==================== block 1
[config.mk]
export PLATFORM = sky130hd
export DESIGN_NAME = nios_jtag_cmd_sequencer
export DESIGN_NICKNAME = d
export VERILOG_FILES = /design/src/rtl/nios_jtag_cmd_sequencer_pkg.sv /design/src/rtl/nios_jtag_cmd_sequencer_tgl_sync.sv /design/src/rtl/nios_jtag_cmd_sequencer.sv
export SDC_FILE = /design/constraint.sdc
export NUM_CORES = 1
export LEC_CHECK = 0
export ABC_AREA = 1
export CORE_ASPECT_RATIO = 0.9
export CORE_MARGIN = 2
export CORE_UTILIZATION = 50
export CTS_BUF_LIST = sky130_fd_sc_hd__clkbuf_4
export CTS_CLUSTER_DIAMETER = 40
export DETAILED_ROUTE_END_ITERATION = 7
export PLACE_DENSITY_LB_ADDON = 0.25
export REMOVE_ABC_BUFFERS = 1
export SYNTH_ARGS = -nofsm -noshare
export SYNTH_HDL_FRONTEND = slang
export SYNTH_SLANG_ARGS = --single-unit
export TNS_END_PERCENT = 5
[constraint.sdc]
create_clock -name clk -period 4.8 [get_ports clk]
set_input_delay 0.48 -clock clk [delete_from_list [all_inputs] [get_ports clk]]
set_output_delay 0.48 -clock clk [all_outputs]
set_load 0.1 [all_outputs]
[src/rtl/nios_jtag_cmd_sequencer_pkg.sv]
// Shared definitions for the Nios II JTAG debug bridge: instruction codes and
// the default payload geometry of the classic 38-bit data register.
package nios_jtag_pkg;

  typedef enum logic [1:0] {
    OCIMEM    = 2'd0,
    TRACEMEM  = 2'd1,
    BREAK     = 2'd2,
    TRACECTRL = 2'd3
  } jtag_instr_e;

  localparam int DEF_DATA_W  = 38;
  localparam int DEF_ACT_BIT = 37;

endpackage

[src/rtl/nios_jtag_cmd_sequencer_tgl_sync.sv]
// Brings a TCK-domain toggle into clk and turns each of its edges into a
// single-cycle event.
module nios_jtag_tgl_sync
  import nios_jtag_pkg::*;
#(
  parameter int SYNC_STAGES = 2
) (
  input  logic i_clk,
  input  logic i_reset,
  input  logic i_tgl,
  output logic o_evt
);

  logic [SYNC_STAGES-1:0] r_sync;
  logic                   r_hist;

  always_ff @(posedge i_clk) begin
    r_sync <= {r_sync[SYNC_STAGES-2:0], i_tgl};
  end

  // History follows the synced level in reset too, so a toggle resting at 1
  // produces no edge when reset is released.
  always_ff @(posedge i_clk) begin
    r_hist <= r_sync[SYNC_STAGES-1];
  end

  assign o_evt = (r_sync[SYNC_STAGES-1] ^ r_hist) & ~i_reset;

endmodule

[src/rtl/nios_jtag_cmd_sequencer.sv]
// System-clock side of the JTAG debug bridge: queues Update-DR commands with
// backpressure and a sticky overflow flag, and latches Capture-DR readback.
module nios_jtag_cmd_sequencer
  import nios_jtag_pkg::*;
#(
  parameter  int DATA_W      = DEF_DATA_W,
  parameter  int IR_W        = 2,
  parameter  int ACT_BIT     = DEF_ACT_BIT,
  parameter  int SYNC_STAGES = 2,
  parameter  int FIFO_DEPTH  = 4,
  localparam int NUM_CMD     = 2**IR_W,
  localparam int LVL_W       = $clog2(FIFO_DEPTH) + 1
) (
  input  logic                      clk,
  input  logic                      reset,
  input  logic                      jtag_upd_tgl,
  input  logic                      jtag_cap_tgl,
  input  logic [IR_W-1:0]           jtag_ir,
  input  logic [DATA_W-1:0]         jtag_sr,
  input  logic [NUM_CMD*DATA_W-1:0] status_in,
  input  logic                      cmd_ready,
  input  logic                      ovf_clr,
  output logic                      cmd_valid,
  output logic [DATA_W-1:0]         jdo,
  output logic [IR_W-1:0]           cmd_ir,
  output logic [NUM_CMD-1:0]        take_action,
  output logic [NUM_CMD-1:0]        take_no_action,
  output logic [DATA_W-1:0]         cap_data,
  output logic [LVL_W-1:0]          level,
  output logic                      ovf
);

  localparam int AW = $clog2(FIFO_DEPTH);

  logic w_upd_evt;
  logic w_cap_evt;

  nios_jtag_tgl_sync #(.SYNC_STAGES(SYNC_STAGES)) u_upd_sync (
    .i_clk   (clk),
    .i_reset (reset),
    .i_tgl   (jtag_upd_tgl),
    .o_evt   (w_upd_evt)
  );

  nios_jtag_tgl_sync #(.SYNC_STAGES(SYNC_STAGES)) u_cap_sync (
    .i_clk   (clk),
    .i_reset (reset),
    .i_tgl   (jtag_cap_tgl),
    .o_evt   (w_cap_evt)
  );

  logic [IR_W-1:0]   r_mem_ir  [FIFO_DEPTH];
  logic [DATA_W-1:0] r_mem_dat [FIFO_DEPTH];
  logic [AW-1:0]     r_wr_ptr;
  logic [AW-1:0]     r_rd_ptr;
  logic [LVL_W-1:0]  r_level;
  logic              r_ovf;
  logic [DATA_W-1:0] r_cap;

  logic              w_full;
  logic              w_pop;
  logic              w_push;
  logic              w_drop;
  logic [NUM_CMD-1:0] w_sel;
  logic [DATA_W-1:0] w_status [NUM_CMD];

  for (genvar k = 0; k < NUM_CMD; k++) begin : g_status
    assign w_status[k] = status_in[k*DATA_W +: DATA_W];
  end

  assign cmd_valid = (r_level != '0);
  assign w_full    = (r_level == LVL_W'(FIFO_DEPTH));
  assign w_pop     = cmd_valid & cmd_ready;
  // A full queue still accepts a push when the head leaves in the same cycle.
  assign w_push    = w_upd_evt & (~w_full | w_pop);
  assign w_drop    = w_upd_evt & w_full & ~w_pop;

  always_ff @(posedge clk) begin
    if (reset) begin
      for (int i = 0; i < FIFO_DEPTH; i++) begin
        r_mem_ir[i]  <= '0;
        r_mem_dat[i] <= '0;
      end
      r_wr_ptr <= '0;
      r_rd_ptr <= '0;
      r_level  <= '0;
      r_ovf    <= 1'b0;
      r_cap    <= '0;
    end else begin
      if (w_push) begin
        r_mem_ir[r_wr_ptr]  <= jtag_ir;
        r_mem_dat[r_wr_ptr] <= jtag_sr;
        r_wr_ptr            <= r_wr_ptr + AW'(1);
      end
      if (w_pop) begin
        r_rd_ptr <= r_rd_ptr + AW'(1);
      end
      case ({w_push, w_pop})
        2'b10:   r_level <= r_level + LVL_W'(1);
        2'b01:   r_level <= r_level - LVL_W'(1);
        default: r_level <= r_level;
      endcase
      if (w_drop) begin
        r_ovf <= 1'b1;
      end else if (ovf_clr) begin
        r_ovf <= 1'b0;
      end
      if (w_cap_evt) begin
        r_cap <= w_status[jtag_ir];
      end
    end
  end

  assign jdo      = r_mem_dat[r_rd_ptr];
  assign cmd_ir   = r_mem_ir[r_rd_ptr];
  assign level    = r_level;
  assign ovf      = r_ovf;
  assign cap_data = r_cap;

  always_comb begin
    w_sel         = '0;
    w_sel[cmd_ir] = 1'b1;
  end

  assign take_action    = (w_pop &  jdo[ACT_BIT]) ? w_sel : '0;
  assign take_no_action = (w_pop & ~jdo[ACT_BIT]) ? w_sel : '0;

endmodule

==> metrics.yaml <==
mux_area_share_pct: 0
die_height_um: 140
logic_area_mm2: 0.00357
seq_area_mm2: 0.00589
ctsHoldBuffers: 0
cp-start-kind: "flip-flop"
grtUsageMet3_pct: 8.88
setup_ws_ns: 1.42
dieArea_mm2: 0.0217
slowest_stage: "dfxtp_2"
place.gp.congestion: 0.827
finalSetupTns_ns: 0
die_w_um: 155
clk_pin_slew_ns: 0.07
required_ns: 4.32
ctsResizeCount: 0
top_register: "r_mem_dat"
io_pins: 289
pwr.group.combinational_mw: 3.05
pwr-share-clk_pct: 22.3
top_cells_by_area: "edfxtp_1 47%, nor2_1 15%, dfxtp_1 11%"
clkCellAreaFrac_pct: 4.96
comb_power_share_pct: 44.9
rsz0062_at_grt: "false"
pre_cts_slack_ns: 1.62
fin_util_pct: 68.1
dp_cells: 1686
finClkSkew_ns: 0.0383
buf_share_pct: 20.8
status: "complete, no violations"
comb-cell-share_pct: 26.1
wl_met1_um: 10800
ys_seq_elements: 214
postRouteAntennaNets: 0
drtIter0Drc: 621
path_depth: 7
yosysChipArea_mm2: 0.0103
layout_top_cell: "nor2_1"
ys_seq_share_pct: 57.4
n_all_inverters: 94
synthSimpleGateAreaFrac_pct: 24.5
cts_buffers: 56
worst_slew_pin_slew_ns: 1.31
grt_start_max_net_pins: 81
cp_data_arrival_time_ns: 2.90
synth-main-ff-cell: "edfxtp_1"
min_path_type: "in2reg"
diodes: 2
postCtsSetupRepairBufs: 0
fin_cells: 1784
yosys.area.top_type: "edfxtp_1"
ys_types: 23
synthDominantCellAreaShare_pct: 46.8
grt_usage_pct: 26.5
pwr-share-seq_pct: 32.8
antenna_found_initial: 2
sh_seq_area_pct: 43.1
wl_met3_um: 3060
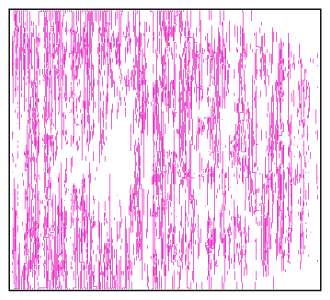
Block 1: metal 2
(2 px per µm)
The layer holds 49% of the routed length. 1323 nets have wire on it.
via count: 9252
wirelength, routed: 29000 µm
met2 Track Usage GR: 44.0%


==================== block 2
Block 2, clock wiring as the flow saved it:
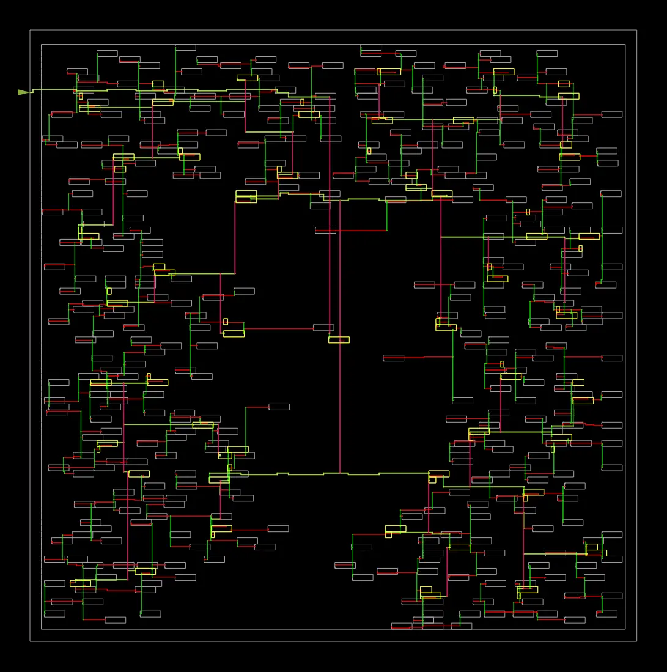
Block 2, met3 routing:
(1 px per µm) Cells faint in the background.
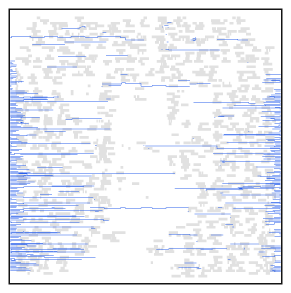
File: config.mk
export PLATFORM = sky130hd
export DESIGN_NAME = axil_reg_file_flat
export DESIGN_NICKNAME = d
export VERILOG_FILES = /design/src/rtl/axil_reg_file_if.sv /design/src/rtl/axil_reg_file.sv /design/src/flat_wrapper.sv
export SDC_FILE = /design/constraint.sdc
export NUM_CORES = 1
export LEC_CHECK = 0
export CORE_AREA = 5 5 266 268
export DETAILED_ROUTE_END_ITERATION = 8
export DIE_AREA = 0 0 271 273
export DONT_BUFFER_PORTS = 1
export PLACE_DENSITY_LB_ADDON = 0.08
export SKIP_CTS_REPAIR_TIMING = 1
export SYNTH_ARGS = -nofsm -noshare
export SYNTH_HDL_FRONTEND = slang
export SYNTH_SLANG_ARGS = --single-unit
export TNS_END_PERCENT = 5
File: constraint.sdc
create_clock -name clk -period 3 [get_ports clk]
set_input_delay 0.3 -clock clk [delete_from_list [all_inputs] [get_ports clk]]
set_output_delay 0.3 -clock clk [all_outputs]
set_load 0.005 [all_outputs]
File: src/rtl/axil_reg_file_if.sv
// AXI4-Lite bus bundle shared by the CSR master and the register file.
interface AXIL_IF #(
  parameter int ADDR_WIDTH = 32,
  parameter int DATA_WIDTH = 32
);
  logic [ADDR_WIDTH-1:0]   awaddr;
  logic [2:0]              awprot;
  logic                    awvalid;
  logic                    awready;
  logic [DATA_WIDTH-1:0]   wdata;
  logic [DATA_WIDTH/8-1:0] wstrb;
  logic                    wvalid;
  logic                    wready;
  logic [1:0]              bresp;
  logic                    bvalid;
  logic                    bready;
  logic [ADDR_WIDTH-1:0]   araddr;
  logic [2:0]              arprot;
  logic                    arvalid;
  logic                    arready;
  logic [DATA_WIDTH-1:0]   rdata;
  logic [1:0]              rresp;
  logic                    rvalid;
  logic                    rready;

  modport Slave (
    input  awaddr, awprot, awvalid, wdata, wstrb, wvalid, bready,
    input  araddr, arprot, arvalid, rready,
    output awready, wready, bresp, bvalid, arready, rdata, rresp, rvalid
  );

  modport Master (
    output awaddr, awprot, awvalid, wdata, wstrb, wvalid, bready,
    output araddr, arprot, arvalid, rready,
    input  awready, wready, bresp, bvalid, arready, rdata, rresp, rvalid
  );
endinterface

File: src/rtl/axil_reg_file.sv
// AXI4-Lite CSR endpoint: NUM_REGS x 32-bit registers, read/write or read-only per RO_MASK.
//
// state  | meaning
// W_IDLE | collecting AW/W (either may be held), commit when both present
// W_RESP | write response pending on B
// R_IDLE | ready for AR
// R_RESP | read data pending on R
module axil_reg_file #(
  parameter int                  NUM_REGS   = 8,
  parameter logic [NUM_REGS-1:0] RO_MASK    = '0,
  parameter int                  ADDR_WIDTH = 32
) (
  input  logic                     clk,
  input  logic                     rst_n,
  AXIL_IF.Slave                    s_axil,
  output logic [NUM_REGS*32-1:0]   reg_out,
  input  logic [NUM_REGS*32-1:0]   reg_in,
  output logic [NUM_REGS-1:0]      wr_pulse,
  output logic [NUM_REGS-1:0]      rd_pulse
);
  localparam int                  IDX_W       = $clog2(NUM_REGS);
  localparam logic [1:0]          RESP_OKAY   = 2'd0;
  localparam logic [1:0]          RESP_SLVERR = 2'd2;
  localparam logic [1:0]          RESP_DECERR = 2'd3;
  localparam logic [NUM_REGS-1:0] PULSE_ONE   = {{(NUM_REGS-1){1'b0}}, 1'b1};

  typedef enum logic {W_IDLE, W_RESP} w_state_t;
  typedef enum logic {R_IDLE, R_RESP} r_state_t;

  w_state_t w_state, w_next;
  r_state_t r_state, r_next;

  logic [31:0]           reg_q    [NUM_REGS];
  logic [31:0]           reg_in_a [NUM_REGS];

  logic                  aw_held, w_held;
  logic [ADDR_WIDTH-1:0] aw_addr_q;
  logic [31:0]           w_data_q;
  logic [3:0]            w_strb_q;

  logic [1:0]            bresp_q, rresp_q;
  logic [31:0]           rdata_q;
  logic [NUM_REGS-1:0]   wr_pulse_q, rd_pulse_q;

  logic                  awready_int, wready_int, arready_int;
  logic                  aw_hs, w_hs, ar_hs, commit;
  logic [ADDR_WIDTH-1:0] w_addr_cur;
  logic [31:0]           w_data_cur;
  logic [3:0]            w_strb_cur;
  logic [IDX_W-1:0]      w_idx, r_idx;
  logic                  w_oor, r_oor;
  logic [1:0]            w_resp;

  // Readies come only from registered state, never from the valids.
  assign awready_int = !aw_held && (w_state == W_IDLE);
  assign wready_int  = !w_held  && (w_state == W_IDLE);
  assign arready_int = (r_state == R_IDLE);

  assign s_axil.awready = awready_int;
  assign s_axil.wready  = wready_int;
  assign s_axil.bvalid  = (w_state == W_RESP);
  assign s_axil.bresp   = bresp_q;
  assign s_axil.arready = arready_int;
  assign s_axil.rvalid  = (r_state == R_RESP);
  assign s_axil.rresp   = rresp_q;
  assign s_axil.rdata   = rdata_q;

  assign wr_pulse = wr_pulse_q;
  assign rd_pulse = rd_pulse_q;

  logic unused_prot;
  assign unused_prot = ^{s_axil.awprot, s_axil.arprot};

  always_comb begin
    reg_out = '0;
    for (int i = 0; i < NUM_REGS; i++) begin
      reg_out[32*i +: 32] = reg_q[i];
      reg_in_a[i]         = reg_in[32*i +: 32];
    end
  end

  always_comb begin
    aw_hs      = s_axil.awvalid && awready_int;
    w_hs       = s_axil.wvalid  && wready_int;
    ar_hs      = s_axil.arvalid && arready_int;
    commit     = (aw_hs || aw_held) && (w_hs || w_held);

    w_addr_cur = aw_held ? aw_addr_q : s_axil.awaddr;
    w_data_cur = w_held  ? w_data_q  : s_axil.wdata;
    w_strb_cur = w_held  ? w_strb_q  : s_axil.wstrb;

    w_idx      = w_addr_cur[IDX_W+1:2];
    w_oor      = (w_addr_cur >> (IDX_W + 2)) != '0;
    r_idx      = s_axil.araddr[IDX_W+1:2];
    r_oor      = (s_axil.araddr >> (IDX_W + 2)) != '0;

    if (w_oor)               w_resp = RESP_DECERR;
    else if (RO_MASK[w_idx]) w_resp = RESP_SLVERR;
    else                     w_resp = RESP_OKAY;

    w_next = w_state;
    case (w_state)
      W_IDLE:  if (commit) w_next = W_RESP;
      W_RESP:  if (s_axil.bready) w_next = W_IDLE;
      default: w_next = W_IDLE;
    endcase

    r_next = r_state;
    case (r_state)
      R_IDLE:  if (ar_hs) r_next = R_RESP;
      R_RESP:  if (s_axil.rready) r_next = R_IDLE;
      default: r_next = R_IDLE;
    endcase
  end

  always_ff @(posedge clk or negedge rst_n) begin
    if (!rst_n) begin
      w_state    <= W_IDLE;
      aw_held    <= 1'b0;
      w_held     <= 1'b0;
      aw_addr_q  <= '0;
      w_data_q   <= '0;
      w_strb_q   <= '0;
      bresp_q    <= RESP_OKAY;
      wr_pulse_q <= '0;
      for (int i = 0; i < NUM_REGS; i++) reg_q[i] <= '0;
    end else begin
      w_state    <= w_next;
      wr_pulse_q <= '0;
      if (aw_hs && !commit) begin
        aw_held   <= 1'b1;
        aw_addr_q <= s_axil.awaddr;
      end
      if (w_hs && !commit) begin
        w_held   <= 1'b1;
        w_data_q <= s_axil.wdata;
        w_strb_q <= s_axil.wstrb;
      end
      if (commit) begin
        aw_held <= 1'b0;
        w_held  <= 1'b0;
        bresp_q <= w_resp;
        if (w_resp == RESP_OKAY) begin
          wr_pulse_q <= PULSE_ONE << w_idx;
          for (int b = 0; b < 4; b++)
            if (w_strb_cur[b]) reg_q[w_idx][8*b +: 8] <= w_data_cur[8*b +: 8];
        end
      end
    end
  end

  // Read samples reg_q before any same-edge commit lands, so it sees the old value.
  always_ff @(posedge clk or negedge rst_n) begin
    if (!rst_n) begin
      r_state    <= R_IDLE;
      rresp_q    <= RESP_OKAY;
      rdata_q    <= '0;
      rd_pulse_q <= '0;
    end else begin
      r_state    <= r_next;
      rd_pulse_q <= '0;
      if (ar_hs) begin
        if (r_oor) begin
          rresp_q <= RESP_DECERR;
          rdata_q <= '0;
        end else begin
          rresp_q    <= RESP_OKAY;
          rdata_q    <= RO_MASK[r_idx] ? reg_in_a[r_idx] : reg_q[r_idx];
          rd_pulse_q <= PULSE_ONE << r_idx;
        end
      end
    end
  end
endmodule
File: src/flat_wrapper.sv
// flat-port wrapper written by rule: the top's interface ports become plain ports
module axil_reg_file_flat 
#(
  parameter int                  NUM_REGS   = 8,
  parameter logic [NUM_REGS-1:0] RO_MASK    = '0,
  parameter int                  ADDR_WIDTH = 32
)
  (clk, rst_n, reg_out, reg_in, wr_pulse, rd_pulse, s_axil_awaddr, s_axil_awprot, s_axil_awvalid, s_axil_wdata, s_axil_wstrb, s_axil_wvalid, s_axil_bready, s_axil_araddr, s_axil_arprot, s_axil_arvalid, s_axil_rready, s_axil_awready, s_axil_wready, s_axil_bresp, s_axil_bvalid, s_axil_arready, s_axil_rdata, s_axil_rresp, s_axil_rvalid);
  AXIL_IF #(.ADDR_WIDTH(ADDR_WIDTH)) s_axil_i ();
  input  logic clk;
  input  logic rst_n;
  output logic [NUM_REGS*32-1:0] reg_out;
  input  logic [NUM_REGS*32-1:0] reg_in;
  output logic [NUM_REGS-1:0] wr_pulse;
  output logic [NUM_REGS-1:0] rd_pulse;
  input wire logic [$bits(s_axil_i.awaddr)-1:0] s_axil_awaddr;
  input wire logic [$bits(s_axil_i.awprot)-1:0] s_axil_awprot;
  input wire logic [$bits(s_axil_i.awvalid)-1:0] s_axil_awvalid;
  input wire logic [$bits(s_axil_i.wdata)-1:0] s_axil_wdata;
  input wire logic [$bits(s_axil_i.wstrb)-1:0] s_axil_wstrb;
  input wire logic [$bits(s_axil_i.wvalid)-1:0] s_axil_wvalid;
  input wire logic [$bits(s_axil_i.bready)-1:0] s_axil_bready;
  input wire logic [$bits(s_axil_i.araddr)-1:0] s_axil_araddr;
  input wire logic [$bits(s_axil_i.arprot)-1:0] s_axil_arprot;
  input wire logic [$bits(s_axil_i.arvalid)-1:0] s_axil_arvalid;
  input wire logic [$bits(s_axil_i.rready)-1:0] s_axil_rready;
  output wire logic [$bits(s_axil_i.awready)-1:0] s_axil_awready;
  output wire logic [$bits(s_axil_i.wready)-1:0] s_axil_wready;
  output wire logic [$bits(s_axil_i.bresp)-1:0] s_axil_bresp;
  output wire logic [$bits(s_axil_i.bvalid)-1:0] s_axil_bvalid;
  output wire logic [$bits(s_axil_i.arready)-1:0] s_axil_arready;
  output wire logic [$bits(s_axil_i.rdata)-1:0] s_axil_rdata;
  output wire logic [$bits(s_axil_i.rresp)-1:0] s_axil_rresp;
  output wire logic [$bits(s_axil_i.rvalid)-1:0] s_axil_rvalid;
  assign s_axil_i.awaddr = s_axil_awaddr;
  assign s_axil_i.awprot = s_axil_awprot;
  assign s_axil_i.awvalid = s_axil_awvalid;
  assign s_axil_i.wdata = s_axil_wdata;
  assign s_axil_i.wstrb = s_axil_wstrb;
  assign s_axil_i.wvalid = s_axil_wvalid;
  assign s_axil_i.bready = s_axil_bready;
  assign s_axil_i.araddr = s_axil_araddr;
  assign s_axil_i.arprot = s_axil_arprot;
  assign s_axil_i.arvalid = s_axil_arvalid;
  assign s_axil_i.rready = s_axil_rready;
  assign s_axil_awready = s_axil_i.awready;
  assign s_axil_wready = s_axil_i.wready;
  assign s_axil_bresp = s_axil_i.bresp;
  assign s_axil_bvalid = s_axil_i.bvalid;
  assign s_axil_arready = s_axil_i.arready;
  assign s_axil_rdata = s_axil_i.rdata;
  assign s_axil_rresp = s_axil_i.rresp;
  assign s_axil_rvalid = s_axil_i.rvalid;
  axil_reg_file #(.NUM_REGS(NUM_REGS), .RO_MASK(RO_MASK), .ADDR_WIDTH(ADDR_WIDTH)) u_core (.clk(clk), .rst_n(rst_n), .s_axil(s_axil_i), .reg_out(reg_out), .reg_in(reg_in), .wr_pulse(wr_pulse), .rd_pulse(rd_pulse));
endmodule
==> metrics.yaml <==
use_met2_pct: 24.4
pre_cts_slack_ns: 0.304
whs_ns: -0.578
violations: "hold timing"
synth_area_per_cell_um2: 15.8
finalWirelength_um: 63700
rows: 96
aoi_share_pct: 1.58
dp_cells: 1959
status: "finished, violations left"
r2r_slack_ns: 0.35
mux_area_share_pct: 34.3
common_cells: "376 x dfrtp_1, 337 x mux2_2, 64 x mux4_2, 40 x nand2_1, 38 x mux2i_1"
hold_viol_final: 376
p_int_mw: 9.68
fp_nets: 1445
top_cells_by_area: "dfrtp_1 55%, mux2_2 22%, mux4_2 8.5%"
synth.most_common_cell: "dfrtp_1"
Notes on 'clock wiring as the flow saved it' of block 2 above:
CTS Sinks: 376
P_clk: 5.42 mW
flop count: 376

Notes on 'met3 routing' of block 2 above:
The wires run mostly horizontal. The layer carries 6790 µm of wire. The longest straight run is 156 µm. 303 nets have wire on it. The layer holds 11% of the routed length.
M3 GR Usage: 8.77%
via count: 10326


==================== block 3
Block 3, floorplan with the power grid:
(4 px per µm) Pins as bars on the die edge. Tap cells in grey.
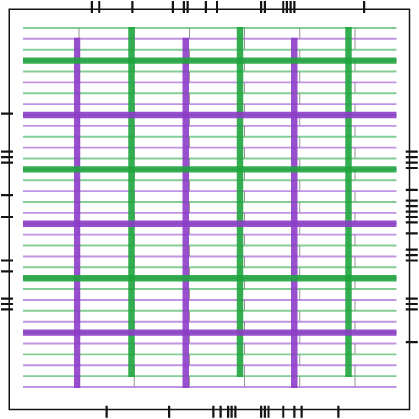
Block 3, metal layers overlaid:
(4 px per µm)
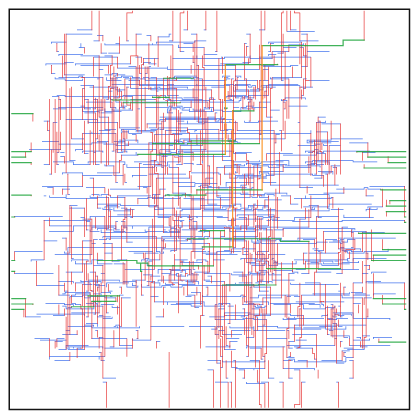
<file path="src/rtl/ef_uart_pkg.sv">
// Shared definitions for the EF UART engines: parity modes, receiver state
// encoding, debug view and the expected-parity helper.
package ef_uart_pkg;

  localparam logic [2:0] PAR_NONE   = 3'd0;
  localparam logic [2:0] PAR_ODD    = 3'd1;
  localparam logic [2:0] PAR_EVEN   = 3'd2;
  localparam logic [2:0] PAR_STICK0 = 3'd3;
  localparam logic [2:0] PAR_STICK1 = 3'd4;

  typedef enum logic [2:0] {IDLE, START, DATA, PARITY, STOP} rx_state_t;

  typedef struct packed {
    rx_state_t  state;
    logic       sample_pt;
    logic [3:0] bit_cnt;
  } rx_dbg_t;

  function automatic logic parity_enabled(input logic [2:0] mode);
    return (mode >= PAR_ODD) && (mode <= PAR_STICK1);
  endfunction

  // Only the low dsize bits take part; undefined modes behave like no parity.
  function automatic logic expected_parity(input logic [15:0] data,
                                           input logic [3:0]  dsize,
                                           input logic [2:0]  mode);
    logic x;
    x = 1'b0;
    for (int i = 0; i < 16; i++) begin
      if (i < int'(dsize)) x = x ^ data[i];
    end
    case (mode)
      PAR_ODD:    return ~x;
      PAR_EVEN:   return x;
      PAR_STICK1: return 1'b1;
      default:    return 1'b0;
    endcase
  endfunction

endpackage

</file>
<file path="src/rtl/ef_uart_rx_core_if.sv">
// Receive-side character stream plus one-cycle status pulses.
interface ef_uart_rx_core_if #(parameter int MDW = 9);
  // A character moves on every clock edge where rx_valid and rx_ready are both
  // high; rx_data is held stable while rx_valid is high and not yet accepted.
  logic [MDW-1:0] rx_data;
  logic           rx_valid;
  logic           rx_ready;
  logic           frame_err;
  logic           parity_err;
  logic           break_det;
  logic           overrun;
  logic           to_pulse;

  modport master (output rx_data, rx_valid, frame_err, parity_err, break_det,
                         overrun, to_pulse,
                  input  rx_ready);
  modport slave  (input  rx_data, rx_valid, frame_err, parity_err, break_det,
                         overrun, to_pulse,
                  output rx_ready);
endinterface

</file>
<file path="src/rtl/ef_uart_baud_gen.sv">
// Prescaler down-counter: tick every prescale+1 clocks while enabled.
module ef_uart_baud_gen #(
  parameter int PW = 16
) (
  input  logic          PCLK,
  input  logic          PRESET,
  input  logic          en,
  input  logic [PW-1:0] prescale,
  output logic          tick
);

  logic [PW-1:0] cnt_q;

  always_ff @(posedge PCLK) begin
    if (PRESET || !en)       cnt_q <= '0;
    else if (cnt_q == '0)    cnt_q <= prescale;
    else                     cnt_q <= cnt_q - 1'b1;
  end

  assign tick = en && (cnt_q == '0);

endmodule

</file>
<file path="src/rtl/ef_uart_rx_core.sv">
// UART receive engine: synchroniser, majority filter, framing FSM,
// valid/ready output register and idle-timeout detector.
module ef_uart_rx_core
  import ef_uart_pkg::*;
#(
  parameter int MDW = 9,
  parameter int OS  = 16,
  parameter int PW  = 16,
  parameter int TW  = 6
) (
  input  logic          PCLK,
  input  logic          PRESET,
  input  logic          en,
  input  logic          rx,
  input  logic [PW-1:0] prescale,
  input  logic [3:0]    data_size,
  input  logic [2:0]    parity_mode,
  input  logic          stop2,
  input  logic [TW-1:0] timeout_bits,
  ef_uart_rx_core_if.master rx_bus,
  output rx_dbg_t       dbg
);

  localparam int            SW  = $clog2(OS);
  localparam logic [SW-1:0] MID = SW'(OS / 2 - 1);

  logic tick;
  ef_uart_baud_gen #(.PW(PW)) u_baud (
    .PCLK(PCLK), .PRESET(PRESET), .en(en), .prescale(prescale), .tick(tick)
  );

  logic [1:0]     sync_q;
  logic [2:0]     samp_q;
  logic           filt, filt_d_q;
  rx_state_t      state_q, state_d;
  logic [SW-1:0]  s_q;
  logic [3:0]     bcnt_q, dsize;
  logic [MDW-1:0] shreg_q, data_q;
  logic           any_high_q, stop_low_q, sb_q, par_bit_q;
  logic           sample_pt, start_edge, done, par_en;
  logic           frame_now, parity_now, break_now, load, drop;
  logic           valid_q, fe_q, pe_q, brk_q, ovr_q, to_q;
  logic           armed_q;
  logic [TW-1:0]  tcnt_q;

  always_ff @(posedge PCLK) begin
    if (PRESET) sync_q <= 2'b11;
    else        sync_q <= {sync_q[0], rx};
  end

  assign filt = (samp_q[0] & samp_q[1]) | (samp_q[0] & samp_q[2]) | (samp_q[1] & samp_q[2]);

  always_comb begin
    if (data_size < 4'd5)         dsize = 4'd5;
    else if (data_size > 4'(MDW)) dsize = 4'(MDW);
    else                          dsize = data_size;
  end

  assign par_en     = parity_enabled(parity_mode);
  assign sample_pt  = tick && (s_q == MID);
  assign start_edge = tick && filt_d_q && !filt;

  always_ff @(posedge PCLK) begin
    if (PRESET) state_q <= IDLE;
    else        state_q <= state_d;
  end

  always_comb begin
    state_d = state_q;
    done    = 1'b0;
    case (state_q)
      IDLE:   if (start_edge) state_d = START;
      START:  if (sample_pt) state_d = filt ? IDLE : DATA;
      DATA:   if (sample_pt && bcnt_q == dsize - 4'd1) state_d = par_en ? PARITY : STOP;
      PARITY: if (sample_pt) state_d = STOP;
      STOP:   if (sample_pt && (!stop2 || sb_q)) begin
                state_d = IDLE;
                done    = 1'b1;
              end
      default: state_d = IDLE;
    endcase
    if (!en) begin
      state_d = IDLE;
      done    = 1'b0;
    end
  end

  // s free-runs in every state so idle bit times stay aligned to the last sample point.
  always_ff @(posedge PCLK) begin
    if (PRESET) begin
      samp_q     <= 3'b111;
      filt_d_q   <= 1'b1;
      s_q        <= '0;
      bcnt_q     <= '0;
      shreg_q    <= '0;
      any_high_q <= 1'b0;
      stop_low_q <= 1'b0;
      sb_q       <= 1'b0;
      par_bit_q  <= 1'b0;
    end else if (!en) begin
      s_q <= '0;
    end else if (tick) begin
      samp_q   <= {samp_q[1:0], sync_q[1]};
      filt_d_q <= filt;
      s_q      <= (state_q == IDLE && start_edge) ? '0 : s_q + 1'b1;
      case (state_q)
        IDLE: if (start_edge) begin
          bcnt_q     <= '0;
          shreg_q    <= '0;
          any_high_q <= 1'b0;
          stop_low_q <= 1'b0;
          sb_q       <= 1'b0;
        end
        DATA: if (sample_pt) begin
          shreg_q[bcnt_q] <= filt;
          any_high_q      <= any_high_q | filt;
          bcnt_q          <= bcnt_q + 4'd1;
        end
        PARITY: if (sample_pt) begin
          par_bit_q  <= filt;
          any_high_q <= any_high_q | filt;
        end
        STOP: if (sample_pt) begin
          stop_low_q <= stop_low_q | !filt;
          any_high_q <= any_high_q | filt;
          sb_q       <= 1'b1;
        end
        default: ;
      endcase
    end
  end

  assign frame_now  = stop_low_q || !filt;
  assign break_now  = !any_high_q && !filt;
  assign parity_now = par_en && (par_bit_q != expected_parity(16'(shreg_q), dsize, parity_mode));
  assign load       = done && !break_now && !(valid_q && !rx_bus.rx_ready);
  assign drop       = done && !break_now && valid_q && !rx_bus.rx_ready;

  always_ff @(posedge PCLK) begin
    if (PRESET) begin
      data_q  <= '0;
      valid_q <= 1'b0;
      fe_q    <= 1'b0;
      pe_q    <= 1'b0;
      brk_q   <= 1'b0;
      ovr_q   <= 1'b0;
      to_q    <= 1'b0;
      armed_q <= 1'b0;
      tcnt_q  <= '0;
    end else begin
      fe_q  <= done && frame_now;
      pe_q  <= done && parity_now;
      brk_q <= done && break_now;
      ovr_q <= drop;
      to_q  <= 1'b0;
      if (load) begin
        data_q  <= shreg_q;
        valid_q <= 1'b1;
      end else if (valid_q && rx_bus.rx_ready) begin
        valid_q <= 1'b0;
      end
      if (done) begin
        armed_q <= 1'b1;
        tcnt_q  <= '0;
      end else if (state_q == IDLE && start_edge) begin
        armed_q <= 1'b0;
        tcnt_q  <= '0;
      end else if (armed_q && sample_pt && state_q == IDLE && filt && timeout_bits != '0) begin
        tcnt_q <= tcnt_q + 1'b1;
        if (tcnt_q + 1'b1 == timeout_bits) begin
          to_q    <= 1'b1;
          armed_q <= 1'b0;
        end
      end
    end
  end

  assign rx_bus.rx_data    = data_q;
  assign rx_bus.rx_valid   = valid_q;
  assign rx_bus.frame_err  = fe_q;
  assign rx_bus.parity_err = pe_q;
  assign rx_bus.break_det  = brk_q;
  assign rx_bus.overrun    = ovr_q;
  assign rx_bus.to_pulse   = to_q;

  always_comb begin
    dbg.state     = state_q;
    dbg.sample_pt = sample_pt;
    dbg.bit_cnt   = bcnt_q;
  end

endmodule

</file>
<file path="src/flat_wrapper.sv">
// flat-port wrapper written by rule: the top's interface ports become plain ports
module ef_uart_rx_core_flat import ef_uart_pkg::*;
#(
  parameter int MDW = 9,
  parameter int OS  = 16,
  parameter int PW  = 16,
  parameter int TW  = 6
)
  (PCLK, PRESET, en, rx, prescale, data_size, parity_mode, stop2, timeout_bits, dbg, rx_bus_rx_data, rx_bus_rx_valid, rx_bus_frame_err, rx_bus_parity_err, rx_bus_break_det, rx_bus_overrun, rx_bus_to_pulse, rx_bus_rx_ready);
  ef_uart_rx_core_if #(.MDW(MDW)) rx_bus_i ();
  input  logic PCLK;
  input  logic PRESET;
  input  logic en;
  input  logic rx;
  input  logic [PW-1:0] prescale;
  input  logic [3:0] data_size;
  input  logic [2:0] parity_mode;
  input  logic stop2;
  input  logic [TW-1:0] timeout_bits;
  output rx_dbg_t dbg;
  output wire logic [$bits(rx_bus_i.rx_data)-1:0] rx_bus_rx_data;
  output wire logic [$bits(rx_bus_i.rx_valid)-1:0] rx_bus_rx_valid;
  output wire logic [$bits(rx_bus_i.frame_err)-1:0] rx_bus_frame_err;
  output wire logic [$bits(rx_bus_i.parity_err)-1:0] rx_bus_parity_err;
  output wire logic [$bits(rx_bus_i.break_det)-1:0] rx_bus_break_det;
  output wire logic [$bits(rx_bus_i.overrun)-1:0] rx_bus_overrun;
  output wire logic [$bits(rx_bus_i.to_pulse)-1:0] rx_bus_to_pulse;
  input wire logic [$bits(rx_bus_i.rx_ready)-1:0] rx_bus_rx_ready;
  assign rx_bus_rx_data = rx_bus_i.rx_data;
  assign rx_bus_rx_valid = rx_bus_i.rx_valid;
  assign rx_bus_frame_err = rx_bus_i.frame_err;
  assign rx_bus_parity_err = rx_bus_i.parity_err;
  assign rx_bus_break_det = rx_bus_i.break_det;
  assign rx_bus_overrun = rx_bus_i.overrun;
  assign rx_bus_to_pulse = rx_bus_i.to_pulse;
  assign rx_bus_i.rx_ready = rx_bus_rx_ready;
  ef_uart_rx_core #(.MDW(MDW), .OS(OS), .PW(PW), .TW(TW)) u_core (.PCLK(PCLK), .PRESET(PRESET), .en(en), .rx(rx), .prescale(prescale), .data_size(data_size), .parity_mode(parity_mode), .stop2(stop2), .timeout_bits(timeout_bits), .rx_bus(rx_bus_i), .dbg(dbg));
endmodule
</file>
<file path="config.mk">
export PLATFORM = sky130hd
export DESIGN_NAME = ef_uart_rx_core_flat
export DESIGN_NICKNAME = d
export VERILOG_FILES = /design/src/rtl/ef_uart_pkg.sv /design/src/rtl/ef_uart_rx_core_if.sv /design/src/rtl/ef_uart_baud_gen.sv /design/src/rtl/ef_uart_rx_core.sv /design/src/flat_wrapper.sv
export SDC_FILE = /design/constraint.sdc
export NUM_CORES = 1
export LEC_CHECK = 0
export CAP_MARGIN = 40
export CORE_MARGIN = 3
export CORE_UTILIZATION = 40
export DETAILED_ROUTE_END_ITERATION = 8
export PLACE_DENSITY = 0.65
export SETUP_SLACK_MARGIN = 0.4
export SYNTH_ARGS = -nofsm -noshare
export SYNTH_HDL_FRONTEND = slang
export SYNTH_SLANG_ARGS = --single-unit
</file>
<file path="constraint.sdc">
create_clock -name PCLK -period 2.95 [get_ports PCLK]
set_input_delay 0.59 -clock PCLK [delete_from_list [all_inputs] [get_ports PCLK]]
set_output_delay 0.59 -clock PCLK [all_outputs]
set_load 0.01 [all_outputs]
</file>
==> metrics.yaml <==
timing_worst_setup_path_type: "in2reg"
clock_sinks: 68
reg2reg_from: "u_core.u_baud.cnt_q[2]"
synthDominantCellAreaShare_pct: 38.8
rsz0062_at_grt: "true"
use_met2_pct: 27.3
endpoint: "u_core.rx_bus.parity_err"
ys_cells: 421
cts_buffers: 9
tapCellCount: 105
ys_types: 56
io_pins: 58
maxCapViolCount: 0
seq_area_mm2: 0.00137
r2r_slack_ns: 0.51
rows: 33
clk-power_mw: 0.842
synth-main-ff-cell: "dfxtp_1"
grt_pass1_wl_um: 14100
hold_viol_final: 0
comb_power_share_pct: 37.0
grt_overflow: 0
path_cells: "buf_6, or3b_4, a21oi_4, inv_2, ha_4, nand2b_4, a21oi_2, a221oi_2, xnor2_1, xnor2_2, or4_1, a41oi_2"
syn_inst: 421
hold_depth: 1
cts_tree: "built"
power.leakage_nw: 1.81
ctsResizeCount: 24
p_seq_mw: 1.14
fin_util_pct: 55.9
h-tree-depth: 3
max_freq_mhz: 388
aoi_share_pct: 13.3
pwr-share-seq_pct: 36.2
finClkSkew_ns: 0.00907
clk_pin_slew_ns: 0.07
maxSlewViolCount: 0
status: "complete, no violations"
synthTopLogicFamily: "simple AND/OR/NAND/NOR gates"
place.gp.congestion: 0.834
dp_hpwl_um: 6110
p_int_mw: 2.05
top_area_cell_class: "multi-input combinational cells"
syn_to_final_growth_pct: 33.5
ys_seq_share_pct: 38.8
root_buffer: "clkbuf_8"
multi_input_comb_cells: 327
slew_headroom_pct: 62.0
dp_cells: 590
hold-path-endpoint: "u_core.sync_q[1]"
common_cells: "68 x dfxtp_1, 66 x nor2_1, 38 x nand2_1, 23 x a21oi_1, 22 x xnor2_1"
power_mw: 3.14
Notes on 'floorplan with the power grid' of block 3 above:
Key: green = VDD; purple = VSS
58 signal pins sit on the boundary. 6 straps on met4. 6 straps on met5.
DIE WIDTH: 99.7 µm
VDD IR max: 466 µV

Notes on 'metal layers overlaid' of block 3 above:
Key: orange = M4 [wire length 92.5 µm]; blue = M1 [wire length 4120 µm]; green = M3 [wire length 440 µm]; red = M2 [wire length 3880 µm]
via count: 3201
Avg WL per Cell: 14.0 µm
Global Route Usage Sum: 17.5%
wirelength, routed: 8540 µm


==================== block 4
## config.mk

```make
export PLATFORM = sky130hd
export DESIGN_NAME = result_shift_tx
export DESIGN_NICKNAME = d
export VERILOG_FILES = /design/src/rtl/result_shift_tx.sv
export SDC_FILE = /design/constraint.sdc
export NUM_CORES = 1
export LEC_CHECK = 0
export CAP_MARGIN = 0
export CORE_ASPECT_RATIO = 0.7
export CORE_UTILIZATION = 44
export DETAILED_ROUTE_END_ITERATION = 10
export GPL_TIMING_DRIVEN = 0
export PLACE_DENSITY = 0.75
export SKIP_CTS_REPAIR_TIMING = 1
export SLEW_MARGIN = 40
export SYNTH_ARGS = -nofsm -noshare
export SYNTH_HDL_FRONTEND = slang
export SYNTH_SLANG_ARGS = --single-unit
```

## constraint.sdc

```tcl
create_clock -name internal_clock -period 1.4 [get_ports internal_clock]
set_input_delay 0.14 -clock internal_clock [delete_from_list [all_inputs] [get_ports internal_clock]]
set_output_delay 0.14 -clock internal_clock [all_outputs]
set_load 0.01 [all_outputs]
```

## src/rtl/result_shift_tx.sv

```systemverilog
// Transmit side of the worker result interface: latches a result word on load and
// presents it LSB-byte first, advancing on each synchronized rising edge of the host shift pin.
module result_shift_tx #(
    parameter int WIDTH       = 32,
    parameter int SYNC_STAGES = 2
) (
    input  logic                       internal_clock,
    input  logic                       reset,
    input  logic                       i_load,
    input  logic [WIDTH-1:0]           i_result,
    input  logic                       i_shift_async,
    output logic [7:0]                 o_data_out,
    output logic                       o_valid,
    output logic [((WIDTH/8) > 1 ? $clog2(WIDTH/8) : 1)-1:0] o_byte_idx,
    output logic                       o_overrun
);

    localparam int NBYTES = WIDTH / 8;
    localparam int IDXW   = (NBYTES > 1) ? $clog2(NBYTES) : 1;

    typedef enum logic {
        IDLE,
        ACTIVE
    } state_t;

    state_t               r_state;
    logic [WIDTH-1:0]     r_shreg;
    logic [SYNC_STAGES-1:0] r_sync;
    logic                 r_prev;

    logic                 w_syncOut;
    logic                 w_edge;
    logic                 w_lastByte;
    logic [WIDTH-1:0]     w_shregNext;

    assign w_syncOut   = r_sync[SYNC_STAGES-1];
    assign w_edge      = w_syncOut & ~r_prev;
    assign w_lastByte  = (o_byte_idx == IDXW'(NBYTES - 1));
    assign w_shregNext = r_shreg >> 8;

    // The shift pin is asynchronous to whichever clock was selected upstream.
    always_ff @(posedge internal_clock) begin
        if (reset) begin
            r_sync <= '0;
            r_prev <= 1'b0;
        end else begin
            r_sync <= {r_sync[SYNC_STAGES-2:0], i_shift_async};
            r_prev <= w_syncOut;
        end
    end

    always_ff @(posedge internal_clock) begin
        if (reset) begin
            r_state    <= IDLE;
            r_shreg    <= '0;
            o_data_out <= '0;
            o_valid    <= 1'b0;
            o_byte_idx <= '0;
            o_overrun  <= 1'b0;
        end else begin
            case (r_state)
                IDLE: begin
                    if (i_load) begin
                        r_state    <= ACTIVE;
                        r_shreg    <= i_result;
                        o_data_out <= i_result[7:0];
                        o_valid    <= 1'b1;
                        o_byte_idx <= '0;
                    end
                end
                ACTIVE: begin
                    if (w_edge && w_lastByte) begin
                        // A load coinciding with the final edge chains straight into the next word.
                        if (i_load) begin
                            r_shreg    <= i_result;
                            o_data_out <= i_result[7:0];
                            o_valid    <= 1'b1;
                            o_byte_idx <= '0;
                        end else begin
                            r_state    <= IDLE;
                            r_shreg    <= '0;
                            o_data_out <= '0;
                            o_valid    <= 1'b0;
                            o_byte_idx <= '0;
                        end
                    end else begin
                        if (w_edge) begin
                            r_shreg    <= w_shregNext;
                            o_data_out <= w_shregNext[7:0];
                            o_byte_idx <= o_byte_idx + 1'b1;
                        end
                        if (i_load) begin
                            o_overrun <= 1'b1;
                        end
                    end
                end
                default: begin
                    r_state    <= IDLE;
                    r_shreg    <= '0;
                    o_data_out <= '0;
                    o_valid    <= 1'b0;
                    o_byte_idx <= '0;
                end
            endcase
        end
    end

endmodule
```

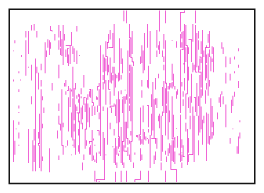
Block 4: metal 2
(3 px per µm)
The longest straight run is 37.4 µm. 264 nets have wire on it. The layer holds 42% of the routed length.
via count: 1863
wirelength, routed: 4940 µm
met2 Track Usage GR: 32.0%

==> metrics.yaml <==
status: "complete, no violations"
tapCellCount: 52
pwr-share-clk_pct: 34.7
top_regs: "r_shreg: 25 flops, o_data_out: 7 flops"
dpl_cell_area_mm2: 0.00247
logic_area_mm2: 0.00105
clk-power_mw: 0.938
grt_usage_pct: 22.7
max_freq_mhz: 727
finalCritPeriodShare_pct: 98.3
cp-start-kind: "flip-flop"
clk_pin_slew_ns: 0.07
top_area_cell_class: "multi-input combinational cells"
power_leader: "registers"
synthDominantCellAreaShare_pct: 41.3
buf_share_pct: 26.0
drtIter0Drc: 117
ff2ff_path_depth: 5
die_height_um: 57.6
ys_types: 28
routed-wl-met2_um: 2080
dieArea_mm2: 0.00468
core_mm2: 0.00407
min_path_type: "in2reg"

==================== block 5
`src/rtl/voter_ctrl.sv`:
```
// Session controller for the 4-input majority voter: collects one ballot per voter,
// rejects duplicates, then tallies. Optional timeout forced tally via VOTER_CTRL_TIMEOUT_EN.
module voter_ctrl #(
  parameter int TIMEOUT = 16
) (
  input  logic       clk,
  input  logic       rst,
  input  logic       start,
  input  logic       vote_valid,
  input  logic [1:0] vote_id,
  input  logic       vote_val,
  output logic       vote_ack,
  output logic       dup_err,
  output logic       busy,
  output logic [3:0] voted,
  output logic [3:0] ballot,
  output logic [3:1] result,
  output logic       done,
  output logic       timed_out
);

  // state   | meaning
  // IDLE    | waiting for start; result/ballot/timed_out hold last session
  // COLLECT | accepting ballots over the shared port
  // TALLY   | registering the verdict from the latched ballots
  // DONE    | done pulse, result valid
  typedef enum logic [1:0] {IDLE, COLLECT, TALLY, DONE} state_t;

  if (TIMEOUT < 2 || TIMEOUT > 255) begin : g_timeout_range
    $error("voter_ctrl: TIMEOUT must be in 2..255");
  end

  state_t     state, state_n;
  logic [3:0] voted_n, ballot_n;
  logic [3:1] result_n;
  logic       ack_n, dup_n;
  logic [2:0] yes_cnt;

  assign yes_cnt = {2'b00, ballot[0]} + {2'b00, ballot[1]} + {2'b00, ballot[2]} + {2'b00, ballot[3]};
  assign busy    = (state == COLLECT) || (state == TALLY);
  assign done    = (state == DONE);

`ifdef VOTER_CTRL_TIMEOUT_EN
  logic [7:0] tmo_cnt, tmo_cnt_n;
  logic       timed_out_n;
`else
  assign timed_out = 1'b0;
`endif

  always_comb begin
    state_n  = state;
    voted_n  = voted;
    ballot_n = ballot;
    result_n = result;
    ack_n    = 1'b0;
    dup_n    = 1'b0;
`ifdef VOTER_CTRL_TIMEOUT_EN
    tmo_cnt_n   = tmo_cnt;
    timed_out_n = timed_out;
`endif
    case (state)
      IDLE: begin
        if (start) begin
          state_n  = COLLECT;
          voted_n  = 4'b0000;
          ballot_n = 4'b0000;
`ifdef VOTER_CTRL_TIMEOUT_EN
          tmo_cnt_n   = 8'd0;
          timed_out_n = 1'b0;
`endif
        end
      end
      COLLECT: begin
        if (vote_valid) begin
          if (!voted[vote_id]) begin
            voted_n[vote_id]  = 1'b1;
            ballot_n[vote_id] = vote_val;
            ack_n             = 1'b1;
          end else begin
            dup_n = 1'b1;
          end
        end
`ifdef VOTER_CTRL_TIMEOUT_EN
        tmo_cnt_n = tmo_cnt + 8'd1;
`endif
        // A completing ballot takes priority over a timeout on the same edge.
        if (voted_n == 4'b1111) begin
          state_n = TALLY;
`ifdef VOTER_CTRL_TIMEOUT_EN
        end else if (tmo_cnt == 8'(TIMEOUT - 1)) begin
          state_n     = TALLY;
          timed_out_n = 1'b1;
`endif
        end
      end
      TALLY: begin
        if (yes_cnt >= 3'd3)      result_n = 3'b100;
        else if (yes_cnt == 3'd2) result_n = 3'b010;
        else                      result_n = 3'b001;
        state_n = DONE;
      end
      DONE: state_n = IDLE;
      default: state_n = IDLE;
    endcase
  end

  always_ff @(posedge clk) begin
    if (rst) begin
      state    <= IDLE;
      voted    <= 4'b0000;
      ballot   <= 4'b0000;
      result   <= 3'b000;
      vote_ack <= 1'b0;
      dup_err  <= 1'b0;
`ifdef VOTER_CTRL_TIMEOUT_EN
      tmo_cnt   <= 8'd0;
      timed_out <= 1'b0;
`endif
    end else begin
      state    <= state_n;
      voted    <= voted_n;
      ballot   <= ballot_n;
      result   <= result_n;
      vote_ack <= ack_n;
      dup_err  <= dup_n;
`ifdef VOTER_CTRL_TIMEOUT_EN
      tmo_cnt   <= tmo_cnt_n;
      timed_out <= timed_out_n;
`endif
    end
  end

endmodule

```
`config.mk`:
```
export PLATFORM = sky130hd
export DESIGN_NAME = voter_ctrl
export DESIGN_NICKNAME = d
export VERILOG_FILES = /design/src/rtl/voter_ctrl.sv
export SDC_FILE = /design/constraint.sdc
export NUM_CORES = 1
export LEC_CHECK = 0
export ABC_AREA = 1
export CAP_MARGIN = 30
export CELL_PAD_IN_SITES_DETAIL_PLACEMENT = 0
export CELL_PAD_IN_SITES_GLOBAL_PLACEMENT = 1
export CORE_MARGIN = 1
export CORE_UTILIZATION = 32
export CTS_CLUSTER_SIZE = 16
export DETAILED_ROUTE_END_ITERATION = 8
export PLACE_DENSITY_LB_ADDON = 0.25
export SKIP_CTS_REPAIR_TIMING = 1
export SLEW_MARGIN = 20
export SYNTH_ARGS = -nofsm -noshare
export SYNTH_HDL_FRONTEND = slang
export SYNTH_SLANG_ARGS = --single-unit
```
`constraint.sdc`:
```
create_clock -name clk -period 2 [get_ports clk]
set_input_delay 0.3 -clock clk [delete_from_list [all_inputs] [get_ports clk]]
set_output_delay 0.3 -clock clk [all_outputs]
set_load 0.005 [all_outputs]
```
==> metrics.yaml <==
use_met2_pct: 24.3
max_freq_mhz: 529
finalSetupViolCount: 0
tapCellCount: 30
top_area_cell_class: "multi-input combinational cells"
maxSlewViolCount: 0
finalSetupTns_ns: 0
comb_power_share_pct: 43.8
fin_util_pct: 45.2
routed-wl-met2_um: 852
seq_area_um2: 300
status: "complete, no violations"
mostFrequentLayoutCells: "37 x nand2_1, 21 x clkdlybuf4s50_1, 20 x inv_1, 18 x nor2_1, 15 x dfxtp_1"
yosys.area.top_type: "dfxtp_1"
pre_cts_slack_ns: 0.288
wl_met1_um: 932
met1_usage_pct: 19.6
path_depth: 3
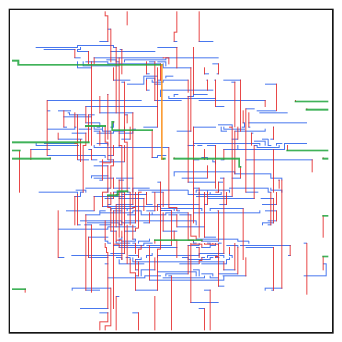
Block 5: metal layers overlaid
(6 px per µm)
Key: red = M2 [wire length 852 µm]; green = M3 [wire length 101 µm]; blue = M1 [wire length 933 µm]; orange = M4 [wire length 15.6 µm]
wirelength, routed: 1900 µm
Avg WL per Cell: 10.5 µm
via count: 823
Global Route Usage Sum: 15.4%

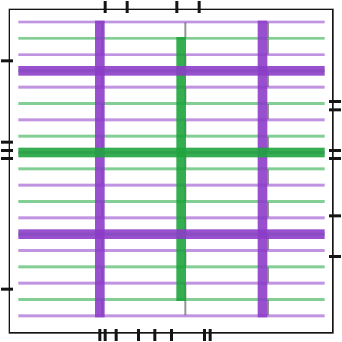
Block 5: floorplan with the power grid
(6 px per µm) Pins as bars on the die edge. Tap cells in grey.
Key: purple = VSS; green = VDD
30 tap cells. The core has 18 rows. 3 straps on met5.
chip height: 53.7 µm
VDD IR max: 539 µV
core area: 0.00250 mm²


==================== block 6
Block 6, floorplan with the power grid:
(4 px per µm) Pins as bars on the die edge. Tap cells in grey.
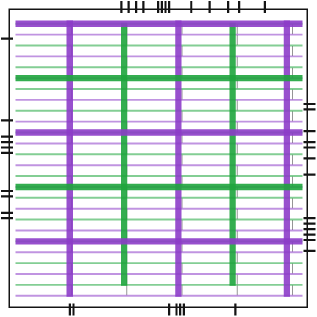
Block 6, clock wiring as the flow saved it:
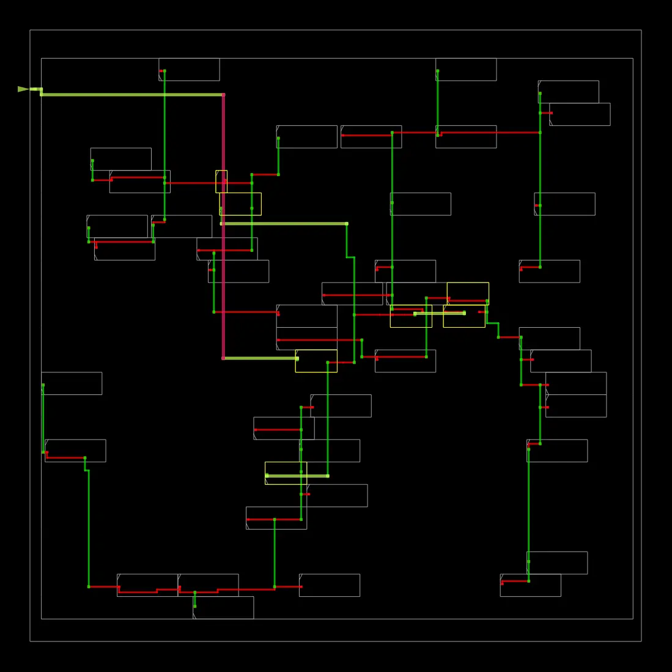
<file path="config.mk">
export PLATFORM = sky130hd
export DESIGN_NAME = lcd_timing_gen_flat
export DESIGN_NICKNAME = d
export VERILOG_FILES = /design/src/rtl/lcd_timing_gen_pkg.sv /design/src/rtl/lcd_timing_gen_if.sv /design/src/rtl/lcd_timing_gen_axis_counter.sv /design/src/rtl/lcd_timing_gen.sv /design/src/flat_wrapper.sv
export SDC_FILE = /design/constraint.sdc
export NUM_CORES = 1
export LEC_CHECK = 0
export ABC_AREA = 1
export CORE_UTILIZATION = 46
export DETAILED_ROUTE_END_ITERATION = 16
export GPL_TIMING_DRIVEN = 0
export PLACE_DENSITY = 0.71
export SLEW_MARGIN = 20
export SYNTH_ARGS = -nofsm -noshare
export SYNTH_HDL_FRONTEND = slang
export SYNTH_HIERARCHICAL = 1
export SYNTH_SLANG_ARGS = --single-unit
</file>
<file path="constraint.sdc">
create_clock -name CLK -period 3.8 [get_ports CLK]
set_clock_uncertainty 0.1 [all_clocks]
set_input_delay 0.95 -clock CLK [delete_from_list [all_inputs] [get_ports CLK]]
set_output_delay 0.95 -clock CLK [all_outputs]
set_load 0.02 [all_outputs]
</file>
<file path="src/rtl/lcd_timing_gen_pkg.sv">
// Purpose : shared timing constants, region enum and helpers for the TFT-LCD timing generator.
// Latency : n/a (compile-time definitions only).
// Backpressure: n/a.
package lcd_timing_pkg;

    // Default 480x272 panel timing (pixels / lines)
    localparam int DEF_H_ACTIVE = 480;
    localparam int DEF_H_FP     = 2;
    localparam int DEF_H_SYNC   = 41;
    localparam int DEF_H_BP     = 2;
    localparam int DEF_V_ACTIVE = 272;
    localparam int DEF_V_FP     = 2;
    localparam int DEF_V_SYNC   = 10;
    localparam int DEF_V_BP     = 2;

    // Both raster counters are exported as 10-bit positions
    localparam int CNT_W = 10;

    // Regions along one axis, in scan order
    typedef enum logic [1:0] {
        RGN_ACTIVE,
        RGN_FRONT,
        RGN_SYNC,
        RGN_BACK
    } region_e;

    function automatic int axis_total(input int act, input int fp, input int sync, input int bp);
        return act + fp + sync + bp;
    endfunction

    // Classify a position on one axis; the back porch runs to the end of the axis
    function automatic region_e region_of(input int pos, input int act, input int fp, input int sync);
        if (pos < act)                 return RGN_ACTIVE;
        else if (pos < act + fp)       return RGN_FRONT;
        else if (pos < act + fp + sync) return RGN_SYNC;
        else                           return RGN_BACK;
    endfunction

    // Address bits needed to cover a frame buffer of the given pixel count
    function automatic int addr_width(input int pixels);
        return (pixels <= 1) ? 1 : $clog2(pixels);
    endfunction

    localparam int DEF_H_TOTAL = axis_total(DEF_H_ACTIVE, DEF_H_FP, DEF_H_SYNC, DEF_H_BP);
    localparam int DEF_V_TOTAL = axis_total(DEF_V_ACTIVE, DEF_V_FP, DEF_V_SYNC, DEF_V_BP);
    localparam int DEF_ADDR_W  = addr_width(DEF_H_ACTIVE * DEF_V_ACTIVE);

endpackage

</file>
<file path="src/rtl/lcd_timing_gen_if.sv">
// Purpose : TFT-LCD timing bundle (syncs, DE, raster counters, frame-buffer prefetch address).
// Latency : n/a (wiring only).
// Backpressure: none; the raster free-runs on the pixel clock.
interface lcd_timing_gen_if #(
    parameter int ADDR_W = 17
);
    logic              Hsync;
    logic              Vsync;
    logic              DE;
    logic [9:0]        H_COUNT;
    logic [9:0]        V_COUNT;
    logic [ADDR_W-1:0] BRAMADDR;
    logic              FRAME_START;

    // Timing generator drives everything
    modport master (
        output Hsync, Vsync, DE, H_COUNT, V_COUNT, BRAMADDR, FRAME_START
    );

    // LCD controller / tracker / BRAM consume everything
    modport slave (
        input  Hsync, Vsync, DE, H_COUNT, V_COUNT, BRAMADDR, FRAME_START
    );
endinterface

</file>
<file path="src/rtl/lcd_timing_gen_axis_counter.sv">
// Purpose : one raster axis: wrapping position counter with step enable, wrap flag and region decode.
// Latency : count is registered; *_nxt decodes describe the value loaded at the coming edge.
// Backpressure: none; advances whenever i_step is high.
module lcd_axis_counter
    import lcd_timing_pkg::*;
#(
    parameter int ACTIVE_LEN = DEF_H_ACTIVE,
    parameter int FP_LEN     = DEF_H_FP,
    parameter int SYNC_LEN   = DEF_H_SYNC,
    parameter int BP_LEN     = DEF_H_BP
) (
    input  logic             i_clk,
    input  logic             i_rst,
    input  logic             i_step,
    output logic [CNT_W-1:0] o_count,
    output logic             o_wrap,
    output logic             o_active_nxt,
    output logic             o_sync_nxt
);

    localparam int               TOTAL = axis_total(ACTIVE_LEN, FP_LEN, SYNC_LEN, BP_LEN);
    localparam logic [CNT_W-1:0] LAST  = CNT_W'(TOTAL - 1);

    logic [CNT_W-1:0] r_count;
    logic [CNT_W-1:0] w_count_nxt;
    region_e          w_region_nxt;

    // Next position: step and wrap at the last position of the axis
    always_comb begin
        w_count_nxt = r_count;
        if (i_step) begin
            w_count_nxt = (r_count == LAST) ? '0 : r_count + 1'b1;
        end
    end

    // Position register; reset parks on the last back-porch position so the first step lands on 0
    always_ff @(posedge i_clk) begin
        if (i_rst) begin
            r_count <= LAST;
        end else begin
            r_count <= w_count_nxt;
        end
    end

    assign w_region_nxt = region_of(int'(w_count_nxt), ACTIVE_LEN, FP_LEN, SYNC_LEN);

    assign o_count      = r_count;
    assign o_wrap       = (r_count == LAST);
    assign o_active_nxt = (w_region_nxt == RGN_ACTIVE);
    assign o_sync_nxt   = (w_region_nxt == RGN_SYNC);

endmodule

</file>
<file path="src/rtl/lcd_timing_gen.sv">
// Purpose : TFT-LCD raster timing (Hsync/Vsync/DE/counters/FRAME_START) plus BRAM prefetch address
//           one cycle ahead of DE. Build macro LCD_TIMING_REVERSE_SCAN_EN makes the address count down.
// Latency : all outputs registered; BRAMADDR leads the matching DE pixel by exactly one cycle.
// Backpressure: none; free-running on the pixel clock, synchronous RESET restarts the frame.
module lcd_timing_gen
    import lcd_timing_pkg::*;
#(
    parameter int H_ACTIVE        = DEF_H_ACTIVE,
    parameter int H_FP            = DEF_H_FP,
    parameter int H_SYNC          = DEF_H_SYNC,
    parameter int H_BP            = DEF_H_BP,
    parameter int V_ACTIVE        = DEF_V_ACTIVE,
    parameter int V_FP            = DEF_V_FP,
    parameter int V_SYNC          = DEF_V_SYNC,
    parameter int V_BP            = DEF_V_BP,
    parameter int SYNC_ACTIVE_LOW = 1,
    parameter int ADDR_W          = DEF_ADDR_W
) (
    input  logic         CLK,
    input  logic         RESET,
    lcd_timing_gen_if.master lcd
);

    localparam int                PIXELS      = H_ACTIVE * V_ACTIVE;
    localparam logic [ADDR_W-1:0] ADDR_LAST   = ADDR_W'(PIXELS - 1);
    localparam logic              SYNC_ASSERT = (SYNC_ACTIVE_LOW != 0) ? 1'b0 : 1'b1;
`ifdef LCD_TIMING_REVERSE_SCAN_EN
    localparam logic [ADDR_W-1:0] ADDR_INIT   = ADDR_LAST;
`else
    localparam logic [ADDR_W-1:0] ADDR_INIT   = '0;
`endif

    logic [CNT_W-1:0]  w_h_count;
    logic [CNT_W-1:0]  w_v_count;
    logic              w_h_wrap;
    logic              w_v_wrap;
    logic              w_h_active_nxt;
    logic              w_v_active_nxt;
    logic              w_h_sync_nxt;
    logic              w_v_sync_nxt;
    logic              w_de_nxt;
    logic              w_fs_nxt;
    logic [ADDR_W-1:0] w_addr_nxt;

    logic              r_de;
    logic              r_hsync;
    logic              r_vsync;
    logic              r_frame_start;
    logic [ADDR_W-1:0] r_addr;

    lcd_axis_counter #(
        .ACTIVE_LEN (H_ACTIVE),
        .FP_LEN     (H_FP),
        .SYNC_LEN   (H_SYNC),
        .BP_LEN     (H_BP)
    ) u_h_axis (
        .i_clk        (CLK),
        .i_rst        (RESET),
        .i_step       (1'b1),
        .o_count      (w_h_count),
        .o_wrap       (w_h_wrap),
        .o_active_nxt (w_h_active_nxt),
        .o_sync_nxt   (w_h_sync_nxt)
    );

    // Vertical axis steps only when the line wraps, so Vsync edges line up with H_COUNT = 0
    lcd_axis_counter #(
        .ACTIVE_LEN (V_ACTIVE),
        .FP_LEN     (V_FP),
        .SYNC_LEN   (V_SYNC),
        .BP_LEN     (V_BP)
    ) u_v_axis (
        .i_clk        (CLK),
        .i_rst        (RESET),
        .i_step       (w_h_wrap),
        .o_count      (w_v_count),
        .o_wrap       (w_v_wrap),
        .o_active_nxt (w_v_active_nxt),
        .o_sync_nxt   (w_v_sync_nxt)
    );

    // Decode of the position the counters move to at the coming edge
    assign w_de_nxt = w_h_active_nxt & w_v_active_nxt;
    assign w_fs_nxt = w_h_wrap & w_v_wrap;

    // Prefetch address: advance whenever the coming cycle shows a pixel, wrapping after the last one
    always_comb begin
        w_addr_nxt = r_addr;
        if (w_de_nxt) begin
`ifdef LCD_TIMING_REVERSE_SCAN_EN
            w_addr_nxt = (r_addr == '0) ? ADDR_LAST : r_addr - 1'b1;
`else
            w_addr_nxt = (r_addr == ADDR_LAST) ? '0 : r_addr + 1'b1;
`endif
        end
    end

    // Output registers; reset shows the idle last back-porch position with pixel 0 prefetched
    always_ff @(posedge CLK) begin
        if (RESET) begin
            r_de          <= 1'b0;
            r_hsync       <= ~SYNC_ASSERT;
            r_vsync       <= ~SYNC_ASSERT;
            r_frame_start <= 1'b0;
            r_addr        <= ADDR_INIT;
        end else begin
            r_de          <= w_de_nxt;
            r_hsync       <= w_h_sync_nxt ? SYNC_ASSERT : ~SYNC_ASSERT;
            r_vsync       <= w_v_sync_nxt ? SYNC_ASSERT : ~SYNC_ASSERT;
            r_frame_start <= w_fs_nxt;
            r_addr        <= w_addr_nxt;
        end
    end

    assign lcd.H_COUNT     = w_h_count;
    assign lcd.V_COUNT     = w_v_count;
    assign lcd.DE          = r_de;
    assign lcd.Hsync       = r_hsync;
    assign lcd.Vsync       = r_vsync;
    assign lcd.FRAME_START = r_frame_start;
    assign lcd.BRAMADDR    = r_addr;

endmodule

</file>
<file path="src/flat_wrapper.sv">
// flat-port wrapper written by rule: the top's interface ports become plain ports
module lcd_timing_gen_flat import lcd_timing_pkg::*;
#(
    parameter int H_ACTIVE        = DEF_H_ACTIVE,
    parameter int H_FP            = DEF_H_FP,
    parameter int H_SYNC          = DEF_H_SYNC,
    parameter int H_BP            = DEF_H_BP,
    parameter int V_ACTIVE        = DEF_V_ACTIVE,
    parameter int V_FP            = DEF_V_FP,
    parameter int V_SYNC          = DEF_V_SYNC,
    parameter int V_BP            = DEF_V_BP,
    parameter int SYNC_ACTIVE_LOW = 1,
    parameter int ADDR_W          = DEF_ADDR_W
)
  (CLK, RESET, lcd_Hsync, lcd_Vsync, lcd_DE, lcd_H_COUNT, lcd_V_COUNT, lcd_BRAMADDR, lcd_FRAME_START);
  lcd_timing_gen_if #(.ADDR_W(ADDR_W)) lcd_i ();
  input  logic CLK;
  input  logic RESET;
  output wire logic [$bits(lcd_i.Hsync)-1:0] lcd_Hsync;
  output wire logic [$bits(lcd_i.Vsync)-1:0] lcd_Vsync;
  output wire logic [$bits(lcd_i.DE)-1:0] lcd_DE;
  output wire logic [$bits(lcd_i.H_COUNT)-1:0] lcd_H_COUNT;
  output wire logic [$bits(lcd_i.V_COUNT)-1:0] lcd_V_COUNT;
  output wire logic [$bits(lcd_i.BRAMADDR)-1:0] lcd_BRAMADDR;
  output wire logic [$bits(lcd_i.FRAME_START)-1:0] lcd_FRAME_START;
  assign lcd_Hsync = lcd_i.Hsync;
  assign lcd_Vsync = lcd_i.Vsync;
  assign lcd_DE = lcd_i.DE;
  assign lcd_H_COUNT = lcd_i.H_COUNT;
  assign lcd_V_COUNT = lcd_i.V_COUNT;
  assign lcd_BRAMADDR = lcd_i.BRAMADDR;
  assign lcd_FRAME_START = lcd_i.FRAME_START;
  lcd_timing_gen #(.H_ACTIVE(H_ACTIVE), .H_FP(H_FP), .H_SYNC(H_SYNC), .H_BP(H_BP), .V_ACTIVE(V_ACTIVE), .V_FP(V_FP), .V_SYNC(V_SYNC), .V_BP(V_BP), .SYNC_ACTIVE_LOW(SYNC_ACTIVE_LOW), .ADDR_W(ADDR_W)) u_core (.CLK(CLK), .RESET(RESET), .lcd(lcd_i));
endmodule
</file>
==> metrics.yaml <==
diodes: 0
grt_pass1_wl_um: 9000
yosys.area.top_type: "dfxtp_1"
min_path_type: "reg2reg"
io_pins: 43
postRouteAntennaNets: 0
logic_area_mm2: 0.00136
initial_core_util_pct: 49.1
ctsHoldBuffers: 0
path_delay_family: "simple AND/OR/NAND/NOR gates"
grt_usage_pct: 21.1
vias: 2330
met1_usage_pct: 29.3
common_cells: "105 x nand2_1, 62 x nor2_1, 51 x inv_1, 41 x dfxtp_1, 29 x nand3_1"
status: "complete, no violations"
ys_sh_xor_pct: 4.39
drtIter0Drc: 156
drc: 0
p_per_area_mw_per_mm2: 495
fa_ha_area_share_pct: 2.61
syn_to_final_growth_pct: 24.7
comb-cell-share_pct: 45.4
path_depth: 22
fin_cells: 482
swShare_pct: 40.1
ys_cells: 366
largest_register_ffs: 17
die_w_um: 74.2
cp-start-kind: "flip-flop"
yosysChipArea_mm2: 0.00239
end_kind: "flip-flop"
path_buffers: 4
dpl_cell_area_mm2: 0.00290
power_mw: 1.48
numSequentialCells: 41
## Picture notes: 'floorplan with the power grid' of block 6
Key: green = VDD; purple = VSS
5 straps on met4. 43 signal pins sit on the boundary. 5 straps on met5.
VDD IR max: 234 µV
core area: 0.00488 mm²

## Picture notes: 'clock wiring as the flow saved it' of block 6
Latency at later pin: 0.28 ns
number of buffers created by CTS: 5
P_clk: 0.281 mW
CTS Sinks: 41
clock buffer count: 7


==================== block 7
Block 7, metal layers overlaid:
(4 px per µm)
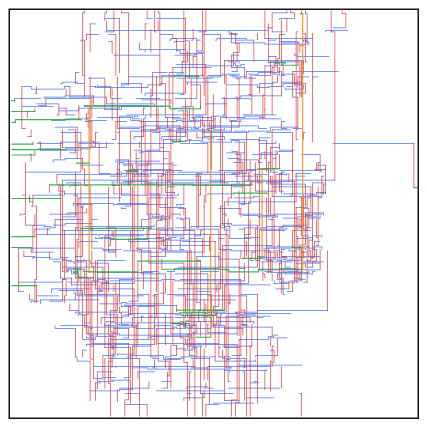
Block 7, met3 routing:
(3 px per µm) Cells faint in the background.
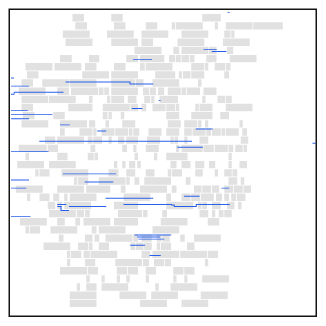
===== src/rtl/balance_ledger_if.sv =====
// Credit/debit handshake bundle between the reel engine,
// the lever debouncer and the balance ledger.
interface balance_ledger_if;
    logic        bet_req;
    logic        win_valid;
    logic [15:0] win_bcd;
    logic        win_ready;
    logic        bet_ok;
    logic        bet_denied;
    logic        sat;
    logic        busy;
    logic [15:0] bal_bcd;

    modport master (
        output bet_req, win_valid, win_bcd,
        input  win_ready, bet_ok, bet_denied,
        input  sat, busy, bal_bcd
    );

    modport slave (
        input  bet_req, win_valid, win_bcd,
        output win_ready, bet_ok, bet_denied,
        output sat, busy, bal_bcd
    );
endinterface


===== src/rtl/balance_ledger.sv =====
// Digit-serial packed-BCD balance ledger: credits payouts,
// debits bets, commits whole results only.
module balance_ledger #(
    parameter logic [15:0] INIT_BAL = 16'h0100,
    parameter logic [15:0] BET_BCD  = 16'h0001
) (
    input  logic             clk,
    input  logic             rst_n,
    balance_ledger_if.slave  lb
);
    typedef enum logic [1:0] {
        IDLE, CMP, DIG, COMMIT
    } state_t;

    state_t      state_q, state_d;
    logic [15:0] acc, win_q, bal_q;
    logic [1:0]  d;
    logic        c, sub, bet_pend;
    logic        rdy_q, busy_q, ok_q, den_q, sat_q;

    logic        take_win, take_bet;
    logic [15:0] opnd;
    logic [3:0]  a_dig, b_raw, b_dig, r_dig;
    logic [4:0]  bc, sum;
    logic        c_nxt;

    always_comb begin
        take_win = (state_q == IDLE) && lb.win_valid && rdy_q;
        take_bet = (state_q == IDLE) && !take_win && bet_pend;
        state_d  = state_q;
        unique case (state_q)
            IDLE: begin
                if (take_win)      state_d = DIG;
                else if (take_bet) state_d = CMP;
            end
            CMP:    state_d = (bal_q >= BET_BCD) ? DIG : IDLE;
            DIG:    if (d == 2'd3) state_d = COMMIT;
            COMMIT: state_d = IDLE;
            default: state_d = IDLE;
        endcase
    end

    // One BCD digit per clock; malformed digits saturate to 9
    always_comb begin
        opnd  = sub ? BET_BCD : win_q;
        a_dig = acc[{d, 2'b00} +: 4];
        b_raw = opnd[{d, 2'b00} +: 4];
        b_dig = (b_raw > 4'd9) ? 4'd9 : b_raw;
        bc    = {1'b0, b_dig} + {4'b0, c};
        sum   = '0;
        c_nxt = 1'b0;
        if (!sub) begin
            sum = {1'b0, a_dig} + bc;
            if (sum > 5'd9) begin
                sum   = sum - 5'd10;
                c_nxt = 1'b1;
            end
        end else if ({1'b0, a_dig} >= bc) begin
            sum = {1'b0, a_dig} - bc;
        end else begin
            sum   = {1'b0, a_dig} + 5'd10 - bc;
            c_nxt = 1'b1;
        end
        r_dig = sum[3:0];
    end

    always_ff @(posedge clk or negedge rst_n) begin
        if (!rst_n) begin
            state_q  <= IDLE;
            acc      <= '0;
            win_q    <= '0;
            d        <= '0;
            c        <= 1'b0;
            sub      <= 1'b0;
            bet_pend <= 1'b0;
            bal_q    <= INIT_BAL;
            rdy_q    <= 1'b0;
            busy_q   <= 1'b0;
            ok_q     <= 1'b0;
            den_q    <= 1'b0;
            sat_q    <= 1'b0;
        end else begin
            state_q  <= state_d;
            rdy_q    <= (state_d == IDLE);
            busy_q   <= (state_d != IDLE);
            ok_q     <= 1'b0;
            den_q    <= 1'b0;
            sat_q    <= 1'b0;
            bet_pend <= take_bet ? 1'b0
                      : (bet_pend | lb.bet_req);
            unique case (state_q)
                IDLE: begin
                    if (take_win) begin
                        win_q <= lb.win_bcd;
                        acc   <= bal_q;
                        sub   <= 1'b0;
                        d     <= '0;
                        c     <= 1'b0;
                    end
                end
                CMP: begin
                    if (state_d == DIG) begin
                        sub <= 1'b1;
                        acc <= bal_q;
                        d   <= '0;
                        c   <= 1'b0;
                    end else begin
                        den_q <= 1'b1;
                    end
                end
                DIG: begin
                    acc[{d, 2'b00} +: 4] <= r_dig;
                    c <= c_nxt;
                    d <= d + 2'd1;
                end
                COMMIT: begin
                    if (!sub && c) begin
                        bal_q <= 16'h9999;
                        sat_q <= 1'b1;
                    end else begin
                        bal_q <= acc;
                    end
                    ok_q <= sub;
                end
                default: ;
            endcase
        end
    end

    assign lb.win_ready  = rdy_q;
    assign lb.busy       = busy_q;
    assign lb.bet_ok     = ok_q;
    assign lb.bet_denied = den_q;
    assign lb.sat        = sat_q;
    assign lb.bal_bcd    = bal_q;
endmodule


===== src/flat_wrapper.sv =====
// flat-port wrapper written by rule: the top's interface ports become plain ports
module balance_ledger_flat 
#(
    parameter logic [15:0] INIT_BAL = 16'h0100,
    parameter logic [15:0] BET_BCD  = 16'h0001
)
  (clk, rst_n, lb_bet_req, lb_win_valid, lb_win_bcd, lb_win_ready, lb_bet_ok, lb_bet_denied, lb_sat, lb_busy, lb_bal_bcd);
  balance_ledger_if lb_i ();
  input  logic clk;
  input  logic rst_n;
  input wire logic [$bits(lb_i.bet_req)-1:0] lb_bet_req;
  input wire logic [$bits(lb_i.win_valid)-1:0] lb_win_valid;
  input wire logic [$bits(lb_i.win_bcd)-1:0] lb_win_bcd;
  output wire logic [$bits(lb_i.win_ready)-1:0] lb_win_ready;
  output wire logic [$bits(lb_i.bet_ok)-1:0] lb_bet_ok;
  output wire logic [$bits(lb_i.bet_denied)-1:0] lb_bet_denied;
  output wire logic [$bits(lb_i.sat)-1:0] lb_sat;
  output wire logic [$bits(lb_i.busy)-1:0] lb_busy;
  output wire logic [$bits(lb_i.bal_bcd)-1:0] lb_bal_bcd;
  assign lb_i.bet_req = lb_bet_req;
  assign lb_i.win_valid = lb_win_valid;
  assign lb_i.win_bcd = lb_win_bcd;
  assign lb_win_ready = lb_i.win_ready;
  assign lb_bet_ok = lb_i.bet_ok;
  assign lb_bet_denied = lb_i.bet_denied;
  assign lb_sat = lb_i.sat;
  assign lb_busy = lb_i.busy;
  assign lb_bal_bcd = lb_i.bal_bcd;
  balance_ledger #(.INIT_BAL(INIT_BAL), .BET_BCD(BET_BCD)) u_core (.clk(clk), .rst_n(rst_n), .lb(lb_i));
endmodule

===== config.mk =====
export PLATFORM = sky130hd
export DESIGN_NAME = balance_ledger_flat
export DESIGN_NICKNAME = d
export VERILOG_FILES = /design/src/rtl/balance_ledger_if.sv /design/src/rtl/balance_ledger.sv /design/src/flat_wrapper.sv
export SDC_FILE = /design/constraint.sdc
export NUM_CORES = 1
export LEC_CHECK = 0
export CAP_MARGIN = 20
export CORE_UTILIZATION = 35
export CTS_BUF_LIST = sky130_fd_sc_hd__clkbuf_16
export DETAILED_ROUTE_END_ITERATION = 6
export DONT_BUFFER_PORTS = 1
export PLACE_DENSITY = 0.53
export SYNTH_ARGS = -nofsm -noshare
export SYNTH_HDL_FRONTEND = slang
export SYNTH_SLANG_ARGS = --single-unit

===== constraint.sdc =====
create_clock -name clk -period 5.7 [get_ports clk]
set_input_delay 0.57 -clock clk [delete_from_list [all_inputs] [get_ports clk]]
set_output_delay 0.57 -clock clk [all_outputs]
set_load 0.02 [all_outputs]

==> metrics.yaml <==
status: "complete, no violations"
seq_area_mm2: 0.00150
yosys_warnings: 0
drtIter0Drc: 141
min_path_type: "in2async"
io_buffers: 0
final_nets: 360
busiest_layer: "met2"
ys_cells: 313
grt_pass1_wl_um: 13900
pre_cts_slack_ns: 0.788
use_met2_pct: 27.2
cts_buffers: 9
clkCellAreaFrac_pct: 6.47
ys_seq_share_pct: 43.0
mostFrequentLayoutCells: "59 x dfrtp_1, 25 x nor2_1, 21 x ha_1, 20 x inv_1, 19 x mux2i_1"
die_w_um: 102
endpoint: "u_core.acc[10]"
core_mm2: 0.00973
buf_share_pct: 1.09
ff2ff_path_depth: 16
cpPeakStageDelay_ns: 0.76
ctsResizeCount: 0
crit_start: "u_core.d[0]"
syn_inst: 313
slew_headroom_pct: 27.9
numSequentialCells: 60
synthDominantCellAreaShare_pct: 42.3
logic_area_mm2: 0.00186
dp_cells: 437
aoi_share_pct: 14.6
yosysChipArea_mm2: 0.00349
mux_area_share_pct: 15.4
warning_count: 38
clock_latency_ns: 0.32
Notes on 'metal layers overlaid' of block 7 above:
Key: blue = M1 [wire length 3860 µm]; red = M2 [wire length 3890 µm]; orange = M4 [wire length 180 µm]; green = M3 [wire length 338 µm]
via count: 2479
Global Route Usage Sum: 17.9%
Avg WL per Cell: 18.3 µm
wirelength, routed: 8270 µm

Notes on 'met3 routing' of block 7 above:
30 nets have wire on it. The layer holds 4.1% of the routed length. The longest straight run is 50.6 µm. The wires run mostly horizontal.
M3 GR Usage: 3.76%


==================== block 8
Block 8, metal 2:
(1.5 px per µm)
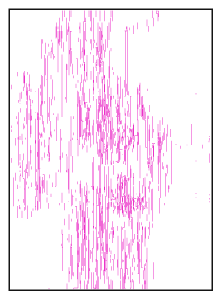
Block 8, metal layers overlaid:
(2 px per µm)
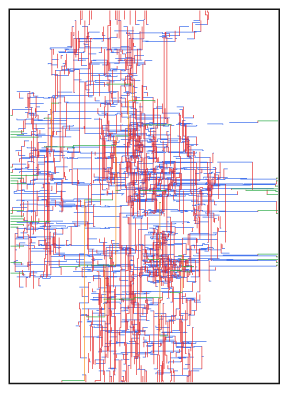
--- src/rtl/seg_rx.sv ---
// seg_rx: decodes a multiplexed, active-low 7-segment display bus back into frames of nibbles.
// Optional feature: define SEG_RX_DP_EN to capture the decimal point and include it in the stability compare.
module seg_rx #(
  parameter int DIGITS        = 8,
  parameter int STABLE_CYCLES = 4
) (
  input  logic        seg_rx_port_clk,
  input  logic        seg_rx_port_rst,
  input  logic [6:0]  seg_rx_port_ssd,
  input  logic        seg_rx_port_odp,
  input  logic [7:0]  seg_rx_port_an,
  input  logic        seg_rx_port_ready,
  output logic [31:0] seg_rx_port_value,
  output logic [7:0]  seg_rx_port_dp,
  output logic [7:0]  seg_rx_port_blank,
  output logic [7:0]  seg_rx_port_bad,
  output logic        seg_rx_port_valid,
  output logic        seg_rx_port_err,
  output logic        seg_rx_port_ovr
);

  localparam int             CW       = $clog2(STABLE_CYCLES + 1) + 1;
  localparam logic [CW-1:0]  L_STABLE = CW'(STABLE_CYCLES);
  localparam logic [7:0]     L_DMASK  = 8'((9'd1 << DIGITS) - 9'd1);

  typedef enum logic [1:0] {
    IDLE   = 2'd0,
    SETTLE = 2'd1,
    HELD   = 2'd2
  } state_t;

  // Returns {bad, blank, nibble} for an active-low {g..a} pattern.
  function automatic logic [5:0] f_decode(input logic [6:0] seg);
    logic [5:0] res;
    case (seg)
      7'h40:   res = 6'h00;
      7'h79:   res = 6'h01;
      7'h24:   res = 6'h02;
      7'h30:   res = 6'h03;
      7'h19:   res = 6'h04;
      7'h12:   res = 6'h05;
      7'h02:   res = 6'h06;
      7'h78:   res = 6'h07;
      7'h00:   res = 6'h08;
      7'h10:   res = 6'h09;
      7'h08:   res = 6'h0A;
      7'h03:   res = 6'h0B;
      7'h46:   res = 6'h0C;
      7'h21:   res = 6'h0D;
      7'h06:   res = 6'h0E;
      7'h0E:   res = 6'h0F;
      7'h7F:   res = 6'b01_0000;
      default: res = 6'b10_0000;
    endcase
    return res;
  endfunction

  state_t         r_state, w_state_n;
  logic [CW-1:0]  r_cnt, w_run;
  logic [15:0]    r_prev, w_cur;
  logic [7:0]     w_an_eff, w_low;
  logic           w_none, w_onehot, w_multi, w_changed;
  logic           w_odp_eff, w_dp_bit;
  logic           w_sample, w_err_n, w_complete;
  logic [2:0]     w_idx;
  logic [5:0]     w_dec;
  logic [7:0]     r_mask, w_mask_n, w_mask_set;
  logic [31:0]    r_stg_val, w_stg_val_n;
  logic [7:0]     r_stg_dp, w_stg_dp_n, r_stg_blank, w_stg_blank_n, r_stg_bad, w_stg_bad_n;
  logic [31:0]    r_value;
  logic [7:0]     r_dp, r_blank, r_bad;
  logic           r_valid, r_err, r_ovr;

`ifdef SEG_RX_DP_EN
  assign w_odp_eff = seg_rx_port_odp;
`else
  logic w_unused_odp;
  assign w_unused_odp = seg_rx_port_odp;
  assign w_odp_eff    = 1'b1;
`endif

  // Anodes beyond DIGITS are forced inactive so they never select or disturb anything.
  assign w_an_eff  = seg_rx_port_an | ~L_DMASK;
  assign w_low     = ~w_an_eff;
  assign w_none    = (w_low == 8'd0);
  assign w_onehot  = !w_none && ((w_low & (w_low - 8'd1)) == 8'd0);
  assign w_multi   = !w_none && !w_onehot;
  assign w_cur     = {w_an_eff, seg_rx_port_ssd, w_odp_eff};
  assign w_changed = (w_cur != r_prev);
  assign w_dec     = f_decode(seg_rx_port_ssd);
  assign w_dp_bit  = ~w_odp_eff;

  // Run length of the current bus pattern, saturating at the threshold.
  always_comb begin
    w_run = r_cnt;
    if (w_changed) begin
      w_run = CW'(1);
    end else if (r_cnt >= L_STABLE) begin
      w_run = L_STABLE;
    end else begin
      w_run = r_cnt + CW'(1);
    end
  end

  // Active digit index from the one-hot anode pattern.
  always_comb begin
    w_idx = 3'd0;
    for (int i = 0; i < 8; i++) begin
      w_idx = w_low[i] ? 3'(i) : w_idx;
    end
  end

  // Next state, sample strobe and error pulse.
  always_comb begin
    w_state_n = r_state;
    w_sample  = 1'b0;
    w_err_n   = 1'b0;
    if (w_multi) begin
      w_state_n = IDLE;
      w_err_n   = w_changed;
    end else if (w_none) begin
      w_state_n = IDLE;
    end else if ((w_changed || (r_state != HELD)) && (w_run == L_STABLE)) begin
      w_sample  = 1'b1;
      w_state_n = HELD;
    end else if (w_changed || (r_state == IDLE)) begin
      w_state_n = SETTLE;
    end else begin
      w_state_n = r_state;
    end
  end

  // Frame staging: digit 0 opens a frame, full mask completes it.
  always_comb begin
    w_mask_n      = r_mask;
    w_stg_val_n   = r_stg_val;
    w_stg_dp_n    = r_stg_dp;
    w_stg_blank_n = r_stg_blank;
    w_stg_bad_n   = r_stg_bad;
    w_complete    = 1'b0;
    w_mask_set    = r_mask | (8'd1 << w_idx);
    if (w_multi) begin
      w_mask_n = 8'd0;
    end else if (w_sample && ((w_idx == 3'd0) || r_mask[0])) begin
      w_stg_val_n[{w_idx, 2'b00} +: 4] = w_dec[3:0];
      w_stg_blank_n[w_idx]             = w_dec[4];
      w_stg_bad_n[w_idx]               = w_dec[5];
      w_stg_dp_n[w_idx]                = w_dp_bit;
      if (w_mask_set == L_DMASK) begin
        w_complete = 1'b1;
        w_mask_n   = 8'd0;
      end else begin
        w_mask_n = w_mask_set;
      end
    end else begin
      w_mask_n = r_mask;
    end
  end

  // FSM state, run counter and previous-bus register.
  always_ff @(posedge seg_rx_port_clk or posedge seg_rx_port_rst) begin
    if (seg_rx_port_rst) begin
      r_state <= IDLE;
      r_cnt   <= '0;
      r_prev  <= {8'hFF, 7'h7F, 1'b1};
      r_err   <= 1'b0;
    end else begin
      r_state <= w_state_n;
      r_cnt   <= w_run;
      r_prev  <= w_cur;
      r_err   <= w_err_n;
    end
  end

  // Staged frame storage.
  always_ff @(posedge seg_rx_port_clk or posedge seg_rx_port_rst) begin
    if (seg_rx_port_rst) begin
      r_mask      <= 8'd0;
      r_stg_val   <= 32'd0;
      r_stg_dp    <= 8'd0;
      r_stg_blank <= 8'd0;
      r_stg_bad   <= 8'd0;
    end else begin
      r_mask      <= w_mask_n;
      r_stg_val   <= w_stg_val_n;
      r_stg_dp    <= w_stg_dp_n;
      r_stg_blank <= w_stg_blank_n;
      r_stg_bad   <= w_stg_bad_n;
    end
  end

  // Output handshake: a frame finishing against an unaccepted one is dropped and flagged.
  always_ff @(posedge seg_rx_port_clk or posedge seg_rx_port_rst) begin
    if (seg_rx_port_rst) begin
      r_value <= 32'd0;
      r_dp    <= 8'd0;
      r_blank <= 8'd0;
      r_bad   <= 8'd0;
      r_valid <= 1'b0;
      r_ovr   <= 1'b0;
    end else if (w_complete && !(r_valid && !seg_rx_port_ready)) begin
      r_value <= w_stg_val_n;
      r_dp    <= w_stg_dp_n;
      r_blank <= w_stg_blank_n;
      r_bad   <= w_stg_bad_n;
      r_valid <= 1'b1;
    end else if (w_complete) begin
      r_ovr <= 1'b1;
    end else if (r_valid && seg_rx_port_ready) begin
      r_valid <= 1'b0;
    end else begin
      r_valid <= r_valid;
    end
  end

  assign seg_rx_port_value = r_value;
  assign seg_rx_port_dp    = r_dp;
  assign seg_rx_port_blank = r_blank;
  assign seg_rx_port_bad   = r_bad;
  assign seg_rx_port_valid = r_valid;
  assign seg_rx_port_err   = r_err;
  assign seg_rx_port_ovr   = r_ovr;

endmodule

--- config.mk ---
export PLATFORM = sky130hd
export DESIGN_NAME = seg_rx
export DESIGN_NICKNAME = d
export VERILOG_FILES = /design/src/rtl/seg_rx.sv
export SDC_FILE = /design/constraint.sdc
export NUM_CORES = 1
export LEC_CHECK = 0
export CAP_MARGIN = 20
export CORE_ASPECT_RATIO = 1.4
export CORE_MARGIN = 2
export CORE_UTILIZATION = 27
export CTS_BUF_LIST = sky130_fd_sc_hd__clkbuf_8
export DETAILED_ROUTE_END_ITERATION = 12
export REMOVE_ABC_BUFFERS = 1
export SYNTH_ARGS = -nofsm -noshare
export SYNTH_HDL_FRONTEND = slang
export SYNTH_SLANG_ARGS = --single-unit
--- constraint.sdc ---
create_clock -name seg_rx_port_clk -period 5.98 [get_ports seg_rx_port_clk]
set_input_delay 1.495 -clock seg_rx_port_clk [delete_from_list [all_inputs] [get_ports seg_rx_port_clk]]
set_output_delay 1.495 -clock seg_rx_port_clk [all_outputs]
set_load 0.02 [all_outputs]
==> metrics.yaml <==
status: "complete, no violations"
endpoint: "seg_rx_port_value[27]"
async_flop_share_pct: 100
comb-cell-share_pct: 33.0
postRouteAntennaNets: 0
io_buffers: 76
post-route-cell-area_mm2: 0.00791
io_pins: 78
cts_buffer_depth: 2
fin_cells: 907
postCtsSetupRepairBufs: 0
dpl_cell_area_mm2: 0.00756
reg2reg_to: "seg_rx_port_value[23]"
place.gp.congestion: 0.825
ys_seq_elements: 144
grt_pass1_wl_um: 23500
synth_area_per_cell_um2: 12.8
ff2ff_path_depth: 7
yosys_warnings: 0
p_per_area_mw_per_mm2: 224
synthSimpleGateAreaFrac_pct: 12.4
finClkSkew_ns: 0.0117
buffers: 95
top_area_cell_class: "flip-flops and latches"
cp_data_arrival_time_ns: 5.20
ctsResizeCount: 0
crit_start: "seg_rx_port_an[2]"
drtIter0Drc: 184
end_kind: "flip-flop"
synthTopLogicFamily: "multiplexers"
die_height_um: 186
path_cells: "clkdlybuf4s50_1, nand3b_1, a31oi_1, nor2_2, ha_1, ha_1, or3b_2, or3_1, or3_1, mux2_2, mux2_2"
ys_sh_xor_pct: 2.30
finalSetupTns_ns: 0
mux_area_share_pct: 19.0
min_path_type: "reg2reg"
whs_ns: 0.486
clk-power_mw: 0.676
ys_types: 55
fa_ha_area_share_pct: 1.56
fin_util_pct: 34.0
diodes: 0
reg2reg_from: "r_prev[6]"
nClkBuffers: 20
n_all_inverters: 10
finalSetupViolCount: 0
clkCellAreaFrac_pct: 4.38
yosysChipArea_mm2: 0.00641
root_buffer: "clkbuf_8"
clock_sinks: 144
ctsHoldBuffers: 0
## Picture notes: 'metal 2' of block 8
The longest straight run is 62.2 µm. 548 nets have wire on it. The layer holds 50% of the routed length.
via count: 4166
wirelength, routed: 14300 µm
met2 Track Usage GR: 19.6%

## Picture notes: 'metal layers overlaid' of block 8
Key: green = M3 [wire length 447 µm]; blue = M1 [wire length 6470 µm]; orange = M4 [wire length 315 µm]; red = M2 [wire length 7110 µm]
Avg WL per Cell: 15.8 µm
Global Route Usage Sum: 12.0%


==================== block 9
Block 9, metal layers overlaid:
(2 px per µm)
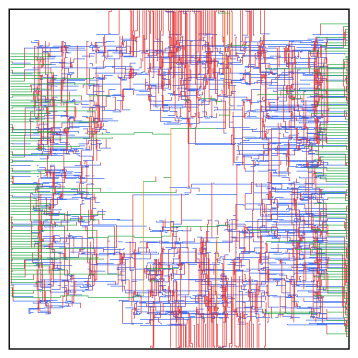
[src/rtl/dmem_arbiter.sv]
// Two-port data-memory arbiter: round-robin with a bounded port-1 lock burst,
// a single issue register driving memory and a registered per-port response.
module dmem_arbiter #(
    parameter int unsigned MAX_LOCK = 8
) (
    input  logic        clk,
    input  logic        rst,
    input  logic        ip_p0_req,
    input  logic        ip_p0_wr,
    input  logic [31:0] ip_p0_addr,
    input  logic [3:0]  ip_p0_mask,
    input  logic [31:0] ip_p0_wdata,
    input  logic        ip_p1_req,
    input  logic        ip_p1_wr,
    input  logic [31:0] ip_p1_addr,
    input  logic [3:0]  ip_p1_mask,
    input  logic [31:0] ip_p1_wdata,
    input  logic        ip_p1_lock,
    output logic        op_p0_gnt,
    output logic        op_p1_gnt,
    output logic        op_p0_ack,
    output logic        op_p1_ack,
    output logic [31:0] op_p0_rdata,
    output logic [31:0] op_p1_rdata,
    output logic [31:0] op_dmem_addr,
    output logic        op_dmem_wr,
    output logic [3:0]  op_dmem_mask,
    output logic [31:0] op_dmem_wdata,
    output logic        op_dmem_rd,
    input  logic        ip_dmem_valid,
    input  logic [31:0] ip_dmem_rdata
);
    localparam logic [7:0] LOCK_MAX = 8'(MAX_LOCK);

    logic        iss_valid, iss_wr, iss_port;
    logic [31:0] iss_addr, iss_wdata;
    logic [3:0]  iss_mask;
    logic        last_gnt;
    logic [7:0]  lock_cnt;
    logic        stall, lock_win;

    assign stall = iss_valid & ~iss_wr & ~ip_dmem_valid;
    // Lock only extends a burst already begun, so the first tie after a
    // port-0 grant or reset is still settled by round robin.
    assign lock_win = ip_p1_lock & last_gnt & (lock_cnt != 8'd0) & (lock_cnt < LOCK_MAX);

    always_comb begin
        op_p0_gnt = 1'b0;
        op_p1_gnt = 1'b0;
        if (!rst && !stall) begin
            if (ip_p0_req && ip_p1_req) begin
                if (lock_win || !last_gnt) op_p1_gnt = 1'b1;
                else                       op_p0_gnt = 1'b1;
            end else begin
                op_p0_gnt = ip_p0_req;
                op_p1_gnt = ip_p1_req;
            end
        end
    end

    always_ff @(posedge clk or posedge rst) begin
        if (rst) begin
            iss_valid   <= 1'b0;
            iss_wr      <= 1'b0;
            iss_port    <= 1'b0;
            iss_addr    <= '0;
            iss_mask    <= '0;
            iss_wdata   <= '0;
            last_gnt    <= 1'b1;
            lock_cnt    <= '0;
            op_p0_ack   <= 1'b0;
            op_p1_ack   <= 1'b0;
            op_p0_rdata <= '0;
            op_p1_rdata <= '0;
        end else begin
            if (!stall) begin
                iss_valid <= op_p0_gnt | op_p1_gnt;
                if (op_p0_gnt) begin
                    iss_wr    <= ip_p0_wr;
                    iss_addr  <= ip_p0_addr;
                    iss_mask  <= ip_p0_mask;
                    iss_wdata <= ip_p0_wdata;
                    iss_port  <= 1'b0;
                end else if (op_p1_gnt) begin
                    iss_wr    <= ip_p1_wr;
                    iss_addr  <= ip_p1_addr;
                    iss_mask  <= ip_p1_mask;
                    iss_wdata <= ip_p1_wdata;
                    iss_port  <= 1'b1;
                end
            end
            op_p0_ack <= iss_valid & ~stall & ~iss_port;
            op_p1_ack <= iss_valid & ~stall & iss_port;
            if (iss_valid && !iss_wr && ip_dmem_valid) begin
                if (iss_port) op_p1_rdata <= ip_dmem_rdata;
                else          op_p0_rdata <= ip_dmem_rdata;
            end
            if (op_p0_gnt || op_p1_gnt) last_gnt <= op_p1_gnt;
            if (!ip_p1_lock || op_p0_gnt)
                lock_cnt <= '0;
            else if (op_p1_gnt && lock_cnt < LOCK_MAX)
                lock_cnt <= lock_cnt + 8'd1;
        end
    end

    assign op_dmem_wr    = iss_valid & iss_wr;
    assign op_dmem_rd    = iss_valid & ~iss_wr;
    assign op_dmem_addr  = iss_addr;
    assign op_dmem_mask  = iss_wr ? iss_mask : 4'h0;
    assign op_dmem_wdata = iss_wdata;
endmodule

[config.mk]
export PLATFORM = sky130hd
export DESIGN_NAME = dmem_arbiter
export DESIGN_NICKNAME = d
export VERILOG_FILES = /design/src/rtl/dmem_arbiter.sv
export SDC_FILE = /design/constraint.sdc
export NUM_CORES = 1
export LEC_CHECK = 0
export ABC_AREA = 1
export CAP_MARGIN = 25
export CORE_MARGIN = 10
export CORE_UTILIZATION = 30
export CTS_BUF_LIST = sky130_fd_sc_hd__clkbuf_8
export CTS_CLUSTER_DIAMETER = 120
export DETAILED_ROUTE_END_ITERATION = 10
export HOLD_SLACK_MARGIN = 0.15
export SLEW_MARGIN = 40
export SYNTH_ARGS = -nofsm -noshare
export SYNTH_HDL_FRONTEND = slang
export SYNTH_SLANG_ARGS = --single-unit
[constraint.sdc]
create_clock -name clk -period 7.9 [get_ports clk]
set_input_delay 1.58 -clock clk [delete_from_list [all_inputs] [get_ports clk]]
set_output_delay 1.58 -clock clk [all_outputs]
set_load 0.03 [all_outputs]
==> metrics.yaml <==
status: "complete, no violations"
endpoint: "op_p0_gnt"
end_kind: "primary output"
die_w_um: 169
io_buffers: 313
top_cells_by_area: "dfrtp_1 54%, nand2_1 24%, nand3_1 5.6%"
met1_usage_pct: 19.9
grt_pass1_wl_um: 37200
syn_inst: 849
fp_nets: 1027
postCtsSetupRepairBufs: 0
buffers: 320
synthTopLogicFamily: "simple AND/OR/NAND/NOR gates"
hold_depth: 2
slew_headroom_pct: 46.4
sh_seq_area_pct: 35.1
ff2ff_path_depth: 10
required_ns: 6.32
dpl_cell_area_mm2: 0.00994
initial_core_util_pct: 30.6
core_mm2: 0.0218
power_mw: 3.28
clkCellAreaFrac_pct: 4.36
mostFrequentLayoutCells: "430 x nand2_1, 313 x clkdlybuf4s50_1, 145 x dfrtp_1, 72 x nand3_1, 64 x o21ai_0"
warning_count: 27
ir_worst_vdd_uv: 213
drtIter0Drc: 399
comb_power_share_pct: 45.2
hold_start: "op_dmem_wdata[14]"
finalSetupViolCount: 0
ys_types: 22
io_pins: 314
min_path_type: "reg2reg"
path_depth: 7
grtUsageMet3_pct: 8.94
nClkBuffers: 17
clk-power_mw: 0.676
clk_pin_slew_ns: 0.09
synth-main-ff-cell: "dfrtp_1"
reg2reg_from: "iss_wr"
use_met2_pct: 24.8
seq_area_mm2: 0.00365
finalCriticalPeriod_ns: 5.64
finalCritPeriodShare_pct: 71.3
cts_tree: "built"
wl_met3_um: 3210
drc: 0
finalWirelength_um: 24100
finClkSkew_ns: 0.0124
hold_viol_final: 0
syn_area_mm2: 0.00667
cpPeakStageDelay_ns: 0.68
aoi_share_pct: 5.10
worst_slew_pin_slew_ns: 0.803
multi_input_comb_cells: 599
cp-start-kind: "input port"
layout_top_cell: "nand2_1"
busiest_layer: "met2"
path_cells: "clkdlybuf4s50_1, inv_6, nand2_2, nor2_8, nand2_4, inv_1, clkdlybuf4s50_1"
synthSimpleGateAreaFrac_pct: 32.1
yosys_warnings: 0
power.leakage_nw: 5.18
common_cells: "430 x nand2_1, 145 x dfrtp_1, 74 x nand3_1, 64 x o21ai_0, 56 x inv_1"
ctsHoldBuffers: 0
maxSlewViolCount: 0
diodes: 0
Notes on 'metal layers overlaid' of block 9 above:
Key: green = M3 [wire length 3210 µm]; blue = M1 [wire length 10200 µm]; red = M2 [wire length 10400 µm]; orange = M4 [wire length 253 µm]
via count: 6297
Global Route Usage Sum: 16.3%


==================== block 10
$ cat src/rtl/uart_tx_buffered_if.sv
// Write-side handshake between a producer and the buffered UART transmitter.
interface uart_tx_buffered_if #(
  parameter int unsigned WIDTH = 8
) ();

  logic             tx_req;
  logic [WIDTH-1:0] tx_din;
  logic             tx_ready;

  modport master (
    output tx_req,
    output tx_din,
    input  tx_ready
  );

  modport slave (
    input  tx_req,
    input  tx_din,
    output tx_ready
  );

endinterface

$ cat src/rtl/uart_tx_buffered.sv
// UART transmitter with a write FIFO. Frame settings are captured with each popped word, so
// reconfiguring mid-frame only affects later frames.
module uart_tx_buffered #(
  parameter int unsigned WIDTH      = 8,
  parameter int unsigned FIFO_DEPTH = 16,
  parameter int unsigned DIV_W      = 16
) (
  input  logic                              clk,
  input  logic                              rst_n,
  uart_tx_buffered_if.slave                 wr_if,
  input  logic [1:0]                        cfg_parity,
  input  logic [1:0]                        cfg_stop_bits,
  input  logic [DIV_W-1:0]                  cfg_clk_div,
  output logic [$clog2(FIFO_DEPTH+1)-1:0]   fifo_level,
  output logic                              tx_busy,
  output logic                              uart_tx
);

  localparam int unsigned LvlW = $clog2(FIFO_DEPTH + 1);
  localparam int unsigned PtrW = $clog2(FIFO_DEPTH);
  localparam int unsigned BitW = $clog2(WIDTH);
  localparam logic [LvlW-1:0] LvlFull = LvlW'(FIFO_DEPTH);
  localparam logic [BitW-1:0] LastBit = BitW'(WIDTH - 1);

  typedef enum logic [2:0] {
    StIdle,
    StStart,
    StData,
    StParity,
    StStop
  } state_e;

  // ---------------------------------------------------------------------------------------------
  // Transmit FIFO
  // ---------------------------------------------------------------------------------------------
  logic [WIDTH-1:0] mem_q [FIFO_DEPTH];
  logic [PtrW-1:0]  wr_ptr_q, rd_ptr_q;
  logic [LvlW-1:0]  count_q, count_d;
  logic             ready_q;
  logic             push, pop;
  logic [WIDTH-1:0] head;
  logic             fifo_nonempty;

  // Acceptance uses only the registered ready, so a same-cycle pop never frees a full FIFO.
  assign push          = wr_if.tx_req & ready_q;
  assign head          = mem_q[rd_ptr_q];
  assign fifo_nonempty = (count_q != '0);

  always_comb begin
    count_d = count_q + LvlW'(push) - LvlW'(pop);
  end

  always_ff @(posedge clk) begin
    if (!rst_n) begin
      wr_ptr_q <= '0;
      rd_ptr_q <= '0;
      count_q  <= '0;
      ready_q  <= 1'b1;
    end else begin
      if (push) wr_ptr_q <= wr_ptr_q + PtrW'(1);
      if (pop)  rd_ptr_q <= rd_ptr_q + PtrW'(1);
      count_q <= count_d;
      ready_q <= (count_d != LvlFull);
    end
  end

  always_ff @(posedge clk) begin
    if (push) mem_q[wr_ptr_q] <= wr_if.tx_din;
  end

  assign wr_if.tx_ready = ready_q;
  assign fifo_level     = count_q;

  // ---------------------------------------------------------------------------------------------
  // Frame sequencer
  // ---------------------------------------------------------------------------------------------
  state_e           state_q, state_d;
  logic [DIV_W-1:0] cnt_q, cnt_d;
  logic [DIV_W-1:0] div_m1_q, div_m1_d;
  logic [WIDTH-1:0] shift_q, shift_d;
  logic [BitW-1:0]  bit_q, bit_d;
  logic             par_en_q, par_en_d;
  logic             par_bit_q, par_bit_d;
  logic             stop_two_q, stop_two_d;
  logic             stop_idx_q, stop_idx_d;
  logic             uart_tx_q, uart_tx_d;
  logic             busy_q, busy_d;
  logic             load;
  logic             bit_done;
  logic [DIV_W-1:0] cfg_div_m1;

  assign bit_done   = (cnt_q == '0);
  assign cfg_div_m1 = (cfg_clk_div == '0) ? '0 : cfg_clk_div - DIV_W'(1);

  always_comb begin
    state_d    = state_q;
    cnt_d      = bit_done ? cnt_q : cnt_q - DIV_W'(1);
    div_m1_d   = div_m1_q;
    shift_d    = shift_q;
    bit_d      = bit_q;
    par_en_d   = par_en_q;
    par_bit_d  = par_bit_q;
    stop_two_d = stop_two_q;
    stop_idx_d = stop_idx_q;
    load       = 1'b0;

    case (state_q)
      StIdle: begin
        if (fifo_nonempty) load = 1'b1;
      end
      StStart: begin
        if (bit_done) begin
          state_d = StData;
          cnt_d   = div_m1_q;
          bit_d   = '0;
        end
      end
      StData: begin
        if (bit_done) begin
          cnt_d   = div_m1_q;
          shift_d = shift_q >> 1;
          if (bit_q == LastBit) begin
            state_d    = par_en_q ? StParity : StStop;
            stop_idx_d = 1'b0;
          end else begin
            bit_d = bit_q + BitW'(1);
          end
        end
      end
      StParity: begin
        if (bit_done) begin
          state_d    = StStop;
          cnt_d      = div_m1_q;
          stop_idx_d = 1'b0;
        end
      end
      StStop: begin
        if (bit_done) begin
          if (stop_two_q && !stop_idx_q) begin
            stop_idx_d = 1'b1;
            cnt_d      = div_m1_q;
          end else if (fifo_nonempty) begin
            load = 1'b1;
          end else begin
            state_d = StIdle;
          end
        end
      end
      default: state_d = StIdle;
    endcase

    // Pop and capture the frame settings together so the whole frame uses one configuration.
    if (load) begin
      state_d    = StStart;
      shift_d    = head;
      cnt_d      = cfg_div_m1;
      div_m1_d   = cfg_div_m1;
      par_en_d   = (cfg_parity == 2'b01) || (cfg_parity == 2'b10);
      par_bit_d  = (^head) ^ (cfg_parity == 2'b10);
      stop_two_d = (cfg_stop_bits == 2'b01);
      stop_idx_d = 1'b0;
    end
    pop = load;
  end

  // The line and busy flag are registered from the current state, one clock behind the FSM.
  always_comb begin
    case (state_q)
      StStart:  uart_tx_d = 1'b0;
      StData:   uart_tx_d = shift_q[0];
      StParity: uart_tx_d = par_bit_q;
      default:  uart_tx_d = 1'b1;
    endcase
    busy_d = (state_q != StIdle);
  end

  always_ff @(posedge clk) begin
    if (!rst_n) begin
      state_q    <= StIdle;
      cnt_q      <= '0;
      div_m1_q   <= '0;
      shift_q    <= '0;
      bit_q      <= '0;
      par_en_q   <= 1'b0;
      par_bit_q  <= 1'b0;
      stop_two_q <= 1'b0;
      stop_idx_q <= 1'b0;
      uart_tx_q  <= 1'b1;
      busy_q     <= 1'b0;
    end else begin
      state_q    <= state_d;
      cnt_q      <= cnt_d;
      div_m1_q   <= div_m1_d;
      shift_q    <= shift_d;
      bit_q      <= bit_d;
      par_en_q   <= par_en_d;
      par_bit_q  <= par_bit_d;
      stop_two_q <= stop_two_d;
      stop_idx_q <= stop_idx_d;
      uart_tx_q  <= uart_tx_d;
      busy_q     <= busy_d;
    end
  end

  assign uart_tx = uart_tx_q;
  assign tx_busy = busy_q;

endmodule

$ cat src/flat_wrapper.sv
// flat-port wrapper written by rule: the top's interface ports become plain ports
module uart_tx_buffered_flat 
#(
  parameter int unsigned WIDTH      = 8,
  parameter int unsigned FIFO_DEPTH = 16,
  parameter int unsigned DIV_W      = 16
)
  (clk, rst_n, cfg_parity, cfg_stop_bits, cfg_clk_div, fifo_level, tx_busy, uart_tx, wr_if_tx_req, wr_if_tx_din, wr_if_tx_ready);
  uart_tx_buffered_if #(.WIDTH(WIDTH)) wr_if_i ();
  input  logic clk;
  input  logic rst_n;
  input  logic [1:0] cfg_parity;
  input  logic [1:0] cfg_stop_bits;
  input  logic [DIV_W-1:0] cfg_clk_div;
  output logic [$clog2(FIFO_DEPTH+1)-1:0] fifo_level;
  output logic tx_busy;
  output logic uart_tx;
  input wire logic [$bits(wr_if_i.tx_req)-1:0] wr_if_tx_req;
  input wire logic [$bits(wr_if_i.tx_din)-1:0] wr_if_tx_din;
  output wire logic [$bits(wr_if_i.tx_ready)-1:0] wr_if_tx_ready;
  assign wr_if_i.tx_req = wr_if_tx_req;
  assign wr_if_i.tx_din = wr_if_tx_din;
  assign wr_if_tx_ready = wr_if_i.tx_ready;
  uart_tx_buffered #(.WIDTH(WIDTH), .FIFO_DEPTH(FIFO_DEPTH), .DIV_W(DIV_W)) u_core (.clk(clk), .rst_n(rst_n), .wr_if(wr_if_i), .cfg_parity(cfg_parity), .cfg_stop_bits(cfg_stop_bits), .cfg_clk_div(cfg_clk_div), .fifo_level(fifo_level), .tx_busy(tx_busy), .uart_tx(uart_tx));
endmodule
$ cat config.mk
export PLATFORM = sky130hd
export DESIGN_NAME = uart_tx_buffered_flat
export DESIGN_NICKNAME = d
export VERILOG_FILES = /design/src/rtl/uart_tx_buffered_if.sv /design/src/rtl/uart_tx_buffered.sv /design/src/flat_wrapper.sv
export SDC_FILE = /design/constraint.sdc
export NUM_CORES = 1
export LEC_CHECK = 0
export CORE_ASPECT_RATIO = 0.7
export CORE_UTILIZATION = 50
export CTS_CLUSTER_SIZE = 40
export DETAILED_ROUTE_END_ITERATION = 10
export HOLD_SLACK_MARGIN = 0.12
export PLACE_DENSITY = 0.75
export REMOVE_ABC_BUFFERS = 1
export SLEW_MARGIN = 15
export SYNTH_ARGS = -nofsm -noshare
export SYNTH_HDL_FRONTEND = slang
export SYNTH_SLANG_ARGS = --single-unit
$ cat constraint.sdc
create_clock -name clk -period 7.1 [get_ports clk]
set_input_delay 1.42 -clock clk [delete_from_list [all_inputs] [get_ports clk]]
set_output_delay 1.42 -clock clk [all_outputs]
set_load 0.005 [all_outputs]
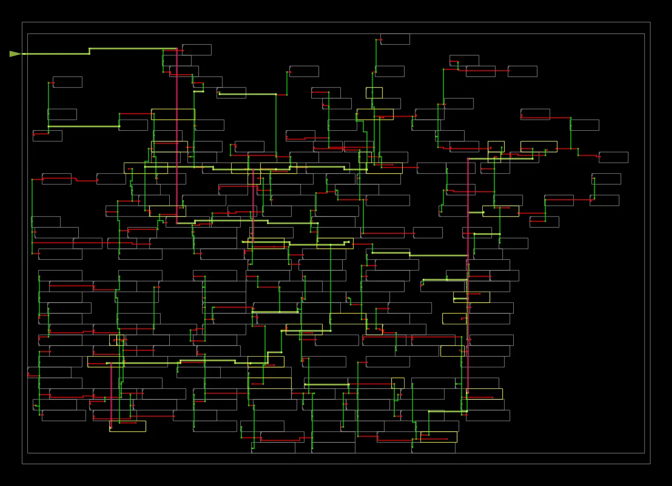
Block 10: clock wiring as the flow saved it
number of buffers created by CTS: 17
CTS Sinks: 198
Latency at later pin: 0.44 ns
P_clk: 1.03 mW

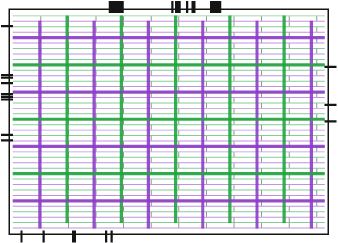
Block 10: floorplan with the power grid
(2 px per µm) Pins as bars on the die edge. Tap cells in grey.
Key: purple = VSS; green = VDD
39 signal pins sit on the boundary. 225 tap cells. The core has 39 rows. 7 straps on met5.
core area: 0.0165 mm²
DIE WIDTH: 159 µm
VDD IR max: 220 µV
chip height: 112 µm

==> metrics.yaml <==
buf_share_pct: 4.51
rsz0062_at_grt: "false"
endpoint: "u_core.cnt_q[10]"
mux_area_share_pct: 11.0
path_cells: "clkdlybuf4s50_1, inv_1, ha_1, or3b_2, nor3_1, nand2_1, o311ai_4, nor2_1, or2_1"
synth.most_common_cell: "edfxtp_1"
warning_count: 29
yosys.area.top_type: "edfxtp_1"
root_buffer: "clkbuf_16"
layout_top_cell: "edfxtp_1"
p_sw_mw: 1.22
path_delay_family: "simple AND/OR/NAND/NOR gates"
status: "complete, no violations"
end_kind: "flip-flop"
comb-cell-share_pct: 31.6
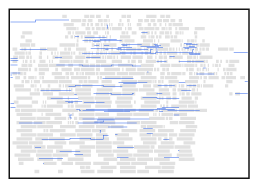
Block 10: met3 routing
(1.5 px per µm) Cells faint in the background.
73 nets have wire on it. The longest straight run is 58.9 µm.
wirelength, routed: 18000 µm
M3 GR Usage: 4.77%
via count: 5323


==================== block 11
Block 11, floorplan with the power grid:
(6 px per µm) Pins as bars on the die edge. Tap cells in grey.
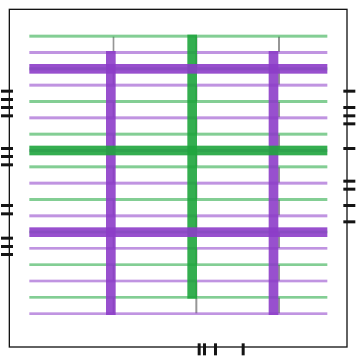
Block 11, metal 2:
(4 px per µm)
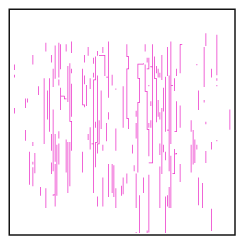
[src/rtl/dff_pkg.sv]
// Shared definitions for the elastic register pipeline.
package dff_pkg;

    // Width of an occupancy counter able to hold 0..depth.
    function automatic int cnt_w(int depth);
        return $clog2(depth + 1);
    endfunction

endpackage

[src/rtl/dff_pipe_stage.sv]
// One elastic register stage: takes upstream payload whenever it is empty or its
// downstream neighbour is taking the current contents.
module dff_pipe_stage #(
    parameter int unsigned      WIDTH       = 8,
    parameter logic [WIDTH-1:0] RESET_VALUE = '0
) (
    input  logic             clk,
    input  logic             reset,
    input  logic             flush_i,
    input  logic             up_vld_i,
    input  logic [WIDTH-1:0] up_data_i,
    input  logic             dn_ready_i,
    output logic             vld_o,
    output logic [WIDTH-1:0] data_o,
    output logic             ready_o
);

    logic             vld_d, vld_q;
    logic [WIDTH-1:0] data_d, data_q;

    assign ready_o = ~vld_q | dn_ready_i;

    always_comb begin
        vld_d  = vld_q;
        data_d = data_q;
        if (flush_i) begin
            vld_d  = 1'b0;
            data_d = RESET_VALUE;
        end else if (ready_o) begin
            vld_d = up_vld_i;
            // Bubbles advance the valid bit only; data keeps its last payload.
            if (up_vld_i) begin
                data_d = up_data_i;
            end
        end
    end

    always_ff @(posedge clk or posedge reset) begin
        if (reset) begin
            vld_q  <= 1'b0;
            data_q <= RESET_VALUE;
        end else begin
            vld_q  <= vld_d;
            data_q <= data_d;
        end
    end

    assign vld_o  = vld_q;
    assign data_o = data_q;

endmodule

[src/rtl/dff_pipe.sv]
// Elastic valid/ready register pipeline of DEPTH stages with synchronous flush,
// programmable reset value and occupancy count.
module dff_pipe
    import dff_pkg::*;
#(
    parameter int unsigned      WIDTH       = 8,
    parameter int unsigned      DEPTH       = 3,
    parameter logic [WIDTH-1:0] RESET_VALUE = '0
) (
    input  logic                      clk,
    input  logic                      reset,
    input  logic                      flush_i,
    input  logic                      in_valid_i,
    output logic                      in_ready_o,
    input  logic [WIDTH-1:0]          in_data_i,
    output logic                      out_valid_o,
    input  logic                      out_ready_i,
    output logic [WIDTH-1:0]          out_data_o,
    output logic [cnt_w(DEPTH)-1:0]   count_o
);

    localparam int unsigned CntW = cnt_w(DEPTH);

    typedef struct packed {
        logic             vld;
        logic [WIDTH-1:0] data;
    } stage_t;

    logic [DEPTH-1:0] vld_vec;
    logic [CntW-1:0]  vld_cnt;

    // Each stage keeps its own nets so the backward ready chain has no
    // self-dependent vector.
    for (genvar k = 0; k < DEPTH; k++) begin : g_stage
        stage_t up;
        stage_t st;
        logic   dn_ready;
        logic   rdy;

        if (k == 0) begin : g_first
            assign up = '{vld: in_valid_i, data: in_data_i};
        end else begin : g_mid
            assign up = g_stage[k-1].st;
        end

        if (k == DEPTH - 1) begin : g_last
            assign dn_ready = out_ready_i;
        end else begin : g_inner
            assign dn_ready = g_stage[k+1].rdy;
        end

        dff_pipe_stage #(
            .WIDTH      (WIDTH),
            .RESET_VALUE(RESET_VALUE)
        ) u_stage (
            .clk       (clk),
            .reset     (reset),
            .flush_i   (flush_i),
            .up_vld_i  (up.vld),
            .up_data_i (up.data),
            .dn_ready_i(dn_ready),
            .vld_o     (st.vld),
            .data_o    (st.data),
            .ready_o   (rdy)
        );

        assign vld_vec[k] = st.vld;
    end

    always_comb begin
        vld_cnt = '0;
        for (int i = 0; i < DEPTH; i++) begin
            vld_cnt = vld_cnt + CntW'(vld_vec[i]);
        end
    end

    assign in_ready_o  = g_stage[0].rdy & ~flush_i;
    assign out_valid_o = g_stage[DEPTH-1].st.vld;
    assign out_data_o  = g_stage[DEPTH-1].st.data;
    assign count_o     = vld_cnt;

    a_out_stable : assert property (@(posedge clk) disable iff (reset)
        (out_valid_o && !out_ready_i && !flush_i) |=> (out_valid_o && $stable(out_data_o)));

    a_cnt_bound : assert property (@(posedge clk) disable iff (reset)
        vld_cnt <= CntW'(DEPTH));

endmodule

[config.mk]
export PLATFORM = sky130hd
export DESIGN_NAME = dff_pipe
export DESIGN_NICKNAME = d
export VERILOG_FILES = /design/src/rtl/dff_pkg.sv /design/src/rtl/dff_pipe_stage.sv /design/src/rtl/dff_pipe.sv
export SDC_FILE = /design/constraint.sdc
export NUM_CORES = 1
export LEC_CHECK = 0
export CAP_MARGIN = 20
export CORE_MARGIN = 3
export CORE_UTILIZATION = 45
export CTS_CLUSTER_SIZE = 25
export DETAILED_ROUTE_END_ITERATION = 8
export PLACE_DENSITY = 0.72
export SYNTH_ARGS = -nofsm -noshare
export SYNTH_HDL_FRONTEND = slang
export SYNTH_SLANG_ARGS = --single-unit
[constraint.sdc]
create_clock -name clk -period 1.7 [get_ports clk]
set_input_delay 0.34 -clock clk [delete_from_list [all_inputs] [get_ports clk]]
set_output_delay 0.34 -clock clk [all_outputs]
set_load 0.05 [all_outputs]
==> metrics.yaml <==
pwr.group.combinational_mw: 0.181
p_sw_mw: 0.264
first_pass_iters: 4
post-route-cell-area_mm2: 0.00154
routed-wl-met2_um: 917
finalSetupViolCount: 2
wl_per_cell_um: 13.3
grt_pass1_wl_um: 3570
grtUsageMet3_pct: 4.41
numSequentialCells: 27
aoi_share_pct: 23.1
pre_cts_slack_ns: -0.0104
multi_input_comb_cells: 53
clock_sinks: 27
clock_latency_ns: 0.30
yosysChipArea_mm2: 0.00113
status: "finished, violations left"
maxSlewViolCount: 0
cpPeakStageDelay_ns: 0.60
power_mw: 1.11
common_cells: "27 x dfrtp_1, 16 x a22o_1, 11 x a21oi_1, 8 x nand3_1, 8 x o21ai_0"
dp_cells: 140
n_fill_cell: 178
place.gp.congestion: 0.662
logic_area_um2: 432
top_cells_by_area: "dfrtp_1 60%, a22o_1 12%, a21oi_1 4.9%"
p_seq_mw: 0.674
ys_seq_elements: 27
end_kind: "primary output"
path_delay_family: "adder cells"
synthSimpleGateAreaFrac_pct: 11.8
h-tree-depth: 1
p_int_mw: 0.845
clk_pin_slew_ns: 0.12
grt_start_max_net_pins: 18
grt_usage_pct: 13.9
finClkSkew_ns: 0.00279
dr.max_layer_used: "met3"
busiest_layer: "met2"
finalSetupTns_ns: -0.150
ys_types: 18
enable_flop_cells: 0
p_per_area_mw_per_mm2: 718
endpoint: "count_o[0]"
antenna_found_initial: 0
final_nets: 135
violations: "setup timing"
synthTopLogicFamily: "AND-OR/OR-AND gates"
worst_slew_pin_slew_ns: 0.441
hold_viol_final: 0
nClkBuffers: 4
grt_overflow: 0
min_path_type: "in2async"
postCtsSetupRepairBufs: 2
yosys.area.top_type: "dfrtp_1"
setup_ws_ns: -0.108
About 'floorplan with the power grid' of block 11:
Key: green = VDD; purple = VSS
25 signal pins sit on the boundary. 28 tap cells.
chip height: 56.1 µm
core area: 0.00230 mm²
DIE WIDTH: 56.1 µm
VDD IR max: 641 µV

About 'metal 2' of block 11:
The wires run mostly vertical. The layer holds 47% of the routed length. 113 nets have wire on it. The longest straight run is 29.6 µm.
met2 Track Usage GR: 22.2%
via count: 791
wirelength, routed: 1960 µm


==================== block 12
**src/rtl/fetch_pkg.sv**
```systemverilog
// Shared definitions for the instruction-fetch sequencer: FSM state
// encoding and default widths / halt encoding.
package fetch_pkg;

    localparam int          AW_DEF        = 5;
    localparam int          DW_DEF        = 32;
    localparam logic [31:0] HALT_WORD_DEF = 32'hFFFF_FFFF;

    typedef enum logic [1:0] {
        ST_IDLE   = 2'd0,
        ST_RUN    = 2'd1,
        ST_HALTED = 2'd2
    } state_t;

endpackage

```
**src/rtl/fetch_out_slot.sv**
```systemverilog
// Valid/ready output register toward decode. Holds one fetched word and
// its address. A load always wins over a flush; otherwise the slot holds.
module fetch_out_slot
    import fetch_pkg::*;
#(
    parameter int AW = AW_DEF,
    parameter int DW = DW_DEF
) (
    input  logic          clk,
    input  logic          rst_n,
    input  logic          i_load,
    input  logic          i_flush,
    input  logic [DW-1:0] i_instr,
    input  logic [AW-1:0] i_pc,
    output logic          o_valid,
    output logic [DW-1:0] o_instr,
    output logic [AW-1:0] o_pc
);

    // Capture a new word, drop the current one, or hold.
    always_ff @(posedge clk or negedge rst_n) begin
        if (!rst_n) begin
            o_valid <= 1'b0;
            o_instr <= '0;
            o_pc    <= '0;
        end else if (i_load) begin
            o_valid <= 1'b1;
            o_instr <= i_instr;
            o_pc    <= i_pc;
        end else if (i_flush) begin
            o_valid <= 1'b0;
        end
    end

endmodule

```
**src/rtl/fetch_sequencer.sv**
```systemverilog
// Instruction-fetch controller: owns the PC, drives the combinational
// instruction memory, and registers each word into a valid/ready slot.
// Optional performance counters are built when FETCH_PERF_CNT_EN is defined.
//
// state   | meaning
// IDLE    | waiting for start, no fetch
// RUN     | fetching one word per cycle whenever the slot is free
// HALTED  | halt word seen; pending word drains, waits for start/redirect
module fetch_sequencer
    import fetch_pkg::*;
#(
    parameter int          AW        = AW_DEF,
    parameter int          DW        = DW_DEF,
    parameter int          RESET_PC  = 0,
    parameter logic [DW-1:0] HALT_WORD = HALT_WORD_DEF
) (
    input  logic          clk,
    input  logic          rst_n,
    input  logic          start,
    output logic [AW-1:0] im_addr,
    input  logic [DW-1:0] im_instr,
    output logic          if_valid,
    input  logic          if_ready,
    output logic [DW-1:0] if_instr,
    output logic [AW-1:0] if_pc,
    input  logic          br_valid,
    input  logic [AW-1:0] br_target,
    output logic          halted,
    output logic          busy
`ifdef FETCH_PERF_CNT_EN
   ,output logic [31:0]   fetch_cnt,
    output logic [31:0]   stall_cnt,
    output logic [15:0]   flush_cnt
`endif
);

    localparam logic [AW-1:0] PC_RST = AW'(RESET_PC);
    localparam logic [AW-1:0] PC_ONE = AW'(1);

    state_t        r_state;
    state_t        w_state_nxt;
    logic [AW-1:0] r_pc;
    logic [AW-1:0] w_pc_nxt;
    logic          w_load;
    logic          w_flush;
    logic          w_slot_free;

    assign w_slot_free = !if_valid || if_ready;
    assign im_addr     = r_pc;
    assign busy        = (r_state == ST_RUN);
    assign halted      = (r_state == ST_HALTED);

    // State and program counter registers.
    always_ff @(posedge clk or negedge rst_n) begin
        if (!rst_n) begin
            r_state <= ST_IDLE;
            r_pc    <= PC_RST;
        end else begin
            r_state <= w_state_nxt;
            r_pc    <= w_pc_nxt;
        end
    end

    // Next state, next PC and slot controls; redirect beats start beats fetch.
    always_comb begin
        w_state_nxt = r_state;
        w_pc_nxt    = r_pc;
        w_load      = 1'b0;
        w_flush     = 1'b0;
        unique case (r_state)
            ST_IDLE: begin
                if (start) begin
                    w_pc_nxt    = PC_RST;
                    w_state_nxt = ST_RUN;
                end
            end
            ST_RUN: begin
                if (br_valid) begin
                    w_pc_nxt = br_target;
                    w_flush  = 1'b1;
                end else if (w_slot_free) begin
                    w_load = 1'b1;
                    if (im_instr == HALT_WORD) begin
                        w_state_nxt = ST_HALTED;
                    end else begin
                        w_pc_nxt = r_pc + PC_ONE;
                    end
                end
            end
            ST_HALTED: begin
                if (br_valid) begin
                    w_pc_nxt    = br_target;
                    w_flush     = 1'b1;
                    w_state_nxt = ST_RUN;
                end else if (start) begin
                    w_pc_nxt    = PC_RST;
                    w_flush     = 1'b1;
                    w_state_nxt = ST_RUN;
                end else if (if_ready) begin
                    // Decode took the last word; nothing replaces it.
                    w_flush = 1'b1;
                end
            end
            default: begin
                w_state_nxt = ST_IDLE;
            end
        endcase
    end

    fetch_out_slot #(
        .AW (AW),
        .DW (DW)
    ) u_slot (
        .clk     (clk),
        .rst_n   (rst_n),
        .i_load  (w_load),
        .i_flush (w_flush),
        .i_instr (im_instr),
        .i_pc    (r_pc),
        .o_valid (if_valid),
        .o_instr (if_instr),
        .o_pc    (if_pc)
    );

`ifdef FETCH_PERF_CNT_EN
    logic w_stall;
    logic w_br_flush;

    assign w_stall    = (r_state == ST_RUN) && if_valid && !if_ready;
    assign w_br_flush = br_valid && (r_state != ST_IDLE) && if_valid;

    // Saturating event counters; only reset clears them, start does not.
    always_ff @(posedge clk or negedge rst_n) begin
        if (!rst_n) begin
            fetch_cnt <= '0;
            stall_cnt <= '0;
            flush_cnt <= '0;
        end else begin
            if (w_load && (fetch_cnt != '1))     fetch_cnt <= fetch_cnt + 32'd1;
            if (w_stall && (stall_cnt != '1))    stall_cnt <= stall_cnt + 32'd1;
            if (w_br_flush && (flush_cnt != '1)) flush_cnt <= flush_cnt + 16'd1;
        end
    end
`endif

endmodule

```
**config.mk**
```make
export PLATFORM = sky130hd
export DESIGN_NAME = fetch_sequencer
export DESIGN_NICKNAME = d
export VERILOG_FILES = /design/src/rtl/fetch_pkg.sv /design/src/rtl/fetch_out_slot.sv /design/src/rtl/fetch_sequencer.sv
export SDC_FILE = /design/constraint.sdc
export NUM_CORES = 1
export LEC_CHECK = 0
export CAP_MARGIN = 20
export CORE_UTILIZATION = 43
export CTS_CLUSTER_SIZE = 10
export DETAILED_ROUTE_END_ITERATION = 6
export PLACE_DENSITY_LB_ADDON = 0.12
export SYNTH_ARGS = -nofsm -noshare
export SYNTH_HDL_FRONTEND = slang
export SYNTH_SLANG_ARGS = --single-unit
```
**constraint.sdc**
```tcl
create_clock -name clk -period 2.3 [get_ports clk]
set_input_delay 0.46 -clock clk [delete_from_list [all_inputs] [get_ports clk]]
set_output_delay 0.46 -clock clk [all_outputs]
set_load 0.005 [all_outputs]
```
==> metrics.yaml <==
status: "complete, no violations"
finalSetupTns_ns: 0
maxCapViolCount: 0
postRouteAntennaNets: 0
maxSlewViolCount: 0
postCtsSetupRepairBufs: 0
synth_area_per_cell_um2: 13.0
io_buffers: 86
pwr-share-clk_pct: 18.4
logic_area_um2: 958
clk-power_mw: 0.698
p_sw_mw: 1.05
cp_data_arrival_time_ns: 1.65
path_delay_family: "buffers and inverters"
pwr-share-seq_pct: 36.6
wl_met3_um: 247
path_buffers: 2
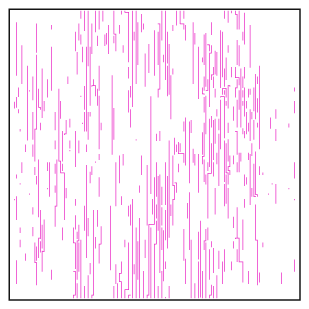
Block 12: metal 2
(4 px per µm)
The wires run mostly vertical. The longest straight run is 24.6 µm. The layer carries 2310 µm of wire.
wirelength, routed: 4760 µm
via count: 1614

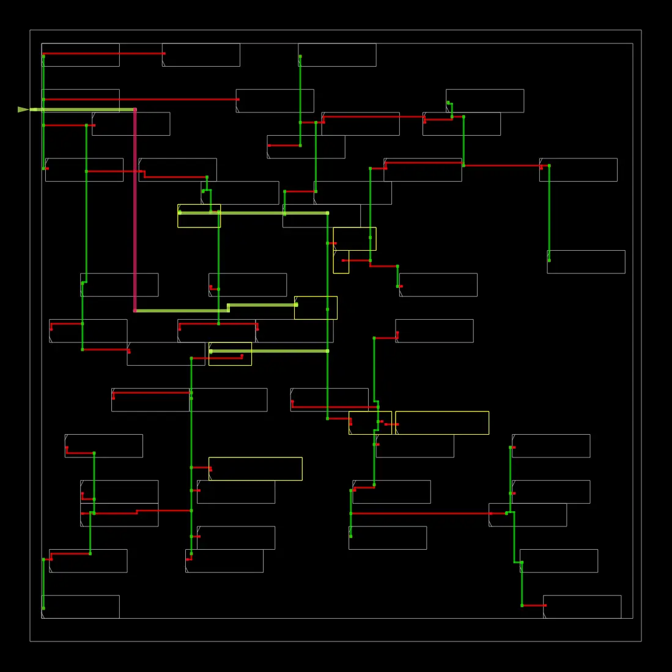
Block 12: clock wiring as the flow saved it
CTS Sinks: 45
number of buffers created by CTS: 5
flop count: 45


==================== block 13
$ cat config.mk
export PLATFORM = sky130hd
export DESIGN_NAME = ram_sdp_init_flat
export DESIGN_NICKNAME = d
export VERILOG_FILES = /design/src/rtl/ram_pkg.sv /design/src/rtl/ram_sdp_init_if.sv /design/src/rtl/ram_be_merge.sv /design/src/rtl/ram_sdp_init.sv /design/src/flat_wrapper.sv
export SDC_FILE = /design/constraint.sdc
export NUM_CORES = 2
export LEC_CHECK = 0
export ABC_AREA = 1
export CORE_MARGIN = 3
export CORE_UTILIZATION = 30
export CTS_CLUSTER_DIAMETER = 60
export DETAILED_ROUTE_END_ITERATION = 10
export SLEW_MARGIN = 10
export SYNTH_ARGS = -nofsm -noshare
export SYNTH_HDL_FRONTEND = slang
export SYNTH_SLANG_ARGS = --single-unit
$ cat constraint.sdc
create_clock -name clk -period 12.7 [get_ports clk]
set_clock_uncertainty 0.2 [all_clocks]
set_input_delay 3.81 -clock clk [delete_from_list [all_inputs] [get_ports clk]]
set_output_delay 3.81 -clock clk [all_outputs]
set_load 0.05 [all_outputs]
$ cat src/rtl/ram_pkg.sv
// Shared types for the simple-dual-port init RAM: FSM state encoding and
// read-during-write mode selectors.
package ram_pkg;

  typedef enum logic {
    ST_INIT = 1'b0,
    ST_RUN  = 1'b1
  } state_t;

  localparam int RDW_READ_FIRST  = 0;
  localparam int RDW_WRITE_FIRST = 1;

endpackage

$ cat src/rtl/ram_sdp_init_if.sv
// Bus bundle for ram_sdp_init: write port, read port, output enable and status.
interface ram_sdp_init_if #(
  parameter int DATA_W = 16,
  parameter int ADDR_W = 8
) ();

  logic                  wr_en;
  logic [ADDR_W-1:0]     wr_addr;
  logic [DATA_W-1:0]     wr_data;
  logic [DATA_W/8-1:0]   wr_be;
  logic                  rd_en;
  logic [ADDR_W-1:0]     rd_addr;
  logic                  oe;
  logic [DATA_W-1:0]     rd_data;
  logic                  rd_valid;
  logic                  init_busy;

  modport master (
    output wr_en, wr_addr, wr_data, wr_be, rd_en, rd_addr, oe,
    input  rd_data, rd_valid, init_busy
  );

  modport slave (
    input  wr_en, wr_addr, wr_data, wr_be, rd_en, rd_addr, oe,
    output rd_data, rd_valid, init_busy
  );

endinterface

$ cat src/rtl/ram_be_merge.sv
// Combinational byte-enable merge: each enabled byte comes from new_data,
// the rest from old_data.
module ram_be_merge #(
  parameter int DATA_W = 16
) (
  input  logic [DATA_W-1:0]   old_data,
  input  logic [DATA_W-1:0]   new_data,
  input  logic [DATA_W/8-1:0] be,
  output logic [DATA_W-1:0]   merged
);

  always_comb begin
    merged = old_data;
    for (int k = 0; k < DATA_W/8; k++) begin
      if (be[k]) merged[8*k +: 8] = new_data[8*k +: 8];
    end
  end

endmodule

$ cat src/rtl/ram_sdp_init.sv
// Simple-dual-port RAM with byte enables, selectable read-during-write and a
// clear sweep after reset. Define RAM_SDP_OUT_REG_EN for a 2-cycle read latency.
module ram_sdp_init
  import ram_pkg::*;
#(
  parameter int               DATA_W   = 16,
  parameter int               ADDR_W   = 8,
  parameter int               RDW_MODE = 0,
  parameter logic [DATA_W-1:0] INIT_VAL = '0
) (
  input logic            clk,
  input logic            rst,
  ram_sdp_init_if.slave  bus
);

  localparam int                DEPTH = 1 << ADDR_W;
  localparam logic [ADDR_W-1:0] LAST  = ADDR_W'(DEPTH - 1);

  state_t            state;
  logic [ADDR_W-1:0] ptr;
  logic [DATA_W-1:0] mem [DEPTH];
  logic [DATA_W-1:0] rd_q;
  logic              rd_v;
  logic              busy_q;
  logic [DATA_W-1:0] wr_merged;
  logic [DATA_W-1:0] rd_word;
  logic              running;
  logic              collide;

  assign running = (state == ST_RUN);
  assign collide = running && bus.wr_en && bus.rd_en && (bus.wr_addr == bus.rd_addr);

  ram_be_merge #(.DATA_W(DATA_W)) u_merge (
    .old_data (mem[bus.wr_addr]),
    .new_data (bus.wr_data),
    .be       (bus.wr_be),
    .merged   (wr_merged)
  );

  // Write-first collisions bypass the array so the read sees the merged word.
  assign rd_word = (RDW_MODE == RDW_WRITE_FIRST && collide) ? wr_merged : mem[bus.rd_addr];

  always_ff @(posedge clk) begin
    if (!rst) begin
      if (state == ST_INIT)             mem[ptr]         <= INIT_VAL;
      else if (running && bus.wr_en)    mem[bus.wr_addr] <= wr_merged;
    end
  end

  always_ff @(posedge clk) begin
    if (rst) begin
      state  <= ST_INIT;
      ptr    <= '0;
      rd_v   <= 1'b0;
      rd_q   <= '0;
      busy_q <= 1'b1;
    end else if (state == ST_INIT) begin
      ptr  <= ptr + 1'b1;
      rd_v <= 1'b0;
      if (ptr == LAST) begin
        state  <= ST_RUN;
        busy_q <= 1'b0;
      end
    end else begin
      rd_v <= bus.rd_en;
      if (bus.rd_en) rd_q <= rd_word;
    end
  end

`ifdef RAM_SDP_OUT_REG_EN
  logic [DATA_W-1:0] out_q;
  logic              out_v;

  always_ff @(posedge clk) begin
    if (rst) begin
      out_q <= '0;
      out_v <= 1'b0;
    end else begin
      out_v <= rd_v;
      if (rd_v) out_q <= rd_q;
    end
  end

  assign bus.rd_data  = bus.oe ? out_q : '0;
  assign bus.rd_valid = out_v;
`else
  assign bus.rd_data  = bus.oe ? rd_q : '0;
  assign bus.rd_valid = rd_v;
`endif

  assign bus.init_busy = busy_q;

endmodule

$ cat src/flat_wrapper.sv
// flat-port wrapper written by rule: the top's interface ports become plain ports
module ram_sdp_init_flat import ram_pkg::*;
#(
  parameter int               DATA_W   = 16,
  parameter int               ADDR_W   = 8,
  parameter int               RDW_MODE = 0,
  parameter logic [DATA_W-1:0] INIT_VAL = '0
)
  (clk, rst, bus_wr_en, bus_wr_addr, bus_wr_data, bus_wr_be, bus_rd_en, bus_rd_addr, bus_oe, bus_rd_data, bus_rd_valid, bus_init_busy);
  ram_sdp_init_if #(.DATA_W(DATA_W), .ADDR_W(ADDR_W)) bus_i ();
  input logic clk;
  input logic rst;
  input wire logic [$bits(bus_i.wr_en)-1:0] bus_wr_en;
  input wire logic [$bits(bus_i.wr_addr)-1:0] bus_wr_addr;
  input wire logic [$bits(bus_i.wr_data)-1:0] bus_wr_data;
  input wire logic [$bits(bus_i.wr_be)-1:0] bus_wr_be;
  input wire logic [$bits(bus_i.rd_en)-1:0] bus_rd_en;
  input wire logic [$bits(bus_i.rd_addr)-1:0] bus_rd_addr;
  input wire logic [$bits(bus_i.oe)-1:0] bus_oe;
  output wire logic [$bits(bus_i.rd_data)-1:0] bus_rd_data;
  output wire logic [$bits(bus_i.rd_valid)-1:0] bus_rd_valid;
  output wire logic [$bits(bus_i.init_busy)-1:0] bus_init_busy;
  assign bus_i.wr_en = bus_wr_en;
  assign bus_i.wr_addr = bus_wr_addr;
  assign bus_i.wr_data = bus_wr_data;
  assign bus_i.wr_be = bus_wr_be;
  assign bus_i.rd_en = bus_rd_en;
  assign bus_i.rd_addr = bus_rd_addr;
  assign bus_i.oe = bus_oe;
  assign bus_rd_data = bus_i.rd_data;
  assign bus_rd_valid = bus_i.rd_valid;
  assign bus_init_busy = bus_i.init_busy;
  ram_sdp_init #(.DATA_W(DATA_W), .ADDR_W(ADDR_W), .RDW_MODE(RDW_MODE), .INIT_VAL(INIT_VAL)) u_core (.clk(clk), .rst(rst), .bus(bus_i));
endmodule
==> metrics.yaml <==
top_cells_by_area: "edfxtp_1 73%, nand3_1 12%, nand2_1 10%"
comb-cell-share_pct: 21.2
reg2reg_to: "u_core.mem[28][12]"
hold_viol_final: 0
finalWirelength_um: 481000
p_seq_mw: 14.7
cp_data_arrival_time_ns: 5.62
path_delay_family: "buffers and inverters"
ys_cells: 14370
p_sw_mw: 6.25
io_buffers: 56
layout_top_cell: "nand2_1"
slew_headroom_pct: 12.1
rsz0062_at_grt: "false"
syn_to_final_growth_pct: 12.5
synthDominantCellAreaShare_pct: 73.3
status: "complete, no violations"
ir_worst_vdd_uv: 114
buffers: 239
postCtsSetupRepairBufs: 0
post-route-cell-area_mm2: 0.189
timing_worst_setup_path_type: "in2out"
post_route_cells_drive_above_1_share_pct: 5.90
drtIter0Drc: 13639
enable_flop_cells: 4096
synth_area_per_cell_um2: 11.7
met1_usage_pct: 23.1
buf_share_pct: 1.37
vias: 109928
comb_power_share_pct: 4.6
maxCapViolCount: 0
endpoint: "bus_rd_data[12]"
ys_types: 23
mux_area_share_pct: 0
cts_tree: "built"
fa_ha_area_share_pct: 0.00745
initial_core_util_pct: 30.1
common_cells: "4475 x nand2_1, 4096 x edfxtp_1, 4048 x nand3_1, 567 x nor2_1, 505 x clkbuf_1"
whs_ns: 0.302
ctsHoldBuffers: 0
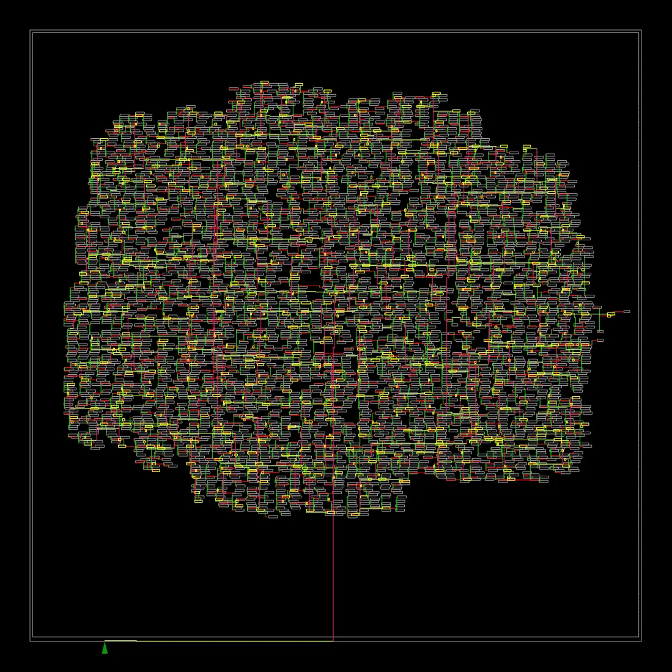
Block 13: clock wiring as the flow saved it
CTS Sinks: 4123
number of buffers created by CTS: 410
clock buffer count: 498
P_clk: 11.9 mW
flop count: 4123


==================== block 14
### config.mk
export PLATFORM = sky130hd
export DESIGN_NAME = uart_rx
export DESIGN_NICKNAME = d
export VERILOG_FILES = /design/src/rtl/uart_rx.sv
export SDC_FILE = /design/constraint.sdc
export NUM_CORES = 1
export LEC_CHECK = 0
export CAP_MARGIN = 10
export CORE_AREA = 4 4 69 71
export CTS_CLUSTER_SIZE = 10
export DETAILED_ROUTE_END_ITERATION = 10
export DIE_AREA = 0 0 73 75
export PLACE_DENSITY_LB_ADDON = 0.25
export SLEW_MARGIN = 20
export SYNTH_ARGS = -nofsm -noshare
export SYNTH_HDL_FRONTEND = slang
export SYNTH_SLANG_ARGS = --single-unit
### constraint.sdc
create_clock -name clk_in -period 4.14 [get_ports clk_in]
set_clock_uncertainty 0.05 [all_clocks]
set_input_delay 0.621 -clock clk_in [delete_from_list [all_inputs] [get_ports clk_in]]
set_output_delay 0.621 -clock clk_in [all_outputs]
set_load 0.01 [all_outputs]
### src/rtl/uart_rx.sv
// 8N1 UART receiver: two-flop input synchronizer, start-bit midpoint
// qualification, and a bit-centred sampling FSM with framing-error detection.
module uart_rx #(
  parameter int CLKS_PER_BIT = 5208
) (
  input  logic       clk_in,
  input  logic       reset,
  input  logic       rx_in,
  output logic [7:0] rx_data,
  output logic       rx_valid,
  output logic       rx_frame_err,
  output logic       rx_busy
);

  localparam int CW = $clog2(CLKS_PER_BIT);
  localparam logic [CW-1:0] BIT_LAST  = CW'(CLKS_PER_BIT - 1);
  localparam logic [CW-1:0] HALF_LAST = CW'(CLKS_PER_BIT / 2 - 1);

  typedef enum logic [1:0] {IDLE, START, DATA, STOP} state_t;

  state_t        state;
  state_t        next_state;
  logic          rx_meta;
  logic          rx_s;
  logic [CW-1:0] cnt;
  logic [2:0]    bit_idx;
  logic [7:0]    shift;
  logic          half_hit;
  logic          bit_hit;
  logic          sample_data;
  logic          load_data;
  logic          flag_err;

  assign half_hit = (cnt == HALF_LAST);
  assign bit_hit  = (cnt == BIT_LAST);

  // The line idles high, so the synchronizer resets to 1 to avoid a false start.
  always_ff @(posedge clk_in) begin
    if (reset) begin
      rx_meta <= 1'b1;
      rx_s    <= 1'b1;
    end else begin
      rx_meta <= rx_in;
      rx_s    <= rx_meta;
    end
  end

  always_ff @(posedge clk_in) begin
    if (reset) state <= IDLE;
    else       state <= next_state;
  end

  always_comb begin
    next_state = state;
    case (state)
      IDLE:  if (!rx_s) next_state = START;
      START: if (half_hit) next_state = rx_s ? IDLE : DATA;
      DATA:  if (bit_hit && (bit_idx == 3'd7)) next_state = STOP;
      STOP:  if (bit_hit) next_state = IDLE;
      default: next_state = IDLE;
    endcase
  end

  always_comb begin
    rx_busy     = (state != IDLE);
    sample_data = (state == DATA) && bit_hit;
    load_data   = (state == STOP) && bit_hit && rx_s;
    flag_err    = (state == STOP) && bit_hit && !rx_s;
  end

  // Leaving STOP at the stop-bit midpoint lets IDLE catch an immediately
  // following start bit; the counter restarts on every state change.
  always_ff @(posedge clk_in) begin
    if (reset) begin
      cnt          <= '0;
      bit_idx      <= 3'd0;
      shift        <= 8'h00;
      rx_data      <= 8'h00;
      rx_valid     <= 1'b0;
      rx_frame_err <= 1'b0;
    end else begin
      if ((state == IDLE) || (next_state != state) || bit_hit)
        cnt <= '0;
      else
        cnt <= cnt + 1'b1;

      if (sample_data) begin
        shift[bit_idx] <= rx_s;
        bit_idx        <= bit_idx + 3'd1;
      end

      if (load_data)
        rx_data <= shift;

      rx_valid     <= load_data;
      rx_frame_err <= flag_err;
    end
  end

endmodule

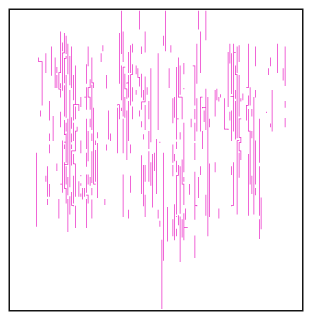
Block 14: metal 2
(4 px per µm)
The wires run mostly vertical. The layer holds 51% of the routed length. 165 nets have wire on it.
met2 Track Usage GR: 22.3%
via count: 1291
wirelength, routed: 3260 µm

==> metrics.yaml <==
via_per_inst: 5.29
dieArea_mm2: 0.00548
finalCritPeriodShare_pct: 62.3
status: "complete, no violations"
fa_ha_area_share_pct: 2.21
ys_sh_xor_pct: 5.66
aoi_share_pct: 7.50
ys_seq_share_pct: 44.7
finalSetupTns_ns: 0
clk-power_mw: 0.234
clk_pin_slew_ns: 0.07
common_cells: "38 x dfxtp_1, 21 x nor2_1, 15 x nand3_1, 12 x a21oi_1, 12 x nand2b_1"
p_per_area_mw_per_mm2: 321
hold-path-endpoint: "rx_s"
ys_cells: 182
path_buffers: 0
cts_tree: "built"
required_ns: 4.30
rows: 24
grt_usage_pct: 12.7
async_flop_share_pct: 0
endpoint: "shift[2]"
met1_usage_pct: 14.1
h-tree-depth: 2
io_buffers: 13
pwr-share-seq_pct: 59.8
busiest_layer: "met2"
routed-wl-met2_um: 1650
synthDominantCellAreaShare_pct: 44.7
path_delay_family: "simple AND/OR/NAND/NOR gates"
hold_start: "rx_meta"
initial_core_util_pct: 40.2
postRouteAntennaNets: 0
wl_met3_um: 131
power_mw: 0.617
p_seq_mw: 0.369
mux_area_share_pct: 5.88
yosys.area.top_type: "dfxtp_1"
synthSimpleGateAreaFrac_pct: 29.6
rsz0062_at_grt: "false"
multi_input_comb_cells: 128
synth.most_common_cell: "dfxtp_1"
ys_types: 37
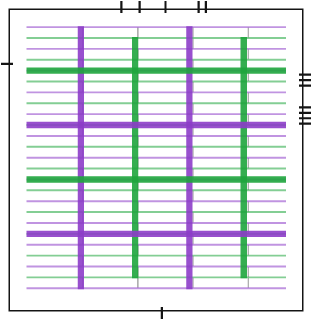
Block 14: floorplan with the power grid
(4 px per µm) Pins as bars on the die edge. Tap cells in grey.
Key: purple = VSS; green = VDD
14 signal pins sit on the boundary. The core has 24 rows. 25 met1 rails follow the rows. 4 straps on met4. 52 tap cells.
VDD IR max: 213 µV
chip height: 75 µm
DIE WIDTH: 73 µm
core area: 0.00423 mm²


==================== block 15
Block 15, met3 routing:
(2 px per µm) Cells faint in the background.
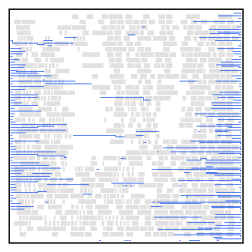
--- config.mk ---
export PLATFORM = sky130hd
export DESIGN_NAME = mem_port_arbiter
export DESIGN_NICKNAME = d
export VERILOG_FILES = /design/src/rtl/mem_arb_pkg.sv /design/src/rtl/mem_port_arbiter.sv
export SDC_FILE = /design/constraint.sdc
export NUM_CORES = 1
export LEC_CHECK = 0
export ABC_CLOCK_PERIOD_IN_PS = 2400
export CORE_MARGIN = 1.5
export CORE_UTILIZATION = 39
export DETAILED_ROUTE_END_ITERATION = 10
export HOLD_SLACK_MARGIN = 0.15
export PLACE_DENSITY_LB_ADDON = 0.3
export RECOVER_POWER = 100
export SYNTH_ARGS = -nofsm -noshare
export SYNTH_HDL_FRONTEND = slang
export SYNTH_SLANG_ARGS = --single-unit
--- constraint.sdc ---
create_clock -name clk -period 2.4 [get_ports clk]
set_clock_uncertainty 0.1 [all_clocks]
set_input_delay 0.24 -clock clk [delete_from_list [all_inputs] [get_ports clk]]
set_output_delay 0.24 -clock clk [all_outputs]
set_load 0.01 [all_outputs]
--- src/rtl/mem_arb_pkg.sv ---
// Shared definitions for the instruction/data memory port arbiter.
package mem_arb_pkg;

  localparam int unsigned DefaultDataStreak = 4;

  typedef enum logic [1:0] {
    StIdle  = 2'd0,
    StBusyI = 2'd1,
    StBusyD = 2'd2
  } arb_state_e;

endpackage

--- src/rtl/mem_port_arbiter.sv ---
// Arbitrates a fetch port and a data port onto one memory port. Data wins, but
// only for DATA_STREAK back-to-back grants while a fetch is waiting.
module mem_port_arbiter
  import mem_arb_pkg::*;
#(
  parameter int unsigned DATA_STREAK = DefaultDataStreak,
  parameter int unsigned ADDR_W      = 32
) (
  input  logic              clk,
  input  logic              reset,
  input  logic              if_req,
  input  logic [ADDR_W-1:0] if_addr,
  input  logic              if_flush,
  output logic              if_done,
  output logic [31:0]       if_rdata,
  input  logic              d_req,
  input  logic              d_we,
  input  logic [ADDR_W-1:0] d_addr,
  input  logic [31:0]       d_wdata,
  output logic              d_done,
  output logic [31:0]       d_rdata,
  output logic              mem_valid,
  output logic              mem_we,
  output logic [ADDR_W-1:0] mem_addr,
  output logic [31:0]       mem_wdata,
  input  logic              mem_ready,
  input  logic [31:0]       mem_rdata
);

  localparam int unsigned StreakW = $clog2(DATA_STREAK + 1);
  localparam logic [StreakW-1:0] StreakMax = StreakW'(DATA_STREAK);

  arb_state_e         state_q;
  logic [StreakW-1:0] streak_q;
  logic               cancel_q;
  logic               grant_d;
  logic               grant_i;

  always_comb begin
    grant_d = 1'b0;
    grant_i = 1'b0;
    if (state_q == StIdle) begin
      if (d_req && (streak_q < StreakMax)) begin
        grant_d = 1'b1;
      end else if (if_req && !if_flush) begin
        grant_i = 1'b1;
      end else if (d_req) begin
        grant_d = 1'b1;
      end
    end
  end

  always_ff @(posedge clk) begin
    if (reset) begin
      state_q   <= StIdle;
      streak_q  <= '0;
      cancel_q  <= 1'b0;
      mem_valid <= 1'b0;
      mem_we    <= 1'b0;
      mem_addr  <= '0;
      mem_wdata <= '0;
      if_done   <= 1'b0;
      if_rdata  <= '0;
      d_done    <= 1'b0;
      d_rdata   <= '0;
    end else begin
      if_done <= 1'b0;
      d_done  <= 1'b0;
      unique case (state_q)
        StIdle: begin
          if (grant_d) begin
            state_q   <= StBusyD;
            mem_valid <= 1'b1;
            mem_we    <= d_we;
            mem_addr  <= d_addr;
            mem_wdata <= d_wdata;
            // Streak only counts grants that actually made a fetch wait.
            if (!if_req) begin
              streak_q <= '0;
            end else if (streak_q != StreakMax) begin
              streak_q <= streak_q + 1'b1;
            end
          end else if (grant_i) begin
            state_q   <= StBusyI;
            mem_valid <= 1'b1;
            mem_we    <= 1'b0;
            mem_addr  <= if_addr;
            mem_wdata <= '0;
            streak_q  <= '0;
            cancel_q  <= 1'b0;
          end
        end
        StBusyI: begin
          if (mem_ready) begin
            state_q   <= StIdle;
            mem_valid <= 1'b0;
            // A flush in the completion cycle still cancels the fetch.
            if (!(cancel_q || if_flush)) begin
              if_done  <= 1'b1;
              if_rdata <= mem_rdata;
            end
          end else if (if_flush) begin
            cancel_q <= 1'b1;
          end
        end
        StBusyD: begin
          if (mem_ready) begin
            state_q   <= StIdle;
            mem_valid <= 1'b0;
            d_done    <= 1'b1;
            d_rdata   <= mem_rdata;
          end
        end
        default: state_q <= StIdle;
      endcase
    end
  end

endmodule

==> metrics.yaml <==
die_height_um: 116
tapCellCount: 172
first_pass_iters: 4
pwr-share-seq_pct: 41.3
finalSetupViolCount: 0
ctsHoldBuffers: 0
fin_cells: 973
ys_seq_share_pct: 55.3
initial_core_util_pct: 39.8
status: "complete, no violations"
p_int_mw: 4.65
grt_overflow: 0
sh_seq_area_pct: 32.9
diodes: 0
ys_seq_elements: 138
maxSlewViolCount: 0
drc: 0
warning_count: 30
ctsResizeCount: 0
reg2reg_from: "state_q[1]"
synth_area_per_cell_um2: 9.52
common_cells: "138 x dfxtp_1, 131 x nand2_1, 71 x a21oi_1, 33 x a22o_1, 32 x a221o_1"
cpPeakStageDelay_ns: 0.55
whs_ns: 0.275
About 'met3 routing' of block 15:
The layer holds 11% of the routed length. 167 nets have wire on it. The longest straight run is 44.2 µm. The layer carries 1900 µm of wire. The wires run mostly horizontal.
via count: 4873
M3 GR Usage: 13.1%


==================== block 16
Block 16, metal layers overlaid:
(2 px per µm)
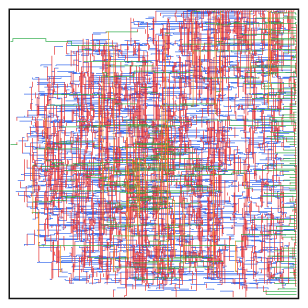
<file path="config.mk">
export PLATFORM = sky130hd
export DESIGN_NAME = apb2axi_rd_collector
export DESIGN_NICKNAME = d
export VERILOG_FILES = /design/src/rtl/apb2axi_rd_collector.sv
export SDC_FILE = /design/constraint.sdc
export NUM_CORES = 1
export LEC_CHECK = 0
export CAP_MARGIN = 20
export CORE_MARGIN = 2
export CORE_UTILIZATION = 60
export CTS_BUF_LIST = sky130_fd_sc_hd__clkbuf_4 sky130_fd_sc_hd__clkbuf_8
export CTS_CLUSTER_SIZE = 40
export DETAILED_ROUTE_END_ITERATION = 12
export MAX_ROUTING_LAYER = met4
export PLACE_DENSITY = 0.84
export SYNTH_ARGS = -nofsm -noshare
export SYNTH_HDL_FRONTEND = slang
export SYNTH_SLANG_ARGS = --single-unit
</file>
<file path="constraint.sdc">
create_clock -name aclk -period 5.53 [get_ports aclk]
set_input_delay 0.8295 -clock aclk [delete_from_list [all_inputs] [get_ports aclk]]
set_output_delay 0.8295 -clock aclk [all_outputs]
set_load 0.01 [all_outputs]
</file>
<file path="src/rtl/apb2axi_rd_collector.sv">
// AXI R-channel collector: forwards tagged read beats to the RDF and emits one completion per burst.
// Optional statistics counters are enabled by defining APB2AXI_RDC_STATS_EN.
package apb2axi_pkg;
    localparam int unsigned TAG_NUM       = 16;
    localparam int unsigned MAX_BEATS_NUM = 16;
    localparam int unsigned AXI_ID_W      = 4;
    localparam int unsigned AXI_DATA_W    = 64;
    localparam int unsigned TAG_W         = $clog2(TAG_NUM);
    localparam int unsigned CNT_W         = 8;

    typedef struct packed {
        logic [TAG_W-1:0]      tag;
        logic [AXI_DATA_W-1:0] data;
        logic                  last;
        logic [1:0]            resp;
    } rdf_entry_t;

    typedef struct packed {
        logic             is_write;
        logic [TAG_W-1:0] tag;
        logic [1:0]       resp;
        logic             error;
        logic [CNT_W-1:0] num_beats;
    } completion_entry_t;

    localparam int unsigned RDF_W        = $bits(rdf_entry_t);
    localparam int unsigned COMPLETION_W = $bits(completion_entry_t);
endpackage

module apb2axi_rd_collector
    import apb2axi_pkg::*;
(
    input  logic                    aclk,
    input  logic                    aresetn,
    input  logic [AXI_ID_W-1:0]     rid,
    input  logic [AXI_DATA_W-1:0]   rdata,
    input  logic [1:0]              rresp,
    input  logic                    rlast,
    input  logic                    rvalid,
    output logic                    rready,
    output logic                    rdf_valid,
    output logic [RDF_W-1:0]        rdf_data,
    input  logic                    rdf_ready,
    output logic                    cpl_valid,
    output logic [COMPLETION_W-1:0] cpl_data,
    input  logic                    cpl_ready,
    output logic                    proto_err
`ifdef APB2AXI_RDC_STATS_EN
    ,
    output logic [31:0]             stat_beats,
    output logic [31:0]             stat_bursts,
    output logic [15:0]             stat_errs
`endif
);

    logic [CNT_W-1:0] cnt_q   [TAG_NUM];
    logic [1:0]       wresp_q [TAG_NUM];
    logic             err_q   [TAG_NUM];

    logic              rdf_valid_q, cpl_valid_q, proto_err_q;
    rdf_entry_t        rdf_q, rdf_d;
    completion_entry_t cpl_q, cpl_d;

    logic             accept_c;
    logic [TAG_W-1:0] tag_c;
    logic [CNT_W-1:0] cur_cnt_c, cnt_d;
    logic [1:0]       wresp_d;
    logic             err_d;
    logic             overflow_c;

    // Both output slots must be able to take a beat so an rlast beat is never half-pushed.
    assign rready   = (!rdf_valid_q | rdf_ready) & (!cpl_valid_q | cpl_ready) & aresetn;
    assign accept_c = rvalid & rready;
    assign tag_c    = rid[TAG_W-1:0];

    assign cur_cnt_c  = cnt_q[tag_c];
    assign overflow_c = accept_c & !rlast & (cur_cnt_c == CNT_W'(MAX_BEATS_NUM - 1));
    assign cnt_d      = overflow_c ? cur_cnt_c : cur_cnt_c + CNT_W'(1);
    assign wresp_d    = (rresp > wresp_q[tag_c]) ? rresp : wresp_q[tag_c];
    assign err_d      = err_q[tag_c] | rresp[1];

    always_comb begin
        rdf_d           = '0;
        rdf_d.tag       = tag_c;
        rdf_d.data      = rdata;
        rdf_d.last      = rlast;
        rdf_d.resp      = rresp;
        cpl_d           = '0;
        cpl_d.is_write  = 1'b0;
        cpl_d.tag       = tag_c;
        cpl_d.resp      = wresp_d;
        cpl_d.error     = err_d;
        cpl_d.num_beats = cur_cnt_c + CNT_W'(1);
    end

    // Per-tag burst tracking; an rlast beat retires the tag's state.
    always_ff @(posedge aclk or negedge aresetn) begin
        if (!aresetn) begin
            for (int i = 0; i < TAG_NUM; i++) begin
                cnt_q[i]   <= '0;
                wresp_q[i] <= '0;
                err_q[i]   <= 1'b0;
            end
        end else if (accept_c) begin
            if (rlast) begin
                cnt_q[tag_c]   <= '0;
                wresp_q[tag_c] <= '0;
                err_q[tag_c]   <= 1'b0;
            end else begin
                cnt_q[tag_c]   <= cnt_d;
                wresp_q[tag_c] <= wresp_d;
                err_q[tag_c]   <= err_d | overflow_c;
            end
        end
    end

    // Output stages reload on the same edge they are popped, giving one beat per clock.
    always_ff @(posedge aclk or negedge aresetn) begin
        if (!aresetn) begin
            rdf_valid_q <= 1'b0;
            rdf_q       <= '0;
            cpl_valid_q <= 1'b0;
            cpl_q       <= '0;
            proto_err_q <= 1'b0;
        end else begin
            if (accept_c) begin
                rdf_valid_q <= 1'b1;
                rdf_q       <= rdf_d;
            end else if (rdf_ready) begin
                rdf_valid_q <= 1'b0;
            end
            if (accept_c && rlast) begin
                cpl_valid_q <= 1'b1;
                cpl_q       <= cpl_d;
            end else if (cpl_ready) begin
                cpl_valid_q <= 1'b0;
            end
            if (overflow_c) begin
                proto_err_q <= 1'b1;
            end
        end
    end

    assign rdf_valid = rdf_valid_q;
    assign rdf_data  = rdf_q;
    assign cpl_valid = cpl_valid_q;
    assign cpl_data  = cpl_q;
    assign proto_err = proto_err_q;

`ifdef APB2AXI_RDC_STATS_EN
    logic [31:0] stat_beats_q, stat_bursts_q;
    logic [15:0] stat_errs_q;

    always_ff @(posedge aclk or negedge aresetn) begin
        if (!aresetn) begin
            stat_beats_q  <= '0;
            stat_bursts_q <= '0;
            stat_errs_q   <= '0;
        end else if (accept_c) begin
            stat_beats_q <= stat_beats_q + 32'd1;
            if (rlast) begin
                stat_bursts_q <= stat_bursts_q + 32'd1;
                if (err_d) begin
                    stat_errs_q <= stat_errs_q + 16'd1;
                end
            end
        end
    end

    assign stat_beats  = stat_beats_q;
    assign stat_bursts = stat_bursts_q;
    assign stat_errs   = stat_errs_q;
`endif

endmodule

</file>
==> metrics.yaml <==
synthSimpleGateAreaFrac_pct: 13.8
wl_met3_um: 3040
syn_area_mm2: 0.0117
first_pass_iters: 5
swShare_pct: 26.8
pre_cts_slack_ns: 0.670
fin_util_pct: 74.3
yosys_warnings: 0
die_w_um: 144
ys_sh_xor_pct: 0.448
mux_area_share_pct: 15.1
power_leader: "registers"
busiest_layer: "met2"
comb_power_share_pct: 18.7
ys_seq_elements: 265
cp_data_arrival_time_ns: 4.60
ir_worst_vdd_uv: 201
sh_seq_area_pct: 46.1
timing_worst_setup_path_type: "in2reg"
min_path_type: "in2async"
pwr-share-clk_pct: 34.2
power_mw: 4.94
place.gp.congestion: 0.951
synth-main-ff-cell: "dfrtp_1"
slowest_stage: "clkdlybuf4s50_1"
ctsHoldBuffers: 0
status: "complete, no violations"
finalCritPeriodShare_pct: 76.0
tapCellCount: 265
Notes on 'metal layers overlaid' of block 16 above:
Key: green = M3 [wire length 3040 µm]; red = M2 [wire length 14000 µm]; orange = M4 [wire length 1190 µm]; blue = M1 [wire length 12300 µm]
Global Route Usage Sum: 31.0%
via count: 8676
Avg WL per Cell: 20.7 µm


==================== block 17
Block 17, floorplan with the power grid:
(4 px per µm) Pins as bars on the die edge. Tap cells in grey.
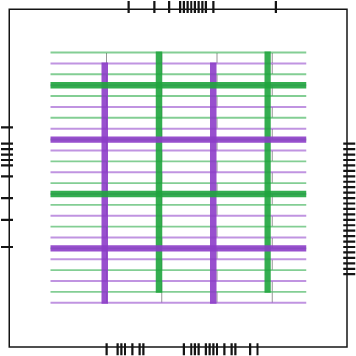
Block 17, clock wiring as the flow saved it:
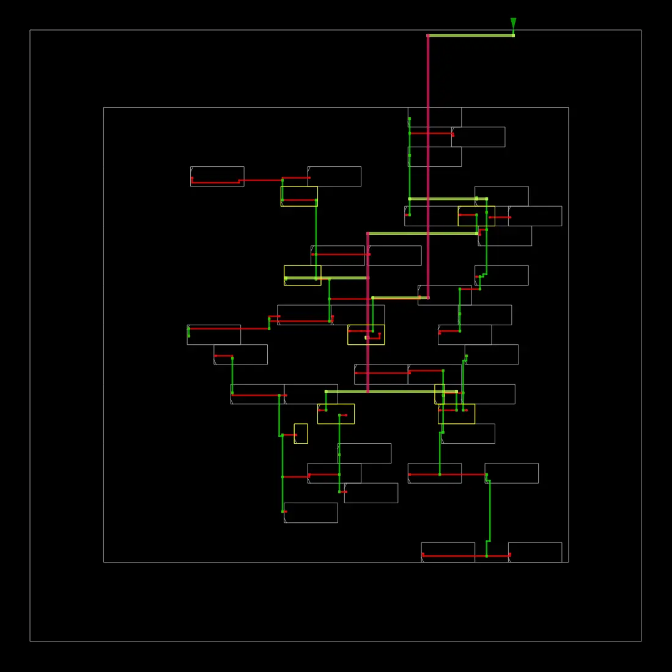
## src/rtl/fetch_sequencer.sv

```systemverilog
// fetch_sequencer: multi-cycle fetch/execute controller for the 8-bit core.
// Owns the program counter, fetches instruction words over a req/ack
// handshake, holds them in the instruction register, issues a one-cycle
// execute strobe and applies the decoder's PC-load requests.
module fetch_sequencer #(
  parameter int PC_WIDTH          = 8,
  parameter int PROGRAM_DataWidth = 16,
  parameter int TimeoutCycles     = 15
) (
  input  logic                         clk,
  input  logic                         reset_n,
  input  logic                         run,
  input  logic                         step,
  output logic                         mem_req,
  output logic [PC_WIDTH-1:0]          mem_adr,
  input  logic [PROGRAM_DataWidth-1:0] mem_data,
  input  logic                         mem_ack,
  output logic [PROGRAM_DataWidth-1:0] instruction,
  input  logic                         cnt_wr_en,
  input  logic                         add_offset,
  input  logic [PC_WIDTH-1:0]          literal_adr,
  output logic                         exec_en,
  output logic [PC_WIDTH-1:0]          pc,
  output logic [1:0]                   state,
  output logic                         mem_err
);

  typedef enum logic [1:0] {
    IDLE  = 2'b00,
    FETCH = 2'b01,
    EXEC  = 2'b10,
    ERROR = 2'b11
  } state_t;

  localparam logic [7:0] TimeoutLast = 8'(TimeoutCycles - 1);

  state_t                         r_state;
  state_t                         w_next_state;
  logic [PC_WIDTH-1:0]            r_pc;
  logic [PROGRAM_DataWidth-1:0]   r_instr;
  logic [7:0]                     r_tcnt;
  logic [PC_WIDTH-1:0]            w_pc_next;

  // Next-state logic; a step pulse is only honoured in IDLE, so it is
  // consumed implicitly and never queued.
  always_comb begin
    // NOTE: default first so every path assigns the signal and no latch is inferred.
    w_next_state = r_state;
    unique case (r_state)
      IDLE:  if (run || step) w_next_state = FETCH;
      FETCH: begin
        if (mem_ack)                    w_next_state = EXEC;  // ack beats timeout
        else if (r_tcnt == TimeoutLast) w_next_state = ERROR;
      end
      EXEC:  w_next_state = run ? FETCH : IDLE;
      ERROR: w_next_state = ERROR;
      default: w_next_state = IDLE;
    endcase
  end

  // State register with synchronous reset.
  always_ff @(posedge clk) begin
    // NOTE: non-blocking assignments for all sequential state so every flop samples pre-edge values.
    if (!reset_n) r_state <= IDLE;
    else          r_state <= w_next_state;
  end

  // PC target for the end of EXEC: relative, absolute or sequential (wraps silently).
  always_comb begin
    w_pc_next = r_pc + PC_WIDTH'(1);
    if (cnt_wr_en) begin
      if (add_offset) w_pc_next = r_pc + literal_adr;
      else            w_pc_next = literal_adr;
    end
  end

  // Program counter: changes only at the end of EXEC.
  always_ff @(posedge clk) begin
    if (!reset_n)             r_pc <= '0;
    else if (r_state == EXEC) r_pc <= w_pc_next;
  end

  // Instruction register: captures the fetched word on ack; an ack during reset is dropped.
  always_ff @(posedge clk) begin
    if (!reset_n)                          r_instr <= '0;
    else if (r_state == FETCH && mem_ack)  r_instr <= mem_data;
  end

  // Fetch wait counter: counts un-acked FETCH cycles, cleared by ack.
  always_ff @(posedge clk) begin
    if (!reset_n) begin
      r_tcnt <= '0;
    end else if (r_state == FETCH) begin
      if (mem_ack) r_tcnt <= '0;
      else         r_tcnt <= r_tcnt + 8'd1;
    end
  end

  // Outputs decoded from registered state only.
  assign mem_req     = (r_state == FETCH);
  assign exec_en     = (r_state == EXEC);
  assign mem_err     = (r_state == ERROR);
  assign mem_adr     = r_pc;
  assign pc          = r_pc;
  assign instruction = r_instr;
  assign state       = r_state;

endmodule

```

## config.mk

```make
export PLATFORM = sky130hd
export DESIGN_NAME = fetch_sequencer
export DESIGN_NICKNAME = d
export VERILOG_FILES = /design/src/rtl/fetch_sequencer.sv
export SDC_FILE = /design/constraint.sdc
export NUM_CORES = 1
export LEC_CHECK = 0
export CORE_MARGIN = 10
export CORE_UTILIZATION = 49
export DETAILED_ROUTE_END_ITERATION = 16
export MAX_ROUTING_LAYER = met4
export PLACE_DENSITY = 0.95
export SLEW_MARGIN = 0
export SYNTH_ARGS = -nofsm -noshare
export SYNTH_HDL_FRONTEND = slang
export SYNTH_SLANG_ARGS = --single-unit
```

## constraint.sdc

```tcl
create_clock -name clk -period 3.45 [get_ports clk]
set_input_delay 0.69 -clock clk [delete_from_list [all_inputs] [get_ports clk]]
set_output_delay 0.69 -clock clk [all_outputs]
set_load 0.02 [all_outputs]
```

==> metrics.yaml <==
status: "complete, no violations"
syn_to_final_growth_pct: 35.1
fp_nets: 290
antenna_found_initial: 0
met1_usage_pct: 16.8
initial_core_util_pct: 50.3
finalCritPeriodShare_pct: 71.9
finalSetupViolCount: 0
synth_area_per_cell_um2: 8.11
clock_sinks: 34
cp_data_arrival_time_ns: 1.79
post_route_cells_drive_above_1_share_pct: 5.57
required_ns: 2.76
grt_overflow: 0
worst_slew_pin_slew_ns: 0.778
p_seq_mw: 0.422
hold_depth: 2
dp_hpwl_um: 4140
common_cells: "45 x nand2_1, 34 x dfxtp_1, 18 x nor2_1, 16 x a21boi_0, 11 x o21ai_0"
p_int_mw: 0.664
whs_ns: 0.459
setup_ws_ns: 0.968
busiest_layer: "met2"
dp_cells: 347
cp-start-kind: "flip-flop"
yosys.area.top_type: "dfxtp_1"
p_sw_mw: 0.249
hold-path-endpoint: "instruction[9]"
end_kind: "primary output"
ff2ff_path_depth: 8
routed-wl-met2_um: 2550
logic_area_mm2: 0.00117
ys_cells: 248
clk_pin_slew_ns: 0.07
final_nets: 346
finalSetupTns_ns: 0
largest_register_ffs: 16
wl_per_cell_um: 14.9
ys_sh_xor_pct: 3.48
ys_types: 51
timing_worst_setup_path_type: "reg2out"
synth-main-ff-cell: "dfxtp_1"
n_fill_cell: 325
synthDominantCellAreaShare_pct: 33.8
p_per_area_mw_per_mm2: 336
ctsResizeCount: 0
synthSimpleGateAreaFrac_pct: 21.1
finalWirelength_um: 5280
wl_met1_um: 2310
slowest_stage: "clkdlybuf4s50_1"
fin_cells: 355
Notes on 'floorplan with the power grid' of block 17 above:
Key: purple = VSS; green = VDD
50 tap cells. 24 met1 rails follow the rows. 4 straps on met5.
core area: 0.00400 mm²
DIE WIDTH: 84.1 µm
VDD IR max: 134 µV
chip height: 84.1 µm

Notes on 'clock wiring as the flow saved it' of block 17 above:
clock buffer count: 7
number of buffers created by CTS: 5
Worst Clk Skew: 0.00789 ns


==================== block 18
Block 18, metal 2:
(1.5 px per µm)
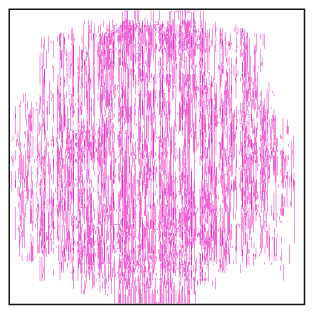
Block 18, met3 routing:
(1.5 px per µm) Cells faint in the background.
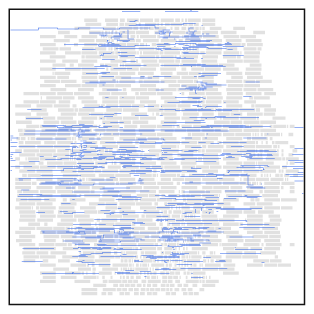
File: src/rtl/param_data_memory.sv
// Word-addressed data memory with byte-lane writes and a power-up sweep that
// loads word i with the value i before any request is accepted.
module param_data_memory #(
  parameter int DATA_WIDTH = 32,
  parameter int DEPTH      = 16,
  parameter int ADDR_WIDTH = 32
) (
  input  logic                    clock_in,
  input  logic                    reset,
  input  logic                    memWrite,
  input  logic                    memRead,
  input  logic [ADDR_WIDTH-1:0]   address,
  input  logic [DATA_WIDTH-1:0]   writeData,
  input  logic [DATA_WIDTH/8-1:0] byteEnable,
  output logic [DATA_WIDTH-1:0]   readData,
  output logic                    readValid,
  output logic                    busy,
  output logic                    addrError
);

  localparam int BYTES       = DATA_WIDTH / 8;
  localparam int OFFSET_BITS = (BYTES > 1) ? $clog2(BYTES) : 0;
  localparam int IDX_W       = $clog2(DEPTH);

  localparam logic [ADDR_WIDTH-1:0] OFFSET_MASK = ADDR_WIDTH'(BYTES - 1);
  localparam logic [ADDR_WIDTH-1:0] DEPTH_LIMIT = ADDR_WIDTH'(DEPTH);
  localparam logic [IDX_W-1:0]      LAST_IDX    = IDX_W'(DEPTH - 1);

  typedef enum logic {
    INIT  = 1'b0,
    READY = 1'b1
  } stateT;

  stateT            stateReg, stateNext;
  logic [IDX_W-1:0] initCountReg, initCountNext;
  logic             initWrite;

  logic [DATA_WIDTH-1:0] mem [DEPTH];

  logic [ADDR_WIDTH-1:0] wordIndex;
  logic [IDX_W-1:0]      memIndex;
  logic                  misaligned;
  logic                  inRange;
  logic                  request;
  logic                  reject;
  logic                  acceptRead;
  logic                  acceptWrite;
  logic [DATA_WIDTH-1:0] currentWord;
  logic [DATA_WIDTH-1:0] mergedWord;

  always_ff @(posedge clock_in or negedge reset) begin
    if (!reset) begin
      stateReg     <= INIT;
      initCountReg <= '0;
    end else begin
      stateReg     <= stateNext;
      initCountReg <= initCountNext;
    end
  end

  always_comb begin
    stateNext     = stateReg;
    initCountNext = initCountReg;
    busy          = 1'b0;
    initWrite     = 1'b0;
    case (stateReg)
      INIT: begin
        busy = 1'b1;
        // Hold the sweep off while reset is low so word 0 is not touched.
        initWrite     = reset;
        initCountNext = initCountReg + IDX_W'(1);
        if (initCountReg == LAST_IDX) begin
          stateNext     = READY;
          initCountNext = '0;
        end
      end
      READY: begin
        stateNext = READY;
      end
      default: begin
        stateNext = INIT;
      end
    endcase
  end

  assign wordIndex   = address >> OFFSET_BITS;
  assign memIndex    = wordIndex[IDX_W-1:0];
  assign misaligned  = |(address & OFFSET_MASK);
  assign inRange     = wordIndex < DEPTH_LIMIT;
  assign request     = (stateReg == READY) && (memRead || memWrite);
  assign reject      = request && (misaligned || !inRange);
  assign acceptRead  = (stateReg == READY) && memRead && !misaligned && inRange;
  assign acceptWrite = (stateReg == READY) && memWrite && !misaligned && inRange;

  // Combinational read port: same-cycle read+write must see merged data.
  assign currentWord = mem[memIndex];

  generate
    for (genvar gi = 0; gi < BYTES; gi++) begin : gLane
      assign mergedWord[8*gi +: 8] = byteEnable[gi] ? writeData[8*gi +: 8]
                                                    : currentWord[8*gi +: 8];
    end
  endgenerate

  // Storage is deliberately outside the reset domain; only the sweep rewrites it.
  always_ff @(posedge clock_in) begin
    if (initWrite) begin
      mem[initCountReg] <= DATA_WIDTH'(initCountReg);
    end else if (acceptWrite) begin
      mem[memIndex] <= mergedWord;
    end
  end

  always_ff @(posedge clock_in or negedge reset) begin
    if (!reset) begin
      readData  <= '0;
      readValid <= 1'b0;
      addrError <= 1'b0;
    end else begin
      readValid <= acceptRead;
      addrError <= reject;
      if (acceptRead) begin
        readData <= acceptWrite ? mergedWord : currentWord;
      end
    end
  end

endmodule

File: config.mk
export PLATFORM = sky130hd
export DESIGN_NAME = param_data_memory
export DESIGN_NICKNAME = d
export VERILOG_FILES = /design/src/rtl/param_data_memory.sv
export SDC_FILE = /design/constraint.sdc
export NUM_CORES = 1
export LEC_CHECK = 0
export CAP_MARGIN = 10
export CORE_MARGIN = 3
export CORE_UTILIZATION = 60
export DETAILED_ROUTE_END_ITERATION = 6
export HOLD_SLACK_MARGIN = 0.1
export PLACE_DENSITY = 0.86
export SKIP_LAST_GASP = 1
export SYNTH_ARGS = -nofsm -noshare
export SYNTH_HDL_FRONTEND = slang
export SYNTH_SLANG_ARGS = --single-unit
File: constraint.sdc
create_clock -name clock_in -period 4.7 [get_ports clock_in]
set_clock_uncertainty 0.15 [all_clocks]
set_input_delay 0.94 -clock clock_in [delete_from_list [all_inputs] [get_ports clock_in]]
set_output_delay 0.94 -clock clock_in [all_outputs]
set_load 0.005 [all_outputs]
==> metrics.yaml <==
whs_ns: 0.400
synth-main-ff-cell: "edfxtp_1"
synthSimpleGateAreaFrac_pct: 4.08
first_pass_iters: 5
syn_inst: 1111
ys_seq_elements: 551
grt_pass1_wl_um: 83400
drtIter0Drc: 1739
fp_nets: 1184
status: "complete, no violations"
swShare_pct: 20.0
io_buffers: 106
busiest_layer: "met2"
clk_pin_slew_ns: 0.06
fin_util_pct: 72.3
postRouteAntennaNets: 0
power_leader: "registers"
path_max_fanout: 16
synthDominantCellAreaShare_pct: 71.1
setup_ws_ns: 0.975
cts_buffer_depth: 3
synth.most_common_cell: "edfxtp_1"
worst_slew_pin_slew_ns: 1.16
met1_usage_pct: 38.4
enable_flop_cells: 512
ir_worst_vdd_uv: 296
clock_latency_ns: 0.57
maxSlewViolCount: 0
grt_usage_pct: 29.7
syn_area_mm2: 0.0216
Notes on 'metal 2' of block 18 above:
The longest straight run is 72.8 µm. The wires run mostly vertical.
wirelength, routed: 56000 µm
met2 Track Usage GR: 49.4%

Notes on 'met3 routing' of block 18 above:
The layer carries 6200 µm of wire. 246 nets have wire on it. The layer holds 11% of the routed length. The longest straight run is 84.4 µm. The wires run mostly horizontal.
M3 GR Usage: 5.82%
via count: 12310


==================== block 19
Block 19, metal layers overlaid:
(4 px per µm)
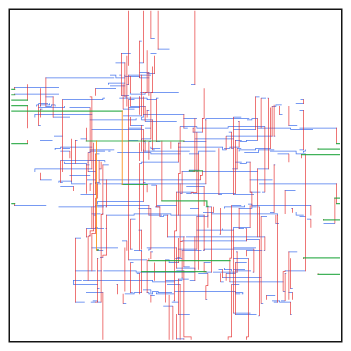
## src/rtl/ssp_tx_fifo_pkg.sv

```systemverilog
// Shared SSP constants used by both the transmit and receive FIFOs.
package ssp_tx_fifo_pkg;

  localparam int unsigned FIFO_WIDTH = 8;
  localparam int unsigned FIFO_DEPTH = 4;
  localparam int unsigned FIFO_PTR_W = $clog2(FIFO_DEPTH);

endpackage

```

## src/rtl/ssp_tx_fifo.sv

```systemverilog
// SSP transmit FIFO: APB host pushes bytes, the shift logic pops them.
// First-word fall-through head, full flag (SSPTXINTR), sticky overflow.
module ssp_tx_fifo
  import ssp_tx_fifo_pkg::*;
#(
  parameter int unsigned FIFO_Width = FIFO_WIDTH,
  parameter int unsigned FIFO_Depth = FIFO_DEPTH
) (
  input  logic                          PCLK,
  input  logic                          CLEAR,
  input  logic                          PSEL,
  input  logic                          PWRITE,
  input  logic [FIFO_Width-1:0]         PWDATA,
  input  logic                          tx_pop,
  output logic [FIFO_Width-1:0]         TxData,
  output logic                          tx_valid,
  output logic                          SSPTXINTR,
  output logic                          fifo_empty,
  output logic                          tx_overflow,
  output logic [$clog2(FIFO_Depth):0]   level
);

  localparam int unsigned PtrW = $clog2(FIFO_Depth);
  localparam int unsigned LvlW = PtrW + 1;

  logic [FIFO_Width-1:0] mem_q [FIFO_Depth];

  logic [PtrW-1:0] wr_ptr_q, wr_ptr_d;
  logic [PtrW-1:0] rd_ptr_q, rd_ptr_d;
  logic [LvlW-1:0] level_q,  level_d;
  logic            ovf_q,    ovf_d;

  logic full, empty, wr_req, push, pop;

  assign full   = (level_q == LvlW'(FIFO_Depth));
  assign empty  = (level_q == '0);
  assign wr_req = PSEL && PWRITE;
  assign push   = wr_req && !full;
  assign pop    = tx_pop && !empty;

  // Next-state for pointers, occupancy and sticky overflow (pre-edge fullness gates push).
  always_comb begin
    wr_ptr_d = wr_ptr_q;
    rd_ptr_d = rd_ptr_q;
    level_d  = level_q;
    ovf_d    = ovf_q;
    if (push) begin
      wr_ptr_d = wr_ptr_q + PtrW'(1);
    end
    if (pop) begin
      rd_ptr_d = rd_ptr_q + PtrW'(1);
    end
    if (push && !pop) begin
      level_d = level_q + LvlW'(1);
    end else if (pop && !push) begin
      level_d = level_q - LvlW'(1);
    end
    if (wr_req && full) begin
      ovf_d = 1'b1;
    end
  end

  // Control state register; CLEAR discards all queued entries immediately.
  always_ff @(posedge PCLK or posedge CLEAR) begin
    if (CLEAR) begin
      wr_ptr_q <= '0;
      rd_ptr_q <= '0;
      level_q  <= '0;
      ovf_q    <= 1'b0;
    end else begin
      wr_ptr_q <= wr_ptr_d;
      rd_ptr_q <= rd_ptr_d;
      level_q  <= level_d;
      ovf_q    <= ovf_d;
    end
  end

  // Storage array; contents are intentionally not reset.
  always_ff @(posedge PCLK) begin
    if (push) begin
      mem_q[wr_ptr_q] <= PWDATA;
    end
  end

  // Output decode from registered level and read pointer; head forced to 0 when empty.
  always_comb begin
    tx_valid    = !empty;
    fifo_empty  = empty;
    SSPTXINTR   = full;
    tx_overflow = ovf_q;
    level       = level_q;
    TxData      = empty ? '0 : mem_q[rd_ptr_q];
  end

endmodule

```

## config.mk

```make
export PLATFORM = sky130hd
export DESIGN_NAME = ssp_tx_fifo
export DESIGN_NICKNAME = d
export VERILOG_FILES = /design/src/rtl/ssp_tx_fifo_pkg.sv /design/src/rtl/ssp_tx_fifo.sv
export SDC_FILE = /design/constraint.sdc
export NUM_CORES = 1
export LEC_CHECK = 0
export CAP_MARGIN = 10
export CORE_MARGIN = 4
export CORE_UTILIZATION = 30
export CTS_CLUSTER_SIZE = 25
export DETAILED_ROUTE_END_ITERATION = 16
export PLACE_DENSITY = 0.52
export SLEW_MARGIN = 25
export SYNTH_ARGS = -nofsm -noshare
export SYNTH_HDL_FRONTEND = slang
export SYNTH_SLANG_ARGS = --single-unit
export TNS_END_PERCENT = 20
```

## constraint.sdc

```tcl
create_clock -name PCLK -period 4.9 [get_ports PCLK]
set_input_delay 0.98 -clock PCLK [delete_from_list [all_inputs] [get_ports PCLK]]
set_output_delay 0.98 -clock PCLK [all_outputs]
set_load 0.005 [all_outputs]
```

==> metrics.yaml <==
status: "complete, no violations"
routed-wl-met2_um: 1560
die_height_um: 82.7
n_fill_cell: 512
syn_area_mm2: 0.00168
cts_buffer_depth: 2
yosys.area.top_type: "edfxtp_1"
enable_flop_cells: 32
p_seq_mw: 0.510
post-route-cell-area_mm2: 0.00213
aoi_share_pct: 0.523
async_flop_share_pct: 20.0
whs_ns: 0.474
ys_sh_xor_pct: 3.14
drtIter0Drc: 20
cpPeakStageDelay_ns: 0.75
p_per_area_mw_per_mm2: 563
warning_count: 29
ys_types: 20
crit_start: "rd_ptr_q[0]"
mostFrequentLayoutCells: "32 x edfxtp_1, 27 x clkdlybuf4s50_1, 12 x and2_1, 8 x mux4_2, 8 x dfrtp_1"
fa_ha_area_share_pct: 4.93
synthTopLogicFamily: "multiplexers"
place.gp.congestion: 0.678
buffers: 27
## Picture notes: 'metal layers overlaid' of block 19
Key: red = M2 [wire length 1560 µm]; blue = M1 [wire length 1210 µm]; green = M3 [wire length 160 µm]; orange = M4 [wire length 45.6 µm]
Global Route Usage Sum: 9.86%
Avg WL per Cell: 15.5 µm
wirelength, routed: 2980 µm


==================== block 20
Block 20, clock wiring as the flow saved it:
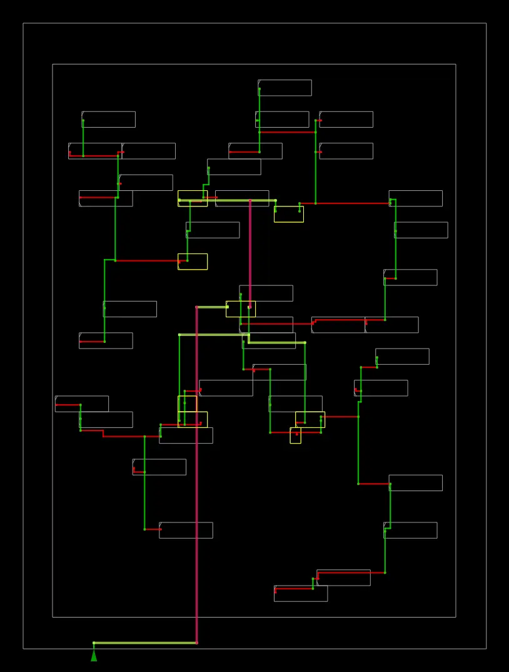
Block 20, metal layers overlaid:
(3 px per µm)
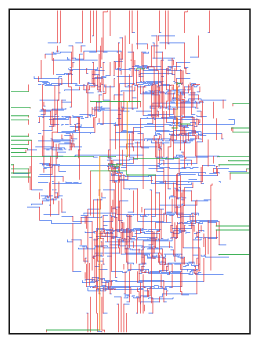
File: config.mk
export PLATFORM = sky130hd
export DESIGN_NAME = sng_stream_gen
export DESIGN_NICKNAME = d
export VERILOG_FILES = /design/src/rtl/sng_stream_gen.sv
export SDC_FILE = /design/constraint.sdc
export NUM_CORES = 1
export LEC_CHECK = 0
export ABC_AREA = 1
export CAP_MARGIN = 20
export CORE_ASPECT_RATIO = 1.4
export CORE_MARGIN = 5
export CORE_UTILIZATION = 35
export CTS_CLUSTER_DIAMETER = 30
export DETAILED_ROUTE_END_ITERATION = 8
export REMOVE_ABC_BUFFERS = 1
export SKIP_LAST_GASP = 1
export SLEW_MARGIN = 30
export SYNTH_ARGS = -nofsm -noshare
export SYNTH_HDL_FRONTEND = slang
export SYNTH_SLANG_ARGS = --single-unit
File: constraint.sdc
create_clock -name clk -period 3.9 [get_ports clk]
set_input_delay 0.78 -clock clk [delete_from_list [all_inputs] [get_ports clk]]
set_output_delay 0.78 -clock clk [all_outputs]
set_load 0.02 [all_outputs]
File: src/rtl/sng_stream_gen.sv
// Unipolar stochastic bitstream generator: one bit per cycle (rand_in < value), first bit one cycle after start, done one cycle after the last bit.
// Backpressure: hold pauses emission and freezes all counters; start is only accepted while idle.
module sng_stream_gen #(
    parameter int BITWIDTH  = 10,
    parameter int LEN_WIDTH = 11
) (
    input  logic                 clk,
    input  logic                 rst,
    input  logic                 start,
    input  logic [BITWIDTH-1:0]  value,
    input  logic [LEN_WIDTH-1:0] stream_len,
    input  logic                 hold,
    input  logic [BITWIDTH-1:0]  rand_in,
    output logic                 busy,
    output logic                 bit_out,
    output logic                 bit_valid,
    output logic [LEN_WIDTH-1:0] ones_cnt,
    output logic                 done
);

    typedef enum logic [1:0] {
        S_IDLE = 2'd0,
        S_RUN  = 2'd1,
        S_DONE = 2'd2
    } state_t;

    localparam logic [LEN_WIDTH-1:0] LEN_ONE = LEN_WIDTH'(1);

    state_t               state;
    state_t               state_nxt;
    logic [BITWIDTH-1:0]  value_q;
    logic [LEN_WIDTH-1:0] remaining;
    logic                 hit;

    assign hit  = (rand_in < value_q);
    assign busy = (state != S_IDLE);

    always_ff @(posedge clk or posedge rst) begin
        if (rst) begin
            state <= S_IDLE;
        end else begin
            state <= state_nxt;
        end
    end

    always_comb begin
        state_nxt = state;
        case (state)
            S_IDLE: begin
                if (start) begin
                    state_nxt = (stream_len == '0) ? S_DONE : S_RUN;
                end
            end
            S_RUN: begin
                // remaining <= 1 also covers the unreachable 0 case so RUN can never stall
                if (!hold && (remaining <= LEN_ONE)) begin
                    state_nxt = S_DONE;
                end
            end
            S_DONE:  state_nxt = S_IDLE;
            default: state_nxt = S_IDLE;
        endcase
    end

    always_ff @(posedge clk or posedge rst) begin
        if (rst) begin
            value_q   <= '0;
            remaining <= '0;
            ones_cnt  <= '0;
            bit_out   <= 1'b0;
            bit_valid <= 1'b0;
            done      <= 1'b0;
        end else begin
            done <= 1'b0;
            case (state)
                S_IDLE: begin
                    bit_valid <= 1'b0;
                    if (start) begin
                        value_q   <= value;
                        remaining <= stream_len;
                        ones_cnt  <= '0;
                    end
                end
                S_RUN: begin
                    if (hold) begin
                        bit_valid <= 1'b0;
                    end else begin
                        bit_out   <= hit;
                        bit_valid <= 1'b1;
                        ones_cnt  <= ones_cnt + LEN_WIDTH'(hit);
                        if (remaining != '0) begin
                            remaining <= remaining - LEN_ONE;
                        end
                    end
                end
                S_DONE: begin
                    bit_valid <= 1'b0;
                    done      <= 1'b1;
                end
                default: bit_valid <= 1'b0;
            endcase
        end
    end

endmodule

==> metrics.yaml <==
grt_pass1_vias: 2133
met1_usage_pct: 16.3
core_mm2: 0.00661
ir_worst_vdd_uv: 265
clkCellAreaFrac_pct: 3.17
synth-main-ff-cell: "dfrtp_1"
via_per_inst: 4.65
buffers: 51
seq_area_um2: 926
busiest_layer: "met2"
crit_top_cell: "ha_1"
common_cells: "106 x nand2_1, 47 x inv_1, 37 x dfrtp_1, 32 x nor2_1"
rows: 35
fin_util_pct: 46.0
clock_sinks: 37
async_flop_share_pct: 100
path_cells: "clkdlybuf4s50_1, ha_1, a21o_1, nor2_1, and3_1, ha_1, ha_1, nand2_1, nor2_1, nand4_1, nand4_1, o21ai_0"
diodes: 0
aoi_share_pct: 8.97
endpoint: "ones_cnt[8]"
ys_types: 23
syn_to_final_growth_pct: 27.5
required_ns: 4.08
dp_cells: 471
grt_overflow: 0
hold_depth: 1
synthSimpleGateAreaFrac_pct: 35.0
yosys_warnings: 0
status: "complete, no violations"
ff2ff_path_depth: 12
hold_start: "state[0]"
## Picture notes: 'clock wiring as the flow saved it' of block 20
Latency at later pin: 0.29 ns
clock buffer count: 6
flop count: 37
Worst Clk Skew: 0.0133 ns

## Picture notes: 'metal layers overlaid' of block 20
Key: red = M2 [wire length 2770 µm]; green = M3 [wire length 272 µm]; orange = M4 [wire length 91.1 µm]; blue = M1 [wire length 2310 µm]
wirelength, routed: 5450 µm
Global Route Usage Sum: 13.8%
Avg WL per Cell: 11.4 µm
via count: 2225


==================== block 21
Block 21, metal 2:
(4 px per µm)
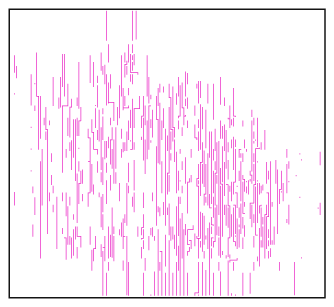
Block 21, met3 routing:
(4 px per µm) Cells faint in the background.
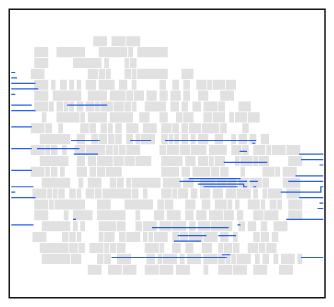
[config.mk]
export PLATFORM = sky130hd
export DESIGN_NAME = control_unit_fsm
export DESIGN_NICKNAME = d
export VERILOG_FILES = /design/src/rtl/control_unit_fsm_pkg.sv /design/src/rtl/control_unit_fsm_ctrl_decode.sv /design/src/rtl/control_unit_fsm.sv
export SDC_FILE = /design/constraint.sdc
export NUM_CORES = 1
export LEC_CHECK = 0
export CORE_ASPECT_RATIO = 0.9
export CORE_MARGIN = 5
export CORE_UTILIZATION = 44
export DETAILED_ROUTE_END_ITERATION = 16
export MAX_ROUTING_LAYER = met4
export PLACE_DENSITY = 0.81
export SKIP_LAST_GASP = 1
export SLEW_MARGIN = 20
export SYNTH_ARGS = -nofsm -noshare
export SYNTH_HDL_FRONTEND = slang
export SYNTH_SLANG_ARGS = --single-unit
export TNS_END_PERCENT = 5
[constraint.sdc]
create_clock -name CLK -period 3.5 [get_ports CLK]
set_input_delay 0.35 -clock CLK [delete_from_list [all_inputs] [get_ports CLK]]
set_output_delay 0.35 -clock CLK [all_outputs]
set_load 0.005 [all_outputs]
[src/rtl/control_unit_fsm_pkg.sv]
// ---------------------------------------------------------------------------
// control_unit_fsm_pkg
//   Shared definitions for the cs147sec05 multi-cycle control unit:
//   - FSM state encoding (visible on the STATE debug port)
//   - opcode / funct field values of the instruction set
//   - ALU operation codes driven on CTRL[25:21]
//   - bit positions inside the 32-bit CTRL word
//   - classify(): maps {opcode, funct} to an instruction class
//   - alu_op_of(): ALU operation requested by each instruction class
// ---------------------------------------------------------------------------
package control_unit_fsm_pkg;

    localparam int CTRL_W = 32;

    typedef enum logic [2:0] {
        ST_FETCH  = 3'd0,
        ST_DECODE = 3'd1,
        ST_EXE    = 3'd2,
        ST_MEM    = 3'd3,
        ST_WB     = 3'd4,
        ST_HALT   = 3'd5
    } state_t;

    // Primary opcodes (instruction bits 31:26)
    localparam logic [5:0] OP_RTYPE = 6'h00;
    localparam logic [5:0] OP_ADDI  = 6'h08;
    localparam logic [5:0] OP_MULI  = 6'h1d;
    localparam logic [5:0] OP_ANDI  = 6'h0c;
    localparam logic [5:0] OP_ORI   = 6'h0d;
    localparam logic [5:0] OP_LUI   = 6'h0f;
    localparam logic [5:0] OP_SLTI  = 6'h0a;
    localparam logic [5:0] OP_BEQ   = 6'h04;
    localparam logic [5:0] OP_BNE   = 6'h05;
    localparam logic [5:0] OP_LW    = 6'h23;
    localparam logic [5:0] OP_SW    = 6'h2b;
    localparam logic [5:0] OP_JMP   = 6'h02;
    localparam logic [5:0] OP_JAL   = 6'h03;
    localparam logic [5:0] OP_PUSH  = 6'h1b;
    localparam logic [5:0] OP_POP   = 6'h1c;

    // R-type funct codes (instruction bits 5:0)
    localparam logic [5:0] FN_ADD = 6'h20;
    localparam logic [5:0] FN_SUB = 6'h22;
    localparam logic [5:0] FN_MUL = 6'h2c;
    localparam logic [5:0] FN_SRL = 6'h02;
    localparam logic [5:0] FN_SLL = 6'h01;
    localparam logic [5:0] FN_AND = 6'h24;
    localparam logic [5:0] FN_OR  = 6'h25;
    localparam logic [5:0] FN_NOR = 6'h27;
    localparam logic [5:0] FN_SLT = 6'h2a;
    localparam logic [5:0] FN_JR  = 6'h08;

    // ALU operation codes
    localparam logic [4:0] ALU_NOP = 5'd0;
    localparam logic [4:0] ALU_ADD = 5'd1;
    localparam logic [4:0] ALU_SUB = 5'd2;
    localparam logic [4:0] ALU_MUL = 5'd3;
    localparam logic [4:0] ALU_SRL = 5'd4;
    localparam logic [4:0] ALU_SLL = 5'd5;
    localparam logic [4:0] ALU_AND = 5'd6;
    localparam logic [4:0] ALU_OR  = 5'd7;
    localparam logic [4:0] ALU_NOR = 5'd8;
    localparam logic [4:0] ALU_SLT = 5'd9;

    // CTRL bit positions
    localparam int C_PC_LOAD   = 0;
    localparam int C_PC_SEL_1  = 1;   // 1: PC+1, 0: R[rs]
    localparam int C_PC_SEL_2  = 2;   // 1: branch target
    localparam int C_PC_SEL_3  = 3;   // 0: jump address
    localparam int C_MEM_R     = 4;
    localparam int C_MEM_W     = 5;
    localparam int C_R1_SEL_1  = 6;   // 1: rs, 0: R0
    localparam int C_REG_R     = 7;
    localparam int C_REG_W     = 8;
    localparam int C_WA_SEL_1  = 9;   // 1: rt, 0: rd
    localparam int C_WA_SEL_2  = 10;  // 1: R31, 0: R0
    localparam int C_WA_SEL_3  = 11;  // 1: rt/rd path
    localparam int C_WD_SEL_1  = 12;  // 1: memory data, 0: ALU result
    localparam int C_WD_SEL_2  = 13;  // 1: lui immediate
    localparam int C_WD_SEL_3  = 14;  // 0: PC+1
    localparam int C_SP_LOAD   = 15;
    localparam int C_OP1_SEL_1 = 16;  // 1: SP
    localparam int C_OP2_SEL_1 = 17;  // 1: shamt, 0: constant 1
    localparam int C_OP2_SEL_2 = 18;  // 1: sign-extended imm, 0: zero-extended
    localparam int C_OP2_SEL_3 = 19;  // 1: op2_sel_1 path, 0: immediate path
    localparam int C_OP2_SEL_4 = 20;  // 1: R[rt]
    localparam int C_ALU_LO    = 21;
    localparam int C_ALU_HI    = 25;
    localparam int C_MA_SEL_1  = 26;  // 1: SP
    localparam int C_DMEM_R    = 27;
    localparam int C_DMEM_W    = 28;
    localparam int C_MD_SEL_1  = 29;  // 1: R1 read port (push stores R0)
    localparam int C_IR_LOAD   = 30;
    localparam int C_MA_SEL_2  = 31;  // 1: PC

    typedef enum logic [4:0] {
        I_ADD, I_SUB, I_MUL, I_AND, I_OR, I_NOR, I_SLT, I_SLL, I_SRL, I_JR,
        I_ADDI, I_MULI, I_ANDI, I_ORI, I_LUI, I_SLTI,
        I_BEQ, I_BNE, I_LW, I_SW,
        I_JMP, I_JAL, I_PUSH, I_POP,
        I_ILLEGAL
    } instr_t;

    function automatic instr_t classify(input logic [5:0] op, input logic [5:0] fn);
        instr_t c;
        c = I_ILLEGAL;
        case (op)
            OP_RTYPE: begin
                case (fn)
                    FN_ADD:  c = I_ADD;
                    FN_SUB:  c = I_SUB;
                    FN_MUL:  c = I_MUL;
                    FN_SRL:  c = I_SRL;
                    FN_SLL:  c = I_SLL;
                    FN_AND:  c = I_AND;
                    FN_OR:   c = I_OR;
                    FN_NOR:  c = I_NOR;
                    FN_SLT:  c = I_SLT;
                    FN_JR:   c = I_JR;
                    default: c = I_ILLEGAL;
                endcase
            end
            OP_ADDI: c = I_ADDI;
            OP_MULI: c = I_MULI;
            OP_ANDI: c = I_ANDI;
            OP_ORI:  c = I_ORI;
            OP_LUI:  c = I_LUI;
            OP_SLTI: c = I_SLTI;
            OP_BEQ:  c = I_BEQ;
            OP_BNE:  c = I_BNE;
            OP_LW:   c = I_LW;
            OP_SW:   c = I_SW;
            OP_JMP:  c = I_JMP;
            OP_JAL:  c = I_JAL;
            OP_PUSH: c = I_PUSH;
            OP_POP:  c = I_POP;
            default: c = I_ILLEGAL;
        endcase
        return c;
    endfunction

    // lw/sw/pop compute addresses with add; push decrements SP and
    // beq/bne compare by subtraction.
    function automatic logic [4:0] alu_op_of(input instr_t c);
        logic [4:0] a;
        a = ALU_NOP;
        case (c)
            I_ADD, I_ADDI, I_LW, I_SW, I_POP:  a = ALU_ADD;
            I_SUB, I_BEQ, I_BNE, I_PUSH:       a = ALU_SUB;
            I_MUL, I_MULI:                     a = ALU_MUL;
            I_SRL:                             a = ALU_SRL;
            I_SLL:                             a = ALU_SLL;
            I_AND, I_ANDI:                     a = ALU_AND;
            I_OR, I_ORI:                       a = ALU_OR;
            I_NOR:                             a = ALU_NOR;
            I_SLT, I_SLTI:                     a = ALU_SLT;
            default:                           a = ALU_NOP;
        endcase
        return a;
    endfunction

endpackage

[src/rtl/control_unit_fsm_ctrl_decode.sv]
// ---------------------------------------------------------------------------
// control_unit_fsm_ctrl_decode
//   Pure combinational output decoder of the control unit.
//   Ports:
//     state     in   state_t  current FSM state
//     ir        in   32       latched instruction
//     zflag     in   1        latched ALU zero flag
//     ctrl      out  32       data-path control word
//     mem_read  out  1        memory read strobe
//     mem_write out  1        memory write strobe
//   Only registered values feed this block, so the control word never
//   depends combinationally on INSTRUCTION or ZERO.
// ---------------------------------------------------------------------------
module control_unit_fsm_ctrl_decode
    import control_unit_fsm_pkg::*;
(
    input  state_t              state,
    input  logic [31:0]         ir,
    input  logic                zflag,
    output logic [CTRL_W-1:0]   ctrl,
    output logic                mem_read,
    output logic                mem_write
);

    instr_t cls;
    logic   unused_ir_fields;

    assign cls = classify(ir[31:26], ir[5:0]);
    // Register/immediate fields are consumed by the data path, not here.
    assign unused_ir_fields = ^ir[25:6];

    always_comb begin
        ctrl      = '0;
        mem_read  = 1'b0;
        mem_write = 1'b0;
        case (state)
            ST_FETCH: begin
                ctrl[C_MA_SEL_2] = 1'b1;
                ctrl[C_IR_LOAD]  = 1'b1;
                ctrl[C_MEM_R]    = 1'b1;
                mem_read         = 1'b1;
            end
            ST_DECODE: begin
                ctrl[C_REG_R]    = 1'b1;
                // push stores R0, so the first read port selects R0
                ctrl[C_R1_SEL_1] = (cls != I_PUSH);
            end
            ST_EXE: begin
                ctrl[C_ALU_HI:C_ALU_LO] = alu_op_of(cls);
                case (cls)
                    I_ADD, I_SUB, I_MUL, I_AND, I_OR, I_NOR, I_SLT,
                    I_BEQ, I_BNE: ctrl[C_OP2_SEL_4] = 1'b1;
                    I_SLL, I_SRL: begin
                        ctrl[C_OP2_SEL_3] = 1'b1;
                        ctrl[C_OP2_SEL_1] = 1'b1;
                    end
                    I_ADDI, I_MULI, I_SLTI, I_LW, I_SW:
                                  ctrl[C_OP2_SEL_2] = 1'b1;
                    // SP +/- constant 1
                    I_PUSH, I_POP: begin
                        ctrl[C_OP1_SEL_1] = 1'b1;
                        ctrl[C_OP2_SEL_3] = 1'b1;
                    end
                    // andi/ori use the zero-extended immediate: all selects 0
                    default: ;
                endcase
            end
            ST_MEM: begin
                case (cls)
                    I_LW: begin
                        ctrl[C_DMEM_R] = 1'b1;
                        mem_read       = 1'b1;
                    end
                    I_POP: begin
                        ctrl[C_DMEM_R]   = 1'b1;
                        ctrl[C_MA_SEL_1] = 1'b1;
                        mem_read         = 1'b1;
                    end
                    I_SW: begin
                        ctrl[C_DMEM_W] = 1'b1;
                        mem_write      = 1'b1;
                    end
                    I_PUSH: begin
                        ctrl[C_DMEM_W]   = 1'b1;
                        ctrl[C_MA_SEL_1] = 1'b1;
                        ctrl[C_MD_SEL_1] = 1'b1;
                        mem_write        = 1'b1;
                    end
                    default: ;
                endcase
            end
            ST_WB: begin
                ctrl[C_PC_LOAD]  = 1'b1;
                ctrl[C_PC_SEL_1] = (cls != I_JR);
                ctrl[C_PC_SEL_3] = !(cls == I_JMP || cls == I_JAL);
                ctrl[C_PC_SEL_2] = (cls == I_BEQ) ? zflag :
                                   (cls == I_BNE) ? ~zflag : 1'b0;
                case (cls)
                    I_ADD, I_SUB, I_MUL, I_AND, I_OR, I_NOR, I_SLT,
                    I_SLL, I_SRL: begin
                        ctrl[C_REG_W]    = 1'b1;
                        ctrl[C_WA_SEL_3] = 1'b1;
                        ctrl[C_WD_SEL_3] = 1'b1;
                    end
                    I_ADDI, I_MULI, I_ANDI, I_ORI, I_SLTI: begin
                        ctrl[C_REG_W]    = 1'b1;
                        ctrl[C_WA_SEL_3] = 1'b1;
                        ctrl[C_WA_SEL_1] = 1'b1;
                        ctrl[C_WD_SEL_3] = 1'b1;
                    end
                    I_LW: begin
                        ctrl[C_REG_W]    = 1'b1;
                        ctrl[C_WA_SEL_3] = 1'b1;
                        ctrl[C_WA_SEL_1] = 1'b1;
                        ctrl[C_WD_SEL_3] = 1'b1;
                        ctrl[C_WD_SEL_1] = 1'b1;
                    end
                    I_LUI: begin
                        ctrl[C_REG_W]    = 1'b1;
                        ctrl[C_WA_SEL_3] = 1'b1;
                        ctrl[C_WA_SEL_1] = 1'b1;
                        ctrl[C_WD_SEL_3] = 1'b1;
                        ctrl[C_WD_SEL_2] = 1'b1;
                    end
                    // pop writes R0 (wa_sel_3=0, wa_sel_2=0) from memory
                    I_POP: begin
                        ctrl[C_REG_W]    = 1'b1;
                        ctrl[C_WD_SEL_3] = 1'b1;
                        ctrl[C_WD_SEL_1] = 1'b1;
                        ctrl[C_SP_LOAD]  = 1'b1;
                    end
                    I_PUSH: ctrl[C_SP_LOAD] = 1'b1;
                    // jal links PC+1 into R31
                    I_JAL: begin
                        ctrl[C_REG_W]    = 1'b1;
                        ctrl[C_WA_SEL_2] = 1'b1;
                    end
                    default: ;
                endcase
            end
            default: ;  // HALT: everything deasserted
        endcase
    end

endmodule

[src/rtl/control_unit_fsm.sv]
// ---------------------------------------------------------------------------
// control_unit_fsm
//   Multi-cycle control unit: sequences each instruction through
//   FETCH -> DECODE -> EXE -> MEM -> WB (one instruction per 5 clocks).
//   Parameter:
//     ILLEGAL_HALT  1: unknown encoding parks the FSM in HALT until RST
//                   0: unknown encoding runs as a NOP (PC+1 only)
//   Ports:
//     CLK          in   1   clock
//     RST          in   1   synchronous active-high reset
//     INSTRUCTION  in   32  instruction word, sampled leaving FETCH
//     ZERO         in   1   ALU zero flag, sampled leaving EXE
//     CTRL         out  32  data-path control word
//     MEM_READ     out  1   memory read strobe
//     MEM_WRITE    out  1   memory write strobe
//     STATE        out  3   current state (debug)
//     HALTED       out  1   high while in HALT
// ---------------------------------------------------------------------------
module control_unit_fsm
    import control_unit_fsm_pkg::*;
#(
    parameter bit ILLEGAL_HALT = 1'b1
) (
    input  logic                CLK,
    input  logic                RST,
    input  logic [31:0]         INSTRUCTION,
    input  logic                ZERO,
    output logic [CTRL_W-1:0]   CTRL,
    output logic                MEM_READ,
    output logic                MEM_WRITE,
    output logic [2:0]          STATE,
    output logic                HALTED
);

    state_t      state;
    logic [31:0] ir;
    logic        zflag;

    // Reset returns to FETCH from any state, so an instruction caught
    // mid-flight never reaches WB and issues no writes.
    always_ff @(posedge CLK) begin
        if (RST) begin
            state <= ST_FETCH;
            ir    <= '0;
            zflag <= 1'b0;
        end else begin
            case (state)
                ST_FETCH: begin
                    ir    <= INSTRUCTION;
                    state <= ST_DECODE;
                end
                ST_DECODE: begin
                    if (ILLEGAL_HALT && classify(ir[31:26], ir[5:0]) == I_ILLEGAL)
                        state <= ST_HALT;
                    else
                        state <= ST_EXE;
                end
                ST_EXE: begin
                    zflag <= ZERO;
                    state <= ST_MEM;
                end
                ST_MEM:  state <= ST_WB;
                ST_WB:   state <= ST_FETCH;
                ST_HALT: state <= ST_HALT;
                // unused encodings are treated as a fault
                default: state <= ST_HALT;
            endcase
        end
    end

    control_unit_fsm_ctrl_decode u_decode (
        .state     (state),
        .ir        (ir),
        .zflag     (zflag),
        .ctrl      (CTRL),
        .mem_read  (MEM_READ),
        .mem_write (MEM_WRITE)
    );

    assign STATE  = state;
    assign HALTED = (state == ST_HALT);

endmodule

==> metrics.yaml <==
required_ns: 3.15
enable_flop_cells: 0
cp_data_arrival_time_ns: 3.24
r2r_slack_ns: 0.60
numSequentialCells: 16
fa_ha_area_share_pct: 4.03
final_nets: 372
wl_per_cell_um: 13.9
rsz0062_at_grt: "true"
pwr-share-seq_pct: 14.2
min_path_type: "reg2reg"
comb-cell-share_pct: 53.9
violations: "setup timing"
p_per_area_mw_per_mm2: 958
whs_ns: 0.471
max_freq_mhz: 279
post-route-cell-area_mm2: 0.00258
top_area_cell_class: "multi-input combinational cells"
synthDominantCellAreaShare_pct: 17.2
pwr-share-clk_pct: 6.6
finalCriticalPeriod_ns: 3.59
aoi_share_pct: 27.9
synthSimpleGateAreaFrac_pct: 34.9
status: "finished, violations left"
timing_worst_setup_path_type: "reg2out"
die_height_um: 71.7
grt_pass1_wl_um: 8290
grt_usage_pct: 17.9
hold_viol_final: 0
top_cells_by_area: "dfxtp_1 17%, a21oi_1 9.7%, nand2_1 7.3%"
syn_inst: 276
synth-main-ff-cell: "dfxtp_1"
finalSetupViolCount: 5
largest_register_ffs: 12
top_register: "ir"
warning_count: 52
multi_input_comb_cells: 224
setup_ws_ns: -0.0851
ys_seq_share_pct: 17.2
syn_area_mm2: 0.00186
wl_met3_um: 309
ys_types: 57
yosysChipArea_mm2: 0.00186
ys_cells: 276
async_flop_share_pct: 0
yosys.area.top_type: "dfxtp_1"
end_kind: "primary output"
finClkSkew_ns: 0.00614
## Picture notes: 'metal 2' of block 21
The layer holds 46% of the routed length. The longest straight run is 26.0 µm. The layer carries 2390 µm of wire. The wires run mostly vertical.
met2 Track Usage GR: 29.5%
via count: 2129
wirelength, routed: 5240 µm

## Picture notes: 'met3 routing' of block 21
The longest straight run is 28.5 µm. The layer holds 5.9% of the routed length. The wires run mostly horizontal. The layer carries 309 µm of wire.
M3 GR Usage: 1.51%


==================== block 22
Block 22, met3 routing:
(2 px per µm) Cells faint in the background.
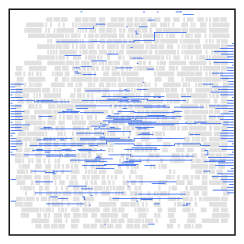
Block 22, floorplan with the power grid:
(3 px per µm) Pins as bars on the die edge. Tap cells in grey.
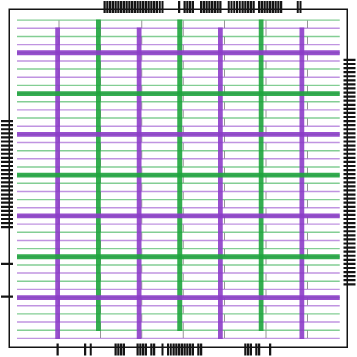
Block 22, clock wiring as the flow saved it:
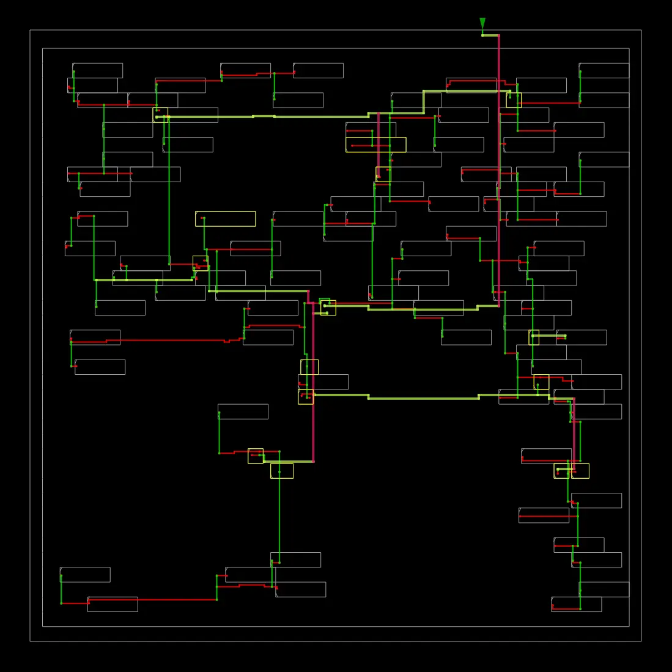
File: config.mk
export PLATFORM = sky130hd
export DESIGN_NAME = execute_stage
export DESIGN_NICKNAME = d
export VERILOG_FILES = /design/src/rtl/execute_stage.sv
export SDC_FILE = /design/constraint.sdc
export NUM_CORES = 1
export LEC_CHECK = 0
export CORE_MARGIN = 2
export CORE_UTILIZATION = 55
export CTS_BUF_LIST = sky130_fd_sc_hd__clkbuf_4
export CTS_CLUSTER_DIAMETER = 50
export DETAILED_ROUTE_END_ITERATION = 10
export GPL_TIMING_DRIVEN = 0
export PLACE_DENSITY = 0.89
export SETUP_SLACK_MARGIN = 0.02
export SKIP_CTS_REPAIR_TIMING = 1
export SLEW_MARGIN = 20
export SYNTH_ARGS = -nofsm -noshare
export SYNTH_HDL_FRONTEND = slang
export SYNTH_SLANG_ARGS = --single-unit
File: constraint.sdc
create_clock -name CLK -period 3.9 [get_ports CLK]
set_input_delay 0.39 -clock CLK [delete_from_list [all_inputs] [get_ports CLK]]
set_output_delay 0.39 -clock CLK [all_outputs]
set_load 0.02 [all_outputs]
File: src/rtl/execute_stage.sv
// ---------------------------------------------------------------------------
// execute_stage -- third stage of the 16-bit pipelined CPU.
//
// Takes the decoded instruction, its PC and the operand bundle from decode,
// performs the ALU operation, address generation or branch/jump resolution,
// and holds the outcome in a registered result bundle for the memory stage
// (valid/ready handshake, one cycle latency). Taken branches and jumps raise
// a one-cycle REDIRECT pulse with the new fetch PC.
//
// Optional feature macro: EXEC_FORWARD_EN
//   defined   -> an ALU op or BEQ accepted directly behind a held ALU op or
//                ADDI takes the held RESULT in place of stale operands.
//   undefined -> operands are used exactly as delivered by decode.
//
// Ports:
//   CLK, RST                 clock, asynchronous active-high reset
//   INVALID / INREADY        decode-side handshake
//   IRIN, PCIN               instruction word and its PC
//   DATAIN1..DATAIN3         operand bundle
//   OUTVALID / OUTREADY      memory-side handshake
//   IROUT, PCOUT             registered instruction and PC
//   RESULT                   ALU result or LW/SW address
//   STOREDATA                SW store data (0 otherwise)
//   DESTREG, WILLWRITE       held destination and register-write flag
//   LOADPENDING              held instruction is LW
//   REDIRECT, REDIRECTPC     one-cycle redirect pulse and target
// ---------------------------------------------------------------------------
module execute_stage (
    input  logic        CLK,
    input  logic        RST,
    input  logic        INVALID,
    output logic        INREADY,
    input  logic [15:0] IRIN,
    input  logic [15:0] PCIN,
    input  logic [15:0] DATAIN1,
    input  logic [15:0] DATAIN2,
    input  logic [15:0] DATAIN3,
    output logic        OUTVALID,
    input  logic        OUTREADY,
    output logic [15:0] IROUT,
    output logic [15:0] PCOUT,
    output logic [15:0] RESULT,
    output logic [15:0] STOREDATA,
    output logic [3:0]  DESTREG,
    output logic        WILLWRITE,
    output logic        LOADPENDING,
    output logic        REDIRECT,
    output logic [15:0] REDIRECTPC
);

    localparam logic [3:0] OP_ADD  = 4'h1;
    localparam logic [3:0] OP_OR   = 4'h2;
    localparam logic [3:0] OP_AND  = 4'h3;
    localparam logic [3:0] OP_SUB  = 4'h4;
    localparam logic [3:0] OP_SLT  = 4'h5;
    localparam logic [3:0] OP_ADDI = 4'h6;
    localparam logic [3:0] OP_LW   = 4'h7;
    localparam logic [3:0] OP_SW   = 4'h8;
    localparam logic [3:0] OP_BEQ  = 4'h9;
    localparam logic [3:0] OP_JUMP = 4'hA;

    logic        valid_reg;
    logic [15:0] ir_reg;
    logic [15:0] pc_reg;
    logic [15:0] result_reg;
    logic [15:0] storedata_reg;
    logic [3:0]  destreg_reg;
    logic        willwrite_reg;
    logic        loadpending_reg;
    logic        redirect_reg;
    logic [15:0] redirectpc_reg;

    logic [15:0] result_next;
    logic [15:0] storedata_next;
    logic [3:0]  destreg_next;
    logic        willwrite_next;
    logic        loadpending_next;
    logic        taken_next;
    logic [15:0] redirectpc_next;

    logic [15:0] opnd1;
    logic [15:0] opnd2;
    logic [15:0] opnd3;
    logic [3:0]  in_op;
    logic        accept;

    assign in_op   = IRIN[15:12];
    assign INREADY = ~valid_reg | OUTREADY;
    // The instruction right behind a taken branch/jump is wrong-path.
    assign accept  = INVALID & INREADY & ~redirect_reg;

    function automatic logic is_alu(input logic [3:0] op);
        return (op == OP_ADD) || (op == OP_OR) || (op == OP_AND) ||
               (op == OP_SUB) || (op == OP_SLT);
    endfunction

`ifdef EXEC_FORWARD_EN
    // Only ALU ops and ADDI have their value in RESULT; LW holds an address.
    logic held_fwd;
    assign held_fwd = valid_reg & willwrite_reg &
                      (is_alu(ir_reg[15:12]) | (ir_reg[15:12] == OP_ADDI));

    always_comb begin
        opnd1 = DATAIN1;
        opnd2 = DATAIN2;
        opnd3 = DATAIN3;
        if (held_fwd) begin
            if (is_alu(in_op)) begin
                if (destreg_reg == IRIN[7:4]) opnd2 = result_reg;
                if (destreg_reg == IRIN[3:0]) opnd3 = result_reg;
            end else if (in_op == OP_BEQ) begin
                if (destreg_reg == IRIN[11:8]) opnd1 = result_reg;
                if (destreg_reg == IRIN[7:4])  opnd2 = result_reg;
            end
        end
    end
`else
    assign opnd1 = DATAIN1;
    assign opnd2 = DATAIN2;
    assign opnd3 = DATAIN3;
`endif

    always_comb begin
        result_next      = 16'd0;
        storedata_next   = 16'd0;
        destreg_next     = 4'd0;
        willwrite_next   = 1'b0;
        loadpending_next = 1'b0;
        taken_next       = 1'b0;
        redirectpc_next  = 16'd0;
        if (is_alu(in_op)) begin
            destreg_next   = opnd1[3:0];
            willwrite_next = 1'b1;
        end
        case (in_op)
            OP_ADD: result_next = opnd2 + opnd3;
            OP_OR:  result_next = opnd2 | opnd3;
            OP_AND: result_next = opnd2 & opnd3;
            OP_SUB: result_next = opnd2 - opnd3;
            OP_SLT: result_next = {15'd0, $signed(opnd2) < $signed(opnd3)};
            OP_ADDI, OP_LW: begin
                result_next      = opnd2;
                destreg_next     = opnd1[3:0];
                willwrite_next   = 1'b1;
                loadpending_next = (in_op == OP_LW);
            end
            OP_SW: begin
                result_next    = opnd2;
                storedata_next = opnd1;
            end
            OP_BEQ: begin
                taken_next      = (opnd1 == opnd2);
                redirectpc_next = PCIN + 16'd1 + {{12{IRIN[3]}}, IRIN[3:0]};
            end
            OP_JUMP: begin
                taken_next      = 1'b1;
                redirectpc_next = {8'd0, opnd1[7:0]};
            end
            default: ;
        endcase
    end

    always_ff @(posedge CLK or posedge RST) begin
        if (RST) begin
            valid_reg       <= 1'b0;
            ir_reg          <= 16'd0;
            pc_reg          <= 16'd0;
            result_reg      <= 16'd0;
            storedata_reg   <= 16'd0;
            destreg_reg     <= 4'd0;
            willwrite_reg   <= 1'b0;
            loadpending_reg <= 1'b0;
            redirect_reg    <= 1'b0;
            redirectpc_reg  <= 16'd0;
        end else begin
            // Redirect is a pulse: only the first cycle in the register.
            redirect_reg <= 1'b0;
            if (accept) begin
                valid_reg       <= 1'b1;
                ir_reg          <= IRIN;
                pc_reg          <= PCIN;
                result_reg      <= result_next;
                storedata_reg   <= storedata_next;
                destreg_reg     <= destreg_next;
                willwrite_reg   <= willwrite_next;
                loadpending_reg <= loadpending_next;
                redirect_reg    <= taken_next;
                if (taken_next)
                    redirectpc_reg <= redirectpc_next;
            end else if (OUTREADY) begin
                valid_reg <= 1'b0;
            end
        end
    end

    assign OUTVALID    = valid_reg;
    assign IROUT       = ir_reg;
    assign PCOUT       = pc_reg;
    assign RESULT      = result_reg;
    assign STOREDATA   = storedata_reg;
    // Hazard info describes only a bundle that is actually present.
    assign DESTREG     = valid_reg ? destreg_reg : 4'd0;
    assign WILLWRITE   = valid_reg & willwrite_reg;
    assign LOADPENDING = valid_reg & loadpending_reg;
    assign REDIRECT    = redirect_reg;
    assign REDIRECTPC  = redirectpc_reg;

endmodule
==> metrics.yaml <==
whs_ns: 0.201
antenna_found_initial: 0
yosys.area.top_type: "dfrtp_1"
hold-path-endpoint: "IROUT[13]"
via_per_inst: 6.00
finalSetupTns_ns: 0
end_kind: "flip-flop"
dp_hpwl_um: 16200
tapCellCount: 143
nClkBuffers: 9
power_mw: 2.80
root_buffer: "clkbuf_4"
syn_inst: 763
p_per_area_mw_per_mm2: 330
drtIter0Drc: 703
grt_overflow: 0
met1_usage_pct: 47.6
ff2ff_path_depth: 6
cp_data_arrival_time_ns: 3.47
top_cells_by_area: "dfrtp_1 34%, ha_1 13%, nand2_1 8.2%"
cts_tree: "built"
wl_per_cell_um: 19.2
timing_worst_setup_path_type: "in2reg"
post-route-cell-area_mm2: 0.00850
worst_slew_pin_slew_ns: 0.836
diodes: 0
synth_area_per_cell_um2: 8.44
buffers: 206
synthDominantCellAreaShare_pct: 34.2
n_all_inverters: 54
busiest_layer: "met2"
crit_start: "DATAIN2[0]"
yosysChipArea_mm2: 0.00644
hold_depth: 3
sh_seq_area_pct: 25.9
status: "complete, no violations"
fin_util_pct: 74.5
routed-wl-met2_um: 9380
min_path_type: "in2reg"
synth-main-ff-cell: "dfrtp_1"
p_int_mw: 1.77
grt_start_max_net_pins: 58
io_buffers: 169
fa_ha_area_share_pct: 14.0
layout_top_cell: "clkdlybuf4s50_1"
clock_latency_ns: 0.49
initial_core_util_pct: 56.4
buf_share_pct: 22.0
first_pass_iters: 6
path_delay_family: "AND-OR/OR-AND gates"
comb-cell-share_pct: 45.7
clkCellAreaFrac_pct: 1.90
rows: 39
wl_met1_um: 9010
logic_area_mm2: 0.00389
dr.max_layer_used: "met4"
grt_pass1_vias: 6295
dpl_cell_area_mm2: 0.00834
grt_usage_pct: 33.3
fin_cells: 1091
yosys_warnings: 0
hold_viol_final: 0
power.leakage_nw: 3.88
p_seq_mw: 1.08
mux_area_share_pct: 0.330
ys_seq_elements: 88
n_fill_cell: 885
fp_nets: 917
post_route_cells_drive_above_1_share_pct: 4.01
ys_sh_xor_pct: 4.90
## Picture notes: 'met3 routing' of block 22
The longest straight run is 44.2 µm. The wires run mostly horizontal. The layer carries 2030 µm of wire. The layer holds 9.7% of the routed length.
via count: 6546
wirelength, routed: 21000 µm

## Picture notes: 'floorplan with the power grid' of block 22
Key: purple = VSS; green = VDD
40 met1 rails follow the rows. 7 straps on met5. 7 straps on met4. 173 signal pins sit on the boundary.
core area: 0.0114 mm²
DIE WIDTH: 112 µm
chip height: 112 µm
VDD IR max: 296 µV

## Picture notes: 'clock wiring as the flow saved it' of block 22
flop count: 88
CTS Sinks: 88
Worst Clk Skew: 0.0212 ns


==================== block 23
$ cat src/rtl/time_counter.sv
// Registered minutes:seconds stopwatch counter with run/pause control,
// adjust mode, synchronous clear and a full-rollover wrap pulse.
//
// state  | meaning
// -------+----------------------------------------------------
// RUN    | normal ticks advance the time
// PAUSED | normal ticks ignored; adjust mode still operates
module time_counter #(
    parameter int SEC_W   = 6,
    parameter int MIN_W   = 6,
    parameter int SEC_MAX = 59,
    parameter int MIN_MAX = 59
) (
    input  logic             clk,
    input  logic             rst_n,
    input  logic             tick_norm,
    input  logic             tick_adj,
    input  logic             adj,
    input  logic             sel,
    input  logic             pause_pulse,
    input  logic             clear_pulse,
    output logic [SEC_W-1:0] seconds,
    output logic [MIN_W-1:0] minutes,
    output logic             running,
    output logic             wrap
);

    typedef enum logic {
        RUN    = 1'b0,
        PAUSED = 1'b1
    } state_t;

    state_t           state, state_nxt;
    logic [SEC_W-1:0] sec_nxt, sec_inc;
    logic [MIN_W-1:0] min_nxt, min_inc;
    logic             wrap_nxt;
    logic             sec_last, min_last;

    // >= rather than == so an out-of-range field still recovers to zero
    assign sec_last = (seconds >= SEC_W'(SEC_MAX));
    assign min_last = (minutes >= MIN_W'(MIN_MAX));
    assign sec_inc  = sec_last ? '0 : seconds + SEC_W'(1);
    assign min_inc  = min_last ? '0 : minutes + MIN_W'(1);

    assign running = (state == RUN);

    always_ff @(posedge clk or negedge rst_n) begin
        if (!rst_n) begin
            state <= RUN;
        end else begin
            state <= state_nxt;
        end
    end

    always_comb begin
        state_nxt = state;
        if (pause_pulse) begin
            state_nxt = (state == RUN) ? PAUSED : RUN;
        end
    end

    always_comb begin
        sec_nxt  = seconds;
        min_nxt  = minutes;
        wrap_nxt = 1'b0;
        if (clear_pulse) begin
            sec_nxt = '0;
            min_nxt = '0;
        end else if (adj) begin
            if (tick_adj) begin
                if (sel) begin
                    min_nxt = min_inc;
                end else begin
                    sec_nxt = sec_inc;
                end
            end
        end else if (tick_norm && state == RUN) begin
            sec_nxt = sec_inc;
            if (sec_last) begin
                min_nxt  = min_inc;
                wrap_nxt = min_last;
            end
        end
    end

    always_ff @(posedge clk or negedge rst_n) begin
        if (!rst_n) begin
            seconds <= '0;
            minutes <= '0;
            wrap    <= 1'b0;
        end else begin
            seconds <= sec_nxt;
            minutes <= min_nxt;
            wrap    <= wrap_nxt;
        end
    end

endmodule

$ cat config.mk
export PLATFORM = sky130hd
export DESIGN_NAME = time_counter
export DESIGN_NICKNAME = d
export VERILOG_FILES = /design/src/rtl/time_counter.sv
export SDC_FILE = /design/constraint.sdc
export NUM_CORES = 1
export LEC_CHECK = 0
export ABC_AREA = 1
export CAP_MARGIN = 20
export CORE_MARGIN = 3
export CORE_UTILIZATION = 35
export CTS_BUF_LIST = sky130_fd_sc_hd__clkbuf_8
export DETAILED_ROUTE_END_ITERATION = 7
export PLACE_DENSITY = 0.7
export SLEW_MARGIN = 20
export SYNTH_ARGS = -nofsm -noshare
export SYNTH_HDL_FRONTEND = slang
export SYNTH_SLANG_ARGS = --single-unit
$ cat constraint.sdc
create_clock -name clk -period 2 [get_ports clk]
set_input_delay 0.2 -clock clk [delete_from_list [all_inputs] [get_ports clk]]
set_output_delay 0.2 -clock clk [all_outputs]
set_load 0.005 [all_outputs]
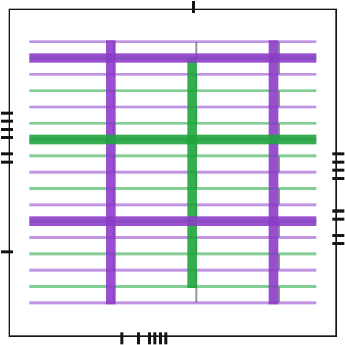
Block 23: floorplan with the power grid
(6 px per µm) Pins as bars on the die edge. Tap cells in grey.
Key: green = VDD; purple = VSS
17 met1 rails follow the rows. The core has 16 rows.
core area: 0.00208 mm²
VDD IR max: 426 µV
chip height: 54.2 µm
DIE WIDTH: 54.2 µm

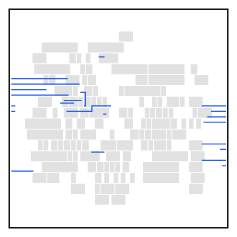
Block 23: met3 routing
(4 px per µm) Cells faint in the background.
19 nets have wire on it. The layer carries 121 µm of wire.
M3 GR Usage: 3.81%
wirelength, routed: 1840 µm
via count: 758

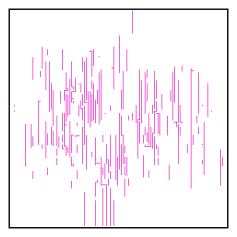
Block 23: metal 2
(4 px per µm)
The layer holds 47% of the routed length. The layer carries 866 µm of wire.
met2 Track Usage GR: 25.9%

==> metrics.yaml <==
dp_hpwl_um: 1450
multi_input_comb_cells: 74
synthDominantCellAreaShare_pct: 43.0
wl_met3_um: 120
mostFrequentLayoutCells: "28 x nand2_1, 21 x clkdlybuf4s50_1, 15 x inv_1, 14 x dfrtp_1, 11 x nand3_1"
via_per_inst: 4.86
top_area_cell_class: "multi-input combinational cells"
dieArea_mm2: 0.00294
pwr.group.combinational_mw: 0.245
crit_top_cell: "nand2_1"
cts_buffers: 3
wl_per_cell_um: 11.8
cpPeakStageDelay_ns: 0.44
power_leader: "registers"
ys_types: 19
ys_sh_xor_pct: 3.23
crit_start: "minutes[0]"
antenna_found_initial: 0
grt_overflow: 0
synth_area_per_cell_um2: 7.76
yosys_warnings: 0
r2r_slack_ns: 0.54
status: "complete, no violations"
maxCapViolCount: 0
postCtsSetupRepairBufs: 0
n_all_inverters: 17
swShare_pct: 29.8
maxSlewViolCount: 0
enable_flop_cells: 0
setup_ws_ns: 0.537
cts_tree: "built"
slowest_stage: "dfrtp_1"
layout_top_cell: "nand2_1"
aoi_share_pct: 4.76
hold_viol_final: 0
fin_util_pct: 52.8
grt_start_max_net_pins: 15
clk_pin_slew_ns: 0.05
grt_pass1_vias: 751

==================== block 24
Block 24, metal layers overlaid:
(4 px per µm)
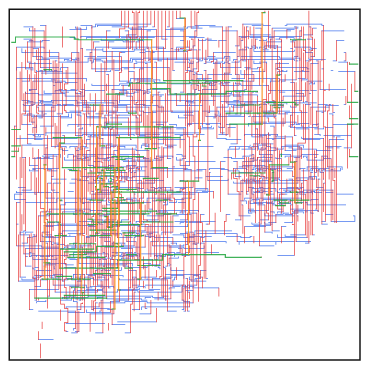
`config.mk`:
```
export PLATFORM = sky130hd
export DESIGN_NAME = seg_display_scheduler
export DESIGN_NICKNAME = d
export VERILOG_FILES = /design/src/rtl/seg_display_scheduler.sv
export SDC_FILE = /design/constraint.sdc
export NUM_CORES = 1
export LEC_CHECK = 0
export ABC_AREA = 1
export CAP_MARGIN = 10
export CORE_UTILIZATION = 49
export DETAILED_ROUTE_END_ITERATION = 16
export HOLD_SLACK_MARGIN = 0.1
export PLACE_DENSITY = 0.83
export SLEW_MARGIN = 30
export SYNTH_ARGS = -nofsm -noshare
export SYNTH_HDL_FRONTEND = slang
export SYNTH_SLANG_ARGS = --single-unit
```
`constraint.sdc`:
```
create_clock -name clk -period 1.6 [get_ports clk]
set_input_delay 0.16 -clock clk [delete_from_list [all_inputs] [get_ports clk]]
set_output_delay 0.16 -clock clk [all_outputs]
set_load 0.05 [all_outputs]
```
`src/rtl/seg_display_scheduler.sv`:
```
// Shares the four-digit 7-segment display between the UART Tx/Rx byte paths and an error flag:
// arbitrates requests, holds each accepted message for a minimum time and scans the digit anodes.
module seg_display_scheduler #(
    parameter int unsigned SCAN_DIV    = 1250,
    parameter int unsigned BLANK_CYC   = 2,
    parameter int unsigned HOLD_CYCLES = 5000000
) (
    input  logic       clk,
    input  logic       reset,
    input  logic       tx_valid,
    input  logic [7:0] tx_data,
    output logic       tx_ack,
    input  logic       rx_valid,
    input  logic [7:0] rx_data,
    output logic       rx_ack,
    input  logic       err_req,
    output logic       an3,
    output logic       an2,
    output logic       an1,
    output logic       an0,
    output logic [4:0] char,
    output logic [1:0] src_id,
    output logic       busy
);
    localparam int unsigned CNT_W  = (SCAN_DIV > 1) ? $clog2(SCAN_DIV) : 1;
    localparam int unsigned HOLD_W = (HOLD_CYCLES > 1) ? $clog2(HOLD_CYCLES) : 1;
    localparam int unsigned CH_W   = 5;

    localparam logic [CH_W-1:0] CH_BLANK = 5'h10;
    localparam logic [CH_W-1:0] CH_T     = 5'h11;
    localparam logic [CH_W-1:0] CH_R     = 5'h12;
    localparam logic [CH_W-1:0] CH_DASH  = 5'h13;

    typedef enum logic [1:0] {
        ST_IDLE   = 2'd0,
        ST_SHOW   = 2'd1,
        ST_LINGER = 2'd2,
        ST_ERR    = 2'd3
    } state_t;

    state_t               r_state;
    logic [CNT_W-1:0]     r_scan_cnt;
    logic [1:0]           r_dig;
    logic [3:0]           r_an;
    logic [CH_W-1:0]      r_char;
    logic [3:0][CH_W-1:0] r_msg;
    logic [HOLD_W-1:0]    r_hold;
    logic                 r_rr_tx;
    logic                 r_tx_ack;
    logic                 r_rx_ack;
    logic                 r_busy;
    logic [1:0]           r_src;

    logic                 w_cnt_wrap;
    logic [CNT_W-1:0]     w_cnt_nxt;
    logic [1:0]           w_dig_nxt;
    logic                 w_pick_tx;
    logic [7:0]           w_sel_data;
    logic [CH_W-1:0]      w_sel_lead;

    // Next scan position and the arbitration winner for this cycle
    always_comb begin
        w_cnt_wrap = (r_scan_cnt == CNT_W'(SCAN_DIV - 1));
        w_cnt_nxt  = w_cnt_wrap ? '0 : r_scan_cnt + 1'b1;
        w_dig_nxt  = w_cnt_wrap ? r_dig + 2'd1 : r_dig;
        w_pick_tx  = tx_valid && (!rx_valid || r_rr_tx);
        w_sel_data = w_pick_tx ? tx_data : rx_data;
        w_sel_lead = w_pick_tx ? CH_T : CH_R;
    end

    // Anodes and char are registered from the next scan position so they line up with the counter
    always_ff @(posedge clk or negedge reset) begin
        if (!reset) begin
            r_scan_cnt <= '0;
            r_dig      <= 2'd0;
            r_an       <= 4'hF;
            r_char     <= CH_BLANK;
        end else begin
            r_scan_cnt <= w_cnt_nxt;
            r_dig      <= w_dig_nxt;
            r_an       <= (w_cnt_nxt < CNT_W'(BLANK_CYC)) ? 4'hF : ~(4'b0001 << w_dig_nxt);
            if (w_cnt_wrap) begin
                r_char <= r_msg[w_dig_nxt];
            end
        end
    end

    // Arbitration / hold FSM; err_req overrides everything
    always_ff @(posedge clk or negedge reset) begin
        if (!reset) begin
            r_state  <= ST_IDLE;
            r_msg    <= {4{CH_BLANK}};
            r_hold   <= '0;
            r_rr_tx  <= 1'b1;
            r_tx_ack <= 1'b0;
            r_rx_ack <= 1'b0;
            r_busy   <= 1'b0;
            r_src    <= 2'd0;
        end else begin
            r_tx_ack <= 1'b0;
            r_rx_ack <= 1'b0;
            if (err_req) begin
                r_state <= ST_ERR;
                r_msg   <= {4{CH_DASH}};
                r_src   <= 2'd3;
                r_busy  <= 1'b1;
            end else begin
                case (r_state)
                    ST_ERR: begin
                        r_state <= ST_IDLE;
                        r_msg   <= {4{CH_BLANK}};
                        r_src   <= 2'd0;
                        r_busy  <= 1'b0;
                    end
                    ST_SHOW: begin
                        if (r_hold == '0) begin
                            r_state <= ST_LINGER;
                            r_busy  <= 1'b0;
                        end else begin
                            r_hold <= r_hold - 1'b1;
                        end
                    end
                    ST_IDLE, ST_LINGER: begin
                        if (tx_valid || rx_valid) begin
                            r_state  <= ST_SHOW;
                            r_busy   <= 1'b1;
                            r_hold   <= HOLD_W'(HOLD_CYCLES - 1);
                            r_msg    <= {w_sel_lead, CH_BLANK,
                                         CH_W'(w_sel_data[7:4]), CH_W'(w_sel_data[3:0])};
                            r_src    <= w_pick_tx ? 2'd1 : 2'd2;
                            r_tx_ack <= w_pick_tx;
                            r_rx_ack <= !w_pick_tx;
                            if (tx_valid && rx_valid) begin
                                r_rr_tx <= !r_rr_tx;
                            end
                        end
                    end
                endcase
            end
        end
    end

    assign {an3, an2, an1, an0} = r_an;
    assign char                 = r_char;
    assign src_id               = r_src;
    assign busy                 = r_busy;
    assign tx_ack               = r_tx_ack;
    assign rx_ack               = r_rx_ack;

endmodule

```
==> metrics.yaml <==
enable_flop_cells: 0
met1_usage_pct: 32.1
diodes: 0
grt_start_max_net_pins: 64
numSequentialCells: 63
p_int_mw: 3.41
yosysChipArea_mm2: 0.00357
pwr-share-clk_pct: 25.5
via_per_inst: 5.33
finalSetupViolCount: 30
setup_ws_ns: -0.154
r2r_slack_ns: -0.15
comb_power_share_pct: 37.0
finalCriticalPeriod_ns: 1.75
root_buffer: "clkbuf_8"
endpoint: "r_hold[7]"
reg2reg_from: "r_hold[2]"
grt_overflow: 0
violations: "setup timing"
io_buffers: 34
status: "finished, violations left"
reg2reg_to: "r_hold[7]"
fin_cells: 688
About 'metal layers overlaid' of block 24:
Key: blue = M1 [wire length 3850 µm]; red = M2 [wire length 5410 µm]; orange = M4 [wire length 399 µm]; green = M3 [wire length 639 µm]
Avg WL per Cell: 15.0 µm
wirelength, routed: 10300 µm
via count: 3668
Global Route Usage Sum: 27.3%


==================== block 25
Block 25, clock wiring as the flow saved it:
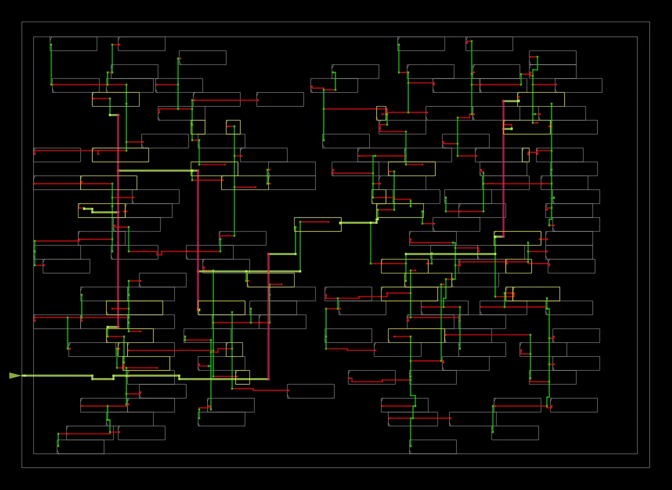
$ cat src/rtl/dmi_access_ctrl_pkg.sv
// Shared debug package for the DTM-side DMI access controller.
// Holds the DMI op encodings, DM response codes, dmistat codes, the
// controller state enum and the default DMI address width.
package dmi_access_ctrl_pkg;

    localparam int unsigned ABITS_DEFAULT = 7;

    // DMI op field encodings (as shifted in by the debugger)
    localparam logic [1:0] OP_NOP      = 2'd0;
    localparam logic [1:0] OP_READ     = 2'd1;
    localparam logic [1:0] OP_WRITE    = 2'd2;
    localparam logic [1:0] OP_RESERVED = 2'd3;

    // Debug-module response codes
    localparam logic [1:0] RESP_SUCCESS = 2'd0;

    // Sticky dmistat codes
    localparam logic [1:0] STAT_OK     = 2'd0;
    localparam logic [1:0] STAT_FAILED = 2'd2;
    localparam logic [1:0] STAT_BUSY   = 2'd3;

    typedef enum logic [1:0] {
        ST_IDLE = 2'd0,
        ST_REQ  = 2'd1,
        ST_RESP = 2'd2
    } dmi_state_e;

    // True for ops that start a DMI transaction
    function automatic logic op_is_access(input logic [1:0] op);
        return (op == OP_READ) || (op == OP_WRITE);
    endfunction

endpackage

$ cat src/rtl/dmi_access_ctrl.sv
// DMI access controller: converts JTAG DTM dmi Update-DR / Capture-DR
// events into single-outstanding DMI request/response transactions and
// keeps the sticky dmistat state plus the capture value.
// Ports:
//   clock, reset_n               DTM clock, async active-low reset
//   upd_valid/addr/data/op       Update-DR event with shifted fields
//   cap_valid, cap_value         Capture-DR event, value to shift out
//   dmireset, dmihardreset       dtmcs clear / hard-reset pulses
//   dmistat                      sticky status (0 ok, 2 failed, 3 busy)
//   dmi_req_*                    request channel toward the DM
//   dmi_resp_*                   response channel from the DM
module dmi_access_ctrl
    import dmi_access_ctrl_pkg::*;
#(
    parameter int unsigned ABITS = ABITS_DEFAULT
) (
    input  logic             clock,
    input  logic             reset_n,
    input  logic             upd_valid,
    input  logic [ABITS-1:0] upd_addr,
    input  logic [31:0]      upd_data,
    input  logic [1:0]       upd_op,
    input  logic             cap_valid,
    output logic [ABITS+33:0] cap_value,
    input  logic             dmireset,
    input  logic             dmihardreset,
    output logic [1:0]       dmistat,
    output logic             dmi_req_valid,
    input  logic             dmi_req_ready,
    output logic [ABITS-1:0] dmi_req_addr,
    output logic [31:0]      dmi_req_data,
    output logic [1:0]       dmi_req_op,
    input  logic             dmi_resp_valid,
    output logic             dmi_resp_ready,
    input  logic [31:0]      dmi_resp_data,
    input  logic [1:0]       dmi_resp_resp
);

    dmi_state_e        state_q, state_d;
    logic              req_valid_q, req_valid_d;
    logic [ABITS-1:0]  req_addr_q, req_addr_d;
    logic [31:0]       req_data_q, req_data_d;
    logic [1:0]        req_op_q, req_op_d;
    logic [31:0]       resp_data_q, resp_data_d;
    logic [1:0]        dmistat_q, dmistat_d;
    logic [ABITS+33:0] cap_value_q, cap_value_d;
    logic              resp_ready_q, resp_ready_d;

    // Next-state, transaction and sticky-status logic
    always_comb begin
        state_d      = state_q;
        req_valid_d  = req_valid_q;
        req_addr_d   = req_addr_q;
        req_data_d   = req_data_q;
        req_op_d     = req_op_q;
        resp_data_d  = resp_data_q;
        dmistat_d    = dmistat_q;
        cap_value_d  = cap_value_q;
        resp_ready_d = resp_ready_q;

        if (dmihardreset) begin
            // Hard reset overrides every other event this cycle
            state_d      = ST_IDLE;
            req_valid_d  = 1'b0;
            dmistat_d    = STAT_OK;
            resp_ready_d = 1'b1;
        end else begin
            // dmireset is applied before the update is evaluated
            if (dmireset) begin
                dmistat_d = STAT_OK;
            end else begin
                dmistat_d = dmistat_q;
            end

            case (state_q)
                ST_IDLE: begin
                    // Stray responses are accepted here and discarded
                    if (upd_valid && (dmistat_d == STAT_OK) && op_is_access(upd_op)) begin
                        req_addr_d  = upd_addr;
                        req_data_d  = upd_data;
                        req_op_d    = upd_op;
                        req_valid_d = 1'b1;
                        state_d     = ST_REQ;
                    end else begin
                        state_d = ST_IDLE;
                    end
                end
                ST_REQ: begin
                    // An overlapping update is dropped; the in-flight request stays
                    if (upd_valid) begin
                        dmistat_d = STAT_BUSY;
                    end else begin
                        dmistat_d = dmistat_d;
                    end
                    if (dmi_req_ready) begin
                        req_valid_d = 1'b0;
                        state_d     = ST_RESP;
                    end else begin
                        state_d = ST_REQ;
                    end
                end
                ST_RESP: begin
                    if (upd_valid) begin
                        dmistat_d = STAT_BUSY;
                    end else begin
                        dmistat_d = dmistat_d;
                    end
                    if (dmi_resp_valid) begin
                        resp_data_d = dmi_resp_data;
                        // Busy is never downgraded to failed
                        if ((dmi_resp_resp != RESP_SUCCESS) && (dmistat_d != STAT_BUSY)) begin
                            dmistat_d = STAT_FAILED;
                        end else begin
                            dmistat_d = dmistat_d;
                        end
                        state_d = ST_IDLE;
                    end else begin
                        state_d = ST_RESP;
                    end
                end
                default: begin
                    state_d     = ST_IDLE;
                    req_valid_d = 1'b0;
                end
            endcase

            // Capture uses the pre-response data register, so a response
            // landing in the same cycle is reported on the next capture
            if (cap_valid) begin
                if (state_q == ST_IDLE) begin
                    cap_value_d = {req_addr_q, resp_data_q, dmistat_d};
                end else begin
                    dmistat_d   = STAT_BUSY;
                    cap_value_d = {req_addr_q, resp_data_q, OP_RESERVED};
                end
            end else begin
                cap_value_d = cap_value_q;
            end

            resp_ready_d = (state_d != ST_REQ);
        end
    end

    // State and output registers
    always_ff @(posedge clock or negedge reset_n) begin
        if (!reset_n) begin
            state_q      <= ST_IDLE;
            req_valid_q  <= 1'b0;
            req_addr_q   <= {ABITS{1'b0}};
            req_data_q   <= 32'd0;
            req_op_q     <= 2'd0;
            resp_data_q  <= 32'd0;
            dmistat_q    <= STAT_OK;
            cap_value_q  <= {(ABITS+34){1'b0}};
            resp_ready_q <= 1'b1;
        end else begin
            state_q      <= state_d;
            req_valid_q  <= req_valid_d;
            req_addr_q   <= req_addr_d;
            req_data_q   <= req_data_d;
            req_op_q     <= req_op_d;
            resp_data_q  <= resp_data_d;
            dmistat_q    <= dmistat_d;
            cap_value_q  <= cap_value_d;
            resp_ready_q <= resp_ready_d;
        end
    end

    assign dmi_req_valid  = req_valid_q;
    assign dmi_req_addr   = req_addr_q;
    assign dmi_req_data   = req_data_q;
    assign dmi_req_op     = req_op_q;
    assign dmistat        = dmistat_q;
    assign cap_value      = cap_value_q;
    assign dmi_resp_ready = resp_ready_q;

endmodule

$ cat config.mk
export PLATFORM = sky130hd
export DESIGN_NAME = dmi_access_ctrl
export DESIGN_NICKNAME = d
export VERILOG_FILES = /design/src/rtl/dmi_access_ctrl_pkg.sv /design/src/rtl/dmi_access_ctrl.sv
export SDC_FILE = /design/constraint.sdc
export NUM_CORES = 1
export LEC_CHECK = 0
export ABC_AREA = 1
export CORE_ASPECT_RATIO = 0.7
export CORE_MARGIN = 2
export CORE_UTILIZATION = 49
export CTS_CLUSTER_DIAMETER = 200
export DETAILED_ROUTE_END_ITERATION = 8
export PLACE_DENSITY = 0.93
export SETUP_SLACK_MARGIN = 0.4
export SYNTH_ARGS = -nofsm -noshare
export SYNTH_HDL_FRONTEND = slang
export SYNTH_SLANG_ARGS = --single-unit
$ cat constraint.sdc
create_clock -name clock -period 3.7 [get_ports clock]
set_input_delay 0.555 -clock clock [delete_from_list [all_inputs] [get_ports clock]]
set_output_delay 0.555 -clock clock [all_outputs]
set_load 0.02 [all_outputs]
==> metrics.yaml <==
nClkBuffers: 20
grt_pass1_vias: 3965
n_fill_cell: 621
synthTopLogicFamily: "AND-OR/OR-AND gates"
syn_area_mm2: 0.00485
io_pins: 169
power_mw: 4.76
buffers: 172
path_depth: 6
yosys.area.top_type: "dfrtp_1"
multi_input_comb_cells: 280
fa_ha_area_share_pct: 1.03
via_per_inst: 4.88
reg2reg_from: "state_q[0]"
status: "complete, no violations"
met1_usage_pct: 29.4
finalWirelength_um: 12000
cts_tree: "built"
enable_flop_cells: 0
post_route_cells_drive_above_1_share_pct: 11.1
place.gp.congestion: 0.868
yosysChipArea_mm2: 0.00485
path_cells: "inv_1, ha_1, nand3_2, buf_4, nor2_1, a21oi_1"
ys_seq_elements: 120
pwr-share-seq_pct: 36.8
antenna_found_initial: 0
reg2reg_to: "resp_data_q[12]"
p_sw_mw: 1.37
comb_power_share_pct: 25.8
core_mm2: 0.00965
timing_worst_setup_path_type: "reg2reg"
postCtsSetupRepairBufs: 0
aoi_share_pct: 14.4
required_ns: 3.97
cpPeakStageDelay_ns: 0.66
ys_seq_share_pct: 61.9
synth.most_common_cell: "dfrtp_1"
top_area_cell_class: "flip-flops and latches"
die_height_um: 87.3
r2r_slack_ns: 1.39
drtIter0Drc: 293
clk-power_mw: 1.78
logic_area_mm2: 0.00139
pre_cts_slack_ns: 1.05
finalSetupTns_ns: 0
fp_nets: 590
grtUsageMet3_pct: 9.49
power.leakage_nw: 3.53
dp_cells: 781
diodes: 0
wl_met1_um: 4920
fin_cells: 813
comb-cell-share_pct: 19.2
n_all_inverters: 81
grt_overflow: 0
busiest_layer: "met2"
Notes on 'clock wiring as the flow saved it' of block 25 above:
Worst Clk Skew: 0.00808 ns
Latency at later pin: 0.40 ns
number of buffers created by CTS: 17
CTS Sinks: 120


==================== block 26
<file path="config.mk">
export PLATFORM = sky130hd
export DESIGN_NAME = vram_write_arbiter
export DESIGN_NICKNAME = d
export VERILOG_FILES = /design/src/rtl/vram_arb_pkg.sv /design/src/rtl/rr_arbiter_2.sv /design/src/rtl/vram_write_arbiter.sv
export SDC_FILE = /design/constraint.sdc
export NUM_CORES = 1
export LEC_CHECK = 0
export ABC_AREA = 1
export CORE_UTILIZATION = 25
export DETAILED_ROUTE_END_ITERATION = 8
export HOLD_SLACK_MARGIN = 0.06
export PLACE_DENSITY = 0.82
export SLEW_MARGIN = 0
export SYNTH_ARGS = -nofsm -noshare
export SYNTH_HDL_FRONTEND = slang
export SYNTH_SLANG_ARGS = --single-unit
export TNS_END_PERCENT = 100
</file>
<file path="constraint.sdc">
create_clock -name clk -period 1.8 [get_ports clk]
set_clock_uncertainty 0.15 [all_clocks]
set_input_delay 0.18 -clock clk [delete_from_list [all_inputs] [get_ports clk]]
set_output_delay 0.18 -clock clk [all_outputs]
set_load 0.03 [all_outputs]
</file>
<file path="src/rtl/vram_arb_pkg.sv">
// rtl/vram_arb_pkg.sv - shared defaults and state encoding for the VRAM write arbiter
package vram_arb_pkg;

    localparam int VRAM_ADDR_W    = 17;
    localparam int VRAM_DATA_W    = 16;
    localparam int VRAM_MAX_BURST = 16;

    typedef enum logic {
        ST_IDLE  = 1'b0,
        ST_BURST = 1'b1
    } arb_state_e;

    function automatic logic [1:0] onehot2(input logic idx);
        return idx ? 2'b10 : 2'b01;
    endfunction

endpackage

</file>
<file path="src/rtl/rr_arbiter_2.sv">
// rtl/rr_arbiter_2.sv - two-way round-robin pick; a tie goes to whoever did not own last
module rr_arbiter_2 (
    input  logic [1:0] req,
    input  logic       last_owner,
    output logic       valid,
    output logic       pick
);

    always_comb begin
        valid = |req;
        pick  = 1'b0;
        case (req)
            2'b01:   pick = 1'b0;
            2'b10:   pick = 1'b1;
            2'b11:   pick = ~last_owner;
            default: pick = 1'b0;
        endcase
    end

endmodule

</file>
<file path="src/rtl/vram_write_arbiter.sv">
// rtl/vram_write_arbiter.sv - single-port VRAM arbiter: display reads preempt, two burst writers share round-robin
module vram_write_arbiter
    import vram_arb_pkg::*;
#(
    parameter int ADDR_W    = VRAM_ADDR_W,
    parameter int DATA_W    = VRAM_DATA_W,
    parameter int MAX_BURST = VRAM_MAX_BURST
) (
    input  logic                clk,
    input  logic                reset,
    input  logic                enable,
    input  logic                disp_rd_req,
    input  logic [ADDR_W-1:0]   disp_rd_addr,
    output logic [DATA_W-1:0]   disp_rd_data,
    output logic                disp_rd_valid,
    input  logic [1:0]          wr_req,
    input  logic [2*ADDR_W-1:0] wr_addr,
    input  logic [2*DATA_W-1:0] wr_data,
    input  logic [1:0]          wr_last,
    output logic [1:0]          wr_gnt,
    output logic [1:0]          wr_ack,
    output logic                mem_en,
    output logic                mem_we,
    output logic [ADDR_W-1:0]   mem_addr,
    output logic [DATA_W-1:0]   mem_wdata,
    input  logic [DATA_W-1:0]   mem_rdata,
    output logic                busy
);

    localparam int CNT_W = $clog2(MAX_BURST + 1);
    localparam logic [CNT_W-1:0] CNT_MAX = CNT_W'(MAX_BURST);

    arb_state_e       state_q, state_d;
    logic             owner_q, owner_d;
    logic             last_owner_q, last_owner_d;
    logic [CNT_W-1:0] burst_cnt_q, burst_cnt_d;
    logic [1:0]       wr_gnt_q, wr_gnt_d;
    logic             disp_rd_valid_q, disp_rd_valid_d;

    logic             arb_valid;
    logic             arb_pick;
    logic             own_req;
    logic             own_last;
    logic [ADDR_W-1:0] own_addr;
    logic [DATA_W-1:0] own_data;
    logic             ack_any;
    logic [CNT_W-1:0] cnt_inc;
    logic             release_burst;

    rr_arbiter_2 u_rr (
        .req        (wr_req),
        .last_owner (last_owner_q),
        .valid      (arb_valid),
        .pick       (arb_pick)
    );

    assign own_req  = owner_q ? wr_req[1]  : wr_req[0];
    assign own_last = owner_q ? wr_last[1] : wr_last[0];
    assign own_addr = owner_q ? wr_addr[2*ADDR_W-1:ADDR_W] : wr_addr[ADDR_W-1:0];
    assign own_data = owner_q ? wr_data[2*DATA_W-1:DATA_W] : wr_data[DATA_W-1:0];
    assign cnt_inc  = burst_cnt_q + CNT_W'(1);

    // A display fetch always wins the port, so it stalls the owner's word without touching the burst.
    assign ack_any = !reset && (state_q == ST_BURST) && enable && own_req && !disp_rd_req;

    assign release_burst = (ack_any && (own_last || (cnt_inc == CNT_MAX))) || !own_req;

    always_ff @(posedge clk) begin
        if (reset) begin
            state_q         <= ST_IDLE;
            owner_q         <= 1'b0;
            last_owner_q    <= 1'b1;
            burst_cnt_q     <= '0;
            wr_gnt_q        <= 2'b00;
            disp_rd_valid_q <= 1'b0;
        end else begin
            state_q         <= state_d;
            owner_q         <= owner_d;
            last_owner_q    <= last_owner_d;
            burst_cnt_q     <= burst_cnt_d;
            wr_gnt_q        <= wr_gnt_d;
            disp_rd_valid_q <= disp_rd_valid_d;
        end
    end

    always_comb begin
        state_d         = state_q;
        owner_d         = owner_q;
        last_owner_d    = last_owner_q;
        burst_cnt_d     = burst_cnt_q;
        wr_gnt_d        = wr_gnt_q;
        disp_rd_valid_d = disp_rd_req;
        case (state_q)
            ST_IDLE: begin
                if (enable && arb_valid) begin
                    state_d     = ST_BURST;
                    owner_d     = arb_pick;
                    wr_gnt_d    = onehot2(arb_pick);
                    burst_cnt_d = '0;
                end
            end
            ST_BURST: begin
                if (enable) begin
                    if (ack_any) begin
                        burst_cnt_d = cnt_inc;
                    end
                    // Leaving BURST always passes through one IDLE cycle before the next grant.
                    if (release_burst) begin
                        state_d      = ST_IDLE;
                        last_owner_d = owner_q;
                        wr_gnt_d     = 2'b00;
                    end
                end
            end
            default: state_d = ST_IDLE;
        endcase
    end

    always_comb begin
        mem_en    = 1'b0;
        mem_we    = 1'b0;
        mem_addr  = '0;
        mem_wdata = '0;
        wr_ack    = 2'b00;
        if (disp_rd_req) begin
            mem_en   = 1'b1;
            mem_addr = disp_rd_addr;
        end else if (ack_any) begin
            mem_en    = 1'b1;
            mem_we    = 1'b1;
            mem_addr  = own_addr;
            mem_wdata = own_data;
            wr_ack    = onehot2(owner_q);
        end
    end

    assign wr_gnt        = wr_gnt_q;
    assign busy          = (state_q == ST_BURST);
    assign disp_rd_valid = disp_rd_valid_q;
    assign disp_rd_data  = mem_rdata;

endmodule

</file>
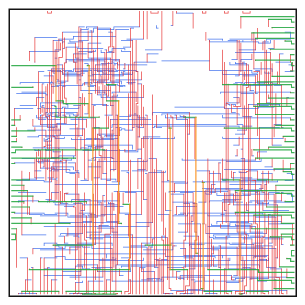
Block 26: metal layers overlaid
(4 px per µm)
Key: red = M2 [wire length 3360 µm]; green = M3 [wire length 602 µm]; orange = M4 [wire length 222 µm]; blue = M1 [wire length 2490 µm]
Avg WL per Cell: 17.8 µm
wirelength, routed: 6680 µm
Global Route Usage Sum: 23.0%
via count: 1879

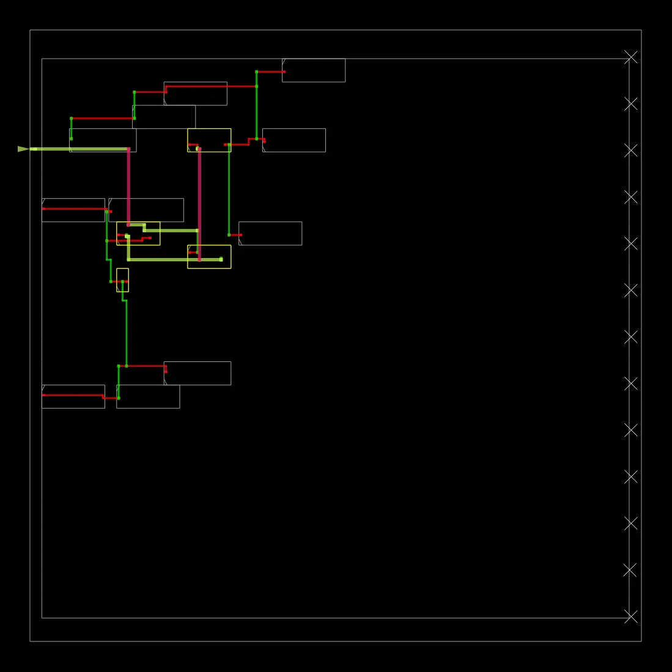
Block 26: clock wiring as the flow saved it
P_clk: 0.254 mW
flop count: 11
Latency at later pin: 0.24 ns

==> metrics.yaml <==
crit_start: "owner_q"
hold_start: "mem_rdata[15]"
r2r_slack_ns: 0
pwr.group.combinational_mw: 0.574
path_max_fanout: 5
wl_met3_um: 601
syn_area_mm2: 0.00120
syn_to_final_growth_pct: 172
layout_top_cell: "clkdlybuf4s50_1"
setup_ws_ns: -0.235
n_all_inverters: 13
synth-main-ff-cell: "dfxtp_1"
first_pass_iters: 7
p_int_mw: 0.739
post-route-cell-area_mm2: 0.00327
initial_core_util_pct: 26.9
buffers: 168
cts_buffer_depth: 2
power.leakage_nw: 1.47
synthDominantCellAreaShare_pct: 18.3
power_leader: "combinational logic"
die_w_um: 71.4
drc: 13
mux_area_share_pct: 0.832
clk_pin_slew_ns: 0.05
reg2reg_from: "owner_q"
hold_viol_final: 0
clkCellAreaFrac_pct: 1.38
status: "finished, violations left"
diodes: 0
top_area_cell_class: "non-clock buffers"
cpPeakStageDelay_ns: 0.34
dpl_cell_area_mm2: 0.00267
tapCellCount: 52
routed-wl-met2_um: 3360
rows: 24
ys_seq_share_pct: 18.3
ctsHoldBuffers: 0
finalSetupViolCount: 37
cp_data_arrival_time_ns: 1.70
ir_worst_vdd_uv: 557
fa_ha_area_share_pct: 1.04
final_nets: 433
finalCritPeriodShare_pct: 113
synth.most_common_cell: "nand2_1"
grt_pass1_vias: 1869
dieArea_mm2: 0.00509
ctsResizeCount: 55
cts_tree: "built"
met1_usage_pct: 25.4
timing_worst_setup_path_type: "reg2out"
slew_headroom_pct: 79.4
pre_cts_slack_ns: -0.330
busiest_layer: "met2"
violations: "DRC, setup timing"
endpoint: "mem_addr[16]"
multi_input_comb_cells: 128
dp_cells: 351
grt_overflow: 0

==================== block 27
## config.mk

```make
export PLATFORM = sky130hd
export DESIGN_NAME = multdiv_hilo_ctrl
export DESIGN_NICKNAME = d
export VERILOG_FILES = /design/src/rtl/multdiv_hilo_ctrl.sv
export SDC_FILE = /design/constraint.sdc
export NUM_CORES = 1
export LEC_CHECK = 0
export CAP_MARGIN = 20
export CORE_MARGIN = 5
export CORE_UTILIZATION = 39
export DETAILED_ROUTE_END_ITERATION = 8
export HOLD_SLACK_MARGIN = 0.12
export PLACE_DENSITY = 0.94
export SLEW_MARGIN = 20
export SYNTH_ARGS = -nofsm -noshare
export SYNTH_HDL_FRONTEND = slang
export SYNTH_SLANG_ARGS = --single-unit
```

## constraint.sdc

```tcl
create_clock -name clk -period 1.9 [get_ports clk]
set_input_delay 0.285 -clock clk [delete_from_list [all_inputs] [get_ports clk]]
set_output_delay 0.285 -clock clk [all_outputs]
set_load 0.05 [all_outputs]
```

## src/rtl/multdiv_hilo_ctrl.sv

```systemverilog
// rtl/multdiv_hilo_ctrl.sv - multiply/divide sequencer and HI/LO register file
module multdiv_hilo_ctrl #(
  parameter int MULT_CYCLES = 32,
  parameter int DIV_CYCLES  = 32
) (
  input  logic        clk,
  input  logic        reset,
  input  logic        start_mult,
  input  logic        start_div,
  input  logic        hi_we,
  input  logic        lo_we,
  input  logic [31:0] wdata,
  input  logic [31:0] mult_hi,
  input  logic [31:0] mult_lo,
  input  logic [31:0] div_hi,
  input  logic [31:0] div_lo,
  input  logic        div_zero,
  output logic        multOp,
  output logic        divOp,
  output logic [31:0] hi,
  output logic [31:0] lo,
  output logic        busy,
  output logic        done,
  output logic        div_by_zero
);

  localparam int MAX_CYCLES = (MULT_CYCLES > DIV_CYCLES) ? MULT_CYCLES : DIV_CYCLES;
  localparam int CNT_W      = $clog2(MAX_CYCLES + 1);
  localparam logic [CNT_W-1:0] MULT_LAST = CNT_W'(MULT_CYCLES - 1);
  localparam logic [CNT_W-1:0] DIV_LAST  = CNT_W'(DIV_CYCLES - 1);

  typedef enum logic [2:0] {IDLE, MULT, DIV, CAP_M, CAP_D} state_t;

  state_t           state, state_nxt;
  logic [CNT_W-1:0] cnt, cnt_nxt;

  always_ff @(posedge clk) begin
    if (reset) begin
      state <= IDLE;
      cnt   <= '0;
    end else begin
      state <= state_nxt;
      cnt   <= cnt_nxt;
    end
  end

  always_comb begin
    state_nxt = state;
    cnt_nxt   = cnt;
    case (state)
      IDLE: begin
        // mult wins a simultaneous request; the divide strobe is simply dropped
        if (start_mult) begin
          state_nxt = MULT;
          cnt_nxt   = '0;
        end else if (start_div) begin
          state_nxt = DIV;
          cnt_nxt   = '0;
        end
      end
      MULT: begin
        cnt_nxt = cnt + 1'b1;
        if (cnt == MULT_LAST) state_nxt = CAP_M;
      end
      DIV: begin
        cnt_nxt = cnt + 1'b1;
        if (cnt == DIV_LAST) state_nxt = CAP_D;
      end
      CAP_M:   state_nxt = IDLE;
      CAP_D:   state_nxt = IDLE;
      default: state_nxt = IDLE;
    endcase
  end

  // Op-enables stay high through the capture cycle so the unit holds its result.
  assign multOp = (state == MULT) || (state == CAP_M);
  assign divOp  = (state == DIV)  || (state == CAP_D);
  assign busy   = (state != IDLE);

  always_ff @(posedge clk) begin
    if (reset) begin
      hi          <= '0;
      lo          <= '0;
      done        <= 1'b0;
      div_by_zero <= 1'b0;
    end else begin
      done        <= (state == CAP_M) || (state == CAP_D);
      div_by_zero <= (state == CAP_D) && div_zero;
      case (state)
        IDLE: begin
          if (hi_we) hi <= wdata;
          if (lo_we) lo <= wdata;
        end
        CAP_M: begin
          hi <= mult_hi;
          lo <= mult_lo;
        end
        CAP_D: begin
          if (!div_zero) begin
            hi <= div_hi;
            lo <= div_lo;
          end
        end
        default: ;
      endcase
    end
  end

endmodule

```

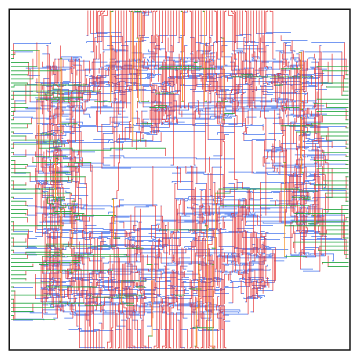
Block 27: metal layers overlaid
(3 px per µm)
Key: green = M3 [wire length 1530 µm]; red = M2 [wire length 8800 µm]; orange = M4 [wire length 556 µm]; blue = M1 [wire length 6330 µm]
Avg WL per Cell: 20.7 µm
wirelength, routed: 17200 µm
Global Route Usage Sum: 25.9%

==> metrics.yaml <==
antenna_found_initial: 0
path_cells: "buf_4, or3_1, buf_12"
timing_worst_setup_path_type: "reg2out"
place.gp.congestion: 0.886
status: "complete, no violations"
pwr-share-clk_pct: 27.5
clkCellAreaFrac_pct: 3.27
n_fill_cell: 808
warning_count: 26
hold_depth: 1
path_delay_family: "buffers and inverters"
pwr.group.combinational_mw: 1.89
initial_core_util_pct: 40.1
hold_viol_final: 0
cp-start-kind: "flip-flop"
wl_met3_um: 1530
layout_top_cell: "clkdlybuf4s50_1"
post_route_cells_drive_above_1_share_pct: 9.20
p_per_area_mw_per_mm2: 731
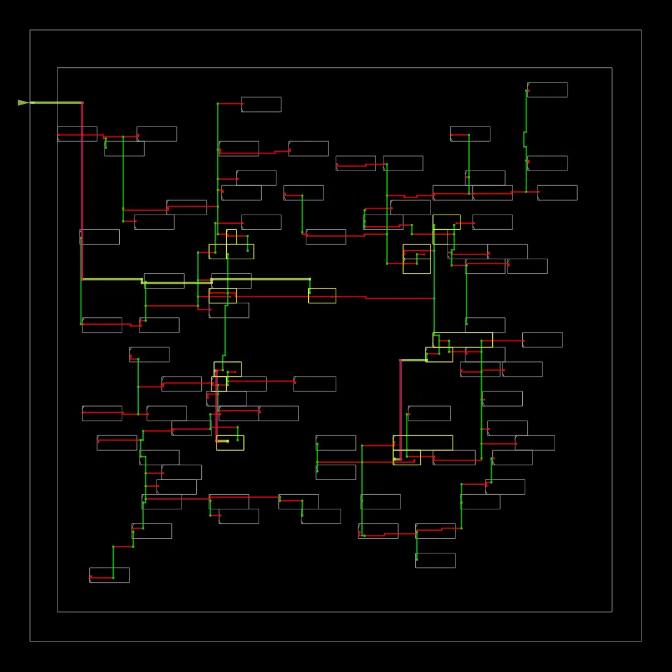
Block 27: clock wiring as the flow saved it
CTS Sinks: 75
Worst Clk Skew: 0.0127 ns
number of buffers created by CTS: 9



==> notes/layouts.md <==
Pictures saved along the way, in no particular order.

Clock wiring as the flow saved it.
picture 1
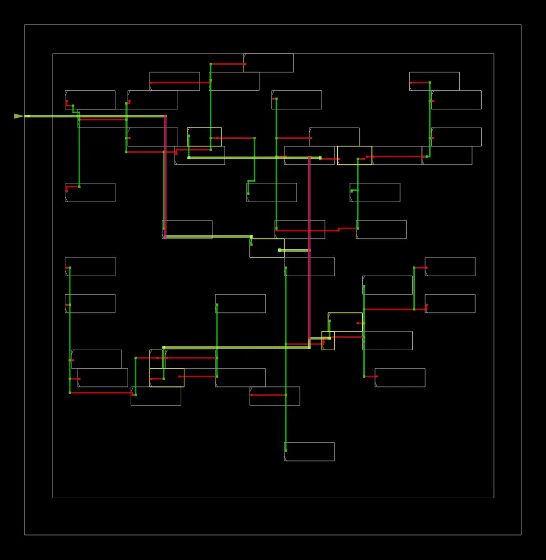
picture 2
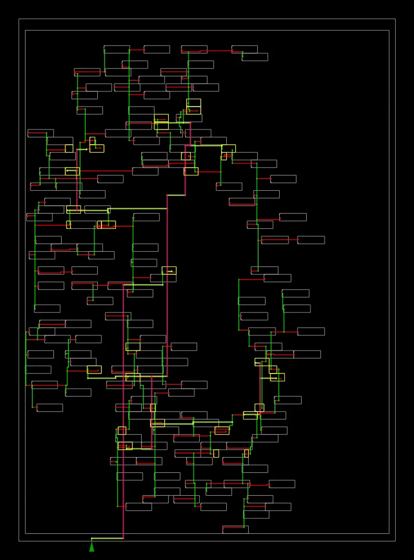
picture 3
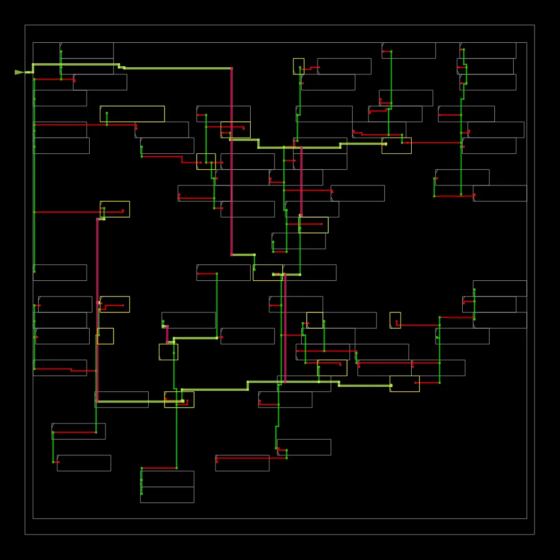
picture 4
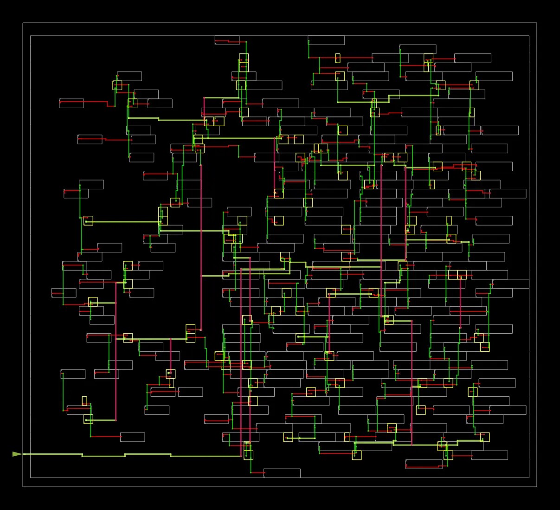
picture 5
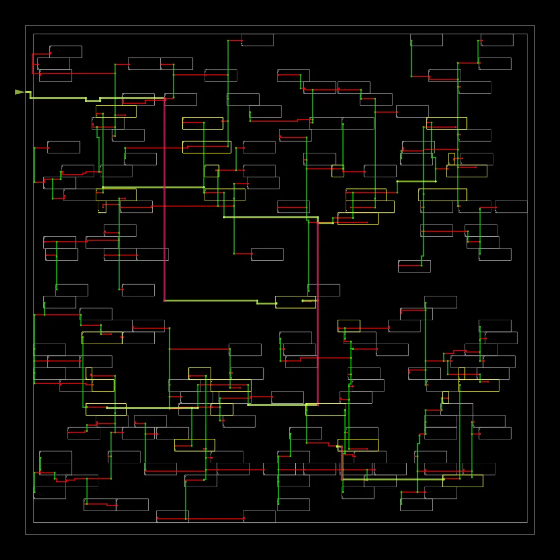
picture 6
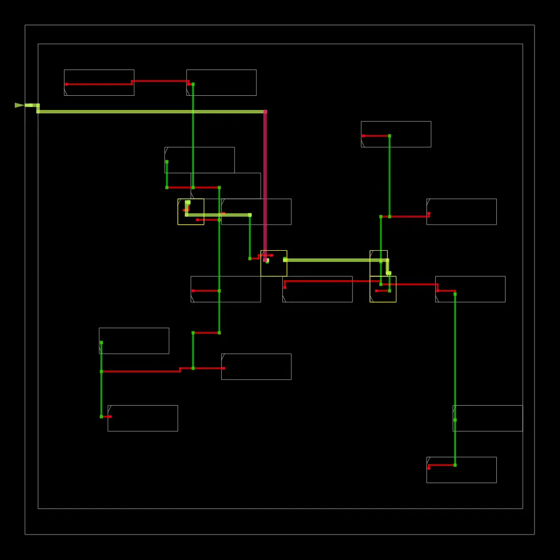
| picture | from |
|---|---|
| picture 3 | block 24 |
| picture 4 | block 1 |
| picture 5 | block 15 |
| picture 6 | block 5 |
| picture 1 | block 14 |
| picture 2 | block 8 |
The one with the fewest sequential cells is picture 6.
The one with the most sequential cells is picture 4.


## Gallery

Clock wiring as the flow saved it.
shot_01.png
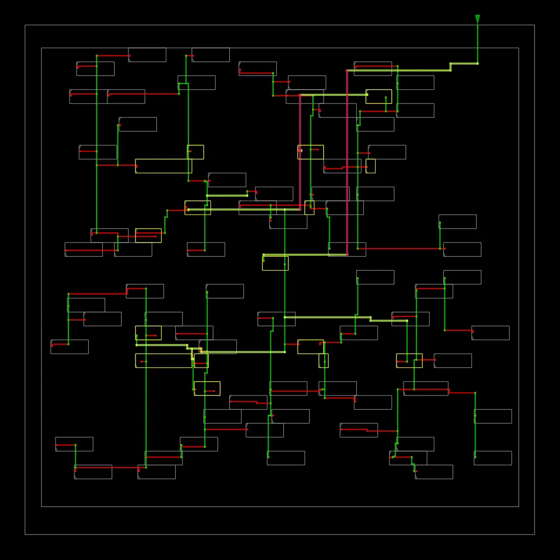
shot_02.png
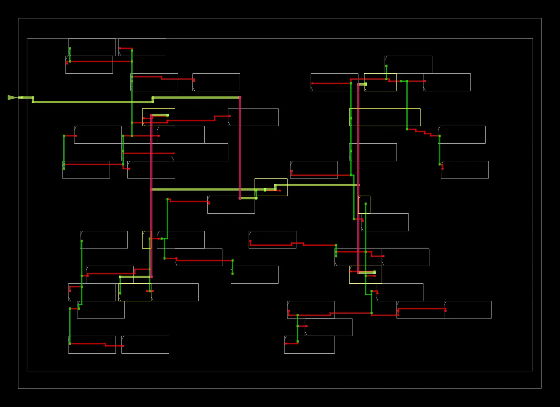
shot_03.png
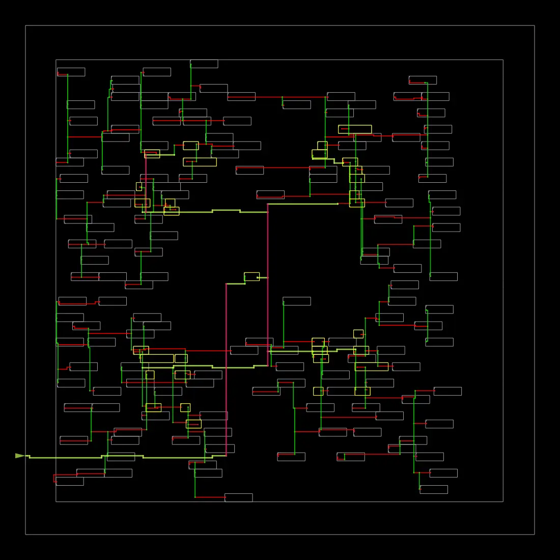
shot_04.png
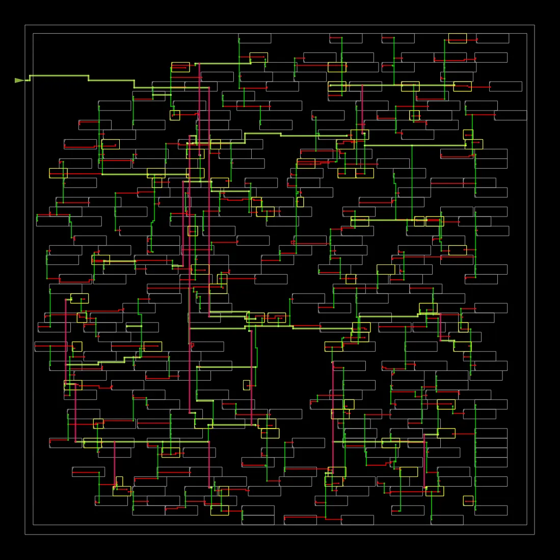
shot_05.png
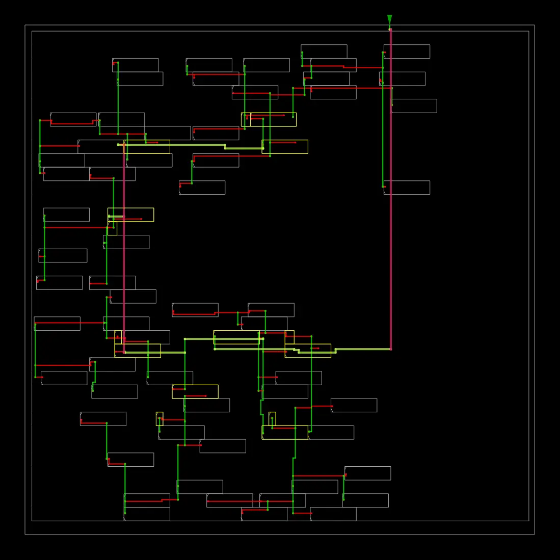
shot_06.png
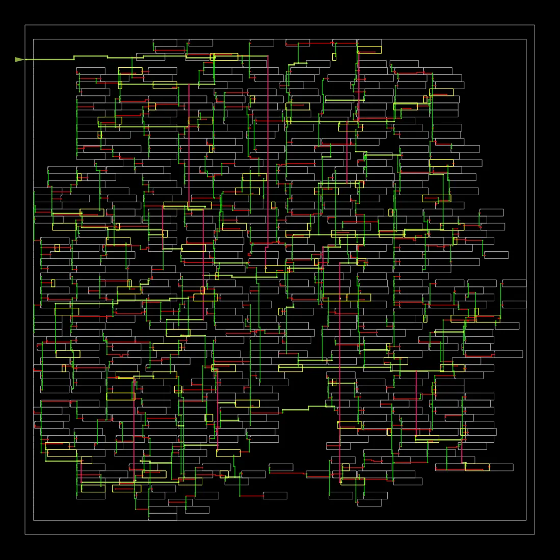
| picture | from |
|---|---|
| shot_03.png | block 9 |
| shot_05.png | block 7 |
| shot_04.png | block 16 |
| shot_02.png | block 4 |
| shot_06.png | block 18 |
| shot_01.png | block 3 |
- fewest clock buffers: shot_02.png

Power and IR drop assume default switching activity.
